=== share_fifo ===
**src/rtl/share_fifo.sv**
```systemverilog
// Synchronous FIFO for winning nonces; clear flushes it in one cycle.
module share_fifo #(
  parameter int WIDTH = 32,
  parameter int DEPTH = 4
) (
  input  logic             clk,
  input  logic             rst,
  input  logic             clear,
  input  logic             push,
  input  logic [WIDTH-1:0] din,
  input  logic             pop,
  output logic [WIDTH-1:0] dout,
  output logic             full,
  output logic             empty
);

  localparam int AW = $clog2(DEPTH);

  logic [WIDTH-1:0] mem [DEPTH];
  logic [AW:0]      wr_ptr, rd_ptr;
  logic             pop_en, push_en;

  assign empty   = (wr_ptr == rd_ptr);
  assign full    = (wr_ptr[AW] != rd_ptr[AW]) && (wr_ptr[AW-1:0] == rd_ptr[AW-1:0]);
  assign pop_en  = pop & ~empty;
  // A pop in the same cycle frees the slot, so a push on full still lands.
  assign push_en = push & (~full | pop_en);
  // Head reads as zero when empty so the output is clean after reset/clear.
  assign dout    = empty ? '0 : mem[rd_ptr[AW-1:0]];

  // Pointer update; clear wins over any push/pop in the same cycle.
  always_ff @(posedge clk or posedge rst) begin
    if (rst) begin
      wr_ptr <= '0;
      rd_ptr <= '0;
    end else if (clear) begin
      wr_ptr <= '0;
      rd_ptr <= '0;
    end else begin
      if (push_en) wr_ptr <= wr_ptr + 1'b1;
      if (pop_en)  rd_ptr <= rd_ptr + 1'b1;
    end
  end

  // Storage write; contents are don't-care until the pointers expose them.
  always_ff @(posedge clk) begin
    if (push_en) mem[wr_ptr[AW-1:0]] <= din;
  end

endmodule

```
**config.mk**
```make
export PLATFORM = sky130hd
export DESIGN_NAME = share_fifo
export DESIGN_NICKNAME = d
export VERILOG_FILES = /design/src/rtl/share_fifo.sv
export SDC_FILE = /design/constraint.sdc
export NUM_CORES = 1
export LEC_CHECK = 0
export CORE_MARGIN = 10
export CORE_UTILIZATION = 59
export DETAILED_ROUTE_END_ITERATION = 6
export GPL_TIMING_DRIVEN = 0
export PLACE_DENSITY = 0.89
export SYNTH_ARGS = -nofsm -noshare
export SYNTH_HDL_FRONTEND = slang
export SYNTH_SLANG_ARGS = --single-unit
export TNS_END_PERCENT = 50
```
**constraint.sdc**
```tcl
create_clock -name clk -period 5.6 [get_ports clk]
set_input_delay 0.84 -clock clk [delete_from_list [all_inputs] [get_ports clk]]
set_output_delay 0.84 -clock clk [all_outputs]
set_load 0.1 [all_outputs]
```
=== full_adder_signed_16bit ===
[config.mk]
export PLATFORM = sky130hd
export DESIGN_NAME = full_adder_signed_16bit
export DESIGN_NICKNAME = d
export VERILOG_FILES = /design/src/rtl/full_adder_signed_16bit.sv
export SDC_FILE = /design/constraint.sdc
export NUM_CORES = 1
export LEC_CHECK = 0
export CELL_PAD_IN_SITES_DETAIL_PLACEMENT = 1
export CELL_PAD_IN_SITES_GLOBAL_PLACEMENT = 2
export CORE_AREA = 5 5 71 73
export DETAILED_ROUTE_END_ITERATION = 16
export DIE_AREA = 0 0 76 78
export PLACE_DENSITY_LB_ADDON = 0.1
export SLEW_MARGIN = 10
export SYNTH_ARGS = -nofsm -noshare
export SYNTH_HDL_FRONTEND = slang
export SYNTH_SLANG_ARGS = --single-unit
[constraint.sdc]
create_clock -name clk -period 0.8 [get_ports clk]
set_clock_uncertainty 0.15 [all_clocks]
set_input_delay 0.12 -clock clk [delete_from_list [all_inputs] [get_ports clk]]
set_output_delay 0.12 -clock clk [all_outputs]
set_load 0.1 [all_outputs]
[src/rtl/full_adder_signed_16bit.sv]
// ---------------------------------------------------------------------------
// full_adder_signed_16bit
//
// Purpose:
//   Registered two's-complement adder for the ALU datapath, S = A + B + Cin.
//   The sum is formed by a ripple chain of 1-bit full-adder cells. The sum
//   and both flags are registered, so a result appears one clock after its
//   operands. A new result is produced every cycle and there is no handshake.
//
// Ports:
//   clk   in   1      clock, all state updates on the rising edge
//   rst   in   1      asynchronous, active-high reset (clears all outputs)
//   A     in   WIDTH  operand A, two's complement
//   B     in   WIDTH  operand B, two's complement
//   Cin   in   1      carry into bit 0
//   S     out  WIDTH  registered sum, wraps modulo 2^WIDTH
//   Cout  out  1      registered carry out of the top bit (unsigned carry)
//   Ovf   out  1      registered signed overflow
// ---------------------------------------------------------------------------
module full_adder_signed_16bit #(
  parameter int WIDTH = 16
) (
  input  logic             clk,
  input  logic             rst,
  input  logic [WIDTH-1:0] A,
  input  logic [WIDTH-1:0] B,
  input  logic             Cin,
  output logic [WIDTH-1:0] S,
  output logic             Cout,
  output logic             Ovf
);

  // Carry chain: carry[i] is the carry into bit i, and carry[WIDTH] leaves the top bit.
  logic [WIDTH:0]   carry;
  logic [WIDTH-1:0] sum_d;
  logic             cout_d;
  logic             ovf_d;

  logic [WIDTH-1:0] sum_q;
  logic             cout_q;
  logic             ovf_q;

  // Ripple of full-adder cells. The loop is kept inside a single process so
  // that each cell's carry feeds the next cell directly.
  always_comb begin
    carry    = '0;
    sum_d    = '0;
    carry[0] = Cin;
    for (int i = 0; i < WIDTH; i++) begin
      sum_d[i]   = A[i] ^ B[i] ^ carry[i];
      carry[i+1] = (A[i] & B[i]) | (A[i] & carry[i]) | (B[i] & carry[i]);
    end
  end

  // Signed overflow happens when the carry into the sign bit differs from
  // the carry out of it. This is the same as two operands with equal signs
  // producing a sum whose sign differs from theirs.
  always_comb begin
    cout_d = carry[WIDTH];
    ovf_d  = carry[WIDTH] ^ carry[WIDTH-1];
  end

  // Output registers. Reset clears them at once, which discards any result
  // that is in flight, so no X ever reaches the outputs.
  always_ff @(posedge clk or posedge rst) begin
    if (rst) begin
      sum_q  <= '0;
      cout_q <= 1'b0;
      ovf_q  <= 1'b0;
    end else begin
      sum_q  <= sum_d;
      cout_q <= cout_d;
      ovf_q  <= ovf_d;
    end
  end

  assign S    = sum_q;
  assign Cout = cout_q;
  assign Ovf  = ovf_q;

endmodule

=== riscv_alu_arbiter_flat ===
$ cat src/rtl/riscv_alu_arbiter_if.sv
// Request/response bundle between two requesters and the ALU arbiter.
// Requester n owns bit n of each 2-bit field and slice n of each packed vector.
interface riscv_alu_arbiter_if #(
    parameter int TAG_W = 4
);
    logic [1:0]         req_valid_i;
    logic [1:0]         req_ready_o;
    logic [7:0]         req_op_i;
    logic [63:0]        req_a_i;
    logic [63:0]        req_b_i;
    logic [2*TAG_W-1:0] req_tag_i;

    logic [1:0]         rsp_valid_o;
    logic [1:0]         rsp_ready_i;
    logic [63:0]        rsp_result_o;
    logic [2*TAG_W-1:0] rsp_tag_o;
    logic [1:0]         rsp_err_o;

    // Requester side
    modport master (
        output req_valid_i, req_op_i, req_a_i, req_b_i, req_tag_i, rsp_ready_i,
        input  req_ready_o, rsp_valid_o, rsp_result_o, rsp_tag_o, rsp_err_o
    );

    // Arbiter side
    modport slave (
        input  req_valid_i, req_op_i, req_a_i, req_b_i, req_tag_i, rsp_ready_i,
        output req_ready_o, rsp_valid_o, rsp_result_o, rsp_tag_o, rsp_err_o
    );
endinterface

$ cat src/rtl/riscv_alu_arbiter.sv
// Two-requester round-robin arbiter time-sharing one combinational riscv_alu.
// Granted request -> issue register (drives the ALU) -> per-requester response
// register with valid/ready. Illegal op codes issue as OUT_ZERO and are flagged.
module riscv_alu_arbiter #(
    parameter int TAG_W = 4
) (
    input  logic                 clk,
    input  logic                 rst_i,
    input  logic                 flush_i,
    riscv_alu_arbiter_if.slave   bus,
    output logic [3:0]           alu_op_o,
    output logic [31:0]          alu_a_o,
    output logic [31:0]          alu_b_o,
    input  logic [31:0]          alu_result_i
);
    localparam logic [3:0] OP_OUT_ZERO = 4'd7;
    localparam logic [3:0] OP_MAX      = 4'd10;

    // Issue stage
    logic             iss_valid_reg;
    logic             iss_id_reg;
    logic [3:0]       iss_op_reg;
    logic [31:0]      iss_a_reg;
    logic [31:0]      iss_b_reg;
    logic [TAG_W-1:0] iss_tag_reg;
    logic             iss_err_reg;
    logic             rr_reg;

    // Response slots
    logic [1:0]       rsp_valid_reg;
    logic [31:0]      rsp_result_reg [2];
    logic [TAG_W-1:0] rsp_tag_reg    [2];
    logic [1:0]       rsp_err_reg;

    logic [1:0]       busy;
    logic [1:0]       elig;
    logic [1:0]       grant;
    logic             winner;
    logic             accept;

    logic [3:0]       sel_op;
    logic [31:0]      sel_a;
    logic [31:0]      sel_b;
    logic [TAG_W-1:0] sel_tag;
    logic             sel_illegal;

    genvar gi;
    generate
        for (gi = 0; gi < 2; gi++) begin : g_req
            // A requester is busy while its op is in the issue stage or its
            // response slot is occupied and not being popped this cycle.
            assign busy[gi] = (iss_valid_reg && (iss_id_reg == 1'(gi)))
                            || (rsp_valid_reg[gi] && !bus.rsp_ready_i[gi]);
            assign elig[gi] = bus.req_valid_i[gi] && !busy[gi] && !flush_i && !rst_i;
        end
    endgenerate

    // Pick the winner: a lone eligible requester wins, a tie goes to rr_reg.
    always_comb begin
        winner = rr_reg;
        grant  = 2'b00;
        if (elig == 2'b01) begin
            winner = 1'b0;
        end else if (elig == 2'b10) begin
            winner = 1'b1;
        end
        if (elig != 2'b00) begin
            grant[winner] = 1'b1;
        end
    end

    assign accept          = |grant;
    assign bus.req_ready_o = grant;

    assign sel_op      = winner ? bus.req_op_i[7:4]   : bus.req_op_i[3:0];
    assign sel_a       = winner ? bus.req_a_i[63:32]  : bus.req_a_i[31:0];
    assign sel_b       = winner ? bus.req_b_i[63:32]  : bus.req_b_i[31:0];
    assign sel_tag     = winner ? bus.req_tag_i[2*TAG_W-1:TAG_W] : bus.req_tag_i[TAG_W-1:0];
    assign sel_illegal = (sel_op > OP_MAX);

    // Issue register and round-robin pointer. The issue stage never stalls:
    // the busy rule guarantees the destination response slot is free.
    always_ff @(posedge clk) begin
        if (rst_i) begin
            iss_valid_reg <= 1'b0;
            iss_id_reg    <= 1'b0;
            iss_op_reg    <= 4'd0;
            iss_a_reg     <= 32'd0;
            iss_b_reg     <= 32'd0;
            iss_tag_reg   <= '0;
            iss_err_reg   <= 1'b0;
            rr_reg        <= 1'b0;
        end else if (flush_i) begin
            iss_valid_reg <= 1'b0;
        end else if (accept) begin
            iss_valid_reg <= 1'b1;
            iss_id_reg    <= winner;
            iss_op_reg    <= sel_illegal ? OP_OUT_ZERO : sel_op;
            iss_a_reg     <= sel_a;
            iss_b_reg     <= sel_b;
            iss_tag_reg   <= sel_tag;
            iss_err_reg   <= sel_illegal;
            rr_reg        <= ~winner;
        end else begin
            iss_valid_reg <= 1'b0;
        end
    end

    assign alu_op_o = iss_op_reg;
    assign alu_a_o  = iss_a_reg;
    assign alu_b_o  = iss_b_reg;

    generate
        for (gi = 0; gi < 2; gi++) begin : g_rsp
            logic capture;
            assign capture = iss_valid_reg && (iss_id_reg == 1'(gi));

            // Capture the ALU result for this requester, or pop it when taken.
            // Flush drops anything in flight, including a capture on this edge.
            always_ff @(posedge clk) begin
                if (rst_i) begin
                    rsp_valid_reg[gi]  <= 1'b0;
                    rsp_result_reg[gi] <= 32'd0;
                    rsp_tag_reg[gi]    <= '0;
                    rsp_err_reg[gi]    <= 1'b0;
                end else if (flush_i) begin
                    rsp_valid_reg[gi]  <= 1'b0;
                end else if (capture) begin
                    rsp_valid_reg[gi]  <= 1'b1;
                    rsp_result_reg[gi] <= alu_result_i;
                    rsp_tag_reg[gi]    <= iss_tag_reg;
                    rsp_err_reg[gi]    <= iss_err_reg;
                end else if (rsp_valid_reg[gi] && bus.rsp_ready_i[gi]) begin
                    rsp_valid_reg[gi]  <= 1'b0;
                end
            end

            assign bus.rsp_result_o[32*gi +: 32]   = rsp_result_reg[gi];
            assign bus.rsp_tag_o[TAG_W*gi +: TAG_W] = rsp_tag_reg[gi];
        end
    endgenerate

    assign bus.rsp_valid_o = rsp_valid_reg;
    assign bus.rsp_err_o   = rsp_err_reg;
endmodule

$ cat src/flat_wrapper.sv
// flat-port wrapper written by rule: the top's interface ports become plain ports
module riscv_alu_arbiter_flat 
#(
    parameter int TAG_W = 4
)
  (clk, rst_i, flush_i, alu_op_o, alu_a_o, alu_b_o, alu_result_i, bus_req_valid_i, bus_req_op_i, bus_req_a_i, bus_req_b_i, bus_req_tag_i, bus_rsp_ready_i, bus_req_ready_o, bus_rsp_valid_o, bus_rsp_result_o, bus_rsp_tag_o, bus_rsp_err_o);
  riscv_alu_arbiter_if #(.TAG_W(TAG_W)) bus_i ();
  input  logic clk;
  input  logic rst_i;
  input  logic flush_i;
  output logic [3:0] alu_op_o;
  output logic [31:0] alu_a_o;
  output logic [31:0] alu_b_o;
  input  logic [31:0] alu_result_i;
  input wire logic [$bits(bus_i.req_valid_i)-1:0] bus_req_valid_i;
  input wire logic [$bits(bus_i.req_op_i)-1:0] bus_req_op_i;
  input wire logic [$bits(bus_i.req_a_i)-1:0] bus_req_a_i;
  input wire logic [$bits(bus_i.req_b_i)-1:0] bus_req_b_i;
  input wire logic [$bits(bus_i.req_tag_i)-1:0] bus_req_tag_i;
  input wire logic [$bits(bus_i.rsp_ready_i)-1:0] bus_rsp_ready_i;
  output wire logic [$bits(bus_i.req_ready_o)-1:0] bus_req_ready_o;
  output wire logic [$bits(bus_i.rsp_valid_o)-1:0] bus_rsp_valid_o;
  output wire logic [$bits(bus_i.rsp_result_o)-1:0] bus_rsp_result_o;
  output wire logic [$bits(bus_i.rsp_tag_o)-1:0] bus_rsp_tag_o;
  output wire logic [$bits(bus_i.rsp_err_o)-1:0] bus_rsp_err_o;
  assign bus_i.req_valid_i = bus_req_valid_i;
  assign bus_i.req_op_i = bus_req_op_i;
  assign bus_i.req_a_i = bus_req_a_i;
  assign bus_i.req_b_i = bus_req_b_i;
  assign bus_i.req_tag_i = bus_req_tag_i;
  assign bus_i.rsp_ready_i = bus_rsp_ready_i;
  assign bus_req_ready_o = bus_i.req_ready_o;
  assign bus_rsp_valid_o = bus_i.rsp_valid_o;
  assign bus_rsp_result_o = bus_i.rsp_result_o;
  assign bus_rsp_tag_o = bus_i.rsp_tag_o;
  assign bus_rsp_err_o = bus_i.rsp_err_o;
  riscv_alu_arbiter #(.TAG_W(TAG_W)) u_core (.clk(clk), .rst_i(rst_i), .flush_i(flush_i), .bus(bus_i), .alu_op_o(alu_op_o), .alu_a_o(alu_a_o), .alu_b_o(alu_b_o), .alu_result_i(alu_result_i));
endmodule
$ cat config.mk
export PLATFORM = sky130hd
export DESIGN_NAME = riscv_alu_arbiter_flat
export DESIGN_NICKNAME = d
export VERILOG_FILES = /design/src/rtl/riscv_alu_arbiter_if.sv /design/src/rtl/riscv_alu_arbiter.sv /design/src/flat_wrapper.sv
export SDC_FILE = /design/constraint.sdc
export NUM_CORES = 1
export LEC_CHECK = 0
export CORE_MARGIN = 4
export CORE_UTILIZATION = 36
export DETAILED_ROUTE_END_ITERATION = 6
export PLACE_DENSITY = 0.77
export SLEW_MARGIN = 20
export SYNTH_ARGS = -nofsm -noshare
export SYNTH_HDL_FRONTEND = slang
export SYNTH_SLANG_ARGS = --single-unit
$ cat constraint.sdc
create_clock -name clk -period 2.46 [get_ports clk]
set_input_delay 0.738 -clock clk [delete_from_list [all_inputs] [get_ports clk]]
set_output_delay 0.738 -clock clk [all_outputs]
set_load 0.005 [all_outputs]
full_adder_signed_16bit, pin placement:
Scale bar: 20 microns. Pins as bars across the die edge, other pins in grey.
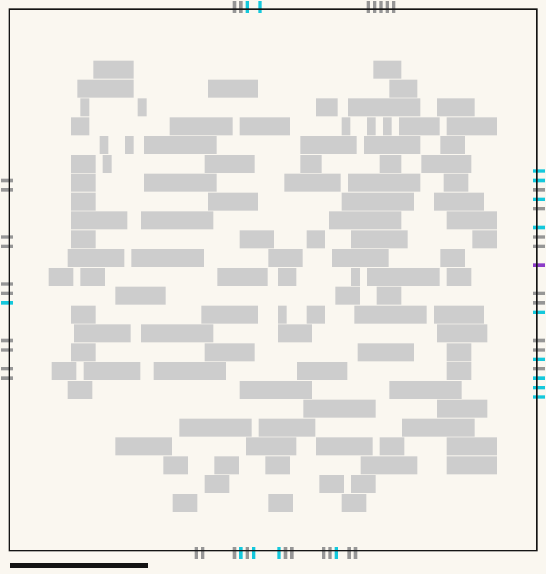
| colour | port | pins | direction | edge |
|---|---|---|---|---|
| cyan | `S` | 16 | output | 9 east, 4 south, 2 north, 1 west |
| purple | `rst` | 1 | input | east |
all pins by edge: 19 east, 14 south, 11 west, 9 north
PortBufs: 52
Chip Height: 78 microns

==> flow_metrics.tcl, full_adder_signed_16bit <==
# implementation run metrics
set metrics [dict create \
    n_fill_cell 426 \
    layout.cells.most_common "clkdlybuf4s50_1" \
    internal_power_w 0.00252 \
    dr.pass1.iters 2 \
    max_slew_margin_pct 91.5 \
    ys_ff 18 \
    cp_max_fo 2 \
    combPwrFrac_pct 56.6 \
    dr.first_iter.drc_count 13 \
    tightest_slew_ns 0.128 \
    maxSlewViolCount 0 \
    flop_cell "dfrtp_1" \
    endpoint "S[15]$_DFF_PP0_" \
    timing.final.ws_setup_ns -5.09 \
    comb_share_pct 21.0 \
    antenna_left 0 \
    hp-class "in -> async" \
    violations "negative setup slack" \
    swShare_pct 44.5 \
    synth_chip_area_sq_um 821 \
    use_met3_pct 3.94 \
    buf_share_pct 41.0 \
    largest_area_cell "dfrtp_1" \
    cts_made_buffers 3 \
    finalHoldViolCount 0 \
    dp_hpwl_microns 1880 \
    grt_pass1_vias 700 \
    grt_max_degree 11 \
    grt_pass1_wl_microns 3440 \
    final_util_pct 41.8 \
    sequentialPower_w 0.00134 \
    setup_violations 36 \
    setup_tns_ns -55.83 \
    h-tree-depth 1 \
    wire_per_inst_microns 12.9 \
    status "finished, violations left" \
    synthArstFlopShare_pct 100 \
]
## full_adder_signed_16bit: stage by stage
step,setup WS (ns),instances,power (W)
2_1_floorplan,-5.05,46,0.00278
3_3_place_gp,-5.82,154,0.00392
3_5_place_dp,-5.87,154,0.00395
4_1_cts,-5.13,158,0.00460
5_1_grt,-5.25,158,0.00475
6_report,-5.09,158,0.00454
## full_adder_signed_16bit: cell families (layout without fill, tap and decap cells)
kind of cell / count (synthesis) / in the layout / synth area share [%]
fa+ha+maj: 16 / 16 / 39.0
flops: 18 / 18 / 54.9
xor+xnor: 1 / 1 / 1.07
buf+inv: 11 / 71 / 5.03
## full_adder_signed_16bit: worst max-delay path, cell delays in order
cell and delay, ns:
buf_8 0.11, inv_12 0.04, fa_2 0.19, inv_2 0.04, fa_2 0.33, fa_2 0.36, fa_2 0.35, fa_2 0.36
fa_2 0.35, fa_2 0.34, fa_2 0.34, fa_2 0.35, fa_2 0.36, fa_2 0.35, fa_2 0.35, fa_2 0.35
fa_2 0.35, fa_2 0.36, inv_2 0.06, fa_2 0.42, inv_2 0.05
## full_adder_signed_16bit: sequential cells by signal (all words and copies together) (netlist names)
register and cells:
S 16, Cout 1, Ovf 1
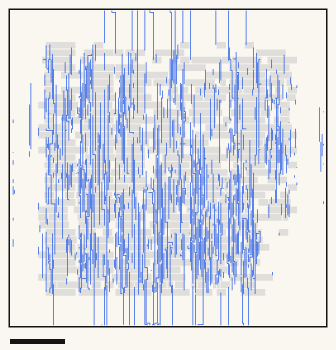
share_fifo: the metal 2 layer
Scale bar: 20 microns. Cells faint in the background.
main direction: vertical
nets with wire on the layer: 361
routing usage on met2: 30.0%
final WL: 11000 microns
Vias: 2739

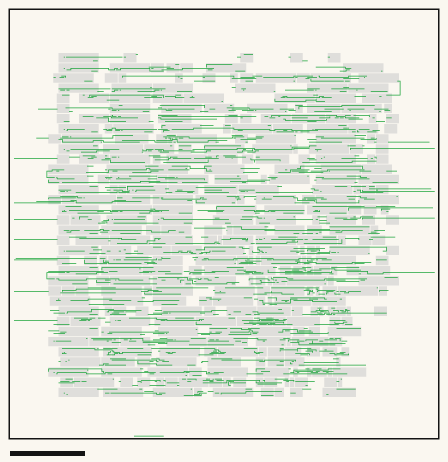
share_fifo: M1 wires
Scale bar: 20 microns. Cells faint in the background.
wire length on this layer: 4210 microns
nets with wire on the layer: 356
main direction: horizontal
longest straight run: 29.9 microns
share of all routed wire: 38%
M1 GR Usage: 20.0%

==> flow_metrics.tcl, share_fifo <==
# implementation run metrics
set metrics [dict create \
    status "finished, final reports clean" \
    warnings 29 \
    ctsResizeCount 0 \
    diodes 0 \
    path_clk_slew_ns 0.06 \
    timing.final.ws_setup_ns 1.29 \
    largestPowerGroup "combinational logic" \
    worstSetupEndpointType "primary output" \
    setup_violations 0 \
    hp-class "in -> async" \
    gp_congestion 0.799 \
    critPathKind "reg -> out" \
    h-tree-depth 4 \
    grt_overflow 0 \
    ir_drop_mv 0.397 \
    switching_power_w 0.00141 \
    clk_path_buf_depth 2 \
    critical_path.top_delay_family "buffers and inverters" \
    r2r_cells 4 \
    p_per_area_nw_per_um2 530 \
    whs_ns 0.543 \
    edf_count 128 \
    most_common_cell "edfxtp_1" \
    max-cap-violations 0 \
    dpl.cell_count 433 \
    largest_area_cell "edfxtp_1" \
    sequentialPower_w 0.00118 \
    layout-drive-gt1-share_pct 21.6 \
    cts_tree "built" \
    cts_made_buffers 17 \
]
-- share_fifo: sequential cells by signal, summed over array words and instances (netlist names) --
| signal | flops |
|---|---|
| mem | 128 |
| wr_ptr | 3 |
| rd_ptr | 3 |
-- share_fifo: kinds of logic after synthesis --
kind of cell / Yosys count / synth area share, %
AND/OR/NAND/NOR: 49 / 5.50
buffers and inverters: 18 / 1.39
adder cells (fa/ha/maj): 5 / 1.18
flip-flops: 134 / 75.3
XOR/XNOR: 6 / 0.991
AND-OR/OR-AND: 6 / 0.944
multiplexers: 37 / 14.7
-- share_fifo: layout make-up --
| class | count | area [sq um] | share of cell area, % |
|---|---|---|---|
| Sequential cell | 134 | 3990 | 58.8 |
| Multi-Input combinational cell | 103 | 1260 | 18.5 |
| Timing Repair Buffer | 70 | 718 | 10.6 |
| Clock buffer | 17 | 414 | 6.10 |
| Clock inverter | 15 | 195 | 2.88 |
| Tap cell | 108 | 135 | 1.99 |
| Buffer | 12 | 51.3 | 0.756 |
| Inverter | 6 | 22.5 | 0.332 |
-- share_fifo: worst register-to-register path, stage by stage, from the launching register on --
cell and delay [ns]:
dfrtp_1 0.35, buf_2 0.27, xor2_1 0.32, o41a_1 0.32, and2_2 0.80
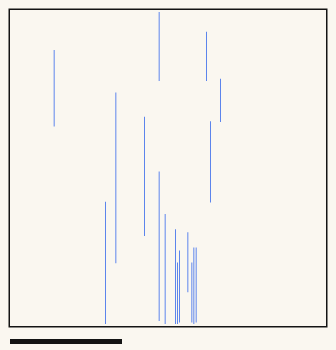
riscv_alu_arbiter_flat: met4 routing
Scale bar: 50 microns.
nets with wire on the layer: 15
main direction: vertical
share of all routed wire: 3.2%
longest straight run: 76.2 microns

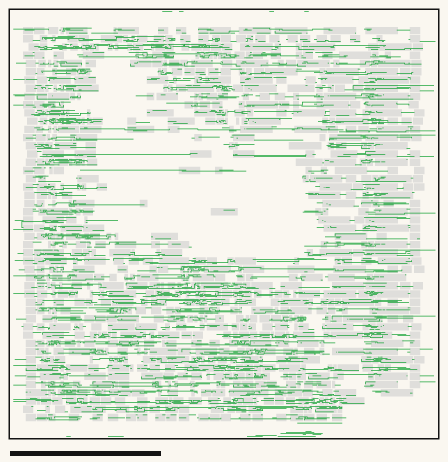
riscv_alu_arbiter_flat: M1 wires
Scale bar: 50 microns. Cells faint in the background.
longest straight run: 37.3 microns
wire length on this layer: 7460 microns

==> flow_metrics.tcl, riscv_alu_arbiter_flat <==
# implementation run metrics
set metrics [dict create \
    whs_endpoint "u_core.alu_op_o[3]$_SDFFE_PP0P_" \
    path_clk_slew_ns 0.06 \
    cts.sinks 152 \
    dp_hpwl_microns 15100 \
    top_cell_area_share_pct 33.7 \
    status "finished, final reports clean" \
    synthesis.area_sq_um 6410 \
    place_area_sq_um 10100 \
    worst_setup_path_start_kind "input port" \
    track_usage_pct 20.2 \
    grt_setup_unrepaired "false" \
    ys_ff 152 \
    tightest_slew_ns 0.852 \
    slowest_stage "dlygate4sd2_1" \
    cts-root-buf "clkbuf_16" \
    sh_seq_area_pct 35.1 \
    clockPowerShare_pct 39.2 \
    clk_path_buf_depth 2 \
    hp-start "u_core.alu_op_o[3]$_SDFFE_PP0P_" \
    viasPerCell 4.90 \
]
riscv_alu_arbiter_flat: routing by layer:
metal  routed length (microns)  part of all wire [%]
met5                         0                     0
met4                       662                   3.2
met3                      2190                    11
met2                     10200                    50
met1                      7460                    36
riscv_alu_arbiter_flat: logic make-up (layout without fill, tap and decap cells):
logic type	Yosys count	after routing	share of synthesized area, %
DFF	152	152	58.7
buffers and inverters	51	404	3.96
muxes	5	5	0.800
and+or+nand+nor	245	245	18.0
AOI/OAI and AO/OA	168	168	18.5
riscv_alu_arbiter_flat: layout by cell type (no fill, tap or decap), drive strengths merged, types with 5 or more instances in the layout:
master	instances
clkdlybuf4s50	320
nor2	148
dfxtp	80
a21oi	77
and2	74
edfxtp	72
a22oi	71
buf	44
clkbuf	17
nand2	12
inv	11
o21ai	6
o22ai	5
riscv_alu_arbiter_flat: worst register-to-register path, stage by stage, from the launching register on:
cell and delay, ns:
dfxtp_1 0.38, nand2_1 0.14, and3_4 0.22, a21oi_4 0.15, buf_4 0.67, a22oi_1 0.24
nor2_1 0.17, nand2b_1 0.08, a21oi_1 0.11

=== mem_access_stage ===
`config.mk`:
```
export PLATFORM = sky130hd
export DESIGN_NAME = mem_access_stage
export DESIGN_NICKNAME = d
export VERILOG_FILES = /design/src/rtl/mem_access_stage.sv
export SDC_FILE = /design/constraint.sdc
export NUM_CORES = 1
export LEC_CHECK = 0
export ABC_AREA = 1
export ABC_CLOCK_PERIOD_IN_PS = 1600
export CELL_PAD_IN_SITES_DETAIL_PLACEMENT = 1
export CELL_PAD_IN_SITES_GLOBAL_PLACEMENT = 1
export CORE_MARGIN = 10
export CORE_UTILIZATION = 28
export CTS_CLUSTER_SIZE = 40
export DETAILED_ROUTE_END_ITERATION = 8
export GPL_TIMING_DRIVEN = 0
export PLACE_DENSITY = 0.77
export SLEW_MARGIN = 30
export SYNTH_ARGS = -nofsm -noshare
export SYNTH_HDL_FRONTEND = slang
export SYNTH_SLANG_ARGS = --single-unit
```
`constraint.sdc`:
```
create_clock -name clk -period 1.6 [get_ports clk]
set_clock_uncertainty 0.2 [all_clocks]
set_input_delay 0.32 -clock clk [delete_from_list [all_inputs] [get_ports clk]]
set_output_delay 0.32 -clock clk [all_outputs]
set_load 0.01 [all_outputs]
```
`src/rtl/mem_access_stage.sv`:
```
// ---------------------------------------------------------------------------
// MemAccessStage (module mem_access_stage)
//
// MIPS MEM stage. Holds the EX/MEM pipeline latch, resolves conditional
// branches, drives a variable-latency data memory over valid/ready request
// and response handshakes, and produces one registered writeback record per
// retired instruction. The upstream pipeline is stalled while a memory access
// is outstanding.
//
// Parameters
//   TIMEOUT_CYCLES : max cycles waiting for a load response (0 = never abort)
//   TMO_W          : width of the timeout counter (TIMEOUT_CYCLES < 2**TMO_W)
//
// Ports
//   clk, rst_n               : clock (rising edge), async active-low reset
//   ivalid, iSig_*           : execute-stage instruction and control bits
//   iadder_branch_result     : branch target
//   iALU_zero, iALU_result   : ALU flag and result (result = memory address)
//   ireg_write_reg           : destination register
//   itemp_regfile_2          : store data
//   ostall                   : hold upstream stages
//   opc_src, obranch_target  : branch taken / redirect PC
//   dmem_req_*, dmem_we,
//   dmem_addr, dmem_wdata    : data-memory request channel
//   dmem_rsp_valid,
//   dmem_rdata               : data-memory response channel
//   owb_*                    : writeback record (owb_valid is a 1-cycle pulse)
//   omisaligned, obus_error  : 1-cycle event pulses
// ---------------------------------------------------------------------------
module mem_access_stage #(
  parameter int TIMEOUT_CYCLES = 255,
  parameter int TMO_W          = 8
) (
  input  logic        clk,
  input  logic        rst_n,
  input  logic        ivalid,
  input  logic        iSig_Branch,
  input  logic        iSig_MemRead,
  input  logic        iSig_MemWrite,
  input  logic        iSig_RegWrite,
  input  logic        iSig_MemtoReg,
  input  logic [31:0] iadder_branch_result,
  input  logic        iALU_zero,
  input  logic [31:0] iALU_result,
  input  logic [4:0]  ireg_write_reg,
  input  logic [31:0] itemp_regfile_2,
  output logic        ostall,
  output logic        opc_src,
  output logic [31:0] obranch_target,
  output logic        dmem_req_valid,
  input  logic        dmem_req_ready,
  output logic        dmem_we,
  output logic [31:0] dmem_addr,
  output logic [31:0] dmem_wdata,
  input  logic        dmem_rsp_valid,
  input  logic [31:0] dmem_rdata,
  output logic        owb_valid,
  output logic        owb_RegWrite,
  output logic [4:0]  owb_write_reg,
  output logic [31:0] owb_data,
  output logic        omisaligned,
  output logic        obus_error
);

  typedef enum logic [1:0] {
    IDLE     = 2'd0,
    REQ      = 2'd1,
    WAIT_RSP = 2'd2
  } state_t;

  // Counter value on the last permitted waiting cycle; irrelevant when the
  // timeout is disabled because tmo_hit is then forced low.
  localparam logic [TMO_W-1:0] TMO_LAST = TMO_W'(TIMEOUT_CYCLES - 1);

  state_t            state;
  state_t            state_next;
  logic [TMO_W-1:0]  tmo_cnt;

  // EX/MEM latch contents
  logic        lv;
  logic        l_branch;
  logic        l_zero;
  logic        l_regwrite;
  logic        l_memtoreg;
  logic        l_memwrite;
  logic        l_mis;
  logic [31:0] l_target;
  logic [31:0] l_alu;
  logic [4:0]  l_wreg;
  logic [31:0] l_wdata;

  // Combinational decode of the current cycle
  logic        memop;
  logic        misaligned_in;
  logic        tmo_hit;
  logic        retire;
  logic        mem_done;
  logic        ret_regwrite;
  logic        ret_mis;
  logic        ret_buserr;
  logic [31:0] ret_data;

  assign misaligned_in = ivalid & (iSig_MemRead | iSig_MemWrite) & (iALU_result[1:0] != 2'b00);
  assign memop         = ivalid & (iSig_MemRead | iSig_MemWrite) & (iALU_result[1:0] == 2'b00);
  assign tmo_hit       = (TIMEOUT_CYCLES != 0) && (tmo_cnt == TMO_LAST);

  assign ostall         = (state != IDLE);
  assign opc_src        = lv & l_branch & l_zero;
  assign obranch_target = l_target;
  assign dmem_req_valid = (state == REQ);
  assign dmem_we        = l_memwrite;
  assign dmem_addr      = {l_alu[31:2], 2'b00};
  assign dmem_wdata     = l_wdata;

  always_ff @(posedge clk or negedge rst_n) begin
    if (!rst_n) begin
      state <= IDLE;
    end else begin
      state <= state_next;
    end
  end

  // Next state plus the retire decision. In IDLE a valid latch can only hold
  // a non-memory (or misaligned, hence suppressed) instruction, because an
  // aligned memory op moves the FSM to REQ on its capture edge. Memory ops
  // clear lv when they retire so they are not retired a second time.
  // A response on the timeout edge takes precedence over the abort.
  always_comb begin
    state_next   = state;
    retire       = 1'b0;
    mem_done     = 1'b0;
    ret_regwrite = 1'b0;
    ret_mis      = 1'b0;
    ret_buserr   = 1'b0;
    ret_data     = l_alu;
    case (state)
      IDLE: begin
        if (lv) begin
          retire       = 1'b1;
          ret_regwrite = l_regwrite & ~l_mis;
          ret_mis      = l_mis;
        end
        if (memop) begin
          state_next = REQ;
        end
      end
      REQ: begin
        if (dmem_req_ready) begin
          if (l_memwrite) begin
            retire     = 1'b1;
            mem_done   = 1'b1;
            state_next = IDLE;
          end else begin
            state_next = WAIT_RSP;
          end
        end
      end
      WAIT_RSP: begin
        if (dmem_rsp_valid) begin
          retire       = 1'b1;
          mem_done     = 1'b1;
          ret_regwrite = l_regwrite;
          ret_data     = l_memtoreg ? dmem_rdata : l_alu;
          state_next   = IDLE;
        end else if (tmo_hit) begin
          retire     = 1'b1;
          mem_done   = 1'b1;
          ret_buserr = 1'b1;
          state_next = IDLE;
        end
      end
      default: begin
        state_next = IDLE;
      end
    endcase
  end

  // Pipeline latch: loads whenever the stage is not stalled.
  always_ff @(posedge clk or negedge rst_n) begin
    if (!rst_n) begin
      lv         <= 1'b0;
      l_branch   <= 1'b0;
      l_zero     <= 1'b0;
      l_regwrite <= 1'b0;
      l_memtoreg <= 1'b0;
      l_memwrite <= 1'b0;
      l_mis      <= 1'b0;
      l_target   <= '0;
      l_alu      <= '0;
      l_wreg     <= '0;
      l_wdata    <= '0;
    end else if (state == IDLE) begin
      lv         <= ivalid;
      l_branch   <= iSig_Branch;
      l_zero     <= iALU_zero;
      l_regwrite <= iSig_RegWrite;
      l_memtoreg <= iSig_MemtoReg;
      l_memwrite <= iSig_MemWrite;
      l_mis      <= misaligned_in;
      l_target   <= iadder_branch_result;
      l_alu      <= iALU_result;
      l_wreg     <= ireg_write_reg;
      l_wdata    <= itemp_regfile_2;
    end else if (mem_done) begin
      lv <= 1'b0;
    end
  end

  // Timeout counter: restarted when a load is accepted, counts idle
  // waiting cycles until the response or the abort.
  always_ff @(posedge clk or negedge rst_n) begin
    if (!rst_n) begin
      tmo_cnt <= '0;
    end else if (state == REQ && dmem_req_ready) begin
      tmo_cnt <= '0;
    end else if (state == WAIT_RSP && !dmem_rsp_valid && !tmo_hit) begin
      tmo_cnt <= tmo_cnt + TMO_W'(1);
    end
  end

  // Writeback register: event flags pulse for one cycle, data fields hold
  // their last value between retires.
  always_ff @(posedge clk or negedge rst_n) begin
    if (!rst_n) begin
      owb_valid     <= 1'b0;
      owb_RegWrite  <= 1'b0;
      owb_write_reg <= '0;
      owb_data      <= '0;
      omisaligned   <= 1'b0;
      obus_error    <= 1'b0;
    end else begin
      owb_valid   <= retire;
      omisaligned <= ret_mis;
      obus_error  <= ret_buserr;
      if (retire) begin
        owb_RegWrite  <= ret_regwrite;
        owb_write_reg <= l_wreg;
        owb_data      <= ret_data;
      end
    end
  end

endmodule
```
=== xor_checksum16 ===
**src/rtl/xor_checksum16_pkg.sv**
```systemverilog
// Shared definitions for the xor_checksum16 block.
//   WORD_W  : datapath word width
//   state_t : checksum FSM states (encodings kept from the original design)
package xor_checksum16_pkg;

  localparam int unsigned WORD_W = 16;

  typedef enum logic [1:0] {
    ST_IDLE  = 2'd0,
    ST_ACCUM = 2'd1,
    ST_DONE  = 2'd2
  } state_t;

endpackage

```
**src/rtl/xor_checksum16_xor16.sv**
```systemverilog
// xor16: bitwise XOR of two 16-bit words, the fold stage of the checksum.
//   a : running accumulator
//   b : incoming word
//   y : a ^ b
module xor16
  import xor_checksum16_pkg::*;
(
  input  logic [WORD_W-1:0] a,
  input  logic [WORD_W-1:0] b,
  output logic [WORD_W-1:0] y
);

  assign y = a ^ b;

endmodule

```
**src/rtl/xor_checksum16.sv**
```systemverilog
// xor_checksum16: streaming 16-bit XOR checksum over framed words.
//   clk, rst          : clock, synchronous active-high reset
//   in_valid/in_ready : input handshake; in_data word, in_first/in_last framing
//   out_valid/out_ready : result handshake
//   out_sum           : XOR of all words in the frame
//   out_count         : words in frame, saturating at MAX_WORDS
//   out_overflow      : frame exceeded MAX_WORDS words
//   err_orphan        : one-cycle pulse when a beat arrives outside a frame
module xor_checksum16
  import xor_checksum16_pkg::*;
#(
  parameter int unsigned CNT_W     = 5,
  parameter int unsigned MAX_WORDS = 31
) (
  input  logic              clk,
  input  logic              rst,
  input  logic              in_valid,
  output logic              in_ready,
  input  logic [WORD_W-1:0] in_data,
  input  logic              in_first,
  input  logic              in_last,
  output logic              out_valid,
  input  logic              out_ready,
  output logic [WORD_W-1:0] out_sum,
  output logic [CNT_W-1:0]  out_count,
  output logic              out_overflow,
  output logic              err_orphan
);

  localparam logic [CNT_W-1:0] MAX_CNT = CNT_W'(MAX_WORDS);
  localparam logic [CNT_W-1:0] ONE_CNT = CNT_W'(1);

  state_t            state, state_nx;
  logic [WORD_W-1:0] acc, acc_nx, fold;
  logic [CNT_W-1:0]  count, count_nx;
  logic              overflow, overflow_nx;
  logic              orphan_nx;
  logic              load_out;
  logic              accept;

  assign in_ready  = (state == ST_IDLE) || (state == ST_ACCUM);
  assign out_valid = (state == ST_DONE);
  assign accept    = in_valid && in_ready;

  xor16 u_xor16 (
    .a (acc),
    .b (in_data),
    .y (fold)
  );

  always_ff @(posedge clk) begin
    if (rst) state <= ST_IDLE;
    else     state <= state_nx;
  end

  // Result registers are loaded from the next-state values on the same edge
  // that enters DONE, so out_valid and the result appear together.
  always_comb begin
    state_nx    = state;
    acc_nx      = acc;
    count_nx    = count;
    overflow_nx = overflow;
    orphan_nx   = 1'b0;
    load_out    = 1'b0;
    case (state)
      ST_IDLE, ST_ACCUM: begin
        if (accept) begin
          if (in_first) begin
            // Frame start; in ACCUM this silently drops the partial frame.
            acc_nx      = in_data;
            count_nx    = ONE_CNT;
            overflow_nx = 1'b0;
            state_nx    = ST_ACCUM;
            if (in_last) begin
              state_nx = ST_DONE;
              load_out = 1'b1;
            end
          end else if (state == ST_ACCUM) begin
            acc_nx = fold;
            if (count == MAX_CNT) overflow_nx = 1'b1;
            else                  count_nx    = count + ONE_CNT;
            if (in_last) begin
              state_nx = ST_DONE;
              load_out = 1'b1;
            end
          end else begin
            orphan_nx = 1'b1;
          end
        end
      end
      ST_DONE: begin
        if (out_ready) state_nx = ST_IDLE;
      end
      default: state_nx = ST_IDLE;
    endcase
  end

  always_ff @(posedge clk) begin
    if (rst) begin
      acc          <= '0;
      count        <= '0;
      overflow     <= 1'b0;
      out_sum      <= '0;
      out_count    <= '0;
      out_overflow <= 1'b0;
      err_orphan   <= 1'b0;
    end else begin
      acc        <= acc_nx;
      count      <= count_nx;
      overflow   <= overflow_nx;
      err_orphan <= orphan_nx;
      if (load_out) begin
        out_sum      <= acc_nx;
        out_count    <= count_nx;
        out_overflow <= overflow_nx;
      end
    end
  end

endmodule
```
**config.mk**
```make
export PLATFORM = sky130hd
export DESIGN_NAME = xor_checksum16
export DESIGN_NICKNAME = d
export VERILOG_FILES = /design/src/rtl/xor_checksum16_pkg.sv /design/src/rtl/xor_checksum16_xor16.sv /design/src/rtl/xor_checksum16.sv
export SDC_FILE = /design/constraint.sdc
export NUM_CORES = 1
export LEC_CHECK = 0
export CAP_MARGIN = 20
export CORE_ASPECT_RATIO = 1.2
export CORE_MARGIN = 3
export CORE_UTILIZATION = 55
export CTS_CLUSTER_SIZE = 10
export DETAILED_ROUTE_END_ITERATION = 10
export PLACE_DENSITY = 0.83
export RECOVER_POWER = 25
export REMOVE_ABC_BUFFERS = 1
export SYNTH_ARGS = -nofsm -noshare
export SYNTH_HDL_FRONTEND = slang
export SYNTH_SLANG_ARGS = --single-unit
```
**constraint.sdc**
```tcl
create_clock -name clk -period 2.6 [get_ports clk]
set_input_delay 0.52 -clock clk [delete_from_list [all_inputs] [get_ports clk]]
set_output_delay 0.52 -clock clk [all_outputs]
set_load 0.02 [all_outputs]
```
=== clock_mode_ctrl_flat ===
## config.mk

```make
export PLATFORM = sky130hd
export DESIGN_NAME = clock_mode_ctrl_flat
export DESIGN_NICKNAME = d
export VERILOG_FILES = /design/src/rtl/clock_mode_ctrl_pkg.sv /design/src/rtl/clock_mode_ctrl_if.sv /design/src/rtl/alarm_ring_timer.sv /design/src/rtl/clock_mode_ctrl.sv /design/src/flat_wrapper.sv
export SDC_FILE = /design/constraint.sdc
export NUM_CORES = 1
export LEC_CHECK = 0
export ABC_CLOCK_PERIOD_IN_PS = 1900
export CAP_MARGIN = 20
export CORE_ASPECT_RATIO = 1.4
export CORE_MARGIN = 2
export CORE_UTILIZATION = 40
export CTS_CLUSTER_DIAMETER = 50
export DETAILED_ROUTE_END_ITERATION = 6
export PLACE_DENSITY = 0.85
export SLEW_MARGIN = 20
export SYNTH_ARGS = -nofsm -noshare
export SYNTH_HDL_FRONTEND = slang
export SYNTH_SLANG_ARGS = --single-unit
```

## constraint.sdc

```tcl
create_clock -name clk -period 1.9 [get_ports clk]
set_clock_uncertainty 0.2 [all_clocks]
set_input_delay 0.38 -clock clk [delete_from_list [all_inputs] [get_ports clk]]
set_output_delay 0.38 -clock clk [all_outputs]
set_load 0.05 [all_outputs]
```

## src/rtl/clock_mode_ctrl_pkg.sv

```systemverilog
// Shared types and constants for the alarm clock mode controller:
// mode encodings, default moduli and counter field widths.
package clock_mode_ctrl_pkg;

    localparam int SEC_W  = 6;
    localparam int MIN_W  = 6;
    localparam int HR_W   = 5;
    localparam int MODE_W = 3;

    localparam int SEC_MOD_DEF   = 60;
    localparam int MIN_MOD_DEF   = 60;
    localparam int HR_MOD_DEF    = 24;
    localparam int RING_SECS_DEF = 60;

    typedef enum logic [MODE_W-1:0] {
        MODE_RUN     = 3'd0,
        MODE_SET_HR  = 3'd1,
        MODE_SET_MIN = 3'd2,
        MODE_ALM_HR  = 3'd3,
        MODE_ALM_MIN = 3'd4
    } mode_e;

    // Any unexpected encoding falls back to RUN so the FSM always recovers.
    function automatic mode_e nextMode(input mode_e cur);
        case (cur)
            MODE_RUN:     return MODE_SET_HR;
            MODE_SET_HR:  return MODE_SET_MIN;
            MODE_SET_MIN: return MODE_ALM_HR;
            MODE_ALM_HR:  return MODE_ALM_MIN;
            default:      return MODE_RUN;
        endcase
    endfunction

endpackage

```

## src/rtl/clock_mode_ctrl_if.sv

```systemverilog
// Bundle between button/counter side and the mode controller. The slave
// modport is the controller view; master is whoever drives buttons and counters.
interface clock_mode_ctrl_if;
    import clock_mode_ctrl_pkg::*;

    logic              tick_1hz;
    logic              btn_mode;
    logic              btn_inc;
    logic              btn_stop;
    logic              alarm_en;
    logic [SEC_W-1:0]  sec_cnt;
    logic [MIN_W-1:0]  min_cnt;
    logic [HR_W-1:0]   hr_cnt;
    logic [MIN_W-1:0]  alm_min;
    logic [HR_W-1:0]   alm_hr;

    logic              sec_en;
    logic              min_en;
    logic              hr_en;
    logic              alm_min_en;
    logic              alm_hr_en;
    logic [MODE_W-1:0] mode;
    logic              ringing;
    logic              ring_led;

    modport master (
        output tick_1hz, btn_mode, btn_inc, btn_stop, alarm_en,
        output sec_cnt, min_cnt, hr_cnt, alm_min, alm_hr,
        input  sec_en, min_en, hr_en, alm_min_en, alm_hr_en,
        input  mode, ringing, ring_led
    );

    modport slave (
        input  tick_1hz, btn_mode, btn_inc, btn_stop, alarm_en,
        input  sec_cnt, min_cnt, hr_cnt, alm_min, alm_hr,
        output sec_en, min_en, hr_en, alm_min_en, alm_hr_en,
        output mode, ringing, ring_led
    );

endinterface

```

## src/rtl/alarm_ring_timer.sv

```systemverilog
// Alarm ringing state: rising-edge detect on the match condition, ringing flag,
// per-tick ring timer with auto-stop, and the blinking ring LED.
module alarm_ring_timer #(
    parameter int RING_SECS = 60
) (
    input  logic clk,
    input  logic reset,
    input  logic tick_i,
    input  logic match_i,
    input  logic stop_i,
    input  logic alarmEn_i,
    input  logic modeBtn_i,
    output logic ringing_o,
    output logic ringLed_o
);

    localparam int TIMER_W = $clog2(RING_SECS + 1);
    localparam logic [TIMER_W-1:0] TIMER_LAST = TIMER_W'(RING_SECS - 1);

    logic               match_q;
    logic               ringing_q, ringing_d;
    logic               ringLed_q, ringLed_d;
    logic [TIMER_W-1:0] timer_q, timer_d;
    logic               rise;
    logic               expire;
    logic               clearReq;

    // Clear has priority over a new trigger, so a stop on the matching cycle wins.
    always_comb begin
        rise      = match_i & ~match_q;
        expire    = ringing_q & tick_i & (timer_q == TIMER_LAST);
        clearReq  = stop_i | ~alarmEn_i | modeBtn_i | expire;
        ringing_d = ringing_q;
        ringLed_d = ringLed_q;
        timer_d   = timer_q;
        if (clearReq) begin
            ringing_d = 1'b0;
            ringLed_d = 1'b0;
            timer_d   = '0;
        end else if (ringing_q) begin
            if (tick_i) begin
                timer_d   = timer_q + TIMER_W'(1);
                ringLed_d = ~ringLed_q;
            end
        end else if (rise) begin
            ringing_d = 1'b1;
        end
    end

    always_ff @(posedge clk or posedge reset) begin
        if (reset) begin
            match_q   <= 1'b0;
            ringing_q <= 1'b0;
            ringLed_q <= 1'b0;
            timer_q   <= '0;
        end else begin
            match_q   <= match_i;
            ringing_q <= ringing_d;
            ringLed_q <= ringLed_d;
            timer_q   <= timer_d;
        end
    end

    assign ringing_o = ringing_q;
    assign ringLed_o = ringLed_q;

endmodule

```

## src/rtl/clock_mode_ctrl.sv

```systemverilog
// Alarm clock central controller: user mode FSM, registered enable pulses for the
// time and alarm counter bank, and the alarm match feeding the ring timer.
module clock_mode_ctrl
    import clock_mode_ctrl_pkg::*;
#(
    parameter int SEC_MOD   = SEC_MOD_DEF,
    parameter int MIN_MOD   = MIN_MOD_DEF,
    parameter int RING_SECS = RING_SECS_DEF
) (
    input  logic             clk,
    input  logic             reset,
    clock_mode_ctrl_if.slave bus
);

    mode_e mode_q, mode_d;
    logic  secEn_q, secEn_d;
    logic  minEn_q, minEn_d;
    logic  hrEn_q, hrEn_d;
    logic  almMinEn_q, almMinEn_d;
    logic  almHrEn_q, almHrEn_d;

    logic  secLast;
    logic  minLast;
    logic  incReq;
    logic  match;
    logic  ringing;
    logic  ringLed;

    assign secLast = (bus.sec_cnt == SEC_W'(SEC_MOD - 1));
    assign minLast = (bus.min_cnt == MIN_W'(MIN_MOD - 1));
    // A mode press in the same cycle swallows the increment.
    assign incReq  = bus.btn_inc & ~bus.btn_mode;

    always_comb begin
        mode_d     = mode_q;
        secEn_d    = 1'b0;
        minEn_d    = 1'b0;
        hrEn_d     = 1'b0;
        almMinEn_d = 1'b0;
        almHrEn_d  = 1'b0;
        if (bus.btn_mode) begin
            mode_d = nextMode(mode_q);
        end
        case (mode_q)
            MODE_RUN, MODE_ALM_HR, MODE_ALM_MIN: begin
                secEn_d = bus.tick_1hz;
                minEn_d = bus.tick_1hz & secLast;
                hrEn_d  = bus.tick_1hz & secLast & minLast;
            end
            MODE_SET_HR:  hrEn_d  = incReq;
            MODE_SET_MIN: minEn_d = incReq;
            default: ;
        endcase
        almHrEn_d  = (mode_q == MODE_ALM_HR)  & incReq;
        almMinEn_d = (mode_q == MODE_ALM_MIN) & incReq;
    end

    always_ff @(posedge clk or posedge reset) begin
        if (reset) begin
            mode_q     <= MODE_RUN;
            secEn_q    <= 1'b0;
            minEn_q    <= 1'b0;
            hrEn_q     <= 1'b0;
            almMinEn_q <= 1'b0;
            almHrEn_q  <= 1'b0;
        end else begin
            mode_q     <= mode_d;
            secEn_q    <= secEn_d;
            minEn_q    <= minEn_d;
            hrEn_q     <= hrEn_d;
            almMinEn_q <= almMinEn_d;
            almHrEn_q  <= almHrEn_d;
        end
    end

    // Only the top of a matching minute in RUN counts as an alarm hit.
    assign match = bus.alarm_en
                 & (mode_q == MODE_RUN)
                 & (bus.sec_cnt == '0)
                 & (bus.min_cnt == bus.alm_min)
                 & (bus.hr_cnt == bus.alm_hr);

    alarm_ring_timer #(
        .RING_SECS (RING_SECS)
    ) u_ring (
        .clk       (clk),
        .reset     (reset),
        .tick_i    (bus.tick_1hz),
        .match_i   (match),
        .stop_i    (bus.btn_stop),
        .alarmEn_i (bus.alarm_en),
        .modeBtn_i (bus.btn_mode),
        .ringing_o (ringing),
        .ringLed_o (ringLed)
    );

    assign bus.sec_en     = secEn_q;
    assign bus.min_en     = minEn_q;
    assign bus.hr_en      = hrEn_q;
    assign bus.alm_min_en = almMinEn_q;
    assign bus.alm_hr_en  = almHrEn_q;
    assign bus.mode       = mode_q;
    assign bus.ringing    = ringing;
    assign bus.ring_led   = ringLed;

endmodule

```

## src/flat_wrapper.sv

```systemverilog
// flat-port wrapper written by rule: the top's interface ports become plain ports
module clock_mode_ctrl_flat import clock_mode_ctrl_pkg::*;
#(
    parameter int SEC_MOD   = SEC_MOD_DEF,
    parameter int MIN_MOD   = MIN_MOD_DEF,
    parameter int RING_SECS = RING_SECS_DEF
)
  (clk, reset, bus_tick_1hz, bus_btn_mode, bus_btn_inc, bus_btn_stop, bus_alarm_en, bus_sec_cnt, bus_min_cnt, bus_hr_cnt, bus_alm_min, bus_alm_hr, bus_sec_en, bus_min_en, bus_hr_en, bus_alm_min_en, bus_alm_hr_en, bus_mode, bus_ringing, bus_ring_led);
  clock_mode_ctrl_if bus_i ();
  input  logic clk;
  input  logic reset;
  input wire logic [$bits(bus_i.tick_1hz)-1:0] bus_tick_1hz;
  input wire logic [$bits(bus_i.btn_mode)-1:0] bus_btn_mode;
  input wire logic [$bits(bus_i.btn_inc)-1:0] bus_btn_inc;
  input wire logic [$bits(bus_i.btn_stop)-1:0] bus_btn_stop;
  input wire logic [$bits(bus_i.alarm_en)-1:0] bus_alarm_en;
  input wire logic [$bits(bus_i.sec_cnt)-1:0] bus_sec_cnt;
  input wire logic [$bits(bus_i.min_cnt)-1:0] bus_min_cnt;
  input wire logic [$bits(bus_i.hr_cnt)-1:0] bus_hr_cnt;
  input wire logic [$bits(bus_i.alm_min)-1:0] bus_alm_min;
  input wire logic [$bits(bus_i.alm_hr)-1:0] bus_alm_hr;
  output wire logic [$bits(bus_i.sec_en)-1:0] bus_sec_en;
  output wire logic [$bits(bus_i.min_en)-1:0] bus_min_en;
  output wire logic [$bits(bus_i.hr_en)-1:0] bus_hr_en;
  output wire logic [$bits(bus_i.alm_min_en)-1:0] bus_alm_min_en;
  output wire logic [$bits(bus_i.alm_hr_en)-1:0] bus_alm_hr_en;
  output wire logic [$bits(bus_i.mode)-1:0] bus_mode;
  output wire logic [$bits(bus_i.ringing)-1:0] bus_ringing;
  output wire logic [$bits(bus_i.ring_led)-1:0] bus_ring_led;
  assign bus_i.tick_1hz = bus_tick_1hz;
  assign bus_i.btn_mode = bus_btn_mode;
  assign bus_i.btn_inc = bus_btn_inc;
  assign bus_i.btn_stop = bus_btn_stop;
  assign bus_i.alarm_en = bus_alarm_en;
  assign bus_i.sec_cnt = bus_sec_cnt;
  assign bus_i.min_cnt = bus_min_cnt;
  assign bus_i.hr_cnt = bus_hr_cnt;
  assign bus_i.alm_min = bus_alm_min;
  assign bus_i.alm_hr = bus_alm_hr;
  assign bus_sec_en = bus_i.sec_en;
  assign bus_min_en = bus_i.min_en;
  assign bus_hr_en = bus_i.hr_en;
  assign bus_alm_min_en = bus_i.alm_min_en;
  assign bus_alm_hr_en = bus_i.alm_hr_en;
  assign bus_mode = bus_i.mode;
  assign bus_ringing = bus_i.ringing;
  assign bus_ring_led = bus_i.ring_led;
  clock_mode_ctrl #(.SEC_MOD(SEC_MOD), .MIN_MOD(MIN_MOD), .RING_SECS(RING_SECS)) u_core (.clk(clk), .reset(reset), .bus(bus_i));
endmodule
```

=== product_accumulator_flat ===
## config.mk

```make
export PLATFORM = sky130hd
export DESIGN_NAME = product_accumulator_flat
export DESIGN_NICKNAME = d
export VERILOG_FILES = /design/src/rtl/mac_pkg.sv /design/src/rtl/product_accumulator_if.sv /design/src/rtl/acc_add_sat.sv /design/src/rtl/product_accumulator.sv /design/src/flat_wrapper.sv
export SDC_FILE = /design/constraint.sdc
export NUM_CORES = 1
export LEC_CHECK = 0
export CORE_MARGIN = 2
export CORE_UTILIZATION = 54
export DETAILED_ROUTE_END_ITERATION = 12
export HOLD_SLACK_MARGIN = 0.15
export PLACE_DENSITY = 0.78
export SYNTH_ARGS = -nofsm -noshare
export SYNTH_HDL_FRONTEND = slang
export SYNTH_SLANG_ARGS = --single-unit
```

## constraint.sdc

```tcl
create_clock -name clk -period 4.1 [get_ports clk]
set_input_delay 0.41 -clock clk [delete_from_list [all_inputs] [get_ports clk]]
set_output_delay 0.41 -clock clk [all_outputs]
set_load 0.01 [all_outputs]
```

## src/rtl/mac_pkg.sv

```systemverilog
// Shared constants and FSM encoding for the multiplier / product-accumulator pair.
// Keeping the default widths here keeps both stages in agreement.
package mac_pkg;

  localparam int MAC_PROD_W  = 8;
  localparam int MAC_MAX_LEN = 16;
  localparam int MAC_LEN_W   = 5;
  localparam int MAC_ACC_W   = MAC_PROD_W + $clog2(MAC_MAX_LEN);

  typedef enum logic [1:0] {
    ST_IDLE  = 2'd0,
    ST_ACCUM = 2'd1,
    ST_HOLD  = 2'd2
  } state_t;

endpackage

```

## src/rtl/product_accumulator_if.sv

```systemverilog
// Product-in / sum-out handshake bundle of the product accumulator.
// The master drives products and consumes results; the slave is the accumulator.
interface product_accumulator_if
  import mac_pkg::*;
#(
  parameter int PROD_W = MAC_PROD_W,
  parameter int LEN_W  = MAC_LEN_W,
  parameter int ACC_W  = MAC_ACC_W
);

  logic [LEN_W-1:0]  vec_len;
  logic              in_valid;
  logic [PROD_W-1:0] in_product;
  logic              in_ready;
  logic              out_valid;
  logic              out_ready;
  logic [ACC_W-1:0]  out_sum;
  logic              out_ovf;

  modport master (
    output vec_len, in_valid, in_product, out_ready,
    input  in_ready, out_valid, out_sum, out_ovf
  );

  modport slave (
    input  vec_len, in_valid, in_product, out_ready,
    output in_ready, out_valid, out_sum, out_ovf
  );

endinterface

```

## src/rtl/acc_add_sat.sv

```systemverilog
// Combinational accumulator adder: product is zero-extended, carry-out is reported.
// Build option ACC_SATURATE_EN clamps the sum to all-ones on carry; otherwise it wraps.
module acc_add_sat
  import mac_pkg::*;
#(
  parameter int PROD_W = MAC_PROD_W,
  parameter int ACC_W  = MAC_ACC_W
) (
  input  logic [ACC_W-1:0]  a,
  input  logic [PROD_W-1:0] b,
  output logic [ACC_W-1:0]  sum,
  output logic              carry
);

  logic [ACC_W:0] full;

  assign full  = {1'b0, a} + (ACC_W+1)'(b);
  assign carry = full[ACC_W];

`ifdef ACC_SATURATE_EN
  // Once clamped, any further add carries again, so the clamp holds for the vector.
  assign sum = carry ? '1 : full[ACC_W-1:0];
`else
  assign sum = full[ACC_W-1:0];
`endif

endmodule

```

## src/rtl/product_accumulator.sv

```systemverilog
// Sums a stream of unsigned products into one dot-product result per vector, with a
// stallable valid/ready result port. Adder overflow policy set by ACC_SATURATE_EN.
module product_accumulator
  import mac_pkg::*;
#(
  parameter int PROD_W  = MAC_PROD_W,
  parameter int MAX_LEN = MAC_MAX_LEN,
  parameter int LEN_W   = MAC_LEN_W,
  parameter int ACC_W   = MAC_ACC_W
) (
  input logic                  clk,
  input logic                  rst_n,
  input logic                  enable,
  product_accumulator_if.slave bus
);

  state_t           state;
  logic [ACC_W-1:0] acc;
  logic [ACC_W-1:0] add_a;
  logic [ACC_W-1:0] add_sum;
  logic             add_carry;
  logic [LEN_W-1:0] count;
  logic [LEN_W-1:0] len;
  logic [LEN_W-1:0] len_clamped;
  logic [LEN_W-1:0] len_eff;
  logic [LEN_W-1:0] cnt_next;
  logic             accept;
  logic             pop;
  logic             first;
  logic             last;
  logic             ovf;
  logic             out_valid_q;
  logic [ACC_W-1:0] out_sum_q;

  // HOLD accepts a new first product only in the cycle its result is popped.
  assign bus.in_ready = enable & ((state != ST_HOLD) | bus.out_ready);
  assign accept       = bus.in_valid & bus.in_ready;
  assign pop          = enable & out_valid_q & bus.out_ready;
  assign first        = accept & (state != ST_ACCUM);

  assign len_clamped = (bus.vec_len == '0)                ? LEN_W'(1)       :
                       (bus.vec_len >  LEN_W'(MAX_LEN))   ? LEN_W'(MAX_LEN) :
                                                            bus.vec_len;
  assign len_eff  = first ? len_clamped : len;
  assign cnt_next = (first ? '0 : count) + LEN_W'(1);
  assign last     = (cnt_next == len_eff);
  assign add_a    = first ? '0 : acc;

  acc_add_sat #(
    .PROD_W (PROD_W),
    .ACC_W  (ACC_W)
  ) u_add (
    .a     (add_a),
    .b     (bus.in_product),
    .sum   (add_sum),
    .carry (add_carry)
  );

  // NOTE: non-blocking assignments so every register here samples pre-edge values.
  always_ff @(posedge clk or negedge rst_n) begin
    if (!rst_n) begin
      state       <= ST_IDLE;
      acc         <= '0;
      count       <= '0;
      len         <= LEN_W'(1);
      ovf         <= 1'b0;
      out_valid_q <= 1'b0;
      out_sum_q   <= '0;
    end else if (enable) begin
      if (pop) out_valid_q <= 1'b0;
      if (accept) begin
        acc   <= add_sum;
        count <= cnt_next;
        ovf   <= add_carry | (ovf & ~first);
        if (first) len <= len_clamped;
        if (last) begin
          state       <= ST_HOLD;
          out_valid_q <= 1'b1;
          out_sum_q   <= add_sum;
        end else begin
          state <= ST_ACCUM;
        end
      end else if (pop) begin
        state <= ST_IDLE;
      end
    end
  end

  assign bus.out_valid = out_valid_q;
  assign bus.out_sum   = out_sum_q;
  assign bus.out_ovf   = ovf;

endmodule

```

## src/flat_wrapper.sv

```systemverilog
// flat-port wrapper written by rule: the top's interface ports become plain ports
module product_accumulator_flat import mac_pkg::*;
#(
  parameter int PROD_W  = MAC_PROD_W,
  parameter int MAX_LEN = MAC_MAX_LEN,
  parameter int LEN_W   = MAC_LEN_W,
  parameter int ACC_W   = MAC_ACC_W
)
  (clk, rst_n, enable, bus_vec_len, bus_in_valid, bus_in_product, bus_out_ready, bus_in_ready, bus_out_valid, bus_out_sum, bus_out_ovf);
  product_accumulator_if #(.PROD_W(PROD_W), .LEN_W(LEN_W), .ACC_W(ACC_W)) bus_i ();
  input logic clk;
  input logic rst_n;
  input logic enable;
  input wire logic [$bits(bus_i.vec_len)-1:0] bus_vec_len;
  input wire logic [$bits(bus_i.in_valid)-1:0] bus_in_valid;
  input wire logic [$bits(bus_i.in_product)-1:0] bus_in_product;
  input wire logic [$bits(bus_i.out_ready)-1:0] bus_out_ready;
  output wire logic [$bits(bus_i.in_ready)-1:0] bus_in_ready;
  output wire logic [$bits(bus_i.out_valid)-1:0] bus_out_valid;
  output wire logic [$bits(bus_i.out_sum)-1:0] bus_out_sum;
  output wire logic [$bits(bus_i.out_ovf)-1:0] bus_out_ovf;
  assign bus_i.vec_len = bus_vec_len;
  assign bus_i.in_valid = bus_in_valid;
  assign bus_i.in_product = bus_in_product;
  assign bus_i.out_ready = bus_out_ready;
  assign bus_in_ready = bus_i.in_ready;
  assign bus_out_valid = bus_i.out_valid;
  assign bus_out_sum = bus_i.out_sum;
  assign bus_out_ovf = bus_i.out_ovf;
  product_accumulator #(.PROD_W(PROD_W), .MAX_LEN(MAX_LEN), .LEN_W(LEN_W), .ACC_W(ACC_W)) u_core (.clk(clk), .rst_n(rst_n), .enable(enable), .bus(bus_i));
endmodule
```

clock_mode_ctrl_flat, pin placement:
Scale bar: 10 microns. Pins as bars across the die edge, other pins in grey.
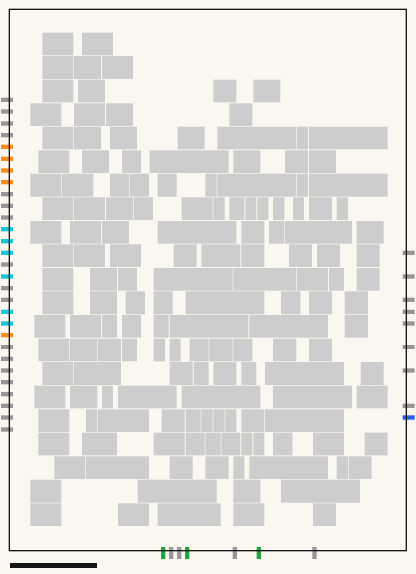
| colour | port | pins | direction | edge |
|---|---|---|---|---|
| blue | `reset` | 1 | input | east |
| cyan | `bus_min_cnt` | 6 | input | west |
| orange | `bus_hr_cnt` | 5 | input | west |
| green | `bus_mode` | 3 | output | south |
all pins by edge: 29 west, 9 east, 7 south
Chip Height: 62.4 microns
Die X: 45.7 microns
PortBufs: 44

==> flow_metrics.tcl, clock_mode_ctrl_flat <==
# implementation run metrics
set metrics [dict create \
    status "finished, final reports clean" \
    avgSynthCellArea_sq_um 10.0 \
    diodes 0 \
    sh_seq_area_pct 27.2 \
    finalHoldViolCount 0 \
    grt_pass1_wl_microns 4130 \
    use_met3_pct 2.89 \
    ctsResizeCount 0 \
    p_per_area_nw_per_um2 713 \
    tightest_slew_ns 0.365 \
    crit_chain "clkdlybuf4s50_1 -> nor4b_2 -> nor4bb_2 -> nand4_1 -> o22ai_1" \
    grt_overflow 0 \
    rows 21 \
    drcViolationCount 0 \
    cts_tree "built" \
    warnings 26 \
    clock_latency_ns 0.30 \
    ys_types 36 \
    yosys_cells 97 \
    dr.first_iter.drc_count 21 \
    pg_comb_w 0.000473 \
    finalWirelength_microns 2420 \
    final_util_pct 66.2 \
    antenna_found_initial 0 \
    internal_power_w 0.000706 \
    dpl.cell_count 173 \
    ys_ff 17 \
    most_common_cell "dfrtp_1" \
    setup_tns_ns 0 \
    nets 191 \
    yosysWarnings 0 \
    antenna_left 0 \
    grt_pass1_vias 1017 \
    grt_use_met2_pct 32.9 \
    top_layer "met4" \
    post_cts_buffers 0 \
    synthArstFlopShare_pct 100 \
    reg2reg_slack_ns 0.28 \
    muxShareOfSynthArea_pct 1.03 \
]
-- clock_mode_ctrl_flat: worst paths after layout --
path	from	end	cells after the start
setup / recovery	bus_sec_cnt[3]	u_core.u_ring.ringing_o$_DFF_PP0_	5
setup reg to reg	u_core.bus.mode[2]$_DFFE_PP0P_	u_core.u_ring.match_q$_DFF_PP0_	3
min in group clk	u_core.u_ring.ringLed_o$_DFFE_PP0P_	u_core.u_ring.ringLed_o$_DFFE_PP0P_	1
hold reg to reg	u_core.u_ring.ringLed_o$_DFFE_PP0P_	u_core.u_ring.ringLed_o$_DFFE_PP0P_	1
max in group asynchronous	reset	u_core.u_ring.timer_q[2]$_DFFE_PP0P_	3
hold / removal	reset	u_core.bus.mode[2]$_DFFE_PP0P_	3
-- clock_mode_ctrl_flat: state kept, by name (all words and copies together) (netlist names) --
register                 flops
u_core.bus.alm_hr_en         1
u_core.u_ring.match_q        1
u_core.bus.sec_en            1
u_core.bus.alm_min_en        1
u_core.u_ring.ringing_o      1
u_core.u_ring.timer_q        6
u_core.bus.min_en            1
u_core.bus.mode              3
u_core.u_ring.ringLed_o      1
u_core.bus.hr_en             1
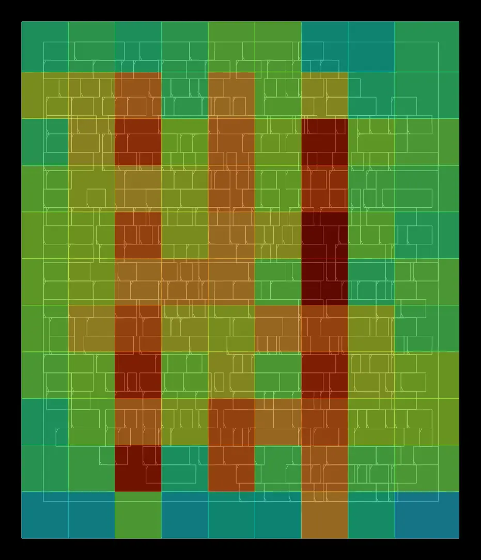
xor_checksum16: routing congestion
routing usage on met2: 34.3%
M1 GR Usage: 27.1%
GR Util All Layers: 21.5%
M3 GR Usage: 4.28%
Final Core Density: 71.5%

==> flow_metrics.tcl, xor_checksum16 <==
# implementation run metrics
set metrics [dict create \
    status "finished, final reports clean" \
    die_y_microns 76.4 \
    pin_count 47 \
    post_cts_buffers 0 \
    fmax_mhz 443 \
    top_cell_area_share_pct 41.4 \
    crit_chain "dlygate4sd3_1 -> clkbuf_1 -> nand3b_1 -> clkbuf_1 -> mux2i_1 -> a21o_1 -> a211oi_2" \
    dieWidth_microns 64.7 \
    muxShareOfSynthArea_pct 8.42 \
    cp-startpoint "in_valid" \
    drcViolationCount 0 \
    whs_endpoint "out_sum[4]$_SDFFE_PP0P_" \
    synthesis.area_sq_um 2270 \
    crit_required_ns 2.82 \
    layout-drive-gt1-share_pct 10.5 \
    maxSlewViolCount 0 \
    internal_power_w 0.00106 \
    whs_path_depth 1 \
    antenna_left 0 \
    max-cap-violations 0 \
    ys_ff 47 \
    path_clk_slew_ns 0.08 \
    area_leaders "dfxtp_1 (41%), a21oi_1 (6.4%), nor2_1 (4.8%)" \
    met2_length_microns 2390 \
    p_per_area_nw_per_um2 513 \
    yosysSeqAreaShare_pct 41.4 \
    largest_area_cell "dfxtp_1" \
    flop_area_sq_um 941 \
    finalWirelength_microns 4900 \
    aoi_share_pct 27.4 \
    final-comb-area_sq_um 1220 \
    endpoint "out_sum[14]$_SDFFE_PP0P_" \
    layout.cells.most_common "dfxtp_1" \
    gp_congestion 0.834 \
    clock_latency_ns 0.31 \
    synth_chip_area_sq_um 2270 \
    slowest_stage "dlygate4sd3_1" \
    r2r-start "state[1]$_SDFFE_PP0P_" \
    hp-class "reg -> reg" \
    core_area_sq_um 3970 \
    leakagePower_nw 1.03 \
]
[xor_checksum16: final cells by class]
class	count	share of cell area, %
Clock buffer	7	2.69
Clock inverter	1	0.176
Inverter	1	0.132
Multi-Input combinational cell	185	43.1
Sequential cell	47	33.1
Tap cell	54	2.38
Timing Repair Buffer	55	18.4
[xor_checksum16: power by group through the flow]
stage | logic [W] | clock network [W] | registers [W]
floorplan | 0.000117 | 0 | 0.000804
global placement | 0.000255 | 0 | 0.000787
detailed placement | 0.000261 | 0 | 0.000788
CTS | 0.000263 | 0.000439 | 0.000772
global route | 0.000283 | 0.000465 | 0.000777
finish | 0.000259 | 0.000427 | 0.000772
[xor_checksum16: sequential cells by signal, indices dropped and copies added, names as in the netlist]
register      flops
acc              16
count             5
err_orphan        1
out_count         5
out_overflow      1
out_sum          16
overflow          1
state             2
[xor_checksum16: metrics by stage]
stage,std cells,hold WS [ns]
CTS,350,0.476
floorplan,233,0.462
global route,350,0.495
detailed placement,342,0.445
finish,350,0.470
global placement,342,0.448
[xor_checksum16: layer usage]
layer / track usage (%) / up-vias
met1: 27.1 / 935
met3: 4.28 / 8
li1: - / 1006
met4: 10.8 / 0
met2: 34.3 / 50
met5: 0 / -
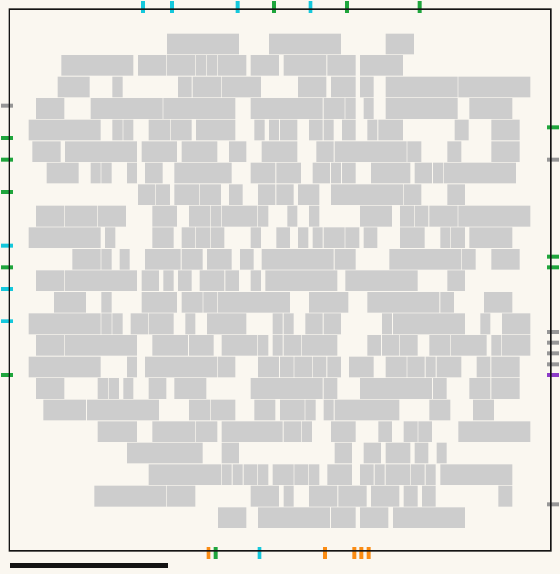
product_accumulator_flat: pin placement
Scale bar: 20 microns. Pins as bars across the die edge, other pins in grey.
| colour | port | pins | direction | edge |
|---|---|---|---|---|
| orange | `bus_vec_len` | 5 | input | south |
| purple | `bus_in_ready` | 1 | output | east |
| green | `bus_out_sum` | 12 | output | 5 west, 3 east, 3 north, 1 south |
| cyan | `bus_in_product` | 8 | input | 4 north, 3 west, 1 south |
Chip Height: 68.2 microns
Die X: 68.2 microns
PortBufs: 32

==> flow_metrics.tcl, product_accumulator_flat <==
# implementation run metrics
set metrics [dict create \
    top_cell_area_share_pct 41.6 \
    slowest_stage "clkdlybuf4s50_1" \
    clk_path_buf_depth 2 \
    cp_max_fo 8 \
    grt_setup_unrepaired "false" \
    m1WireLength_microns 2060 \
    largest_area_cell "dfrtp_1" \
    finalHoldViolCount 0 \
    status "finished, final reports clean" \
    internal_power_w 0.00108 \
    clock_latency_ns 0.29 \
    fmax_mhz 293 \
    diodes 0 \
    switching_power_w 0.000652 \
    cts.sinks 38 \
    cts_made_buffers 5 \
    antenna_left 0 \
]
[product_accumulator_flat: registers in the layout (all words and copies together) (netlist names)]
signal and cells:
u_core.acc 12, u_core.bus.out_sum 12, u_core.count 5, u_core.len 5, u_core.state 2, u_core.bus.out_ovf 1, u_core.bus.out_valid 1
[product_accumulator_flat: cell families (layout without fill, tap and decap cells)]
group / count (synthesis) / in the layout
and+or+nand+nor: 88 / 88
AOI/OAI and AO/OA: 55 / 55
DFF: 38 / 38
muxes: 14 / 14
xor gates and xnor gates: 13 / 13
buffers and inverters: 13 / 50
adders and majority gates: 10 / 10
[product_accumulator_flat: through the flow]
stage	util (%)	area [sq um]	power (W)
floorplan	-	2230	0.00123
finish	67.8	2690	0.00173
detailed placement	65.5	2600	0.00148
CTS	67.8	2690	0.00175
global placement	65.5	2600	0.00145
global route	67.8	2690	0.00189
[product_accumulator_flat: area by class of cell]
| cell class | instances | area [sq um] |
|---|---|---|
| Fill cell | 342 | 1280 |
| Multi-Input combinational cell | 180 | 1210 |
| Sequential cell | 38 | 952 |
| Timing Repair Buffer | 38 | 360 |
| Clock buffer | 7 | 86.3 |
| Tap cell | 50 | 62.6 |
| Inverter | 4 | 15.0 |
| Clock inverter | 1 | 5.00 |
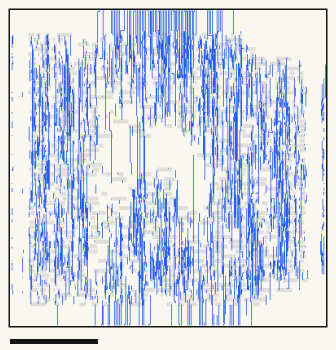
mem_access_stage: the metal 2 layer
Scale bar: 50 microns. Cells faint in the background.
share of all routed wire: 49%
wire length on this layer: 15100 microns
routing usage on met2: 29.1%
final WL: 30500 microns

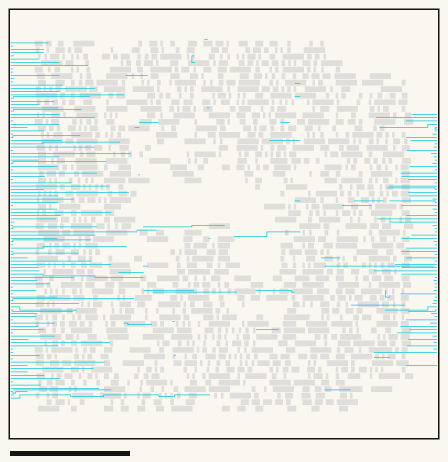
mem_access_stage: the metal 3 layer
Scale bar: 50 microns. Cells faint in the background.
main direction: horizontal
nets with wire on the layer: 199
wire length on this layer: 3200 microns

==> flow_metrics.tcl, mem_access_stage <==
# implementation run metrics
set metrics [dict create \
    violations "negative setup slack" \
    timing.final.ws_setup_ns -0.322 \
    r2r-start "state[0]$_DFFE_PN0P_" \
    grtUsageMet1_pct 20.0 \
    status "finished, violations left" \
    sequentialPower_w 0.00725 \
    sequentialPowerShare_pct 26.5 \
    switching_power_w 0.0111 \
    m1WireLength_microns 11900 \
    grt_setup_unrepaired "true" \
    setup_violations 146 \
    largestPowerGroup "combinational logic" \
    dr.first_iter.drc_count 303 \
    antenna_left 0 \
    drcViolationCount 0 \
]
==> mem_access_stage: critical path, cell delays in order (launching register included) <==
cell and delay (ns):
dfrtp_2 0.41, inv_2 0.08, ha_4 0.18, clkinv_8 0.06, clkbuf_16 0.14, buf_6 0.11
==> mem_access_stage: synthesized netlist by cell type (all sizes together) <==
cell | count | area, sq um
nand2 | 404 | 1540
dfrtp | 159 | 3980
inv | 56 | 210
nand3 | 53 | 295
buf | 45 | 334
o21ai | 43 | 215
nor2 | 30 | 120
clkbuf | 29 | 109
a21oi | 20 | 100
ha | 6 | 75.1
xor2 | 3 | 26.3
nand4 | 2 | 12.5
clkinv | 1 | 3.75
conb | 1 | 3.75
o22ai | 1 | 6.26
or2 | 1 | 6.26
==> mem_access_stage: area by class of cell <==
class	instances	area [sq um]	share of cell area [%]
Sequential cell	159	3980	31.2
Timing Repair Buffer	394	3720	29.1
Multi-Input combinational cell	566	3240	25.3
Buffer	39	613	4.80
Clock buffer	19	443	3.47
Tap cell	324	405	3.17
Inverter	57	229	1.79
Clock inverter	13	145	1.14
Antenna cell	2	5.00	0.0392

=== corepwm_tach_ctrl ===
==> src/rtl/corepwm_pkg.sv <==
// Shared constants and helpers for the CorePWM tachometer blocks.
package corepwm_pkg;

    localparam int unsigned TACH_PRESCALE_MAX = 11;
    localparam int unsigned TACH_NUM_MAX      = 16;
    localparam int unsigned TACH_PRESCALE_W   = 4;
    localparam int unsigned TACH_CNT_W        = 12;

    // Low-bit mask for the effective exponent min(p, TACH_PRESCALE_MAX).
    function automatic logic [TACH_CNT_W-1:0] prescale_mask(input logic [TACH_PRESCALE_W-1:0] p);
        int unsigned e;
        logic [TACH_CNT_W-1:0] one;
        e   = (int'(p) > int'(TACH_PRESCALE_MAX)) ? TACH_PRESCALE_MAX : int'(p);
        one = TACH_CNT_W'(1);
        return (one << e) - one;
    endfunction

endpackage

==> src/rtl/corepwm_tach_prescale.sv <==
// Power-of-two prescaler producing the shared one-PCLK tach sampling strobe.
module corepwm_tach_prescale
    import corepwm_pkg::*;
(
    input  logic                       PCLK,
    input  logic                       PRESETN,
    input  logic [TACH_PRESCALE_W-1:0] TACHPRESCALE,
    output logic                       tach_cnt_clk
);

    logic [TACH_CNT_W-1:0]      cnt_q, cnt_d;
    logic [TACH_PRESCALE_W-1:0] pre_q, pre_d;
    logic                       strobe_q, strobe_d;
    logic                       changed;
    logic [TACH_CNT_W-1:0]      mask;

    always_comb begin
        changed  = (TACHPRESCALE != pre_q);
        mask     = prescale_mask(TACHPRESCALE);
        pre_d    = TACHPRESCALE;
        cnt_d    = changed ? '0 : cnt_q + TACH_CNT_W'(1);
        // A prescale change restarts the period and drops any strobe due now.
        strobe_d = !changed && ((cnt_q & mask) == mask);
    end

    always_ff @(posedge PCLK or negedge PRESETN) begin
        if (!PRESETN) begin
            cnt_q    <= '0;
            pre_q    <= '0;
            strobe_q <= 1'b0;
        end else begin
            cnt_q    <= cnt_d;
            pre_q    <= pre_d;
            strobe_q <= strobe_d;
        end
    end

    assign tach_cnt_clk = strobe_q;

endmodule

==> src/rtl/corepwm_tach_ctrl.sv <==
// Shared tach control: prescaler, sticky W1C status, interrupt mask and TACHINT.
// Define COREPWM_TACH_IRQ_REG_EN to register TACHINT (one PCLK of added latency).
module corepwm_tach_ctrl
    import corepwm_pkg::*;
#(
    parameter int unsigned TACH_NUM = 1
) (
    input  logic                       PCLK,
    input  logic                       PRESETN,
    input  logic [TACH_PRESCALE_W-1:0] TACHPRESCALE,
    input  logic [TACH_NUM-1:0]        update_status,
    input  logic                       stat_wr,
    input  logic [TACH_NUM-1:0]        stat_wdata,
    input  logic                       mask_wr,
    input  logic [TACH_NUM-1:0]        mask_wdata,
    output logic                       tach_cnt_clk,
    output logic [TACH_NUM-1:0]        TACHSTATUS,
    output logic [TACH_NUM-1:0]        status_clear,
    output logic [TACH_NUM-1:0]        TACHIRQMASK,
    output logic                       TACHINT
);

    logic [TACH_NUM-1:0] upd_q, upd_d;
    logic [TACH_NUM-1:0] stat_q, stat_d;
    logic [TACH_NUM-1:0] mask_q, mask_d;
    logic                irq_d;

    corepwm_tach_prescale u_prescale (
        .PCLK         (PCLK),
        .PRESETN      (PRESETN),
        .TACHPRESCALE (TACHPRESCALE),
        .tach_cnt_clk (tach_cnt_clk)
    );

    // Edge detect keeps a long update_status level from re-setting after a clear.
    for (genvar i = 0; i < TACH_NUM; i++) begin : g_chan
        logic set, clr;
        assign set       = update_status[i] & ~upd_q[i];
        assign clr       = stat_wr & stat_wdata[i];
        assign stat_d[i] = set ? 1'b1 : (clr ? 1'b0 : stat_q[i]);
    end

    always_comb begin
        upd_d  = update_status;
        mask_d = mask_wr ? mask_wdata : mask_q;
        irq_d  = |(stat_q & mask_q);
    end

    always_ff @(posedge PCLK or negedge PRESETN) begin
        if (!PRESETN) begin
            upd_q  <= '0;
            stat_q <= '0;
            mask_q <= '0;
        end else begin
            upd_q  <= upd_d;
            stat_q <= stat_d;
            mask_q <= mask_d;
        end
    end

`ifdef COREPWM_TACH_IRQ_REG_EN
    logic int_q;

    always_ff @(posedge PCLK or negedge PRESETN) begin
        if (!PRESETN) begin
            int_q <= 1'b0;
        end else begin
            int_q <= irq_d;
        end
    end

    assign TACHINT = int_q;
`else
    assign TACHINT = irq_d;
`endif

    assign TACHSTATUS   = stat_q;
    assign status_clear = ~stat_q;
    assign TACHIRQMASK  = mask_q;

endmodule

==> config.mk <==
export PLATFORM = sky130hd
export DESIGN_NAME = corepwm_tach_ctrl
export DESIGN_NICKNAME = d
export VERILOG_FILES = /design/src/rtl/corepwm_pkg.sv /design/src/rtl/corepwm_tach_prescale.sv /design/src/rtl/corepwm_tach_ctrl.sv
export SDC_FILE = /design/constraint.sdc
export NUM_CORES = 1
export LEC_CHECK = 0
export CAP_MARGIN = 20
export CORE_UTILIZATION = 45
export DETAILED_ROUTE_END_ITERATION = 12
export PLACE_DENSITY = 0.69
export SETUP_SLACK_MARGIN = 0.1
export SLEW_MARGIN = 20
export SYNTH_ARGS = -nofsm -noshare
export SYNTH_HDL_FRONTEND = slang
export SYNTH_SLANG_ARGS = --single-unit
export TNS_END_PERCENT = 1
==> constraint.sdc <==
create_clock -name PCLK -period 3.7 [get_ports PCLK]
set_clock_uncertainty 0.1 [all_clocks]
set_input_delay 1.11 -clock PCLK [delete_from_list [all_inputs] [get_ports PCLK]]
set_output_delay 1.11 -clock PCLK [all_outputs]
set_load 0.05 [all_outputs]
=== ring_osc_counter ===
**config.mk**
```make
export PLATFORM = sky130hd
export DESIGN_NAME = ring_osc_counter
export DESIGN_NICKNAME = d
export VERILOG_FILES = /design/src/rtl/ring_osc_pkg.sv /design/src/rtl/sync_edge.sv /design/src/rtl/ring_osc_counter.sv
export SDC_FILE = /design/constraint.sdc
export NUM_CORES = 1
export LEC_CHECK = 0
export CORE_MARGIN = 1
export CORE_UTILIZATION = 55
export CTS_BUF_LIST = sky130_fd_sc_hd__clkbuf_16
export DETAILED_ROUTE_END_ITERATION = 8
export PLACE_DENSITY = 0.84
export SLEW_MARGIN = 10
export SYNTH_ARGS = -nofsm -noshare
export SYNTH_HDL_FRONTEND = slang
export SYNTH_SLANG_ARGS = --single-unit
```
**constraint.sdc**
```tcl
create_clock -name count_clk -period 5.8 [get_ports count_clk]
set_clock_uncertainty 0.15 [all_clocks]
set_input_delay 1.16 -clock count_clk [delete_from_list [all_inputs] [get_ports count_clk]]
set_output_delay 1.16 -clock count_clk [all_outputs]
set_load 0.05 [all_outputs]
```
**src/rtl/ring_osc_pkg.sv**
```systemverilog
// Shared types and constants for the ring-oscillator measurement counter.
package ring_osc_pkg;

    typedef enum logic [1:0] {
        ST_IDLE  = 2'd0,
        ST_ARM   = 2'd1,
        ST_COUNT = 2'd2
    } state_e;

    localparam logic MODE_GATED  = 1'b0;
    localparam logic MODE_WINDOW = 1'b1;

    localparam int unsigned WIN_SEL_W  = 3;
    localparam int unsigned EDGE_CNT_W = (1 << WIN_SEL_W) - 1;

    // Value of edge_cnt on which the final reference edge of a window arrives.
    function automatic logic [EDGE_CNT_W-1:0] win_last(input logic [WIN_SEL_W-1:0] ws);
        return EDGE_CNT_W'((1 << ws) - 1);
    endfunction

endpackage

```
**src/rtl/sync_edge.sv**
```systemverilog
// Multi-stage synchroniser with registered rise/fall pulses; level is aligned to the pulses.
module sync_edge #(
    parameter int unsigned SYNC_STAGES = 2
) (
    input  logic count_clk,
    input  logic rst_n,
    input  logic din,
    output logic level,
    output logic rise,
    output logic fall
);

    logic [SYNC_STAGES-1:0] sync_q;
    logic                   prev_q;
    logic                   rise_q;
    logic                   fall_q;

    always_ff @(posedge count_clk or negedge rst_n) begin
        if (!rst_n) begin
            sync_q <= '0;
            prev_q <= 1'b0;
            rise_q <= 1'b0;
            fall_q <= 1'b0;
        end else begin
            sync_q <= {sync_q[SYNC_STAGES-2:0], din};
            prev_q <= sync_q[SYNC_STAGES-1];
            rise_q <= sync_q[SYNC_STAGES-1] & ~prev_q;
            fall_q <= ~sync_q[SYNC_STAGES-1] & prev_q;
        end
    end

    assign level = prev_q;
    assign rise  = rise_q;
    assign fall  = fall_q;

endmodule

```
**src/rtl/ring_osc_counter.sv**
```systemverilog
// Gated / reference-windowed cycle counter with byte-multiplexed result port.
// Define RO_COUNTER_SAT_EN to saturate the counter instead of wrapping.
module ring_osc_counter
    import ring_osc_pkg::*;
#(
    parameter int unsigned WIDTH       = 24,
    parameter int unsigned SYNC_STAGES = 2,
    parameter int unsigned BSEL_W      = 2
) (
    input  logic                 count_clk,
    input  logic                 rst_n,
    input  logic                 enable_raw,
    input  logic                 ref_raw,
    input  logic                 mode,
    input  logic [WIN_SEL_W-1:0] win_sel,
    input  logic [BSEL_W-1:0]    byte_sel,
    output logic [7:0]           result_byte,
    output logic                 valid,
    output logic                 busy,
    output logic                 ovf
);

    localparam int unsigned PAD_W = 8 << BSEL_W;

    logic en_s, en_rise, en_fall;
    logic ref_s, ref_edge, ref_fall;
    logic unused_ref;

    state_e                 state_q;
    logic                   mode_q;
    logic [WIN_SEL_W-1:0]   win_sel_q;
    logic [WIDTH-1:0]       count_q;
    logic [EDGE_CNT_W-1:0]  edge_cnt_q;
    logic [WIDTH-1:0]       result_q;
    logic                   valid_q;
    logic                   ovf_q;
    logic                   ovf_bit_q;
    logic [7:0]             result_byte_q;

    logic [WIDTH-1:0]       cnt_inc;
    logic                   cnt_max;
    logic [PAD_W-1:0]       res_pad;

    sync_edge #(.SYNC_STAGES(SYNC_STAGES)) u_sync_en (
        .count_clk (count_clk),
        .rst_n     (rst_n),
        .din       (enable_raw),
        .level     (en_s),
        .rise      (en_rise),
        .fall      (en_fall)
    );

    sync_edge #(.SYNC_STAGES(SYNC_STAGES)) u_sync_ref (
        .count_clk (count_clk),
        .rst_n     (rst_n),
        .din       (ref_raw),
        .level     (ref_s),
        .rise      (ref_edge),
        .fall      (ref_fall)
    );

    assign unused_ref = ref_s | ref_fall;

    always_comb begin
        cnt_max = &count_q;
`ifdef RO_COUNTER_SAT_EN
        cnt_inc = cnt_max ? count_q : count_q + WIDTH'(1);
`else
        cnt_inc = count_q + WIDTH'(1);
`endif
    end

    always_ff @(posedge count_clk or negedge rst_n) begin
        if (!rst_n) begin
            state_q    <= ST_IDLE;
            mode_q     <= MODE_GATED;
            win_sel_q  <= '0;
            count_q    <= '0;
            edge_cnt_q <= '0;
            result_q   <= '0;
            valid_q    <= 1'b0;
            ovf_q      <= 1'b0;
            ovf_bit_q  <= 1'b0;
        end else begin
            unique case (state_q)
                ST_IDLE: begin
                    if (en_rise) begin
                        mode_q    <= mode;
                        win_sel_q <= win_sel;
                        valid_q   <= 1'b0;
                        ovf_bit_q <= 1'b0;
                        if (mode == MODE_WINDOW) begin
                            state_q <= ST_ARM;
                            count_q <= '0;
                        end else begin
                            state_q <= ST_COUNT;
                            count_q <= WIDTH'(1);
                        end
                    end
                end
                ST_ARM: begin
                    if (en_fall) begin
                        state_q <= ST_IDLE;
                    end else if (ref_edge) begin
                        state_q    <= ST_COUNT;
                        count_q    <= '0;
                        edge_cnt_q <= '0;
                    end
                end
                ST_COUNT: begin
                    if (mode_q == MODE_GATED) begin
                        if (en_fall) begin
                            result_q <= count_q;
                            ovf_q    <= ovf_bit_q;
                            valid_q  <= 1'b1;
                            state_q  <= ST_IDLE;
                        end else if (en_s) begin
                            count_q <= cnt_inc;
                            if (cnt_max) ovf_bit_q <= 1'b1;
                        end
                    end else if (en_fall) begin
                        // Abort beats a coincident reference edge; result is untouched.
                        state_q <= ST_IDLE;
                    end else begin
                        count_q <= cnt_inc;
                        if (cnt_max) ovf_bit_q <= 1'b1;
                        if (ref_edge) begin
                            if (edge_cnt_q == win_last(win_sel_q)) begin
                                result_q <= cnt_inc;
                                ovf_q    <= ovf_bit_q | cnt_max;
                                valid_q  <= 1'b1;
                                state_q  <= ST_IDLE;
                            end else begin
                                edge_cnt_q <= edge_cnt_q + EDGE_CNT_W'(1);
                            end
                        end
                    end
                end
                default: state_q <= ST_IDLE;
            endcase
        end
    end

    assign res_pad = PAD_W'(result_q);

    always_ff @(posedge count_clk or negedge rst_n) begin
        if (!rst_n) begin
            result_byte_q <= 8'h00;
        end else begin
            result_byte_q <= res_pad[8*byte_sel +: 8];
        end
    end

    assign result_byte = result_byte_q;
    assign valid       = valid_q;
    assign ovf         = ovf_q;
    assign busy        = (state_q != ST_IDLE);

endmodule

```

==> notes/layouts.md <==
Pictures saved along the way, in no particular order.

Routing congestion.
panel A
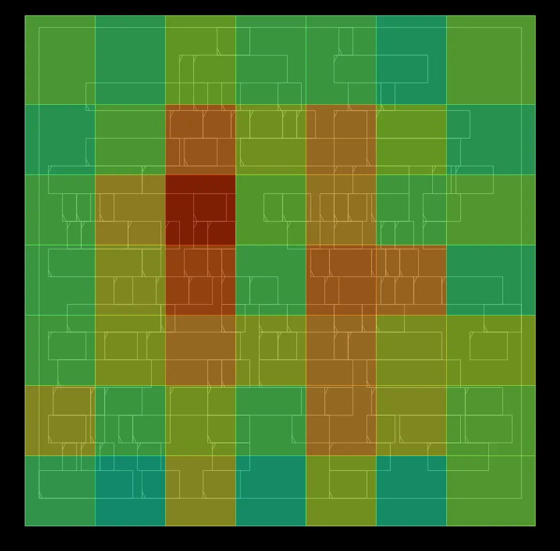
panel B
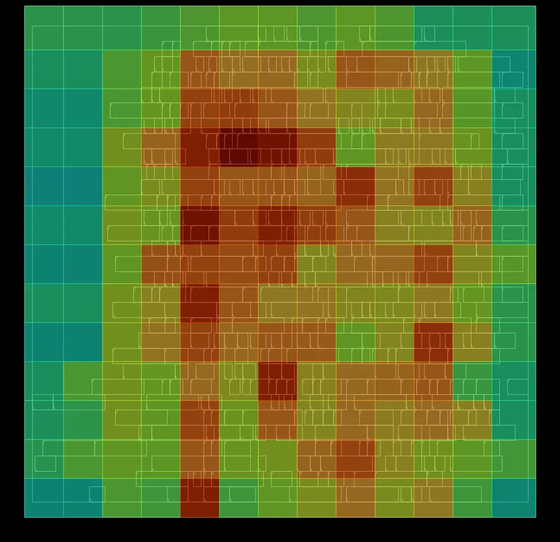
- panel B = ring_osc_counter
- panel A = corepwm_tach_ctrl
Of these, most wire per cell: panel B
Of these, highest track usage: panel B

corepwm_tach_ctrl, the metal 3 layer:
Scale bar: 20 microns. Cells faint in the background.
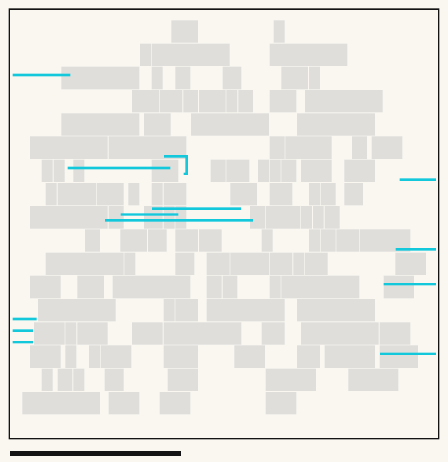
wire length on this layer: 83.6 microns
nets with wire on the layer: 12
longest straight run: 17.0 microns
Vias: 791
final WL: 1870 microns
M3 GR Usage: 1.85%

==> flow_metrics.tcl, corepwm_tach_ctrl <==
# implementation run metrics
set metrics [dict create \
    status "finished, final reports clean" \
    synthTopLogicFamily "simple AND/OR/NAND/NOR gates" \
    die_area_sq_um 2510 \
    switching_power_w 0.000106 \
    synthToLayoutAreaGrowth_pct 19.1 \
    yosys_cells 103 \
    place_area_sq_um 1210 \
    cp.depth 9 \
    grtUsageMet1_pct 22.4 \
    p_clk_w 0.0000997 \
    edf_count 0 \
    clock_latency_ns 0.29 \
    syn-num-nets 116 \
    crit_required_ns 3.81 \
    swShare_pct 26.8 \
    dr.pass1.iters 4 \
    track_usage_pct 17.5 \
    max_slew_margin_pct 45.5 \
    lay_top_cells "dfrtp_1 (19), nor2_1 (16), clkdlybuf4s50_1 (15), nand2_1 (7), xor2_1 (6)" \
    internal_power_w 0.000290 \
    pin_count 16 \
    ir_drop_mv 0.252 \
    wire_per_inst_microns 12.5 \
    yosysSeqAreaShare_pct 45.6 \
    h-tree-depth 1 \
    critical_path.top_delay_family "buffers and inverters" \
    xor_share_pct 13.8 \
    maxSlewViolCount 0 \
    hp-class "reg -> reg" \
    cts_tree "built" \
    grt_pass1_vias 771 \
    antenna_left 0 \
    design_area_sq_um 1240 \
    grt.busiest_layer "met2" \
    sequentialPower_w 0.000218 \
    largest_area_cell "dfrtp_1" \
    dieWidth_microns 50.1 \
    ctsResizeCount 0 \
]
corepwm_tach_ctrl: how the worst min path moves through the flow:
stage,from,endpoint,depth (start not counted)
floorplan,upd_q$_DFF_PN0_,TACHSTATUS$_DFFE_PN0P_,1
global placement,upd_q$_DFF_PN0_,TACHSTATUS$_DFFE_PN0P_,1
detailed placement,upd_q$_DFF_PN0_,TACHSTATUS$_DFFE_PN0P_,1
CTS,upd_q$_DFF_PN0_,TACHSTATUS$_DFFE_PN0P_,1
global route,upd_q$_DFF_PN0_,TACHSTATUS$_DFFE_PN0P_,1
finish,upd_q$_DFF_PN0_,TACHSTATUS$_DFFE_PN0P_,1
corepwm_tach_ctrl: sequential cells by signal, indices dropped and copies added (netlist names):
| name | cells |
|---|---|
| TACHIRQMASK | 1 |
| upd_q | 1 |
| u_prescale.tach_cnt_clk | 1 |
| u_prescale.cnt_q | 11 |
| u_prescale.pre_q | 4 |
| TACHSTATUS | 1 |
corepwm_tach_ctrl: layout make-up:
class	count	area, sq um	share of cell area (%)
clock buffers	4	26.3	2.12
inverters	5	18.8	1.51
multi-input cells	74	505	40.7
flip-flops and latches	19	475	38.3
well taps	28	35.0	2.82
repair buffers	19	180	14.5
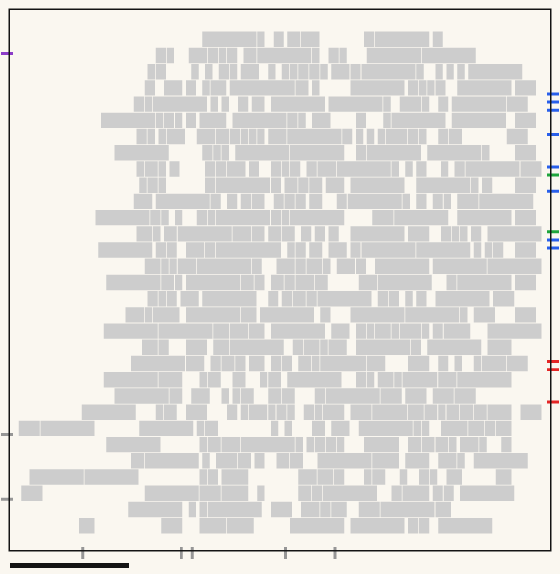
ring_osc_counter: pin placement
Scale bar: 20 microns. Pins as bars across the die edge, other pins in grey.
| colour | port | pins | direction | edge |
|---|---|---|---|---|
| purple | `count_clk` | 1 | input | west |
| red | `win_sel` | 3 | input | east |
| blue | `result_byte` | 8 | output | east |
| green | `byte_sel` | 2 | input | east |
PortBufs: 20
Die X: 90.6 microns
Chip Height: 90.6 microns

==> flow_metrics.tcl, ring_osc_counter <==
# implementation run metrics
set metrics [dict create \
    layout.cells.most_common "dfrtp_1" \
    grt_setup_unrepaired "false" \
    status "finished, final reports clean" \
    crit_path_frequent_cell "inv_1" \
    syn-num-nets 483 \
    ctsResizeCount 0 \
    simple_gate_area_share_pct 19.7 \
    power_w 0.00229 \
    whs_ns 0.197 \
    finalWirelength_microns 9340 \
    synthToLayoutAreaGrowth_pct 11.5 \
    design_area_sq_um 4810 \
    cts_tree "built" \
    n_fill_cell 558 \
    max_stage_delay_ns 0.82 \
    worst_setup_path_start_kind "flop" \
    top_cell_area_share_pct 47.0 \
    rows 31 \
    antenna_found_initial 0 \
    path_clk_slew_ns 0.06 \
    finalNonFillerCells 575 \
    layout-drive-gt1-share_pct 7.14 \
    clk_path_buf_depth 2 \
    ys_sh_adder_pct 2.03 \
    worstSetupEndpointType "primary output" \
    sequentialPower_w 0.000872 \
    dp_hpwl_microns 6070 \
    timing.final.ws_setup_ns 2.54 \
    hp-class "reg -> reg" \
    finalHoldViolCount 0 \
    sequentialPowerShare_pct 38.1 \
    setup_tns_ns 0 \
    h-tree-depth 3 \
    viasPerCell 6.11 \
    nets 489 \
    cts_made_buffers 9 \
    max_slew_margin_pct 31.6 \
    edf_count 0 \
    wl_met3_microns 495 \
    slowest_stage "clkdlybuf4s50_1" \
    cts-root-buf "clkbuf_16" \
    cp_num_buf_inv 3 \
    clockPowerShare_pct 26.3 \
]
-- ring_osc_counter: area by class of cell --
type,count,area (sq um),area share (%)
timing repair buffer,23,220,4.57
inverter,10,37.5,0.780
tap,99,124,2.57
sequential,81,2030,42.1
multi-input combinational,347,2090,43.4
clock inverter,6,90.1,1.87
clock buffer,9,225,4.68
-- ring_osc_counter: worst paths after layout --
kind / cells past startpoint / slack (ns) / endpoint / from
worst min register to register: 0 / 0.20 / u_sync_ref.sync_q[1]$_DFF_PN0_ / u_sync_ref.sync_q[0]$_DFF_PN0_
worst max register to register: 9 / 2.70 / result_q[22]$_DFFE_PN0P_ / win_sel_q[2]$_DFFE_PN0P_
max in group asynchronous: 1 / 3.98 / count_q[13]$_DFFE_PN0P_ / rst_n
min in group asynchronous: 1 / 0.84 / u_sync_ref.sync_q[0]$_DFF_PN0_ / rst_n
worst min-delay path: 0 / 0.20 / u_sync_ref.sync_q[1]$_DFF_PN0_ / u_sync_ref.sync_q[0]$_DFF_PN0_
worst max-delay path: 4 / 2.54 / busy / state_q[0]$_DFFE_PN0P_

=== uart_tx_queue ===
**src/rtl/uart_pkg.sv**
```systemverilog
// Shared definitions for the UART transmit queue: sequencer states, ASCII constants, default depth.
// UART_TXQ_CRLF_EN adds the LF state used to follow each transmitted CR with an LF.
package uart_pkg;

  localparam int unsigned DEPTH_LOG2_DEFAULT = 4;

  localparam logic [7:0] ASCII_CR = 8'h0D;
  localparam logic [7:0] ASCII_LF = 8'h0A;

`ifdef UART_TXQ_CRLF_EN
  typedef enum logic [1:0] {
    ST_IDLE = 2'b00,
    ST_SEND = 2'b01,
    ST_WAIT = 2'b10,
    ST_LF   = 2'b11
  } tx_state_t;
`else
  typedef enum logic [1:0] {
    ST_IDLE = 2'b00,
    ST_SEND = 2'b01,
    ST_WAIT = 2'b10
  } tx_state_t;
`endif

endpackage

```
**src/rtl/sync_fifo_byte.sv**
```systemverilog
// Byte-wide circular FIFO with a separate count register, registered full/empty and sticky overflow.
// Full is judged on the registered count, so a pop in the same cycle does not free a slot for a write.
module sync_fifo_byte
  import uart_pkg::*;
#(
  parameter int unsigned DEPTH_LOG2 = DEPTH_LOG2_DEFAULT
) (
  input  logic                  i_clk,
  input  logic                  i_rst,
  input  logic                  i_wr_en,
  input  logic [7:0]            i_wr_data,
  input  logic                  i_rd_en,
  output logic [7:0]            o_rd_data,
  output logic                  o_full,
  output logic                  o_empty,
  output logic [DEPTH_LOG2:0]   o_count,
  output logic                  o_overflow
);

  localparam int unsigned DEPTH = 1 << DEPTH_LOG2;
  localparam logic [DEPTH_LOG2:0]   CNT_FULL = (DEPTH_LOG2 + 1)'(DEPTH);
  localparam logic [DEPTH_LOG2:0]   CNT_ONE  = (DEPTH_LOG2 + 1)'(1);
  localparam logic [DEPTH_LOG2-1:0] PTR_ONE  = DEPTH_LOG2'(1);

  logic [7:0]            r_mem [DEPTH];
  logic [DEPTH_LOG2-1:0] r_wr_ptr;
  logic [DEPTH_LOG2-1:0] r_rd_ptr;
  logic [DEPTH_LOG2:0]   r_count;
  logic                  r_full;
  logic                  r_empty;
  logic                  r_overflow;

  logic                  w_push;
  logic                  w_pop;
  logic [DEPTH_LOG2:0]   w_count_nxt;

  assign w_push = i_wr_en && !r_full;
  assign w_pop  = i_rd_en && !r_empty;

  always_comb begin
    w_count_nxt = r_count;
    if (w_push && !w_pop) begin
      w_count_nxt = r_count + CNT_ONE;
    end else if (w_pop && !w_push) begin
      w_count_nxt = r_count - CNT_ONE;
    end
  end

  always_ff @(posedge i_clk) begin
    if (w_push) begin
      r_mem[r_wr_ptr] <= i_wr_data;
    end
  end

  always_ff @(posedge i_clk) begin
    if (i_rst) begin
      r_wr_ptr   <= '0;
      r_rd_ptr   <= '0;
      r_count    <= '0;
      r_full     <= 1'b0;
      r_empty    <= 1'b1;
      r_overflow <= 1'b0;
    end else begin
      if (w_push) begin
        r_wr_ptr <= r_wr_ptr + PTR_ONE;
      end
      if (w_pop) begin
        r_rd_ptr <= r_rd_ptr + PTR_ONE;
      end
      r_count    <= w_count_nxt;
      r_full     <= (w_count_nxt == CNT_FULL);
      r_empty    <= (w_count_nxt == '0);
      r_overflow <= r_overflow || (i_wr_en && r_full);
    end
  end

  assign o_rd_data  = r_mem[r_rd_ptr];
  assign o_full     = r_full;
  assign o_empty    = r_empty;
  assign o_count    = r_count;
  assign o_overflow = r_overflow;

endmodule

```
**src/rtl/uart_tx_queue.sv**
```systemverilog
// Byte queue plus transmit sequencer draining it over the tx_dv/tx_ready/tx_done handshake.
// Define UART_TXQ_CRLF_EN to insert an LF after every transmitted CR.
module uart_tx_queue
  import uart_pkg::*;
#(
  parameter int unsigned DEPTH_LOG2 = DEPTH_LOG2_DEFAULT
) (
  input  logic                  i_clk,
  input  logic                  i_rst,
  input  logic                  i_wr_en,
  input  logic [7:0]            i_wr_data,
  output logic                  o_full,
  output logic                  o_empty,
  output logic [DEPTH_LOG2:0]   o_count,
  output logic                  o_overflow,
  output logic                  o_tx_dv,
  output logic [7:0]            o_tx_byte,
  input  logic                  i_tx_ready,
  input  logic                  i_tx_done,
  output logic [1:0]            o_state_out
);

  tx_state_t  r_state;
  tx_state_t  w_state_nxt;
  logic       r_tx_dv;
  logic [7:0] r_tx_byte;

  logic       w_pop;
  logic       w_start;
  logic [7:0] w_next_byte;
  logic [7:0] w_rd_data;
  logic       w_empty;

  sync_fifo_byte #(
    .DEPTH_LOG2 (DEPTH_LOG2)
  ) u_fifo (
    .i_clk      (i_clk),
    .i_rst      (i_rst),
    .i_wr_en    (i_wr_en),
    .i_wr_data  (i_wr_data),
    .i_rd_en    (w_pop),
    .o_rd_data  (w_rd_data),
    .o_full     (o_full),
    .o_empty    (w_empty),
    .o_count    (o_count),
    .o_overflow (o_overflow)
  );

  always_comb begin
    w_state_nxt = r_state;
    w_pop       = 1'b0;
    w_start     = 1'b0;
    w_next_byte = w_rd_data;
    case (r_state)
      ST_IDLE: begin
        if (!w_empty && i_tx_ready) begin
          w_pop       = 1'b1;
          w_start     = 1'b1;
          w_state_nxt = ST_SEND;
        end
      end
      // tx_done arriving during the start pulse belongs to the previous byte
      ST_SEND: w_state_nxt = ST_WAIT;
      ST_WAIT: begin
        if (i_tx_done) begin
`ifdef UART_TXQ_CRLF_EN
          w_state_nxt = (r_tx_byte == ASCII_CR) ? ST_LF : ST_IDLE;
`else
          w_state_nxt = ST_IDLE;
`endif
        end
      end
`ifdef UART_TXQ_CRLF_EN
      ST_LF: begin
        if (i_tx_ready) begin
          w_start     = 1'b1;
          w_next_byte = ASCII_LF;
          w_state_nxt = ST_SEND;
        end
      end
`endif
      default: w_state_nxt = ST_IDLE;
    endcase
  end

  always_ff @(posedge i_clk) begin
    if (i_rst) begin
      r_state   <= ST_IDLE;
      r_tx_dv   <= 1'b0;
      r_tx_byte <= '0;
    end else begin
      r_state <= w_state_nxt;
      r_tx_dv <= w_start;
      if (w_start) begin
        r_tx_byte <= w_next_byte;
      end
    end
  end

  assign o_empty     = w_empty;
  assign o_tx_dv     = r_tx_dv;
  assign o_tx_byte   = r_tx_byte;
  assign o_state_out = r_state;

endmodule
```
**config.mk**
```make
export PLATFORM = sky130hd
export DESIGN_NAME = uart_tx_queue
export DESIGN_NICKNAME = d
export VERILOG_FILES = /design/src/rtl/uart_pkg.sv /design/src/rtl/sync_fifo_byte.sv /design/src/rtl/uart_tx_queue.sv
export SDC_FILE = /design/constraint.sdc
export NUM_CORES = 1
export LEC_CHECK = 0
export CAP_MARGIN = 10
export CORE_MARGIN = 2
export CORE_UTILIZATION = 55
export CTS_BUF_LIST = sky130_fd_sc_hd__clkbuf_4 sky130_fd_sc_hd__clkbuf_8
export CTS_CLUSTER_DIAMETER = 60
export CTS_CLUSTER_SIZE = 12
export DETAILED_ROUTE_END_ITERATION = 8
export PLACE_DENSITY = 0.77
export REMOVE_ABC_BUFFERS = 1
export SYNTH_ARGS = -nofsm -noshare
export SYNTH_HDL_FRONTEND = slang
export SYNTH_SLANG_ARGS = --single-unit
```
**constraint.sdc**
```tcl
create_clock -name i_clk -period 2.2 [get_ports i_clk]
set_clock_uncertainty 0.2 [all_clocks]
set_input_delay 0.44 -clock i_clk [delete_from_list [all_inputs] [get_ports i_clk]]
set_output_delay 0.44 -clock i_clk [all_outputs]
set_load 0.1 [all_outputs]
```
=== fft_stage_sequencer ===
==> config.mk <==
export PLATFORM = sky130hd
export DESIGN_NAME = fft_stage_sequencer
export DESIGN_NICKNAME = d
export VERILOG_FILES = /design/src/rtl/fft_stage_sequencer.sv
export SDC_FILE = /design/constraint.sdc
export NUM_CORES = 1
export LEC_CHECK = 0
export CAP_MARGIN = 30
export CORE_ASPECT_RATIO = 0.6
export CORE_MARGIN = 4
export CORE_UTILIZATION = 25
export CTS_BUF_LIST = sky130_fd_sc_hd__clkbuf_8
export CTS_CLUSTER_DIAMETER = 80
export DETAILED_ROUTE_END_ITERATION = 6
export PLACE_DENSITY_LB_ADDON = 0.08
export SYNTH_ARGS = -nofsm -noshare
export SYNTH_HDL_FRONTEND = slang
export SYNTH_SLANG_ARGS = --single-unit
==> constraint.sdc <==
create_clock -name clk -period 2.5 [get_ports clk]
set_clock_uncertainty 0.15 [all_clocks]
set_input_delay 0.75 -clock clk [delete_from_list [all_inputs] [get_ports clk]]
set_output_delay 0.75 -clock clk [all_outputs]
set_load 0.05 [all_outputs]
==> src/rtl/fft_stage_sequencer.sv <==
// Stage/pair sequencer for an in-place radix-2 FFT: issues (stage, pair_id) to the AGU,
// drains between stages, and delays the AGU addresses to line up with butterfly writeback.
module fft_stage_sequencer #(
  parameter int N          = 1024,
  parameter int MEM_RD_LAT = 1,
  parameter int BFLY_LAT   = 4,
  localparam int LOG2N     = $clog2(N)
) (
  input  logic             clk,
  input  logic             reset,
  input  logic             start,
  output logic             busy,
  output logic             done,
  output logic [LOG2N-1:0] stage,
  output logic [LOG2N-2:0] pair_id,
  output logic             issue_valid,
  input  logic [LOG2N-1:0] addr1_in,
  input  logic [LOG2N-1:0] addr2_in,
  output logic             rd_en,
  output logic             wr_en,
  output logic [LOG2N-1:0] wr_addr1,
  output logic [LOG2N-1:0] wr_addr2
);

  localparam int PW = LOG2N - 1;
  localparam int T  = 1 + MEM_RD_LAT + BFLY_LAT;
  localparam int DL = MEM_RD_LAT + BFLY_LAT;  // always >= 2
  localparam int CW = $clog2(T);

  typedef enum logic [1:0] {IDLE, RUN, DRAIN, DONE} state_t;

  state_t          state, state_nxt;
  logic [PW-1:0]   pair_nxt;
  logic [LOG2N-1:0] stage_nxt;
  logic [CW-1:0]   drain_cnt, drain_nxt;
  logic            last_stage;

  assign last_stage  = (stage == LOG2N'(LOG2N - 1));
  assign issue_valid = (state == RUN);
  assign busy        = (state == RUN) || (state == DRAIN);
  assign done        = (state == DONE);

  // NOTE: sequential state uses non-blocking assignments so every register samples
  // pre-edge values; blocking here would create order-dependent simulation races.
  always_ff @(posedge clk) begin
    if (reset) begin
      state     <= IDLE;
      stage     <= '0;
      pair_id   <= '0;
      drain_cnt <= '0;
    end else begin
      state     <= state_nxt;
      stage     <= stage_nxt;
      pair_id   <= pair_nxt;
      drain_cnt <= drain_nxt;
    end
  end

  // NOTE: every output of this block gets a default first, so no path can infer a latch.
  always_comb begin
    state_nxt = state;
    stage_nxt = stage;
    pair_nxt  = pair_id;
    drain_nxt = drain_cnt;
    unique case (state)
      IDLE: begin
        if (start) begin
          state_nxt = RUN;
          stage_nxt = '0;
          pair_nxt  = '0;
        end
      end
      RUN: begin
        if (pair_id == PW'(N / 2 - 1)) begin
          // pair_id parks on the last pair through the drain instead of wrapping
          state_nxt = DRAIN;
          drain_nxt = last_stage ? CW'(T - 1) : CW'(T - 2);
        end else begin
          pair_nxt = pair_id + PW'(1);
        end
      end
      DRAIN: begin
        if (drain_cnt == '0) begin
          if (last_stage) begin
            state_nxt = DONE;
          end else begin
            state_nxt = RUN;
            stage_nxt = stage + LOG2N'(1);
            pair_nxt  = '0;
          end
        end else begin
          drain_nxt = drain_cnt - CW'(1);
        end
      end
      DONE: begin
        state_nxt = IDLE;
        stage_nxt = '0;
        pair_nxt  = '0;
      end
      default: state_nxt = IDLE;
    endcase
  end

  // Address delay line: DL-1 shift stages plus the output register make DL cycles
  // from rd_en, i.e. T cycles from issue to wr_en.
  logic [DL-2:0]        dl_valid;
  logic [2*LOG2N-1:0]   dl_addr [DL-1];

  always_ff @(posedge clk) begin
    if (reset) begin
      rd_en    <= 1'b0;
      dl_valid <= '0;
      wr_en    <= 1'b0;
      wr_addr1 <= '0;
      wr_addr2 <= '0;
    end else begin
      rd_en       <= issue_valid;
      dl_valid[0] <= rd_en;
      for (int i = 1; i < DL - 1; i++) dl_valid[i] <= dl_valid[i-1];
      wr_en <= dl_valid[DL-2];
      if (dl_valid[DL-2]) begin
        {wr_addr1, wr_addr2} <= dl_addr[DL-2];
      end
    end
  end

  // NOTE: the address payload is not reset; only its valid bits are, which is enough
  // to keep stale addresses from ever reaching the write port.
  always_ff @(posedge clk) begin
    if (rd_en) dl_addr[0] <= {addr1_in, addr2_in};
    for (int i = 1; i < DL - 1; i++) dl_addr[i] <= dl_addr[i-1];
  end

endmodule

=== keccak_round_ctrl ===
--- config.mk ---
export PLATFORM = sky130hd
export DESIGN_NAME = keccak_round_ctrl
export DESIGN_NICKNAME = d
export VERILOG_FILES = /design/src/rtl/keccak_pkg.sv /design/src/rtl/mod_counter.sv /design/src/rtl/keccak_round_ctrl.sv
export SDC_FILE = /design/constraint.sdc
export NUM_CORES = 1
export LEC_CHECK = 0
export CAP_MARGIN = 20
export CORE_MARGIN = 5
export CORE_UTILIZATION = 42
export DETAILED_ROUTE_END_ITERATION = 7
export GPL_TIMING_DRIVEN = 0
export PLACE_DENSITY = 0.86
export SYNTH_ARGS = -nofsm -noshare
export SYNTH_HDL_FRONTEND = slang
export SYNTH_HIERARCHICAL = 1
export SYNTH_SLANG_ARGS = --single-unit
--- constraint.sdc ---
create_clock -name clk -period 1.5 [get_ports clk]
set_input_delay 0.225 -clock clk [delete_from_list [all_inputs] [get_ports clk]]
set_output_delay 0.225 -clock clk [all_outputs]
set_load 0.01 [all_outputs]
--- src/rtl/keccak_pkg.sv ---
// Shared types and constants for the slice-serial Keccak round controller.
package keccak_pkg;

    localparam int unsigned KECCAK_SLICES = 64;
    localparam int unsigned KECCAK_ROUNDS = 24;

    typedef enum logic [2:0] {
        ST_IDLE  = 3'd0,
        ST_INIT  = 3'd1,
        ST_START = 3'd2,
        ST_CALC  = 3'd3,
        ST_NEXT  = 3'd4,
        ST_DONE  = 3'd5
    } state_t;

    // Counter width for a modulus n, never narrower than one bit.
    function automatic int unsigned cw(input int unsigned n);
        return ($clog2(n) > 1) ? int'($clog2(n)) : 1;
    endfunction

endpackage

--- src/rtl/mod_counter.sv ---
// Modulo-MOD up-counter with sync clear, parallel load and terminal-count flag.
module mod_counter
    import keccak_pkg::*;
#(
    parameter int unsigned MOD = 2,
    parameter int unsigned W   = cw(MOD)
) (
    input  logic         i_clk,
    input  logic         i_clr,
    input  logic         i_en,
    input  logic         i_ld,
    input  logic [W-1:0] i_ld_val,
    output logic [W-1:0] o_cnt,
    output logic         o_tc
);

    localparam logic [W-1:0] LAST = W'(MOD - 1);

    logic [W-1:0] r_cnt;

    // Clear wins over load, load wins over count.
    always_ff @(posedge i_clk) begin
        if (i_clr) begin
            r_cnt <= '0;
        end else if (i_ld) begin
            r_cnt <= i_ld_val;
        end else if (i_en) begin
            r_cnt <= (r_cnt == LAST) ? '0 : r_cnt + 1'b1;
        end
    end

    assign o_cnt = r_cnt;
    assign o_tc  = (r_cnt == LAST);

endmodule

--- src/rtl/keccak_round_ctrl.sv ---
// Moore controller sequencing one round or a full permutation over SLICES slices per round.
module keccak_round_ctrl
    import keccak_pkg::*;
#(
    parameter int unsigned SLICES = KECCAK_SLICES,
    parameter int unsigned ROUNDS = KECCAK_ROUNDS
) (
    input  logic                      clk,
    input  logic                      rst,
    input  logic                      start,
    input  logic                      mode,
    input  logic [cw(ROUNDS)-1:0]     round_in,
    output logic                      ready,
    output logic                      clr_reg,
    output logic                      put_input,
    output logic                      ld_reg,
    output logic                      feedback,
    output logic [cw(SLICES)-1:0]     slice_idx,
    output logic [cw(ROUNDS)-1:0]     round_idx,
    output logic                      round_done,
    output logic                      done
);

    localparam int unsigned    SW         = cw(SLICES);
    localparam int unsigned    RW         = cw(ROUNDS);
    localparam logic [RW-1:0]  LAST_ROUND = RW'(ROUNDS - 1);

    state_t          r_state;
    state_t          w_next;
    logic            r_mode;
    logic            w_accept;
    logic [RW-1:0]   w_round_load;
    logic [SW-1:0]   w_slice;
    logic [RW-1:0]   w_round;
    logic            w_slice_tc;
    logic            w_round_tc;

    assign w_accept = (r_state == ST_IDLE) && start;

    always_comb begin
        w_round_load = '0;
        if (!mode) begin
            w_round_load = (round_in > LAST_ROUND) ? LAST_ROUND : round_in;
        end
    end

    mod_counter #(
        .MOD (SLICES),
        .W   (SW)
    ) u_slice_cnt (
        .i_clk    (clk),
        .i_clr    (rst || (r_state == ST_INIT)),
        .i_en     (r_state == ST_CALC),
        .i_ld     (1'b0),
        .i_ld_val ('0),
        .o_cnt    (w_slice),
        .o_tc     (w_slice_tc)
    );

    // Advancing on the NEXT cycle keeps round_idx fixed across each CALC phase.
    mod_counter #(
        .MOD (ROUNDS),
        .W   (RW)
    ) u_round_cnt (
        .i_clk    (clk),
        .i_clr    (rst),
        .i_en     (r_state == ST_NEXT),
        .i_ld     (w_accept),
        .i_ld_val (w_round_load),
        .o_cnt    (w_round),
        .o_tc     (w_round_tc)
    );

    always_ff @(posedge clk) begin
        if (rst) begin
            r_state <= ST_IDLE;
            r_mode  <= 1'b0;
        end else begin
            r_state <= w_next;
            if (w_accept) begin
                r_mode <= mode;
            end
        end
    end

    always_comb begin
        w_next = ST_IDLE;
        case (r_state)
            ST_IDLE:  w_next = start ? ST_INIT : ST_IDLE;
            ST_INIT:  w_next = ST_START;
            ST_START: w_next = ST_CALC;
            ST_CALC: begin
                w_next = ST_CALC;
                if (w_slice_tc) begin
                    w_next = (!r_mode || w_round_tc) ? ST_DONE : ST_NEXT;
                end
            end
            ST_NEXT:  w_next = ST_CALC;
            ST_DONE:  w_next = ST_IDLE;
            default:  w_next = ST_IDLE;
        endcase
    end

    assign ready      = (r_state == ST_IDLE);
    assign clr_reg    = (r_state == ST_INIT);
    assign put_input  = (r_state == ST_START);
    assign ld_reg     = (r_state == ST_CALC);
    assign feedback   = (r_state == ST_CALC) && r_mode && (w_round != '0);
    assign round_done = (r_state == ST_CALC) && w_slice_tc;
    assign done       = (r_state == ST_DONE);
    assign slice_idx  = w_slice;
    assign round_idx  = w_round;

endmodule

=== dot_product_seq ===
### src/rtl/dot_product_seq_pkg.sv
// Shared definitions for the dot-product sequencer and other accumulate blocks.
package dot_product_seq_pkg;

  localparam int OPW    = 4;
  localparam int PW     = 8;
  localparam int SEXT_W = 64;

  localparam logic [2:0] S_IDLE  = 3'd0;
  localparam logic [2:0] S_ISSUE = 3'd1;
  localparam logic [2:0] S_WAIT  = 3'd2;
  localparam logic [2:0] S_ACC   = 3'd3;
  localparam logic [2:0] S_OUT   = 3'd4;

  typedef enum logic [2:0] {
    IDLE  = S_IDLE,
    ISSUE = S_ISSUE,
    WAIT  = S_WAIT,
    ACC   = S_ACC,
    OUT   = S_OUT
  } state_t;

  // Sign-extend a product to a wide word; callers size-cast to their accumulator width.
  function automatic logic [SEXT_W-1:0] sign_extend_p(input logic [PW-1:0] v);
    return {{(SEXT_W-PW){v[PW-1]}}, v};
  endfunction

endpackage

### src/rtl/dot_product_seq_sat_counter.sv
// Up-counter with synchronous clear that sticks at all-ones instead of wrapping.
module dot_product_seq_sat_counter #(
  parameter int CNT_W = 8
) (
  input  logic             clock,
  input  logic             reset,
  input  logic             clr,
  input  logic             inc,
  output logic [CNT_W-1:0] count
);

  // Clear wins over increment; increment stops at the all-ones value.
  always_ff @(posedge clock or negedge reset) begin
    if (!reset) begin
      count <= '0;
    end else if (clr) begin
      count <= '0;
    end else if (inc && (count != {CNT_W{1'b1}})) begin
      count <= count + CNT_W'(1);
    end
  end

endmodule

### src/rtl/dot_product_seq.sv
// Streams signed 4-bit operand pairs through a shared sequential multiplier
// and accumulates the products into a dot product released on valid/ready.
//
// state | meaning
// IDLE  | ready for an operand pair; latches it into mul_a/mul_b on in_valid
// ISSUE | one-cycle start pulse to the multiplier
// WAIT  | waiting for a rising edge on mul_done
// ACC   | add the sign-extended product into the accumulator
// OUT   | result offered downstream; input back-pressured until accepted
module dot_product_seq
  import dot_product_seq_pkg::*;
#(
  parameter int ACC_W = 16,
  parameter int CNT_W = 8
) (
  input  logic             clock,
  input  logic             reset,
  input  logic             in_valid,
  output logic             in_ready,
  input  logic [OPW-1:0]   in_a,
  input  logic [OPW-1:0]   in_b,
  input  logic             in_last,
  output logic             mul_strt,
  output logic [OPW-1:0]   mul_a,
  output logic [OPW-1:0]   mul_b,
  input  logic [PW-1:0]    mul_p,
  input  logic             mul_done,
  output logic [ACC_W-1:0] sum,
  output logic [CNT_W-1:0] sum_count,
  output logic             sum_valid,
  input  logic             sum_ready,
  output logic             overflow
);

  state_t             state, state_nxt;
  logic               last_q;
  logic               done_prev;
  logic               done_rise;
  logic [PW-1:0]      p_q;
  logic [ACC_W-1:0]   acc;
  logic [ACC_W-1:0]   prod_ext;
  logic [ACC_W-1:0]   acc_sum;
  logic               ovf_now;
  logic               accept;
  logic               release_sum;

  // A done level left high from an earlier operation must not count as completion.
  assign done_rise   = mul_done && !done_prev;
  assign accept      = (state == IDLE) && in_valid;
  assign release_sum = (state == OUT) && sum_ready;

  assign prod_ext = ACC_W'(sign_extend_p(p_q));
  assign acc_sum  = acc + prod_ext;
  assign ovf_now  = (acc[ACC_W-1] == prod_ext[ACC_W-1]) && (acc_sum[ACC_W-1] != acc[ACC_W-1]);

  assign sum = acc;

  // State register.
  always_ff @(posedge clock or negedge reset) begin
    if (!reset) state <= IDLE;
    else        state <= state_nxt;
  end

  // Next-state and handshake outputs.
  always_comb begin
    state_nxt = state;
    in_ready  = 1'b0;
    mul_strt  = 1'b0;
    sum_valid = 1'b0;
    case (state)
      IDLE: begin
        in_ready = 1'b1;
        if (in_valid) state_nxt = ISSUE;
      end
      ISSUE: begin
        mul_strt  = 1'b1;
        state_nxt = WAIT;
      end
      WAIT: begin
        if (done_rise) state_nxt = ACC;
      end
      ACC: begin
        state_nxt = last_q ? OUT : IDLE;
      end
      OUT: begin
        sum_valid = 1'b1;
        if (sum_ready) state_nxt = IDLE;
      end
      default: state_nxt = IDLE;
    endcase
  end

  // Operands are captured only on acceptance so they stay stable through WAIT.
  always_ff @(posedge clock or negedge reset) begin
    if (!reset) begin
      mul_a  <= '0;
      mul_b  <= '0;
      last_q <= 1'b0;
    end else if (accept) begin
      mul_a  <= in_a;
      mul_b  <= in_b;
      last_q <= in_last;
    end
  end

  // Edge history of mul_done plus product capture on completion.
  always_ff @(posedge clock or negedge reset) begin
    if (!reset) begin
      done_prev <= 1'b1;
      p_q       <= '0;
    end else begin
      done_prev <= mul_done;
      if ((state == WAIT) && done_rise) p_q <= mul_p;
    end
  end

  // Accumulate with wrap-around; overflow stays set until the result is taken.
  always_ff @(posedge clock or negedge reset) begin
    if (!reset) begin
      acc      <= '0;
      overflow <= 1'b0;
    end else if (state == ACC) begin
      acc      <= acc_sum;
      overflow <= overflow | ovf_now;
    end else if (release_sum) begin
      acc      <= '0;
      overflow <= 1'b0;
    end
  end

  dot_product_seq_sat_counter #(
    .CNT_W (CNT_W)
  ) u_pair_cnt (
    .clock (clock),
    .reset (reset),
    .clr   (release_sum),
    .inc   (state == ACC),
    .count (sum_count)
  );

endmodule

### config.mk
export PLATFORM = sky130hd
export DESIGN_NAME = dot_product_seq
export DESIGN_NICKNAME = d
export VERILOG_FILES = /design/src/rtl/dot_product_seq_pkg.sv /design/src/rtl/dot_product_seq_sat_counter.sv /design/src/rtl/dot_product_seq.sv
export SDC_FILE = /design/constraint.sdc
export NUM_CORES = 1
export LEC_CHECK = 0
export ABC_AREA = 1
export CORE_ASPECT_RATIO = 1.2
export CORE_MARGIN = 2
export CORE_UTILIZATION = 40
export CTS_CLUSTER_DIAMETER = 150
export DETAILED_ROUTE_END_ITERATION = 10
export PLACE_DENSITY = 0.75
export SLEW_MARGIN = 10
export SYNTH_ARGS = -nofsm -noshare
export SYNTH_HDL_FRONTEND = slang
export SYNTH_SLANG_ARGS = --single-unit
### constraint.sdc
create_clock -name clock -period 4.3 [get_ports clock]
set_input_delay 0.86 -clock clock [delete_from_list [all_inputs] [get_ports clock]]
set_output_delay 0.86 -clock clock [all_outputs]
set_load 0.03 [all_outputs]
fft_stage_sequencer, the metal 2 layer:
Scale bar: 50 microns. Cells faint in the background.
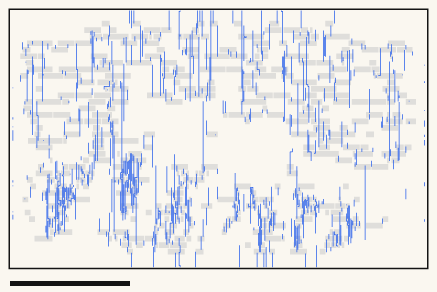
share of all routed wire: 38%
longest straight run: 41.5 microns
wire length on this layer: 3440 microns
main direction: vertical

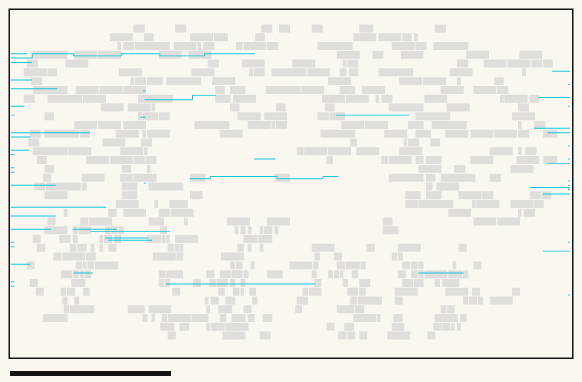
fft_stage_sequencer: the metal 3 layer
Scale bar: 50 microns. Cells faint in the background.
longest straight run: 46.0 microns
main direction: horizontal
share of all routed wire: 5.9%
wire length on this layer: 530 microns
nets with wire on the layer: 45
M3 GR Usage: 3.93%
Vias: 2670
final WL: 8960 microns

==> flow_metrics.tcl, fft_stage_sequencer <==
# implementation run metrics
set metrics [dict create \
    top_cell_area_share_pct 53.1 \
    wire_per_inst_microns 13.7 \
    r2r-end "pair_id[2]$_SDFFE_PP0P_" \
    grt_overflow 0 \
    grt_use_met2_pct 13.2 \
    simple_gate_area_share_pct 14.3 \
    antenna_left 0 \
    synthArstFlopShare_pct 0 \
    worst_ep_arrival_time_ns 1.52 \
    p_clk_w 0.00194 \
    clockPowerShare_pct 35.1 \
    dr.pass1.iters 4 \
    gp_congestion 0.721 \
    dp_hpwl_microns 5840 \
    status "finished, final reports clean" \
    syn-num-nets 362 \
    cts_tree "built" \
    antenna_found_initial 0 \
    top_layer "met4" \
    finalHoldViolCount 0 \
    ys_types 50 \
    whs_ns 0.165 \
    endpoint "wr_en" \
    grt_pass1_wl_microns 14500 \
    largest-register "dl_addr" \
    grt_max_degree 45 \
    track_usage_pct 9.99 \
    switching_power_w 0.00168 \
    syn-instance-count 328 \
    grt_setup_unrepaired "false" \
    xor_share_pct 0.211 \
    die_area_sq_um 18800 \
    critPathKind "reg -> out" \
    grt_pass1_vias 2672 \
    max_slew_margin_pct 61.1 \
    slowest_stage "clkdlybuf4s50_1" \
    yosysSeqAreaShare_pct 67.6 \
    cts_made_buffers 17 \
    setup_violations 0 \
]
fft_stage_sequencer: final cells by class:
type                       instances  area (sq um)
sequential                       130          2810
tap                              228           285
multi-input combinational        175          1260
clock inverter                    15           193
inverter                          12          45.0
timing repair buffer              77           723
clock buffer                      17           234
fill                            1636         10700
fft_stage_sequencer: placed cells by master, fill, tap and decap left out, types with 2 or more instances in the layout:
master,netlist,routed
a21oi_1,15,15
a311oi_1,2,2
a31oi_1,3,3
and3_1,5,4
and3_4,1,2
buf_12,0,4
buf_4,0,28
bufinv_16,0,3
clkbuf_8,0,17
clkdlybuf4s50_1,0,22
dfxtp_1,110,108
dfxtp_2,0,2
dlygate4sd2_1,0,18
dlymetal6s2s_1,0,4
edfxtp_1,20,20
ha_1,11,9
ha_2,0,2
inv_1,11,12
inv_4,0,2
inv_6,0,5
inv_8,0,3
mux2i_1,20,20
nand2_1,9,9
nand2b_1,2,2
nand3_1,6,6
nand3_2,3,3
nand4_1,6,6
nor2_1,28,28
nor2b_1,8,8
nor3_1,5,4
nor3_2,2,3
nor4_1,5,5
nor4b_2,2,2
o21ai_0,6,6
o21ai_1,4,4
o31ai_1,5,5
or3_1,4,4
or4_1,3,3
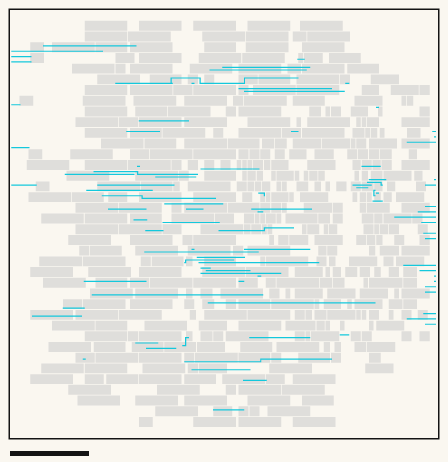
uart_tx_queue: the metal 3 layer
Scale bar: 20 microns. Cells faint in the background.
wire length on this layer: 910 microns
share of all routed wire: 7.5%
main direction: horizontal
longest straight run: 43.2 microns
nets with wire on the layer: 65

==> flow_metrics.tcl, uart_tx_queue <==
# implementation run metrics
set metrics [dict create \
    signal_buffers 75 \
    dpl.cell_count 539 \
    layout-drive-gt1-share_pct 31.8 \
    grt_max_degree 36 \
    area_leaders "edfxtp_1 (64%), mux4_2 (12%), dfxtp_1 (9.0%)" \
    crit_required_ns 2.34 \
    status "finished, final reports clean" \
    dominant_cells "flip-flops and latches" \
    n_fill_cell 704 \
    clock_latency_ns 0.44 \
    dr.first_iter.drc_count 286 \
    avgSynthCellArea_sq_um 17.7 \
    drcViolationCount 0 \
    rows 38 \
    largest_area_cell "edfxtp_1" \
    cts_tree "built" \
    seq_cell_count 155 \
    fp-utilization_pct 55.9 \
    h-tree-depth 4 \
    tightest_slew_ns 0.600 \
    ir_drop_mv 0.660 \
    die_y_microns 109 \
    whs_path_depth 2 \
]
uart_tx_queue: critical path, stage by stage:
cell and delay [ns]:
clkdlybuf4s50_1 0.48, or4b_4 0.51, nand2_1 0.16, o22ai_1 0.12, xor2_1 0.18, o41ai_2 0.37
uart_tx_queue: cells by family (layout without fill, tap and decap cells):
family                     count (synthesis)  count (layout)  synth area share (%)
muxes                                     33              33                  12.1
xor gates and xnor gates                   9               9                  1.31
and+or+nand+nor                           71              71                  5.89
AOI/OAI and AO/OA                         42              42                  5.00
buffers and inverters                     24             114                  1.58
DFF                                      155             155                  72.7
adders and majority gates                  7               7                  1.45
uart_tx_queue: power breakdown:
group	leakage, nW	total [W]	internal (W)	switching, W
sequential	1.38	0.00338	0.00328	0.0000996
clock	0.203	0.00209	0.00112	0.000968
combinational	0.921	0.00147	0.000585	0.000885
uart_tx_queue: state kept, by name, summed over array words and instances, names as in the netlist:
register,flops
u_fifo.r_wr_ptr,4
u_fifo.o_empty,1
u_fifo.o_overflow,1
u_fifo.o_count,5
o_tx_byte,8
u_fifo.r_mem,128
u_fifo.r_rd_ptr,4
u_fifo.o_full,1
o_tx_dv,1
o_state_out,2
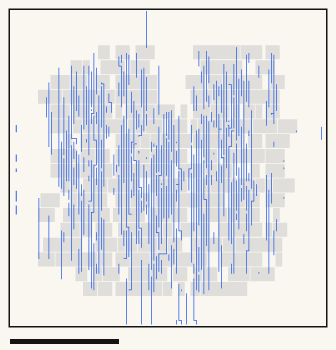
keccak_round_ctrl: the metal 2 layer
Scale bar: 20 microns. Cells faint in the background.
main direction: vertical
longest straight run: 32.6 microns
wire length on this layer: 1770 microns
nets with wire on the layer: 171
final WL: 3360 microns
Vias: 1114
routing usage on met2: 35.0%

==> flow_metrics.tcl, keccak_round_ctrl <==
# implementation run metrics
set metrics [dict create \
    status "finished, violations left" \
    violations "negative setup slack" \
    layout-drive-gt1-share_pct 49.2 \
    syn-instance-count 113 \
    simple_gate_area_share_pct 33.1 \
    sh_seq_area_pct 19.7 \
    yosysSeqAreaShare_pct 30.9 \
    whs_ns 0.537 \
    setup_violations 7 \
    final_util_pct 76.0 \
    synthToLayoutAreaGrowth_pct 72.8 \
    worst_ep_arrival_time_ns 1.46 \
    max_slew_margin_pct 60.8 \
    cts.sinks 15 \
    dr.first_iter.drc_count 23 \
    most_common_cell "dfxtp_1" \
    timing.final.ws_setup_ns -0.188 \
    finalHoldViolCount 0 \
    sequentialPowerShare_pct 40.9 \
]
keccak_round_ctrl: worst paths after layout:
check	slack (ns)	end	cells past startpoint	from
max	-0.19	feedback	3	u_round_cnt/o_cnt[1]$_SDFFE_PP0P_
max reg2reg	-0.12	u_slice_cnt/o_cnt[3]$_SDFFE_PP0P_	7	r_state[2]$_SDFF_PP0_
min	0.54	r_mode$_SDFFE_PP0P_	2	r_mode$_SDFFE_PP0P_
min reg2reg	0.54	r_mode$_SDFFE_PP0P_	2	r_mode$_SDFFE_PP0P_
keccak_round_ctrl: worst max-delay path, cell delays in order, from the launching register on:
cell	delay [ns]
dfxtp_2	0.33
or3_4	0.38
o311a_1	0.31
buf_2	0.15
keccak_round_ctrl: power by group through the flow:
stage	sequential (W)	clock [W]	combinational, W
after CTS	0.000469	0.000238	0.000337
after floorplan	0.000484	0	0.000156
after global routing	0.000475	0.000265	0.000469
after global placement	0.000480	0	0.000281
after detailed placement	0.000482	0	0.000293
final	0.000469	0.000235	0.000443
keccak_round_ctrl: metal layers:
layer	vias to the layer above	wire length [microns]	GRT usage, %
li1	530	-	-
met1	520	1270	18.9
met2	46	1770	35.0
met3	18	188	7.57
met4	0	133	2.32
met5	-	0	0
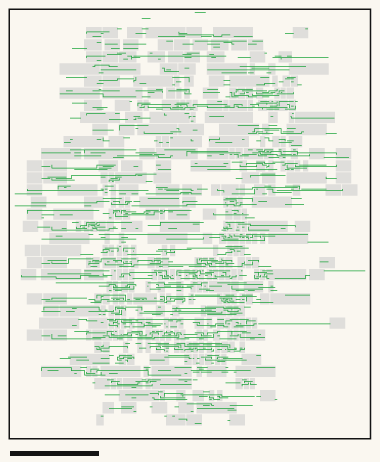
dot_product_seq: M1 wires
Scale bar: 20 microns. Cells faint in the background.
nets with wire on the layer: 409
wire length on this layer: 2690 microns

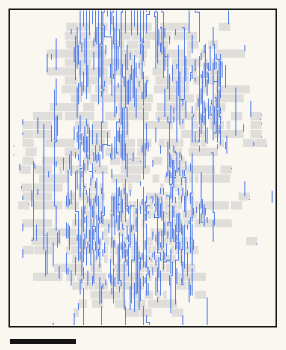
dot_product_seq: the metal 2 layer
Scale bar: 20 microns. Cells faint in the background.
wire length on this layer: 3140 microns
main direction: vertical
longest straight run: 38.1 microns
routing usage on met2: 30.0%
final WL: 6080 microns
Vias: 2421

==> flow_metrics.tcl, dot_product_seq <==
# implementation run metrics
set metrics [dict create \
    fp-utilization_pct 41.4 \
    h-tree-depth 2 \
    clock_latency_ns 0.30 \
    hp-class "reg -> reg" \
    pin_count 58 \
    yosysSeqAreaShare_pct 40.6 \
    synthToLayoutAreaGrowth_pct 27.2 \
    cp_max_fo 3 \
    layout-drive-gt1-share_pct 11.1 \
    clk_path_buf_depth 2 \
    power_w 0.00294 \
    die_area_sq_um 7780 \
    drcViolationCount 0 \
    wire_per_inst_microns 12.3 \
    grt_overflow 0 \
    fmax_mhz 372 \
    ys_ff 46 \
    hp-start "last_q$_DFFE_PN0P_" \
    crit_required_ns 3.44 \
    status "finished, final reports clean" \
]
dot_product_seq: critical path, cell delays in order (launching register included):
cell and delay (ns):
dfrtp_1 0.42, nor2_1 0.15, inv_1 0.10, nor2_2 0.15, clkdlybuf4s50_1 0.70
dot_product_seq: sequential cells by signal (all words and copies together) (netlist names):
signal            count
sum                  16
p_q                   8
u_pair_cnt.count      8
mul_a                 4
mul_b                 4
state                 3
done_prev             1
last_q                1
overflow              1
dot_product_seq: power breakdown:
| group | total [W] | switching (W) | internal, W |
|---|---|---|---|
| Sequential | 0.000796 | 0.000173 | 0.000622 |
| Clock | 0.000330 | 0.000155 | 0.000174 |
| Combinational | 0.00181 | 0.00108 | 0.000738 |
dot_product_seq: cell families after synthesis:
logic type / share of synthesized area [%]
xor+xnor: 1.54
mux: 7.81
buf+inv: 7.33
flops: 40.6
fa+ha+maj: 7.77
simple gates: 27.8
compound gates: 7.11
dot_product_seq: layout make-up:
cell class | count | area (sq um)
fillers | 664 | 3250
well taps | 87 | 109
clock inverters | 3 | 43.8
multi-input cells | 247 | 1480
flip-flops and latches | 46 | 1150
repair buffers | 58 | 573
clock buffers | 5 | 68.8
inverters | 48 | 185

==> layout pictures side by side <==
Routing congestion.
shot_01.png
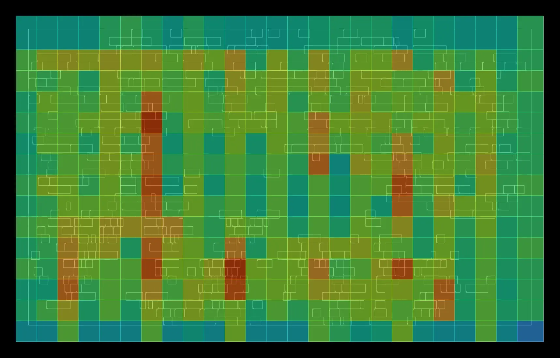
shot_02.png
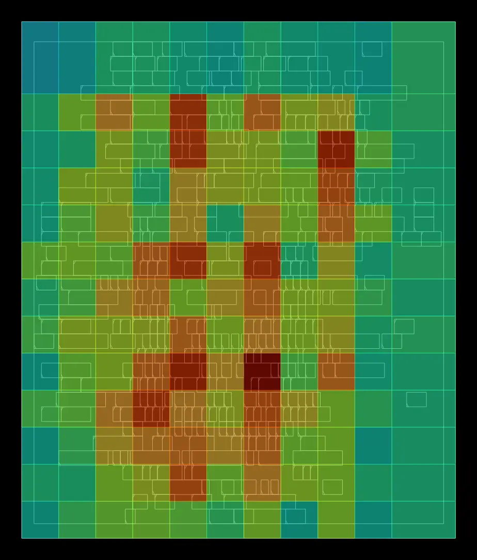
shot_03.png
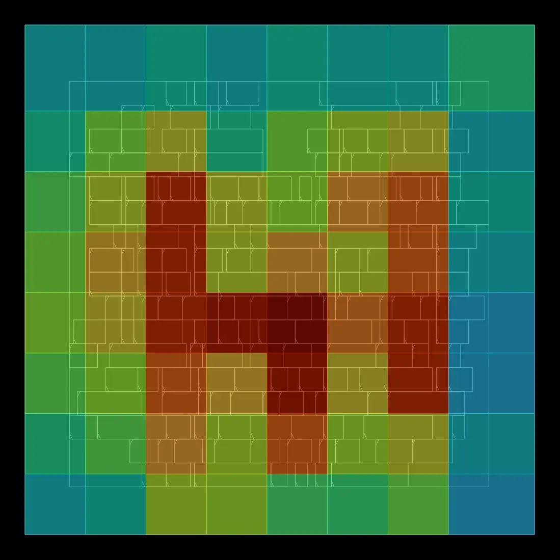
shot_04.png
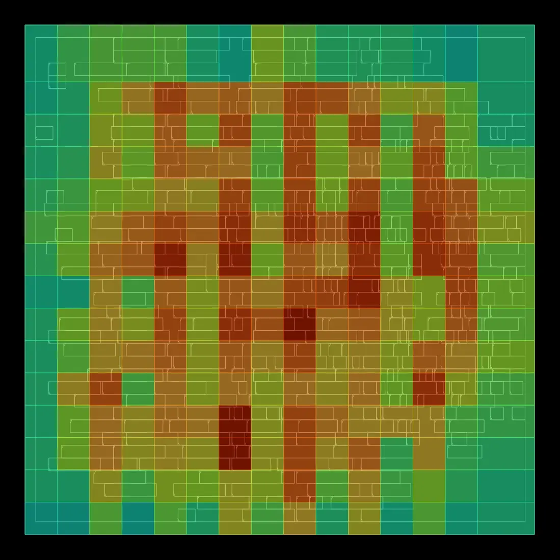
Of these, highest track usage: shot_04.png
- shot_03.png = keccak_round_ctrl
- shot_04.png = uart_tx_queue
- shot_01.png = fft_stage_sequencer
- shot_02.png = dot_product_seq


=== seg_scan_decoder ===
seg_scan_decoder, pin placement:
Scale bar: 20 microns. Pins as bars across the die edge, other pins in grey.
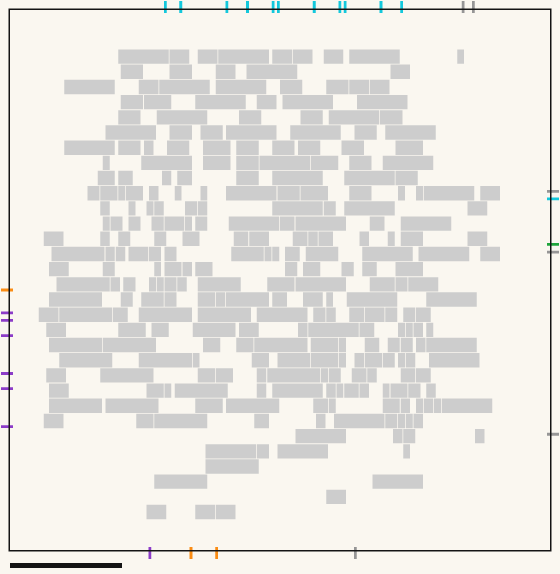

File: config.mk
export PLATFORM = sky130hd
export DESIGN_NAME = seg_scan_decoder
export DESIGN_NICKNAME = d
export VERILOG_FILES = /design/src/rtl/seg_scan_decoder.sv
export SDC_FILE = /design/constraint.sdc
export NUM_CORES = 1
export LEC_CHECK = 0
export CORE_MARGIN = 5
export CORE_UTILIZATION = 40
export DETAILED_ROUTE_END_ITERATION = 10
export PLACE_DENSITY = 0.7
export SYNTH_ARGS = -nofsm -noshare
export SYNTH_HDL_FRONTEND = slang
export SYNTH_SLANG_ARGS = --single-unit
File: constraint.sdc
create_clock -name clk -period 4 [get_ports clk]
set_input_delay 0.6 -clock clk [delete_from_list [all_inputs] [get_ports clk]]
set_output_delay 0.6 -clock clk [all_outputs]
set_load 0.005 [all_outputs]
File: src/rtl/seg_scan_decoder.sv
// Monitors a multiplexed 7-segment bus and reconstructs the displayed hex digits.
// Optional stall watchdog enabled by defining FRAME_TIMEOUT_EN.
module seg_scan_decoder #(
  parameter int unsigned DIGITS      = 3,
  parameter int unsigned STABLE_CYC  = 1000,
  parameter int unsigned TIMEOUT_CYC = 2000000
) (
  input  logic                  clk,
  input  logic                  rst_n,
  input  logic [6:0]            seg,
  input  logic [DIGITS-1:0]     an,
  output logic [4*DIGITS-1:0]   value,
  output logic                  frame_valid,
  output logic                  frame_err,
  output logic                  glyph_err,
  output logic                  anode_err,
  output logic                  scan_stall
);

  localparam int unsigned CntW = $clog2(STABLE_CYC);
  localparam logic [CntW-1:0] CntMax = CntW'(STABLE_CYC - 1);

  typedef enum logic [1:0] {StIdle, StSettle, StCapture, StHold} state_e;

  // Returns {known, nibble}; unknown patterns decode to nibble 0.
  function automatic logic [4:0] decode(input logic [6:0] s);
    logic [4:0] r;
    case (s)
      7'h40:   r = 5'h10;
      7'h79:   r = 5'h11;
      7'h24:   r = 5'h12;
      7'h30:   r = 5'h13;
      7'h19:   r = 5'h14;
      7'h12:   r = 5'h15;
      7'h02:   r = 5'h16;
      7'h78:   r = 5'h17;
      7'h00:   r = 5'h18;
      7'h10:   r = 5'h19;
      7'h08:   r = 5'h1A;
      7'h03:   r = 5'h1B;
      7'h46:   r = 5'h1C;
      7'h21:   r = 5'h1D;
      7'h06:   r = 5'h1E;
      7'h0E:   r = 5'h1F;
      default: r = 5'h00;
    endcase
    return r;
  endfunction

  state_e              state;
  logic [6:0]          seg_r, seg_h;
  logic [DIGITS-1:0]   an_r, an_h;
  logic [CntW-1:0]     cnt;
  logic [DIGITS-1:0]   mask;
  logic [4*DIGITS-1:0] nib;
  logic                bad;
  logic                multi_q;

  logic [DIGITS-1:0]   sel;
  logic                multi, one, changed, hit, mask_full, cap_fire;
  logic [4:0]          glyph;

  always_comb begin
    sel       = ~an_r;
    multi     = |(sel & (sel - DIGITS'(1)));
    one       = (sel != '0) && !multi;
    changed   = (an_r != an_h) || (seg_r != seg_h);
    hit       = |(mask & sel);
    mask_full = &mask;
    glyph     = decode(seg_r);
    cap_fire  = (state == StCapture) && one && !changed;
  end

`ifdef FRAME_TIMEOUT_EN
  localparam int unsigned WdW = $clog2(TIMEOUT_CYC);
  localparam logic [WdW-1:0] WdMax = WdW'(TIMEOUT_CYC - 1);
  logic [WdW-1:0] wd_cnt;
`else
  logic unused_timeout;
  assign unused_timeout = (TIMEOUT_CYC == 0);
  assign scan_stall     = 1'b0;
`endif

  always_ff @(posedge clk or negedge rst_n) begin
    if (!rst_n) begin
      state       <= StIdle;
      seg_r       <= 7'h7F;
      seg_h       <= 7'h7F;
      an_r        <= '1;
      an_h        <= '1;
      cnt         <= '0;
      mask        <= '0;
      nib         <= '0;
      bad         <= 1'b0;
      multi_q     <= 1'b0;
      value       <= '0;
      frame_valid <= 1'b0;
      frame_err   <= 1'b0;
      glyph_err   <= 1'b0;
      anode_err   <= 1'b0;
`ifdef FRAME_TIMEOUT_EN
      wd_cnt      <= '0;
      scan_stall  <= 1'b0;
`endif
    end else begin
      seg_r       <= seg;
      an_r        <= an;
      seg_h       <= seg_r;
      an_h        <= an_r;
      frame_valid <= 1'b0;
      glyph_err   <= 1'b0;
      anode_err   <= 1'b0;
      multi_q     <= multi;
      if (multi && !multi_q) anode_err <= 1'b1;

      // Commit is always the cycle after the last capture, so it never races a capture.
      if (mask_full) begin
        value       <= nib;
        frame_valid <= 1'b1;
        frame_err   <= bad;
        mask        <= '0;
        bad         <= 1'b0;
      end

      case (state)
        StIdle: begin
          if (one) begin
            state <= StSettle;
            cnt   <= '0;
          end
        end
        StSettle: begin
          if (!one) begin
            state <= StIdle;
            cnt   <= '0;
          end else if (changed) begin
            cnt <= '0;
          end else if (cnt == CntMax) begin
            state <= StCapture;
          end else begin
            cnt <= cnt + CntW'(1);
          end
        end
        StCapture: begin
          if (!one) begin
            state <= StIdle;
            cnt   <= '0;
          end else if (changed) begin
            state <= StSettle;
            cnt   <= '0;
          end else begin
            state <= StHold;
            if (!hit) begin
              for (int i = 0; i < DIGITS; i++) begin
                if (sel[i]) nib[4*i +: 4] <= glyph[3:0];
              end
              mask <= mask | sel;
              if (!glyph[4]) begin
                glyph_err <= 1'b1;
                bad       <= 1'b1;
              end
            end
          end
        end
        StHold: begin
          if (!one) begin
            state <= StIdle;
            cnt   <= '0;
          end else if (changed) begin
            state <= StSettle;
            cnt   <= '0;
          end
        end
        default: state <= StIdle;
      endcase

`ifdef FRAME_TIMEOUT_EN
      if (cap_fire) begin
        wd_cnt     <= '0;
        scan_stall <= 1'b0;
      end else if (wd_cnt == WdMax) begin
        scan_stall <= 1'b1;
        mask       <= '0;
        bad        <= 1'b0;
      end else begin
        wd_cnt <= wd_cnt + WdW'(1);
      end
`endif
    end
  end

endmodule

=== bram_read_arbiter ===
<file path="src/rtl/bram_read_arbiter_pkg.sv">
// Shared types and helpers for the BRAM read-port arbiter: width helpers and
// the round-robin find-first used to pick the next client to issue.
package bram_read_arbiter_pkg;

  localparam int MAX_CLIENTS = 8;
  localparam int MAX_TAG_W   = 3;

  typedef struct packed {
    logic                 found;
    logic [MAX_TAG_W-1:0] idx;
  } rr_grant_t;

  function automatic int clog2_min1(input int n);
    return (n <= 2) ? 1 : $clog2(n);
  endfunction

  function automatic int count_width(input int depth);
    return $clog2(depth + 1);
  endfunction

  // First set bit of valid[n-1:0], scanning ptr, ptr+1, ... modulo n.
  function automatic rr_grant_t rr_find_first(
    input logic [MAX_CLIENTS-1:0] valid,
    input logic [MAX_TAG_W-1:0]   ptr,
    input int                     n
  );
    rr_grant_t g;
    int        c;
    g = '0;
    for (int k = 0; k < MAX_CLIENTS; k++) begin
      if (k < n) begin
        c = (int'(ptr) + k) % n;
        if (!g.found && valid[c[MAX_TAG_W-1:0]]) begin
          g.found = 1'b1;
          g.idx   = MAX_TAG_W'(c);
        end
      end
    end
    return g;
  endfunction

endpackage

</file>
<file path="src/rtl/bram_read_arbiter_tag_fifo.sv">
// Circular FIFO of client tags, one entry per in-flight BRAM read, oldest at head.
module bram_arb_tag_fifo
  import bram_read_arbiter_pkg::*;
#(
  parameter int TAG_DEPTH   = 4,
  parameter int TAG_WIDTH   = 2,
  parameter int COUNT_WIDTH = 3
) (
  input  logic                   CLK,
  input  logic                   RST_N,
  input  logic                   i_push,
  input  logic [TAG_WIDTH-1:0]   i_push_tag,
  input  logic                   i_pop,
  output logic [TAG_WIDTH-1:0]   o_head_tag,
  output logic [COUNT_WIDTH-1:0] o_count
);

  localparam int                     PTR_W    = clog2_min1(TAG_DEPTH);
  localparam logic [PTR_W-1:0]       LAST_PTR = PTR_W'(TAG_DEPTH - 1);
  localparam logic [COUNT_WIDTH-1:0] FULL_CNT = COUNT_WIDTH'(TAG_DEPTH);
  localparam logic [COUNT_WIDTH-1:0] CNT_ONE  = COUNT_WIDTH'(1);

  logic [TAG_WIDTH-1:0]   r_mem [TAG_DEPTH];
  logic [PTR_W-1:0]       r_head;
  logic [PTR_W-1:0]       r_tail;
  logic [COUNT_WIDTH-1:0] r_count;
  logic                   w_push_ok;
  logic                   w_pop_ok;

  function automatic logic [PTR_W-1:0] ptr_next(input logic [PTR_W-1:0] p);
    return (p == LAST_PTR) ? '0 : p + PTR_W'(1);
  endfunction

  assign w_push_ok  = i_push && (r_count != FULL_CNT);
  assign w_pop_ok   = i_pop && (r_count != '0);
  assign o_head_tag = r_mem[r_head];
  assign o_count    = r_count;

  always_ff @(posedge CLK) begin
    if (!RST_N) begin
      r_head  <= '0;
      r_tail  <= '0;
      r_count <= '0;
    end else begin
      if (w_push_ok) r_tail <= ptr_next(r_tail);
      if (w_pop_ok)  r_head <= ptr_next(r_head);
      case ({w_push_ok, w_pop_ok})
        2'b10:   r_count <= r_count + CNT_ONE;
        2'b01:   r_count <= r_count - CNT_ONE;
        default: r_count <= r_count;
      endcase
    end
  end

  always_ff @(posedge CLK) begin
    if (w_push_ok) r_mem[r_tail] <= i_push_tag;
  end

endmodule

</file>
<file path="src/rtl/bram_read_arbiter.sv">
// Shares one BRAM read port among NUM_CLIENTS requesters: 1-entry request buffer
// per client, round-robin issue, and in-order tag tracking to route responses.
module bram_read_arbiter
  import bram_read_arbiter_pkg::*;
#(
  parameter int NUM_CLIENTS = 4,
  parameter int ADDR_WIDTH  = 10,
  parameter int DATA_WIDTH  = 32,
  parameter int TAG_DEPTH   = 4
) (
  input  logic                              CLK,
  input  logic                              RST_N,
  input  logic [NUM_CLIENTS-1:0]            REQ_EN,
  input  logic [NUM_CLIENTS*ADDR_WIDTH-1:0] REQ_ADDR,
  output logic [NUM_CLIENTS-1:0]            REQ_RDY,
  output logic [DATA_WIDTH-1:0]             RSP_VAL,
  output logic [NUM_CLIENTS-1:0]            RSP_RDY,
  input  logic [NUM_CLIENTS-1:0]            RSP_EN,
  output logic [ADDR_WIDTH-1:0]             RD_ADDR,
  output logic                              RD_EN,
  input  logic                              RD_RDY,
  input  logic [DATA_WIDTH-1:0]             RES,
  input  logic                              RES_RDY,
  output logic                              RES_EN
);

  localparam int                     TAG_WIDTH   = clog2_min1(NUM_CLIENTS);
  localparam int                     COUNT_WIDTH = count_width(TAG_DEPTH);
  localparam logic [COUNT_WIDTH-1:0] TAG_DEPTH_C = COUNT_WIDTH'(TAG_DEPTH);
  localparam logic [TAG_WIDTH-1:0]   LAST_CLIENT = TAG_WIDTH'(NUM_CLIENTS - 1);

  logic [NUM_CLIENTS-1:0] r_buf_valid;
  logic [ADDR_WIDTH-1:0]  r_buf_addr [NUM_CLIENTS];
  logic [TAG_WIDTH-1:0]   r_rr_ptr;

  logic [MAX_CLIENTS-1:0] w_valid_ext;
  logic [MAX_TAG_W-1:0]   w_ptr_ext;
  rr_grant_t              w_grant;
  logic [TAG_WIDTH-1:0]   w_grant_idx;
  logic [TAG_WIDTH-1:0]   w_rr_next;
  logic [NUM_CLIENTS-1:0] w_grant_oh;
  logic                   w_can_issue;
  logic                   w_issue;
  logic [TAG_WIDTH-1:0]   w_head_tag;
  logic [COUNT_WIDTH-1:0] w_count;
  logic                   w_rsp_active;

  assign w_valid_ext = MAX_CLIENTS'(r_buf_valid);
  assign w_ptr_ext   = MAX_TAG_W'(r_rr_ptr);
  assign w_grant     = rr_find_first(w_valid_ext, w_ptr_ext, NUM_CLIENTS);
  assign w_grant_idx = TAG_WIDTH'(w_grant.idx);
  assign w_rr_next   = (w_grant_idx == LAST_CLIENT) ? '0 : w_grant_idx + TAG_WIDTH'(1);

  // A full tag FIFO blocks issue even when a pop happens in the same cycle.
  assign w_can_issue = RD_RDY && (w_count < TAG_DEPTH_C);
  assign w_issue     = RST_N && w_can_issue && w_grant.found;
  assign w_grant_oh  = w_issue ? (NUM_CLIENTS'(1) << w_grant_idx) : '0;

  assign REQ_RDY = RST_N ? ~r_buf_valid : '0;
  assign RD_EN   = w_issue;
  assign RD_ADDR = r_buf_addr[w_grant_idx];

  always_ff @(posedge CLK) begin
    if (!RST_N) begin
      r_buf_valid <= '0;
      r_rr_ptr    <= '0;
    end else begin
      r_buf_valid <= (r_buf_valid & ~w_grant_oh) | REQ_EN;
      if (w_issue) r_rr_ptr <= w_rr_next;
    end
  end

  for (genvar i = 0; i < NUM_CLIENTS; i++) begin : g_buf
    always_ff @(posedge CLK) begin
      if (REQ_EN[i]) r_buf_addr[i] <= REQ_ADDR[i*ADDR_WIDTH +: ADDR_WIDTH];
    end
  end

  bram_arb_tag_fifo #(
    .TAG_DEPTH  (TAG_DEPTH),
    .TAG_WIDTH  (TAG_WIDTH),
    .COUNT_WIDTH(COUNT_WIDTH)
  ) u_tag_fifo (
    .CLK       (CLK),
    .RST_N     (RST_N),
    .i_push    (w_issue),
    .i_push_tag(w_grant_idx),
    .i_pop     (RES_EN),
    .o_head_tag(w_head_tag),
    .o_count   (w_count)
  );

  // Responses come back strictly in issue order, so the head tag names the owner.
  assign w_rsp_active = RST_N && RES_RDY && (w_count != '0);
  assign RSP_RDY      = w_rsp_active ? (NUM_CLIENTS'(1) << w_head_tag) : '0;
  assign RSP_VAL      = RES;
  assign RES_EN       = |(RSP_EN & RSP_RDY);

  a_res_needs_tag: assert property (@(posedge CLK) disable iff (!RST_N)
    !(RES_RDY && (w_count == '0)));

endmodule

</file>
<file path="config.mk">
export PLATFORM = sky130hd
export DESIGN_NAME = bram_read_arbiter
export DESIGN_NICKNAME = d
export VERILOG_FILES = /design/src/rtl/bram_read_arbiter_pkg.sv /design/src/rtl/bram_read_arbiter_tag_fifo.sv /design/src/rtl/bram_read_arbiter.sv
export SDC_FILE = /design/constraint.sdc
export NUM_CORES = 1
export LEC_CHECK = 0
export CAP_MARGIN = 20
export CORE_ASPECT_RATIO = 1.2
export CORE_MARGIN = 2
export CORE_UTILIZATION = 45
export CTS_BUF_LIST = sky130_fd_sc_hd__clkbuf_8
export CTS_CLUSTER_SIZE = 10
export DETAILED_ROUTE_END_ITERATION = 8
export MAX_ROUTING_LAYER = met4
export PLACE_DENSITY_LB_ADDON = 0.25
export SKIP_CTS_REPAIR_TIMING = 1
export SYNTH_ARGS = -nofsm -noshare
export SYNTH_HDL_FRONTEND = slang
export SYNTH_SLANG_ARGS = --single-unit
</file>
<file path="constraint.sdc">
create_clock -name CLK -period 5 [get_ports CLK]
set_input_delay 1 -clock CLK [delete_from_list [all_inputs] [get_ports CLK]]
set_output_delay 1 -clock CLK [all_outputs]
set_load 0.02 [all_outputs]
</file>
=== led_matrix_scanner ===
--- src/rtl/maze_disp_pkg.sv ---
// Shared types and lookup helpers for the maze game display stage.
package maze_disp_pkg;

  localparam int unsigned PIX_W = 64;
  localparam int unsigned BCD_W = 32;

  // One complete display frame as offered by the game core.
  typedef struct packed {
    logic [PIX_W-1:0] red;
    logic [PIX_W-1:0] grn;
    logic [BCD_W-1:0] bcd;
  } frame_t;

  // Empty frame: no pixels lit. Every digit is set to 4'hF so it shows blank.
  localparam frame_t FRAME_CLR = '{red: '0, grn: '0, bcd: '1};

  // BCD to {a,b,c,d,e,f,g,dp}, active-high; non-decimal codes blank.
  function automatic logic [7:0] seg7_lut(input logic [3:0] v);
    logic [7:0] s;
    case (v)
      4'd0:    s = 8'hFC;
      4'd1:    s = 8'h60;
      4'd2:    s = 8'hDA;
      4'd3:    s = 8'hF2;
      4'd4:    s = 8'h66;
      4'd5:    s = 8'hB6;
      4'd6:    s = 8'hBE;
      4'd7:    s = 8'hE0;
      4'd8:    s = 8'hFE;
      4'd9:    s = 8'hF6;
      default: s = 8'h00;
    endcase
    return s;
  endfunction

  // Row/digit index to active-low one-hot strobe.
  function automatic logic [7:0] row_strobe(input logic [2:0] idx);
    return ~(8'(1) << idx);
  endfunction

endpackage

--- src/rtl/seg7_decode.sv ---
// Registered BCD to seven-segment decoder (one cycle of latency).
module seg7_decode
  import maze_disp_pkg::*;
(
  input  logic       clk,
  input  logic       rst,
  input  logic [3:0] bcd,
  output logic [7:0] seg
);

  // Decode and register the segment pattern.
  always_ff @(posedge clk or negedge rst) begin
    if (!rst) seg <= '0;
    else      seg <= seg7_lut(bcd);
  end

endmodule

--- src/rtl/led_matrix_scanner.sv ---
// Double-buffered row scanner for the 8x8 bicolour matrix and the 8-digit
// seven-segment display. A frame is accepted into the pending buffer and is
// committed to the active buffer only at the row 7 -> row 0 boundary.
// Optional feature macro: SCAN_BLINK_EN (per-pixel green blinking).
module led_matrix_scanner
  import maze_disp_pkg::*;
#(
  parameter int unsigned SCAN_DIV   = 5000,
  parameter int unsigned BLANK_CYC  = 64
`ifdef SCAN_BLINK_EN
  ,
  parameter int unsigned BLINK_LOG2 = 9
`endif
) (
  input  logic        clk,
  input  logic        rst,
  input  logic        frm_valid,
  output logic        frm_ready,
  input  logic [63:0] frm_red,
  input  logic [63:0] frm_grn,
  input  logic [31:0] frm_bcd,
`ifdef SCAN_BLINK_EN
  input  logic [63:0] blink_mask,
`endif
  output logic        frm_start,
  output logic [7:0]  row,
  output logic [7:0]  r_col,
  output logic [7:0]  g_col,
  output logic [7:0]  digit_con,
  output logic [7:0]  digit_seg
);

  localparam int unsigned CNT_W = $clog2(SCAN_DIV);

  // Elaboration guard: the blanking window must leave part of the slot lit.
  generate
    if (BLANK_CYC >= SCAN_DIV) begin : g_bad_blank
      $error("BLANK_CYC must be less than SCAN_DIV");
    end
  endgenerate

  logic [CNT_W-1:0] cnt, cnt_nxt;
  logic [2:0]       idx, idx_nxt;
  frame_t           active, active_nxt, pend;
  logic             wrap, frame_end, accept, commit, lit;
  logic [7:0]       red_row, grn_row;
  logic [3:0]       digit, bcd_early;

`ifdef SCAN_BLINK_EN
  localparam int unsigned BLINK_W = BLINK_LOG2 + 1;

  logic [BLINK_W-1:0] blink_cnt, blink_cnt_nxt;
  logic [63:0]        pend_mask, act_mask, act_mask_nxt;
  logic [7:0]         mask_row;
`endif

  // Next-state for the scan position, buffers and the pixel/digit selection.
  // Outputs are computed from next-state values so they register in step
  // with the slot counter.
  always_comb begin
    wrap       = (cnt == CNT_W'(SCAN_DIV - 1));
    frame_end  = wrap && (idx == 3'd7);
    cnt_nxt    = wrap ? '0 : cnt + CNT_W'(1);
    idx_nxt    = wrap ? idx + 3'd1 : idx;
    accept     = frm_valid && frm_ready;
    commit     = frame_end && !frm_ready;
    active_nxt = commit ? pend : active;
    lit        = (cnt_nxt >= CNT_W'(BLANK_CYC));
    red_row    = active_nxt.red[{idx_nxt, 3'b000} +: 8];
    grn_row    = active_nxt.grn[{idx_nxt, 3'b000} +: 8];
    digit      = active_nxt.bcd[{idx_nxt, 2'b00} +: 4];
`ifdef SCAN_BLINK_EN
    blink_cnt_nxt = frame_end ? blink_cnt + BLINK_W'(1) : blink_cnt;
    act_mask_nxt  = commit ? pend_mask : act_mask;
    mask_row      = act_mask_nxt[{idx_nxt, 3'b000} +: 8];
    if (blink_cnt_nxt[BLINK_W-1]) grn_row = grn_row & ~mask_row;
`endif
    // The decoder adds a cycle, so it is fed the next slot position; 4'hF blanks.
    bcd_early  = lit ? digit : 4'hF;
  end

  // Scan position, frame buffers, handshake and registered drive outputs.
  always_ff @(posedge clk or negedge rst) begin
    if (!rst) begin
      cnt       <= '0;
      idx       <= '0;
      active    <= FRAME_CLR;
      pend      <= FRAME_CLR;
      frm_ready <= 1'b1;
      frm_start <= 1'b0;
      row       <= 8'hFF;
      digit_con <= 8'hFF;
      r_col     <= '0;
      g_col     <= '0;
    end else begin
      cnt    <= cnt_nxt;
      idx    <= idx_nxt;
      active <= active_nxt;
      if (accept) begin
        pend      <= '{red: frm_red, grn: frm_grn, bcd: frm_bcd};
        frm_ready <= 1'b0;
      end else if (commit) begin
        pend      <= FRAME_CLR;
        frm_ready <= 1'b1;
      end
      frm_start <= frame_end;
      row       <= row_strobe(idx_nxt);
      digit_con <= row_strobe(idx_nxt);
      r_col     <= lit ? red_row : '0;
      g_col     <= lit ? grn_row : '0;
    end
  end

`ifdef SCAN_BLINK_EN
  // Blink phase counter and the blink mask travelling with each frame.
  always_ff @(posedge clk or negedge rst) begin
    if (!rst) begin
      blink_cnt <= '0;
      pend_mask <= '0;
      act_mask  <= '0;
    end else begin
      blink_cnt <= blink_cnt_nxt;
      act_mask  <= act_mask_nxt;
      if (accept)      pend_mask <= blink_mask;
      else if (commit) pend_mask <= '0;
    end
  end
`endif

  seg7_decode u_seg (
    .clk (clk),
    .rst (rst),
    .bcd (bcd_early),
    .seg (digit_seg)
  );

endmodule

--- config.mk ---
export PLATFORM = sky130hd
export DESIGN_NAME = led_matrix_scanner
export DESIGN_NICKNAME = d
export VERILOG_FILES = /design/src/rtl/maze_disp_pkg.sv /design/src/rtl/seg7_decode.sv /design/src/rtl/led_matrix_scanner.sv
export SDC_FILE = /design/constraint.sdc
export NUM_CORES = 1
export LEC_CHECK = 0
export CAP_MARGIN = 20
export CORE_ASPECT_RATIO = 0.8
export CORE_UTILIZATION = 55
export DETAILED_ROUTE_END_ITERATION = 8
export GPL_ROUTABILITY_DRIVEN = 0
export PLACE_DENSITY_LB_ADDON = 0.12
export SLEW_MARGIN = 20
export SYNTH_ARGS = -nofsm -noshare
export SYNTH_HDL_FRONTEND = slang
export SYNTH_SLANG_ARGS = --single-unit
--- constraint.sdc ---
create_clock -name clk -period 6.6 [get_ports clk]
set_input_delay 0.99 -clock clk [delete_from_list [all_inputs] [get_ports clk]]
set_output_delay 0.99 -clock clk [all_outputs]
set_load 0.02 [all_outputs]
=== buf_tag_ctrl ===
[src/rtl/buf_tag_ctrl_pkg.sv]
// Shared types and sizes for the buffer tag controller.
// Latency: n/a (declarations only).
// Backpressure: n/a.
package buf_tag_ctrl_pkg;

    localparam int NUM_BUF = 4;
    localparam int TAG_W   = 8;
    localparam int IDX_W   = 2;

    typedef enum logic [1:0] {
        IDLE,
        LOOKUP,
        WAIT_REPL,
        RESP
    } state_t;

endpackage

[src/rtl/buf_tag_match.sv]
// 4-way tag compare plus lowest-index free-entry priority encoder.
// Latency: purely combinational.
// Backpressure: none; it is evaluated every cycle.
module buf_tag_match
    import buf_tag_ctrl_pkg::*;
(
    input  logic [NUM_BUF-1:0][TAG_W-1:0] tags,
    input  logic [NUM_BUF-1:0]            valid,
    input  logic [TAG_W-1:0]              tag,
    output logic                          hit,
    output logic [IDX_W-1:0]              hit_idx,
    output logic                          has_free,
    output logic [IDX_W-1:0]              free_idx
);

    // Scan from the top index down so the lowest matching/free index wins.
    always_comb begin
        hit      = 1'b0;
        hit_idx  = '0;
        has_free = 1'b0;
        free_idx = '0;
        for (int i = NUM_BUF - 1; i >= 0; i--) begin
            if (valid[i] && (tags[i] == tag)) begin
                hit     = 1'b1;
                hit_idx = IDX_W'(i);
            end
            if (!valid[i]) begin
                has_free = 1'b1;
                free_idx = IDX_W'(i);
            end
        end
    end

endmodule

[src/rtl/buf_tag_ctrl.sv]
// Four-entry tag directory: looks up a tag, installs it on a miss, asks the LFU stage for a victim when full.
// Latency: response 2 cycles after accept (hit/fill), 3 cycles when a replacement is needed.
// Backpressure: response held in RESP until resp_ready; no new request accepted meanwhile.
module buf_tag_ctrl
    import buf_tag_ctrl_pkg::*;
(
    input  logic             clk,
    input  logic             rst,
    input  logic             req_valid,
    input  logic [7:0]       req_tag,
    output logic             req_ready,
    input  logic             flush,
    output logic             resp_valid,
    input  logic             resp_ready,
    output logic             resp_hit,
    output logic [1:0]       resp_buf,
    output logic             ref_buf_vld,
    output logic [1:0]       ref_buf_numbr,
    output logic             new_buf_req,
    input  logic [1:0]       buf_num_replc
);

    state_t                          state;
    state_t                          next_state;
    logic [NUM_BUF-1:0][TAG_W-1:0]   tags;
    logic [NUM_BUF-1:0]              valid;
    logic [TAG_W-1:0]                cap_tag;
    logic                            hit;
    logic [IDX_W-1:0]                hit_idx;
    logic                            has_free;
    logic [IDX_W-1:0]                free_idx;
    logic                            accept;

    assign accept = (state == IDLE) && req_valid && !flush;

    buf_tag_match u_match (
        .tags     (tags),
        .valid    (valid),
        .tag      (cap_tag),
        .hit      (hit),
        .hit_idx  (hit_idx),
        .has_free (has_free),
        .free_idx (free_idx)
    );

    // State register.
    always_ff @(posedge clk) begin
        if (rst) begin
            state <= IDLE;
        end else begin
            state <= next_state;
        end
    end

    // Next-state logic and per-state strobes; strobes only come out of LOOKUP so they can never overlap.
    always_comb begin
        next_state    = state;
        req_ready     = 1'b0;
        resp_valid    = 1'b0;
        ref_buf_vld   = 1'b0;
        ref_buf_numbr = '0;
        new_buf_req   = 1'b0;
        case (state)
            IDLE: begin
                req_ready = !flush;
                if (accept) begin
                    next_state = LOOKUP;
                end
            end
            LOOKUP: begin
                if (hit) begin
                    ref_buf_vld   = 1'b1;
                    ref_buf_numbr = hit_idx;
                    next_state    = RESP;
                end else if (has_free) begin
                    ref_buf_vld   = 1'b1;
                    ref_buf_numbr = free_idx;
                    next_state    = RESP;
                end else begin
                    new_buf_req = 1'b1;
                    next_state  = WAIT_REPL;
                end
            end
            WAIT_REPL: begin
                next_state = RESP;
            end
            RESP: begin
                resp_valid = 1'b1;
                if (resp_ready) begin
                    next_state = IDLE;
                end
            end
            default: begin
                next_state = IDLE;
            end
        endcase
    end

    // Valid bits and response fields; response registers only change in LOOKUP/WAIT_REPL so they stay stable in RESP.
    always_ff @(posedge clk) begin
        if (rst) begin
            valid    <= '0;
            resp_hit <= 1'b0;
            resp_buf <= '0;
        end else begin
            case (state)
                IDLE: begin
                    if (flush) begin
                        valid <= '0;
                    end
                end
                LOOKUP: begin
                    if (hit) begin
                        resp_hit <= 1'b1;
                        resp_buf <= hit_idx;
                    end else if (has_free) begin
                        valid[free_idx] <= 1'b1;
                        resp_hit        <= 1'b0;
                        resp_buf        <= free_idx;
                    end
                end
                WAIT_REPL: begin
                    resp_hit <= 1'b0;
                    resp_buf <= buf_num_replc;
                end
                default: begin
                end
            endcase
        end
    end

    // Tag storage and captured request tag; contents are qualified by valid bits so no reset is needed.
    always_ff @(posedge clk) begin
        if (accept) begin
            cap_tag <= req_tag;
        end
        if ((state == LOOKUP) && !hit && has_free) begin
            tags[free_idx] <= cap_tag;
        end
        if (state == WAIT_REPL) begin
            tags[buf_num_replc] <= cap_tag;
        end
    end

endmodule
[config.mk]
export PLATFORM = sky130hd
export DESIGN_NAME = buf_tag_ctrl
export DESIGN_NICKNAME = d
export VERILOG_FILES = /design/src/rtl/buf_tag_ctrl_pkg.sv /design/src/rtl/buf_tag_match.sv /design/src/rtl/buf_tag_ctrl.sv
export SDC_FILE = /design/constraint.sdc
export NUM_CORES = 1
export LEC_CHECK = 0
export ABC_AREA = 1
export CORE_MARGIN = 2
export CORE_UTILIZATION = 47
export CTS_CLUSTER_DIAMETER = 200
export DETAILED_ROUTE_END_ITERATION = 12
export PLACE_DENSITY = 0.67
export SYNTH_ARGS = -nofsm -noshare
export SYNTH_HDL_FRONTEND = slang
export SYNTH_SLANG_ARGS = --single-unit
[constraint.sdc]
create_clock -name clk -period 4.05 [get_ports clk]
set_input_delay 1.0125 -clock clk [delete_from_list [all_inputs] [get_ports clk]]
set_output_delay 1.0125 -clock clk [all_outputs]
set_load 0.05 [all_outputs]
seg_scan_decoder, the metal 2 layer:
Scale bar: 20 microns. Cells faint in the background.
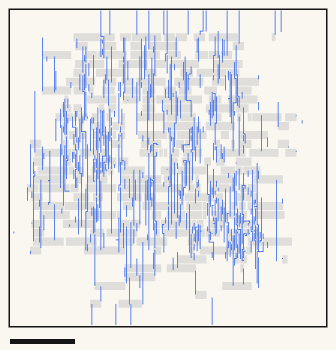
main direction: vertical
wire length on this layer: 2770 microns

## Picture notes: 'pin placement' of seg_scan_decoder
| colour | port | pins | direction | edge |
|---|---|---|---|---|
| cyan | `value` | 12 | output | 11 north, 1 east |
| orange | `an` | 3 | input | 2 south, 1 west |
| purple | `seg` | 7 | input | 6 west, 1 south |
| green | `frame_err` | 1 | output | east |
all pins by edge: 13 north, 7 west, 5 east, 4 south
PortBufs: 27
Die X: 96.8 microns

==> flow_metrics.tcl, seg_scan_decoder <==
# implementation run metrics
set metrics [dict create \
    status "finished, final reports clean" \
    final_util_pct 48.0 \
    flop_area_sq_um 1650 \
    max-cap-violations 0 \
    fin_worst_skew_ns 0.00715 \
    xor_share_pct 4.03 \
    timing.final.ws_setup_ns 1.68 \
    post-route-period-util_pct 58.0 \
    cts_tree "built" \
    grt_max_degree 39 \
    pin_count 29 \
    met2_length_microns 2770 \
    drcViolationCount 0 \
    sh_seq_area_pct 47.2 \
    syn-num-nets 265 \
    worst_setup_path_start_kind "flop" \
    muxShareOfSynthArea_pct 10.6 \
    use_met3_pct 5.04 \
    crit_required_ns 4.22 \
    grt_overflow 0 \
    grt.busiest_layer "met2" \
    p_per_area_nw_per_um2 368 \
    gp_congestion 0.752 \
    core_area_sq_um 7290 \
    leakagePower_nw 1.51 \
    clkbuf_count 14 \
    viasPerCell 5.21 \
    synthToLayoutAreaGrowth_pct 16.3 \
    top_regs "nib (12), value (12), cnt (10)" \
    layout.cells.most_common "dfrtp_1" \
    ctsResizeCount 0 \
    yosysSeqAreaShare_pct 54.9 \
]
## seg_scan_decoder: Yosys cell counts (2+ instances only)
cell type	count	area, sq um
buf_6	3	33.8
mux2_2	23	259
mux2_1	3	33.8
or2_2	2	12.5
o21ai_0	9	45.0
a31oi_1	3	18.8
xnor2_1	3	26.3
nor3_1	7	35.0
nand3_1	7	35.0
dfstp_2	20	526
and3_1	3	18.8
dfrtp_1	45	1130
clkbuf_1	8	30.0
xor2_1	9	78.8
nand4_1	2	12.5
o22ai_1	6	37.5
nor3b_1	3	22.5
or3_1	2	12.5
o211ai_1	7	52.6
o21a_1	4	30.0
a21oi_1	8	40.0
nand4b_1	2	17.5
inv_1	12	45.0
nor2_1	13	48.8
a21o_1	2	15.0
buf_4	2	15.0
buf_2	2	10.0
nand2b_1	5	31.3
nor3_4	2	32.5
nand2_1	7	26.3
nor4_4	2	42.5
nor2b_1	4	25.0
## seg_scan_decoder: worst max-delay path, stage by stage (launching register included)
cell and delay, ns:
dfstp_2 0.71, xor2_1 0.15, nor4_4 0.39, nand4_4 0.21
nor3_2 0.37, mux2_2 0.38
## seg_scan_decoder: power by group
part,switching [W],internal [W]
clock network,0.000235,0.000276
registers,0.0000209,0.000679
logic,0.0000447,0.0000321
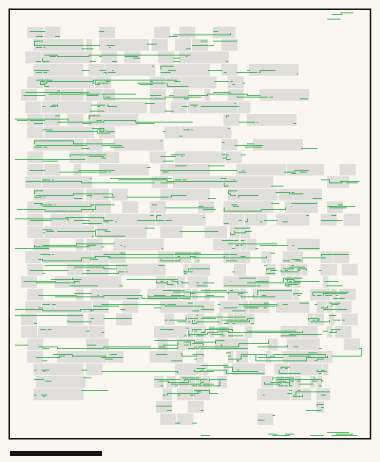
bram_read_arbiter: M1 wires
Scale bar: 20 microns. Cells faint in the background.
nets with wire on the layer: 289
main direction: horizontal
share of all routed wire: 41%
longest straight run: 29.0 microns
wire length on this layer: 2120 microns
final WL: 5190 microns
M1 GR Usage: 17.9%
Vias: 1752

==> flow_metrics.tcl, bram_read_arbiter <==
# implementation run metrics
set metrics [dict create \
    maxSlewViolCount 0 \
    n_fill_cell 551 \
    reg2reg_slack_ns 2.32 \
    largest_area_cell "edfxtp_1" \
    dieWidth_microns 78.4 \
    antenna_left 0 \
    swShare_pct 25.9 \
    dr.first_iter.drc_count 88 \
    crit_path_frequent_cell "mux2i_1" \
    critical_path.top_delay_family "simple AND/OR/NAND/NOR gates" \
    layout-drive-gt1-share_pct 7.53 \
    h-tree-depth 3 \
    top_cell_area_share_pct 48.2 \
    use_met3_pct 3.47 \
    die_y_microns 93.3 \
    ir_drop_mv 0.217 \
    edf_count 48 \
    power_w 0.00122 \
    tightest_slew_ns 0.986 \
    endpoint "RD_ADDR[1]" \
    leakagePower_nw 1.36 \
    setup_violations 0 \
    crit_chain "mux2i_1 -> nor2_1 -> nor3_4 -> buf_4 -> mux2i_1 -> mux2i_1 -> clkdlybuf4s50_1" \
    preCtsSetupSlack_ns 1.01 \
    largest_reg_flops 40 \
    slowest_stage "nor3_4" \
    core_area_sq_um 6450 \
    grt_overflow 0 \
    diodes 0 \
    viasPerCell 4.81 \
    cp.depth 7 \
    status "finished, final reports clean" \
    post-route-period-util_pct 81.7 \
    dpl.cell_count 348 \
    synthTopLogicFamily "multiplexers" \
    finalNonFillerCells 364 \
]
[bram_read_arbiter: layout by cell type (no fill, tap or decap), drive strengths merged, types with 2 or more instances in the layout]
cell type and count:
ha 10, mux4 2, mux2i 33, a21oi 7, o21ai 5, nand2b 2, nor2 8, a21boi 3
o22ai 3, inv 12, clkinv 4, or3 3, and2 6, clkbuf 9, nand2 17, dfxtp 15
clkdlybuf4s50 71, nor3 2, o21a 2, nor2b 8, edfxtp 48, buf 3
[bram_read_arbiter: how the worst min path moves through the flow]
stage	to	slack [ns]	depth (start not counted)
after CTS	u_tag_fifo.r_head[1]$_SDFFE_PN0N_	0.50	2
after global placement	u_tag_fifo.r_head[1]$_SDFFE_PN0N_	0.47	2
after global routing	u_tag_fifo.r_tail[1]$_SDFFE_PN0P_	0.53	2
after floorplan	flop	0.45	2
final	u_tag_fifo.r_head[1]$_SDFFE_PN0N_	0.49	2
after detailed placement	u_tag_fifo.r_head[1]$_SDFFE_PN0N_	0.49	2
[bram_read_arbiter: layout make-up]
type,count,area share (%)
Timing Repair Buffer,74,19.8
Sequential cell,63,47.1
Clock inverter,7,0.914
Inverter,10,1.02
Clock buffer,9,3.35
Multi-Input combinational cell,116,24.9
Tap cell,85,2.88
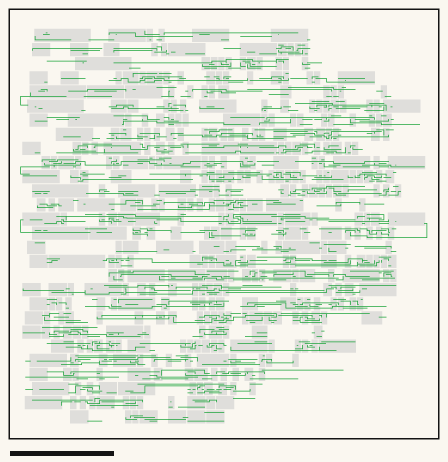
buf_tag_ctrl: M1 wires
Scale bar: 20 microns. Cells faint in the background.
share of all routed wire: 52%
wire length on this layer: 3170 microns
nets with wire on the layer: 425
main direction: horizontal
longest straight run: 25.8 microns

==> flow_metrics.tcl, buf_tag_ctrl <==
# implementation run metrics
set metrics [dict create \
    status "finished, final reports clean" \
    cp_max_fo 8 \
    antenna_found_initial 0 \
    maxSlewViolCount 0 \
    hp-class "reg -> reg" \
    antenna_left 0 \
    fin_crit_ns 3.72 \
    ys_types 34 \
    r2r-end "tags[1]$_DFF_P_" \
    fmax_mhz 269 \
    yosysSeqAreaShare_pct 36.7 \
    r2r_cells 10 \
    switching_power_w 0.000953 \
    ys_sh_adder_pct 1.73 \
    worst_ep_arrival_time_ns 2.71 \
    slowest_stage "clkdlybuf4s50_1" \
    clock_area_share_pct 2.77 \
    pg_comb_w 0.00101 \
    hold_buffers 0 \
]
==> buf_tag_ctrl: cell usage in the layout, fill, tap and decap left out, types with 2 or more instances in the layout <==
cell type        count
nand2_2              3
o21ai_0             32
nand3_2              3
a21oi_1             14
edfxtp_1             8
inv_2                7
xnor2_1              8
nand4_1              2
nand2_1            156
inv_1               58
dfxtp_1             41
nand3_1             26
nor2_2               7
ha_1                 4
clkinv_1             2
nor2_4               3
clkdlybuf4s50_1     23
o21ai_2              7
clkbuf_8             5
nor2_1              32
==> buf_tag_ctrl: worst min-delay path, cell delays in order (launching register included) <==
cell	delay, ns
dfxtp_1	0.32
nand2_1	0.06
a21oi_1	0.05
==> buf_tag_ctrl: sequential cells by signal, summed over array words and instances, names as in the netlist <==
signal / flops
resp_hit: 1
resp_buf: 2
state: 2
tags: 32
cap_tag: 8
valid: 4
==> buf_tag_ctrl: routing by layer <==
metal / routed length, microns / up-vias
li1: - / 1368
met1: 3170 / 1144
met2: 2700 / 38
met3: 205 / 2
met4: 36 / 0
met5: 0 / -
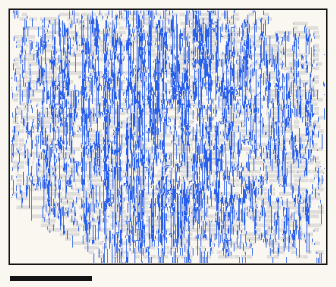
led_matrix_scanner: the metal 2 layer
Scale bar: 50 microns. Cells faint in the background.
share of all routed wire: 44%
main direction: vertical

==> flow_metrics.tcl, led_matrix_scanner <==
# implementation run metrics
set metrics [dict create \
    status "finished, final reports clean" \
    grt_use_met2_pct 42.3 \
    die_area_sq_um 29500 \
    hold_buffers 0 \
    yosys_cells 1742 \
    crit_required_ns 7.00 \
    vias 12634 \
    r2r-start "cnt[0]$_DFF_PN0_" \
    worstSetupEndpointType "flop" \
    hp-class "reg -> reg" \
    whs_path_depth 2 \
    flop_cell "dfrtp_1" \
    finalHoldViolCount 0 \
    pg_comb_w 0.000254 \
    critPathKind "reg -> reg" \
    p_clk_w 0.00204 \
    synthesis.area_sq_um 15800 \
    max_stage_delay_ns 0.74 \
    hp-start "active[150]$_DFF_PN0_" \
    edf_count 0 \
    top_regs "active (160), pend (160), cnt (13)" \
    reg2reg_slack_ns 2.26 \
    grt.busiest_layer "met1" \
    ys_sh_adder_pct 0.712 \
    use_met3_pct 5.39 \
    simple_gate_area_share_pct 22.1 \
    whs_ns 0.460 \
    max_slew_margin_pct 32.6 \
    p_per_area_nw_per_um2 251 \
    warnings 38 \
    xor_share_pct 0.838 \
]
## led_matrix_scanner: cells in the final DEF, fill, tap and decap left out, drive strengths merged, types with 5 or more instances in the layout
cell type	netlist	layout
a21oi	21	21
a31oi	46	46
and3	5	5
buf	55	18
clkbuf	71	54
clkdlybuf4s50	0	202
clkinv	0	7
dfrtp	296	296
dfstp	73	73
ha	9	9
inv	21	23
mux2i	22	22
nand2	747	747
nand3	20	20
nand4	5	5
nor2	77	77
nor2b	5	5
o2111ai	7	7
o211ai	7	7
o21ai	166	166
o221ai	20	20
o22a	7	7
xnor2	8	8
xor2	5	5
## led_matrix_scanner: cell type report
class | instances | share of cell area, %
multi-input combinational | 1226 | 30.6
clock inverter | 11 | 0.484
sequential | 369 | 48.7
timing repair buffer | 220 | 11.7
inverter | 21 | 0.412
clock buffer | 54 | 5.64
tap | 370 | 2.42
## led_matrix_scanner: through the flow
stage               instances  utilization, %  total power [W]
floorplan                1742               -          0.00260
global placement         2204            63.3          0.00278
detailed placement       2205            63.4          0.00280
CTS                      2270            67.6          0.00483
global route             2271            67.7          0.00496
finish                   2271            67.7          0.00480


==> notes/layouts.md <==
Pictures saved along the way, in no particular order.

The metal 2 layer.
(a)
Scale bar: 20 microns. Cells faint in the background.
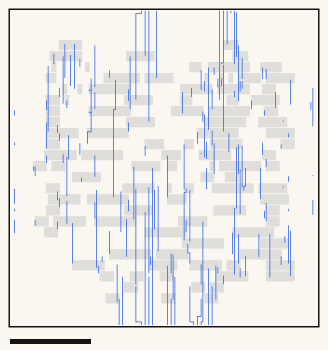
(b)
Scale bar: 20 microns. Cells faint in the background.
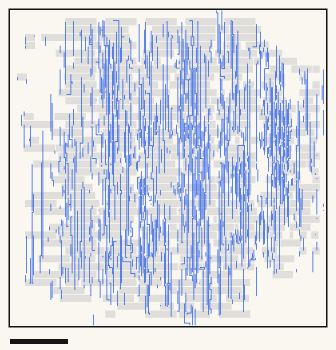
(c)
Scale bar: 50 microns. Cells faint in the background.
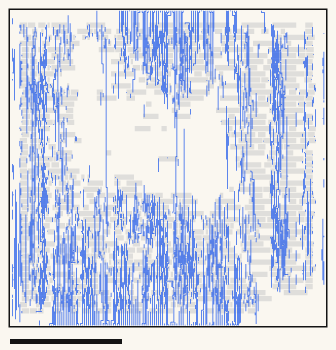
(d)
Scale bar: 20 microns. Cells faint in the background.
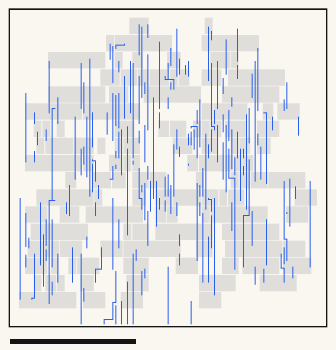
(e)
Scale bar: 10 microns. Cells faint in the background.
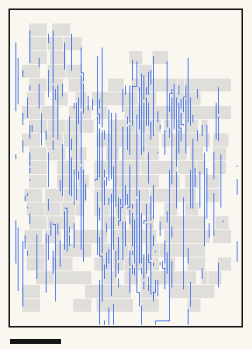
(f)
Scale bar: 20 microns. Cells faint in the background.
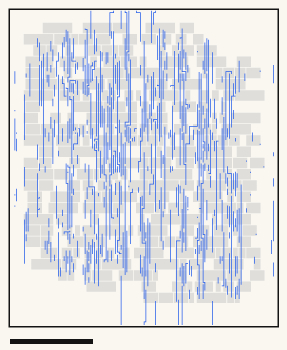
xor_checksum16: (f)
clock_mode_ctrl_flat: (e)
riscv_alu_arbiter_flat: (c)
full_adder_signed_16bit: (a)
uart_tx_queue: (b)
corepwm_tach_ctrl: (d)
The one with the largest die is (c).


==> gallery <==
Met4 routing.
image #1
Scale bar: 20 microns.
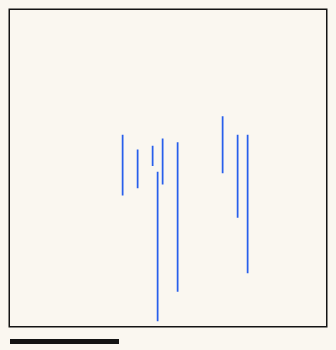
image #2
Scale bar: 20 microns.
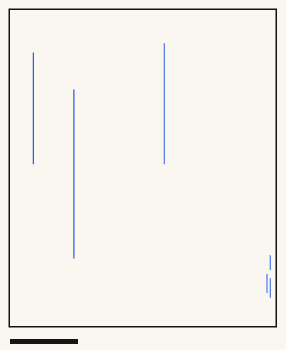
image #3
Scale bar: 50 microns.
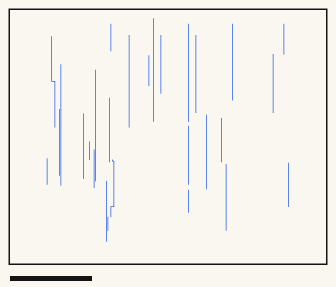
image #4
Scale bar: 50 microns.
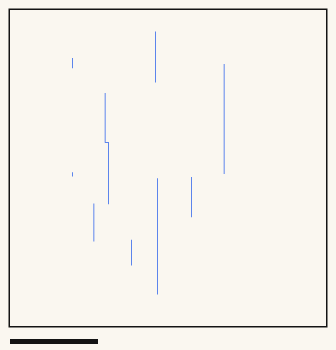
image #5
Scale bar: 20 microns.
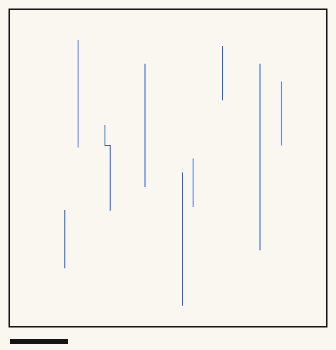
Image #1 is keccak_round_ctrl.
Image #2 is bram_read_arbiter.
Image #3 is led_matrix_scanner.
Image #4 is mem_access_stage.
Image #5 is uart_tx_queue.

No activity file was given, so power comes from the tool's default toggle rates.
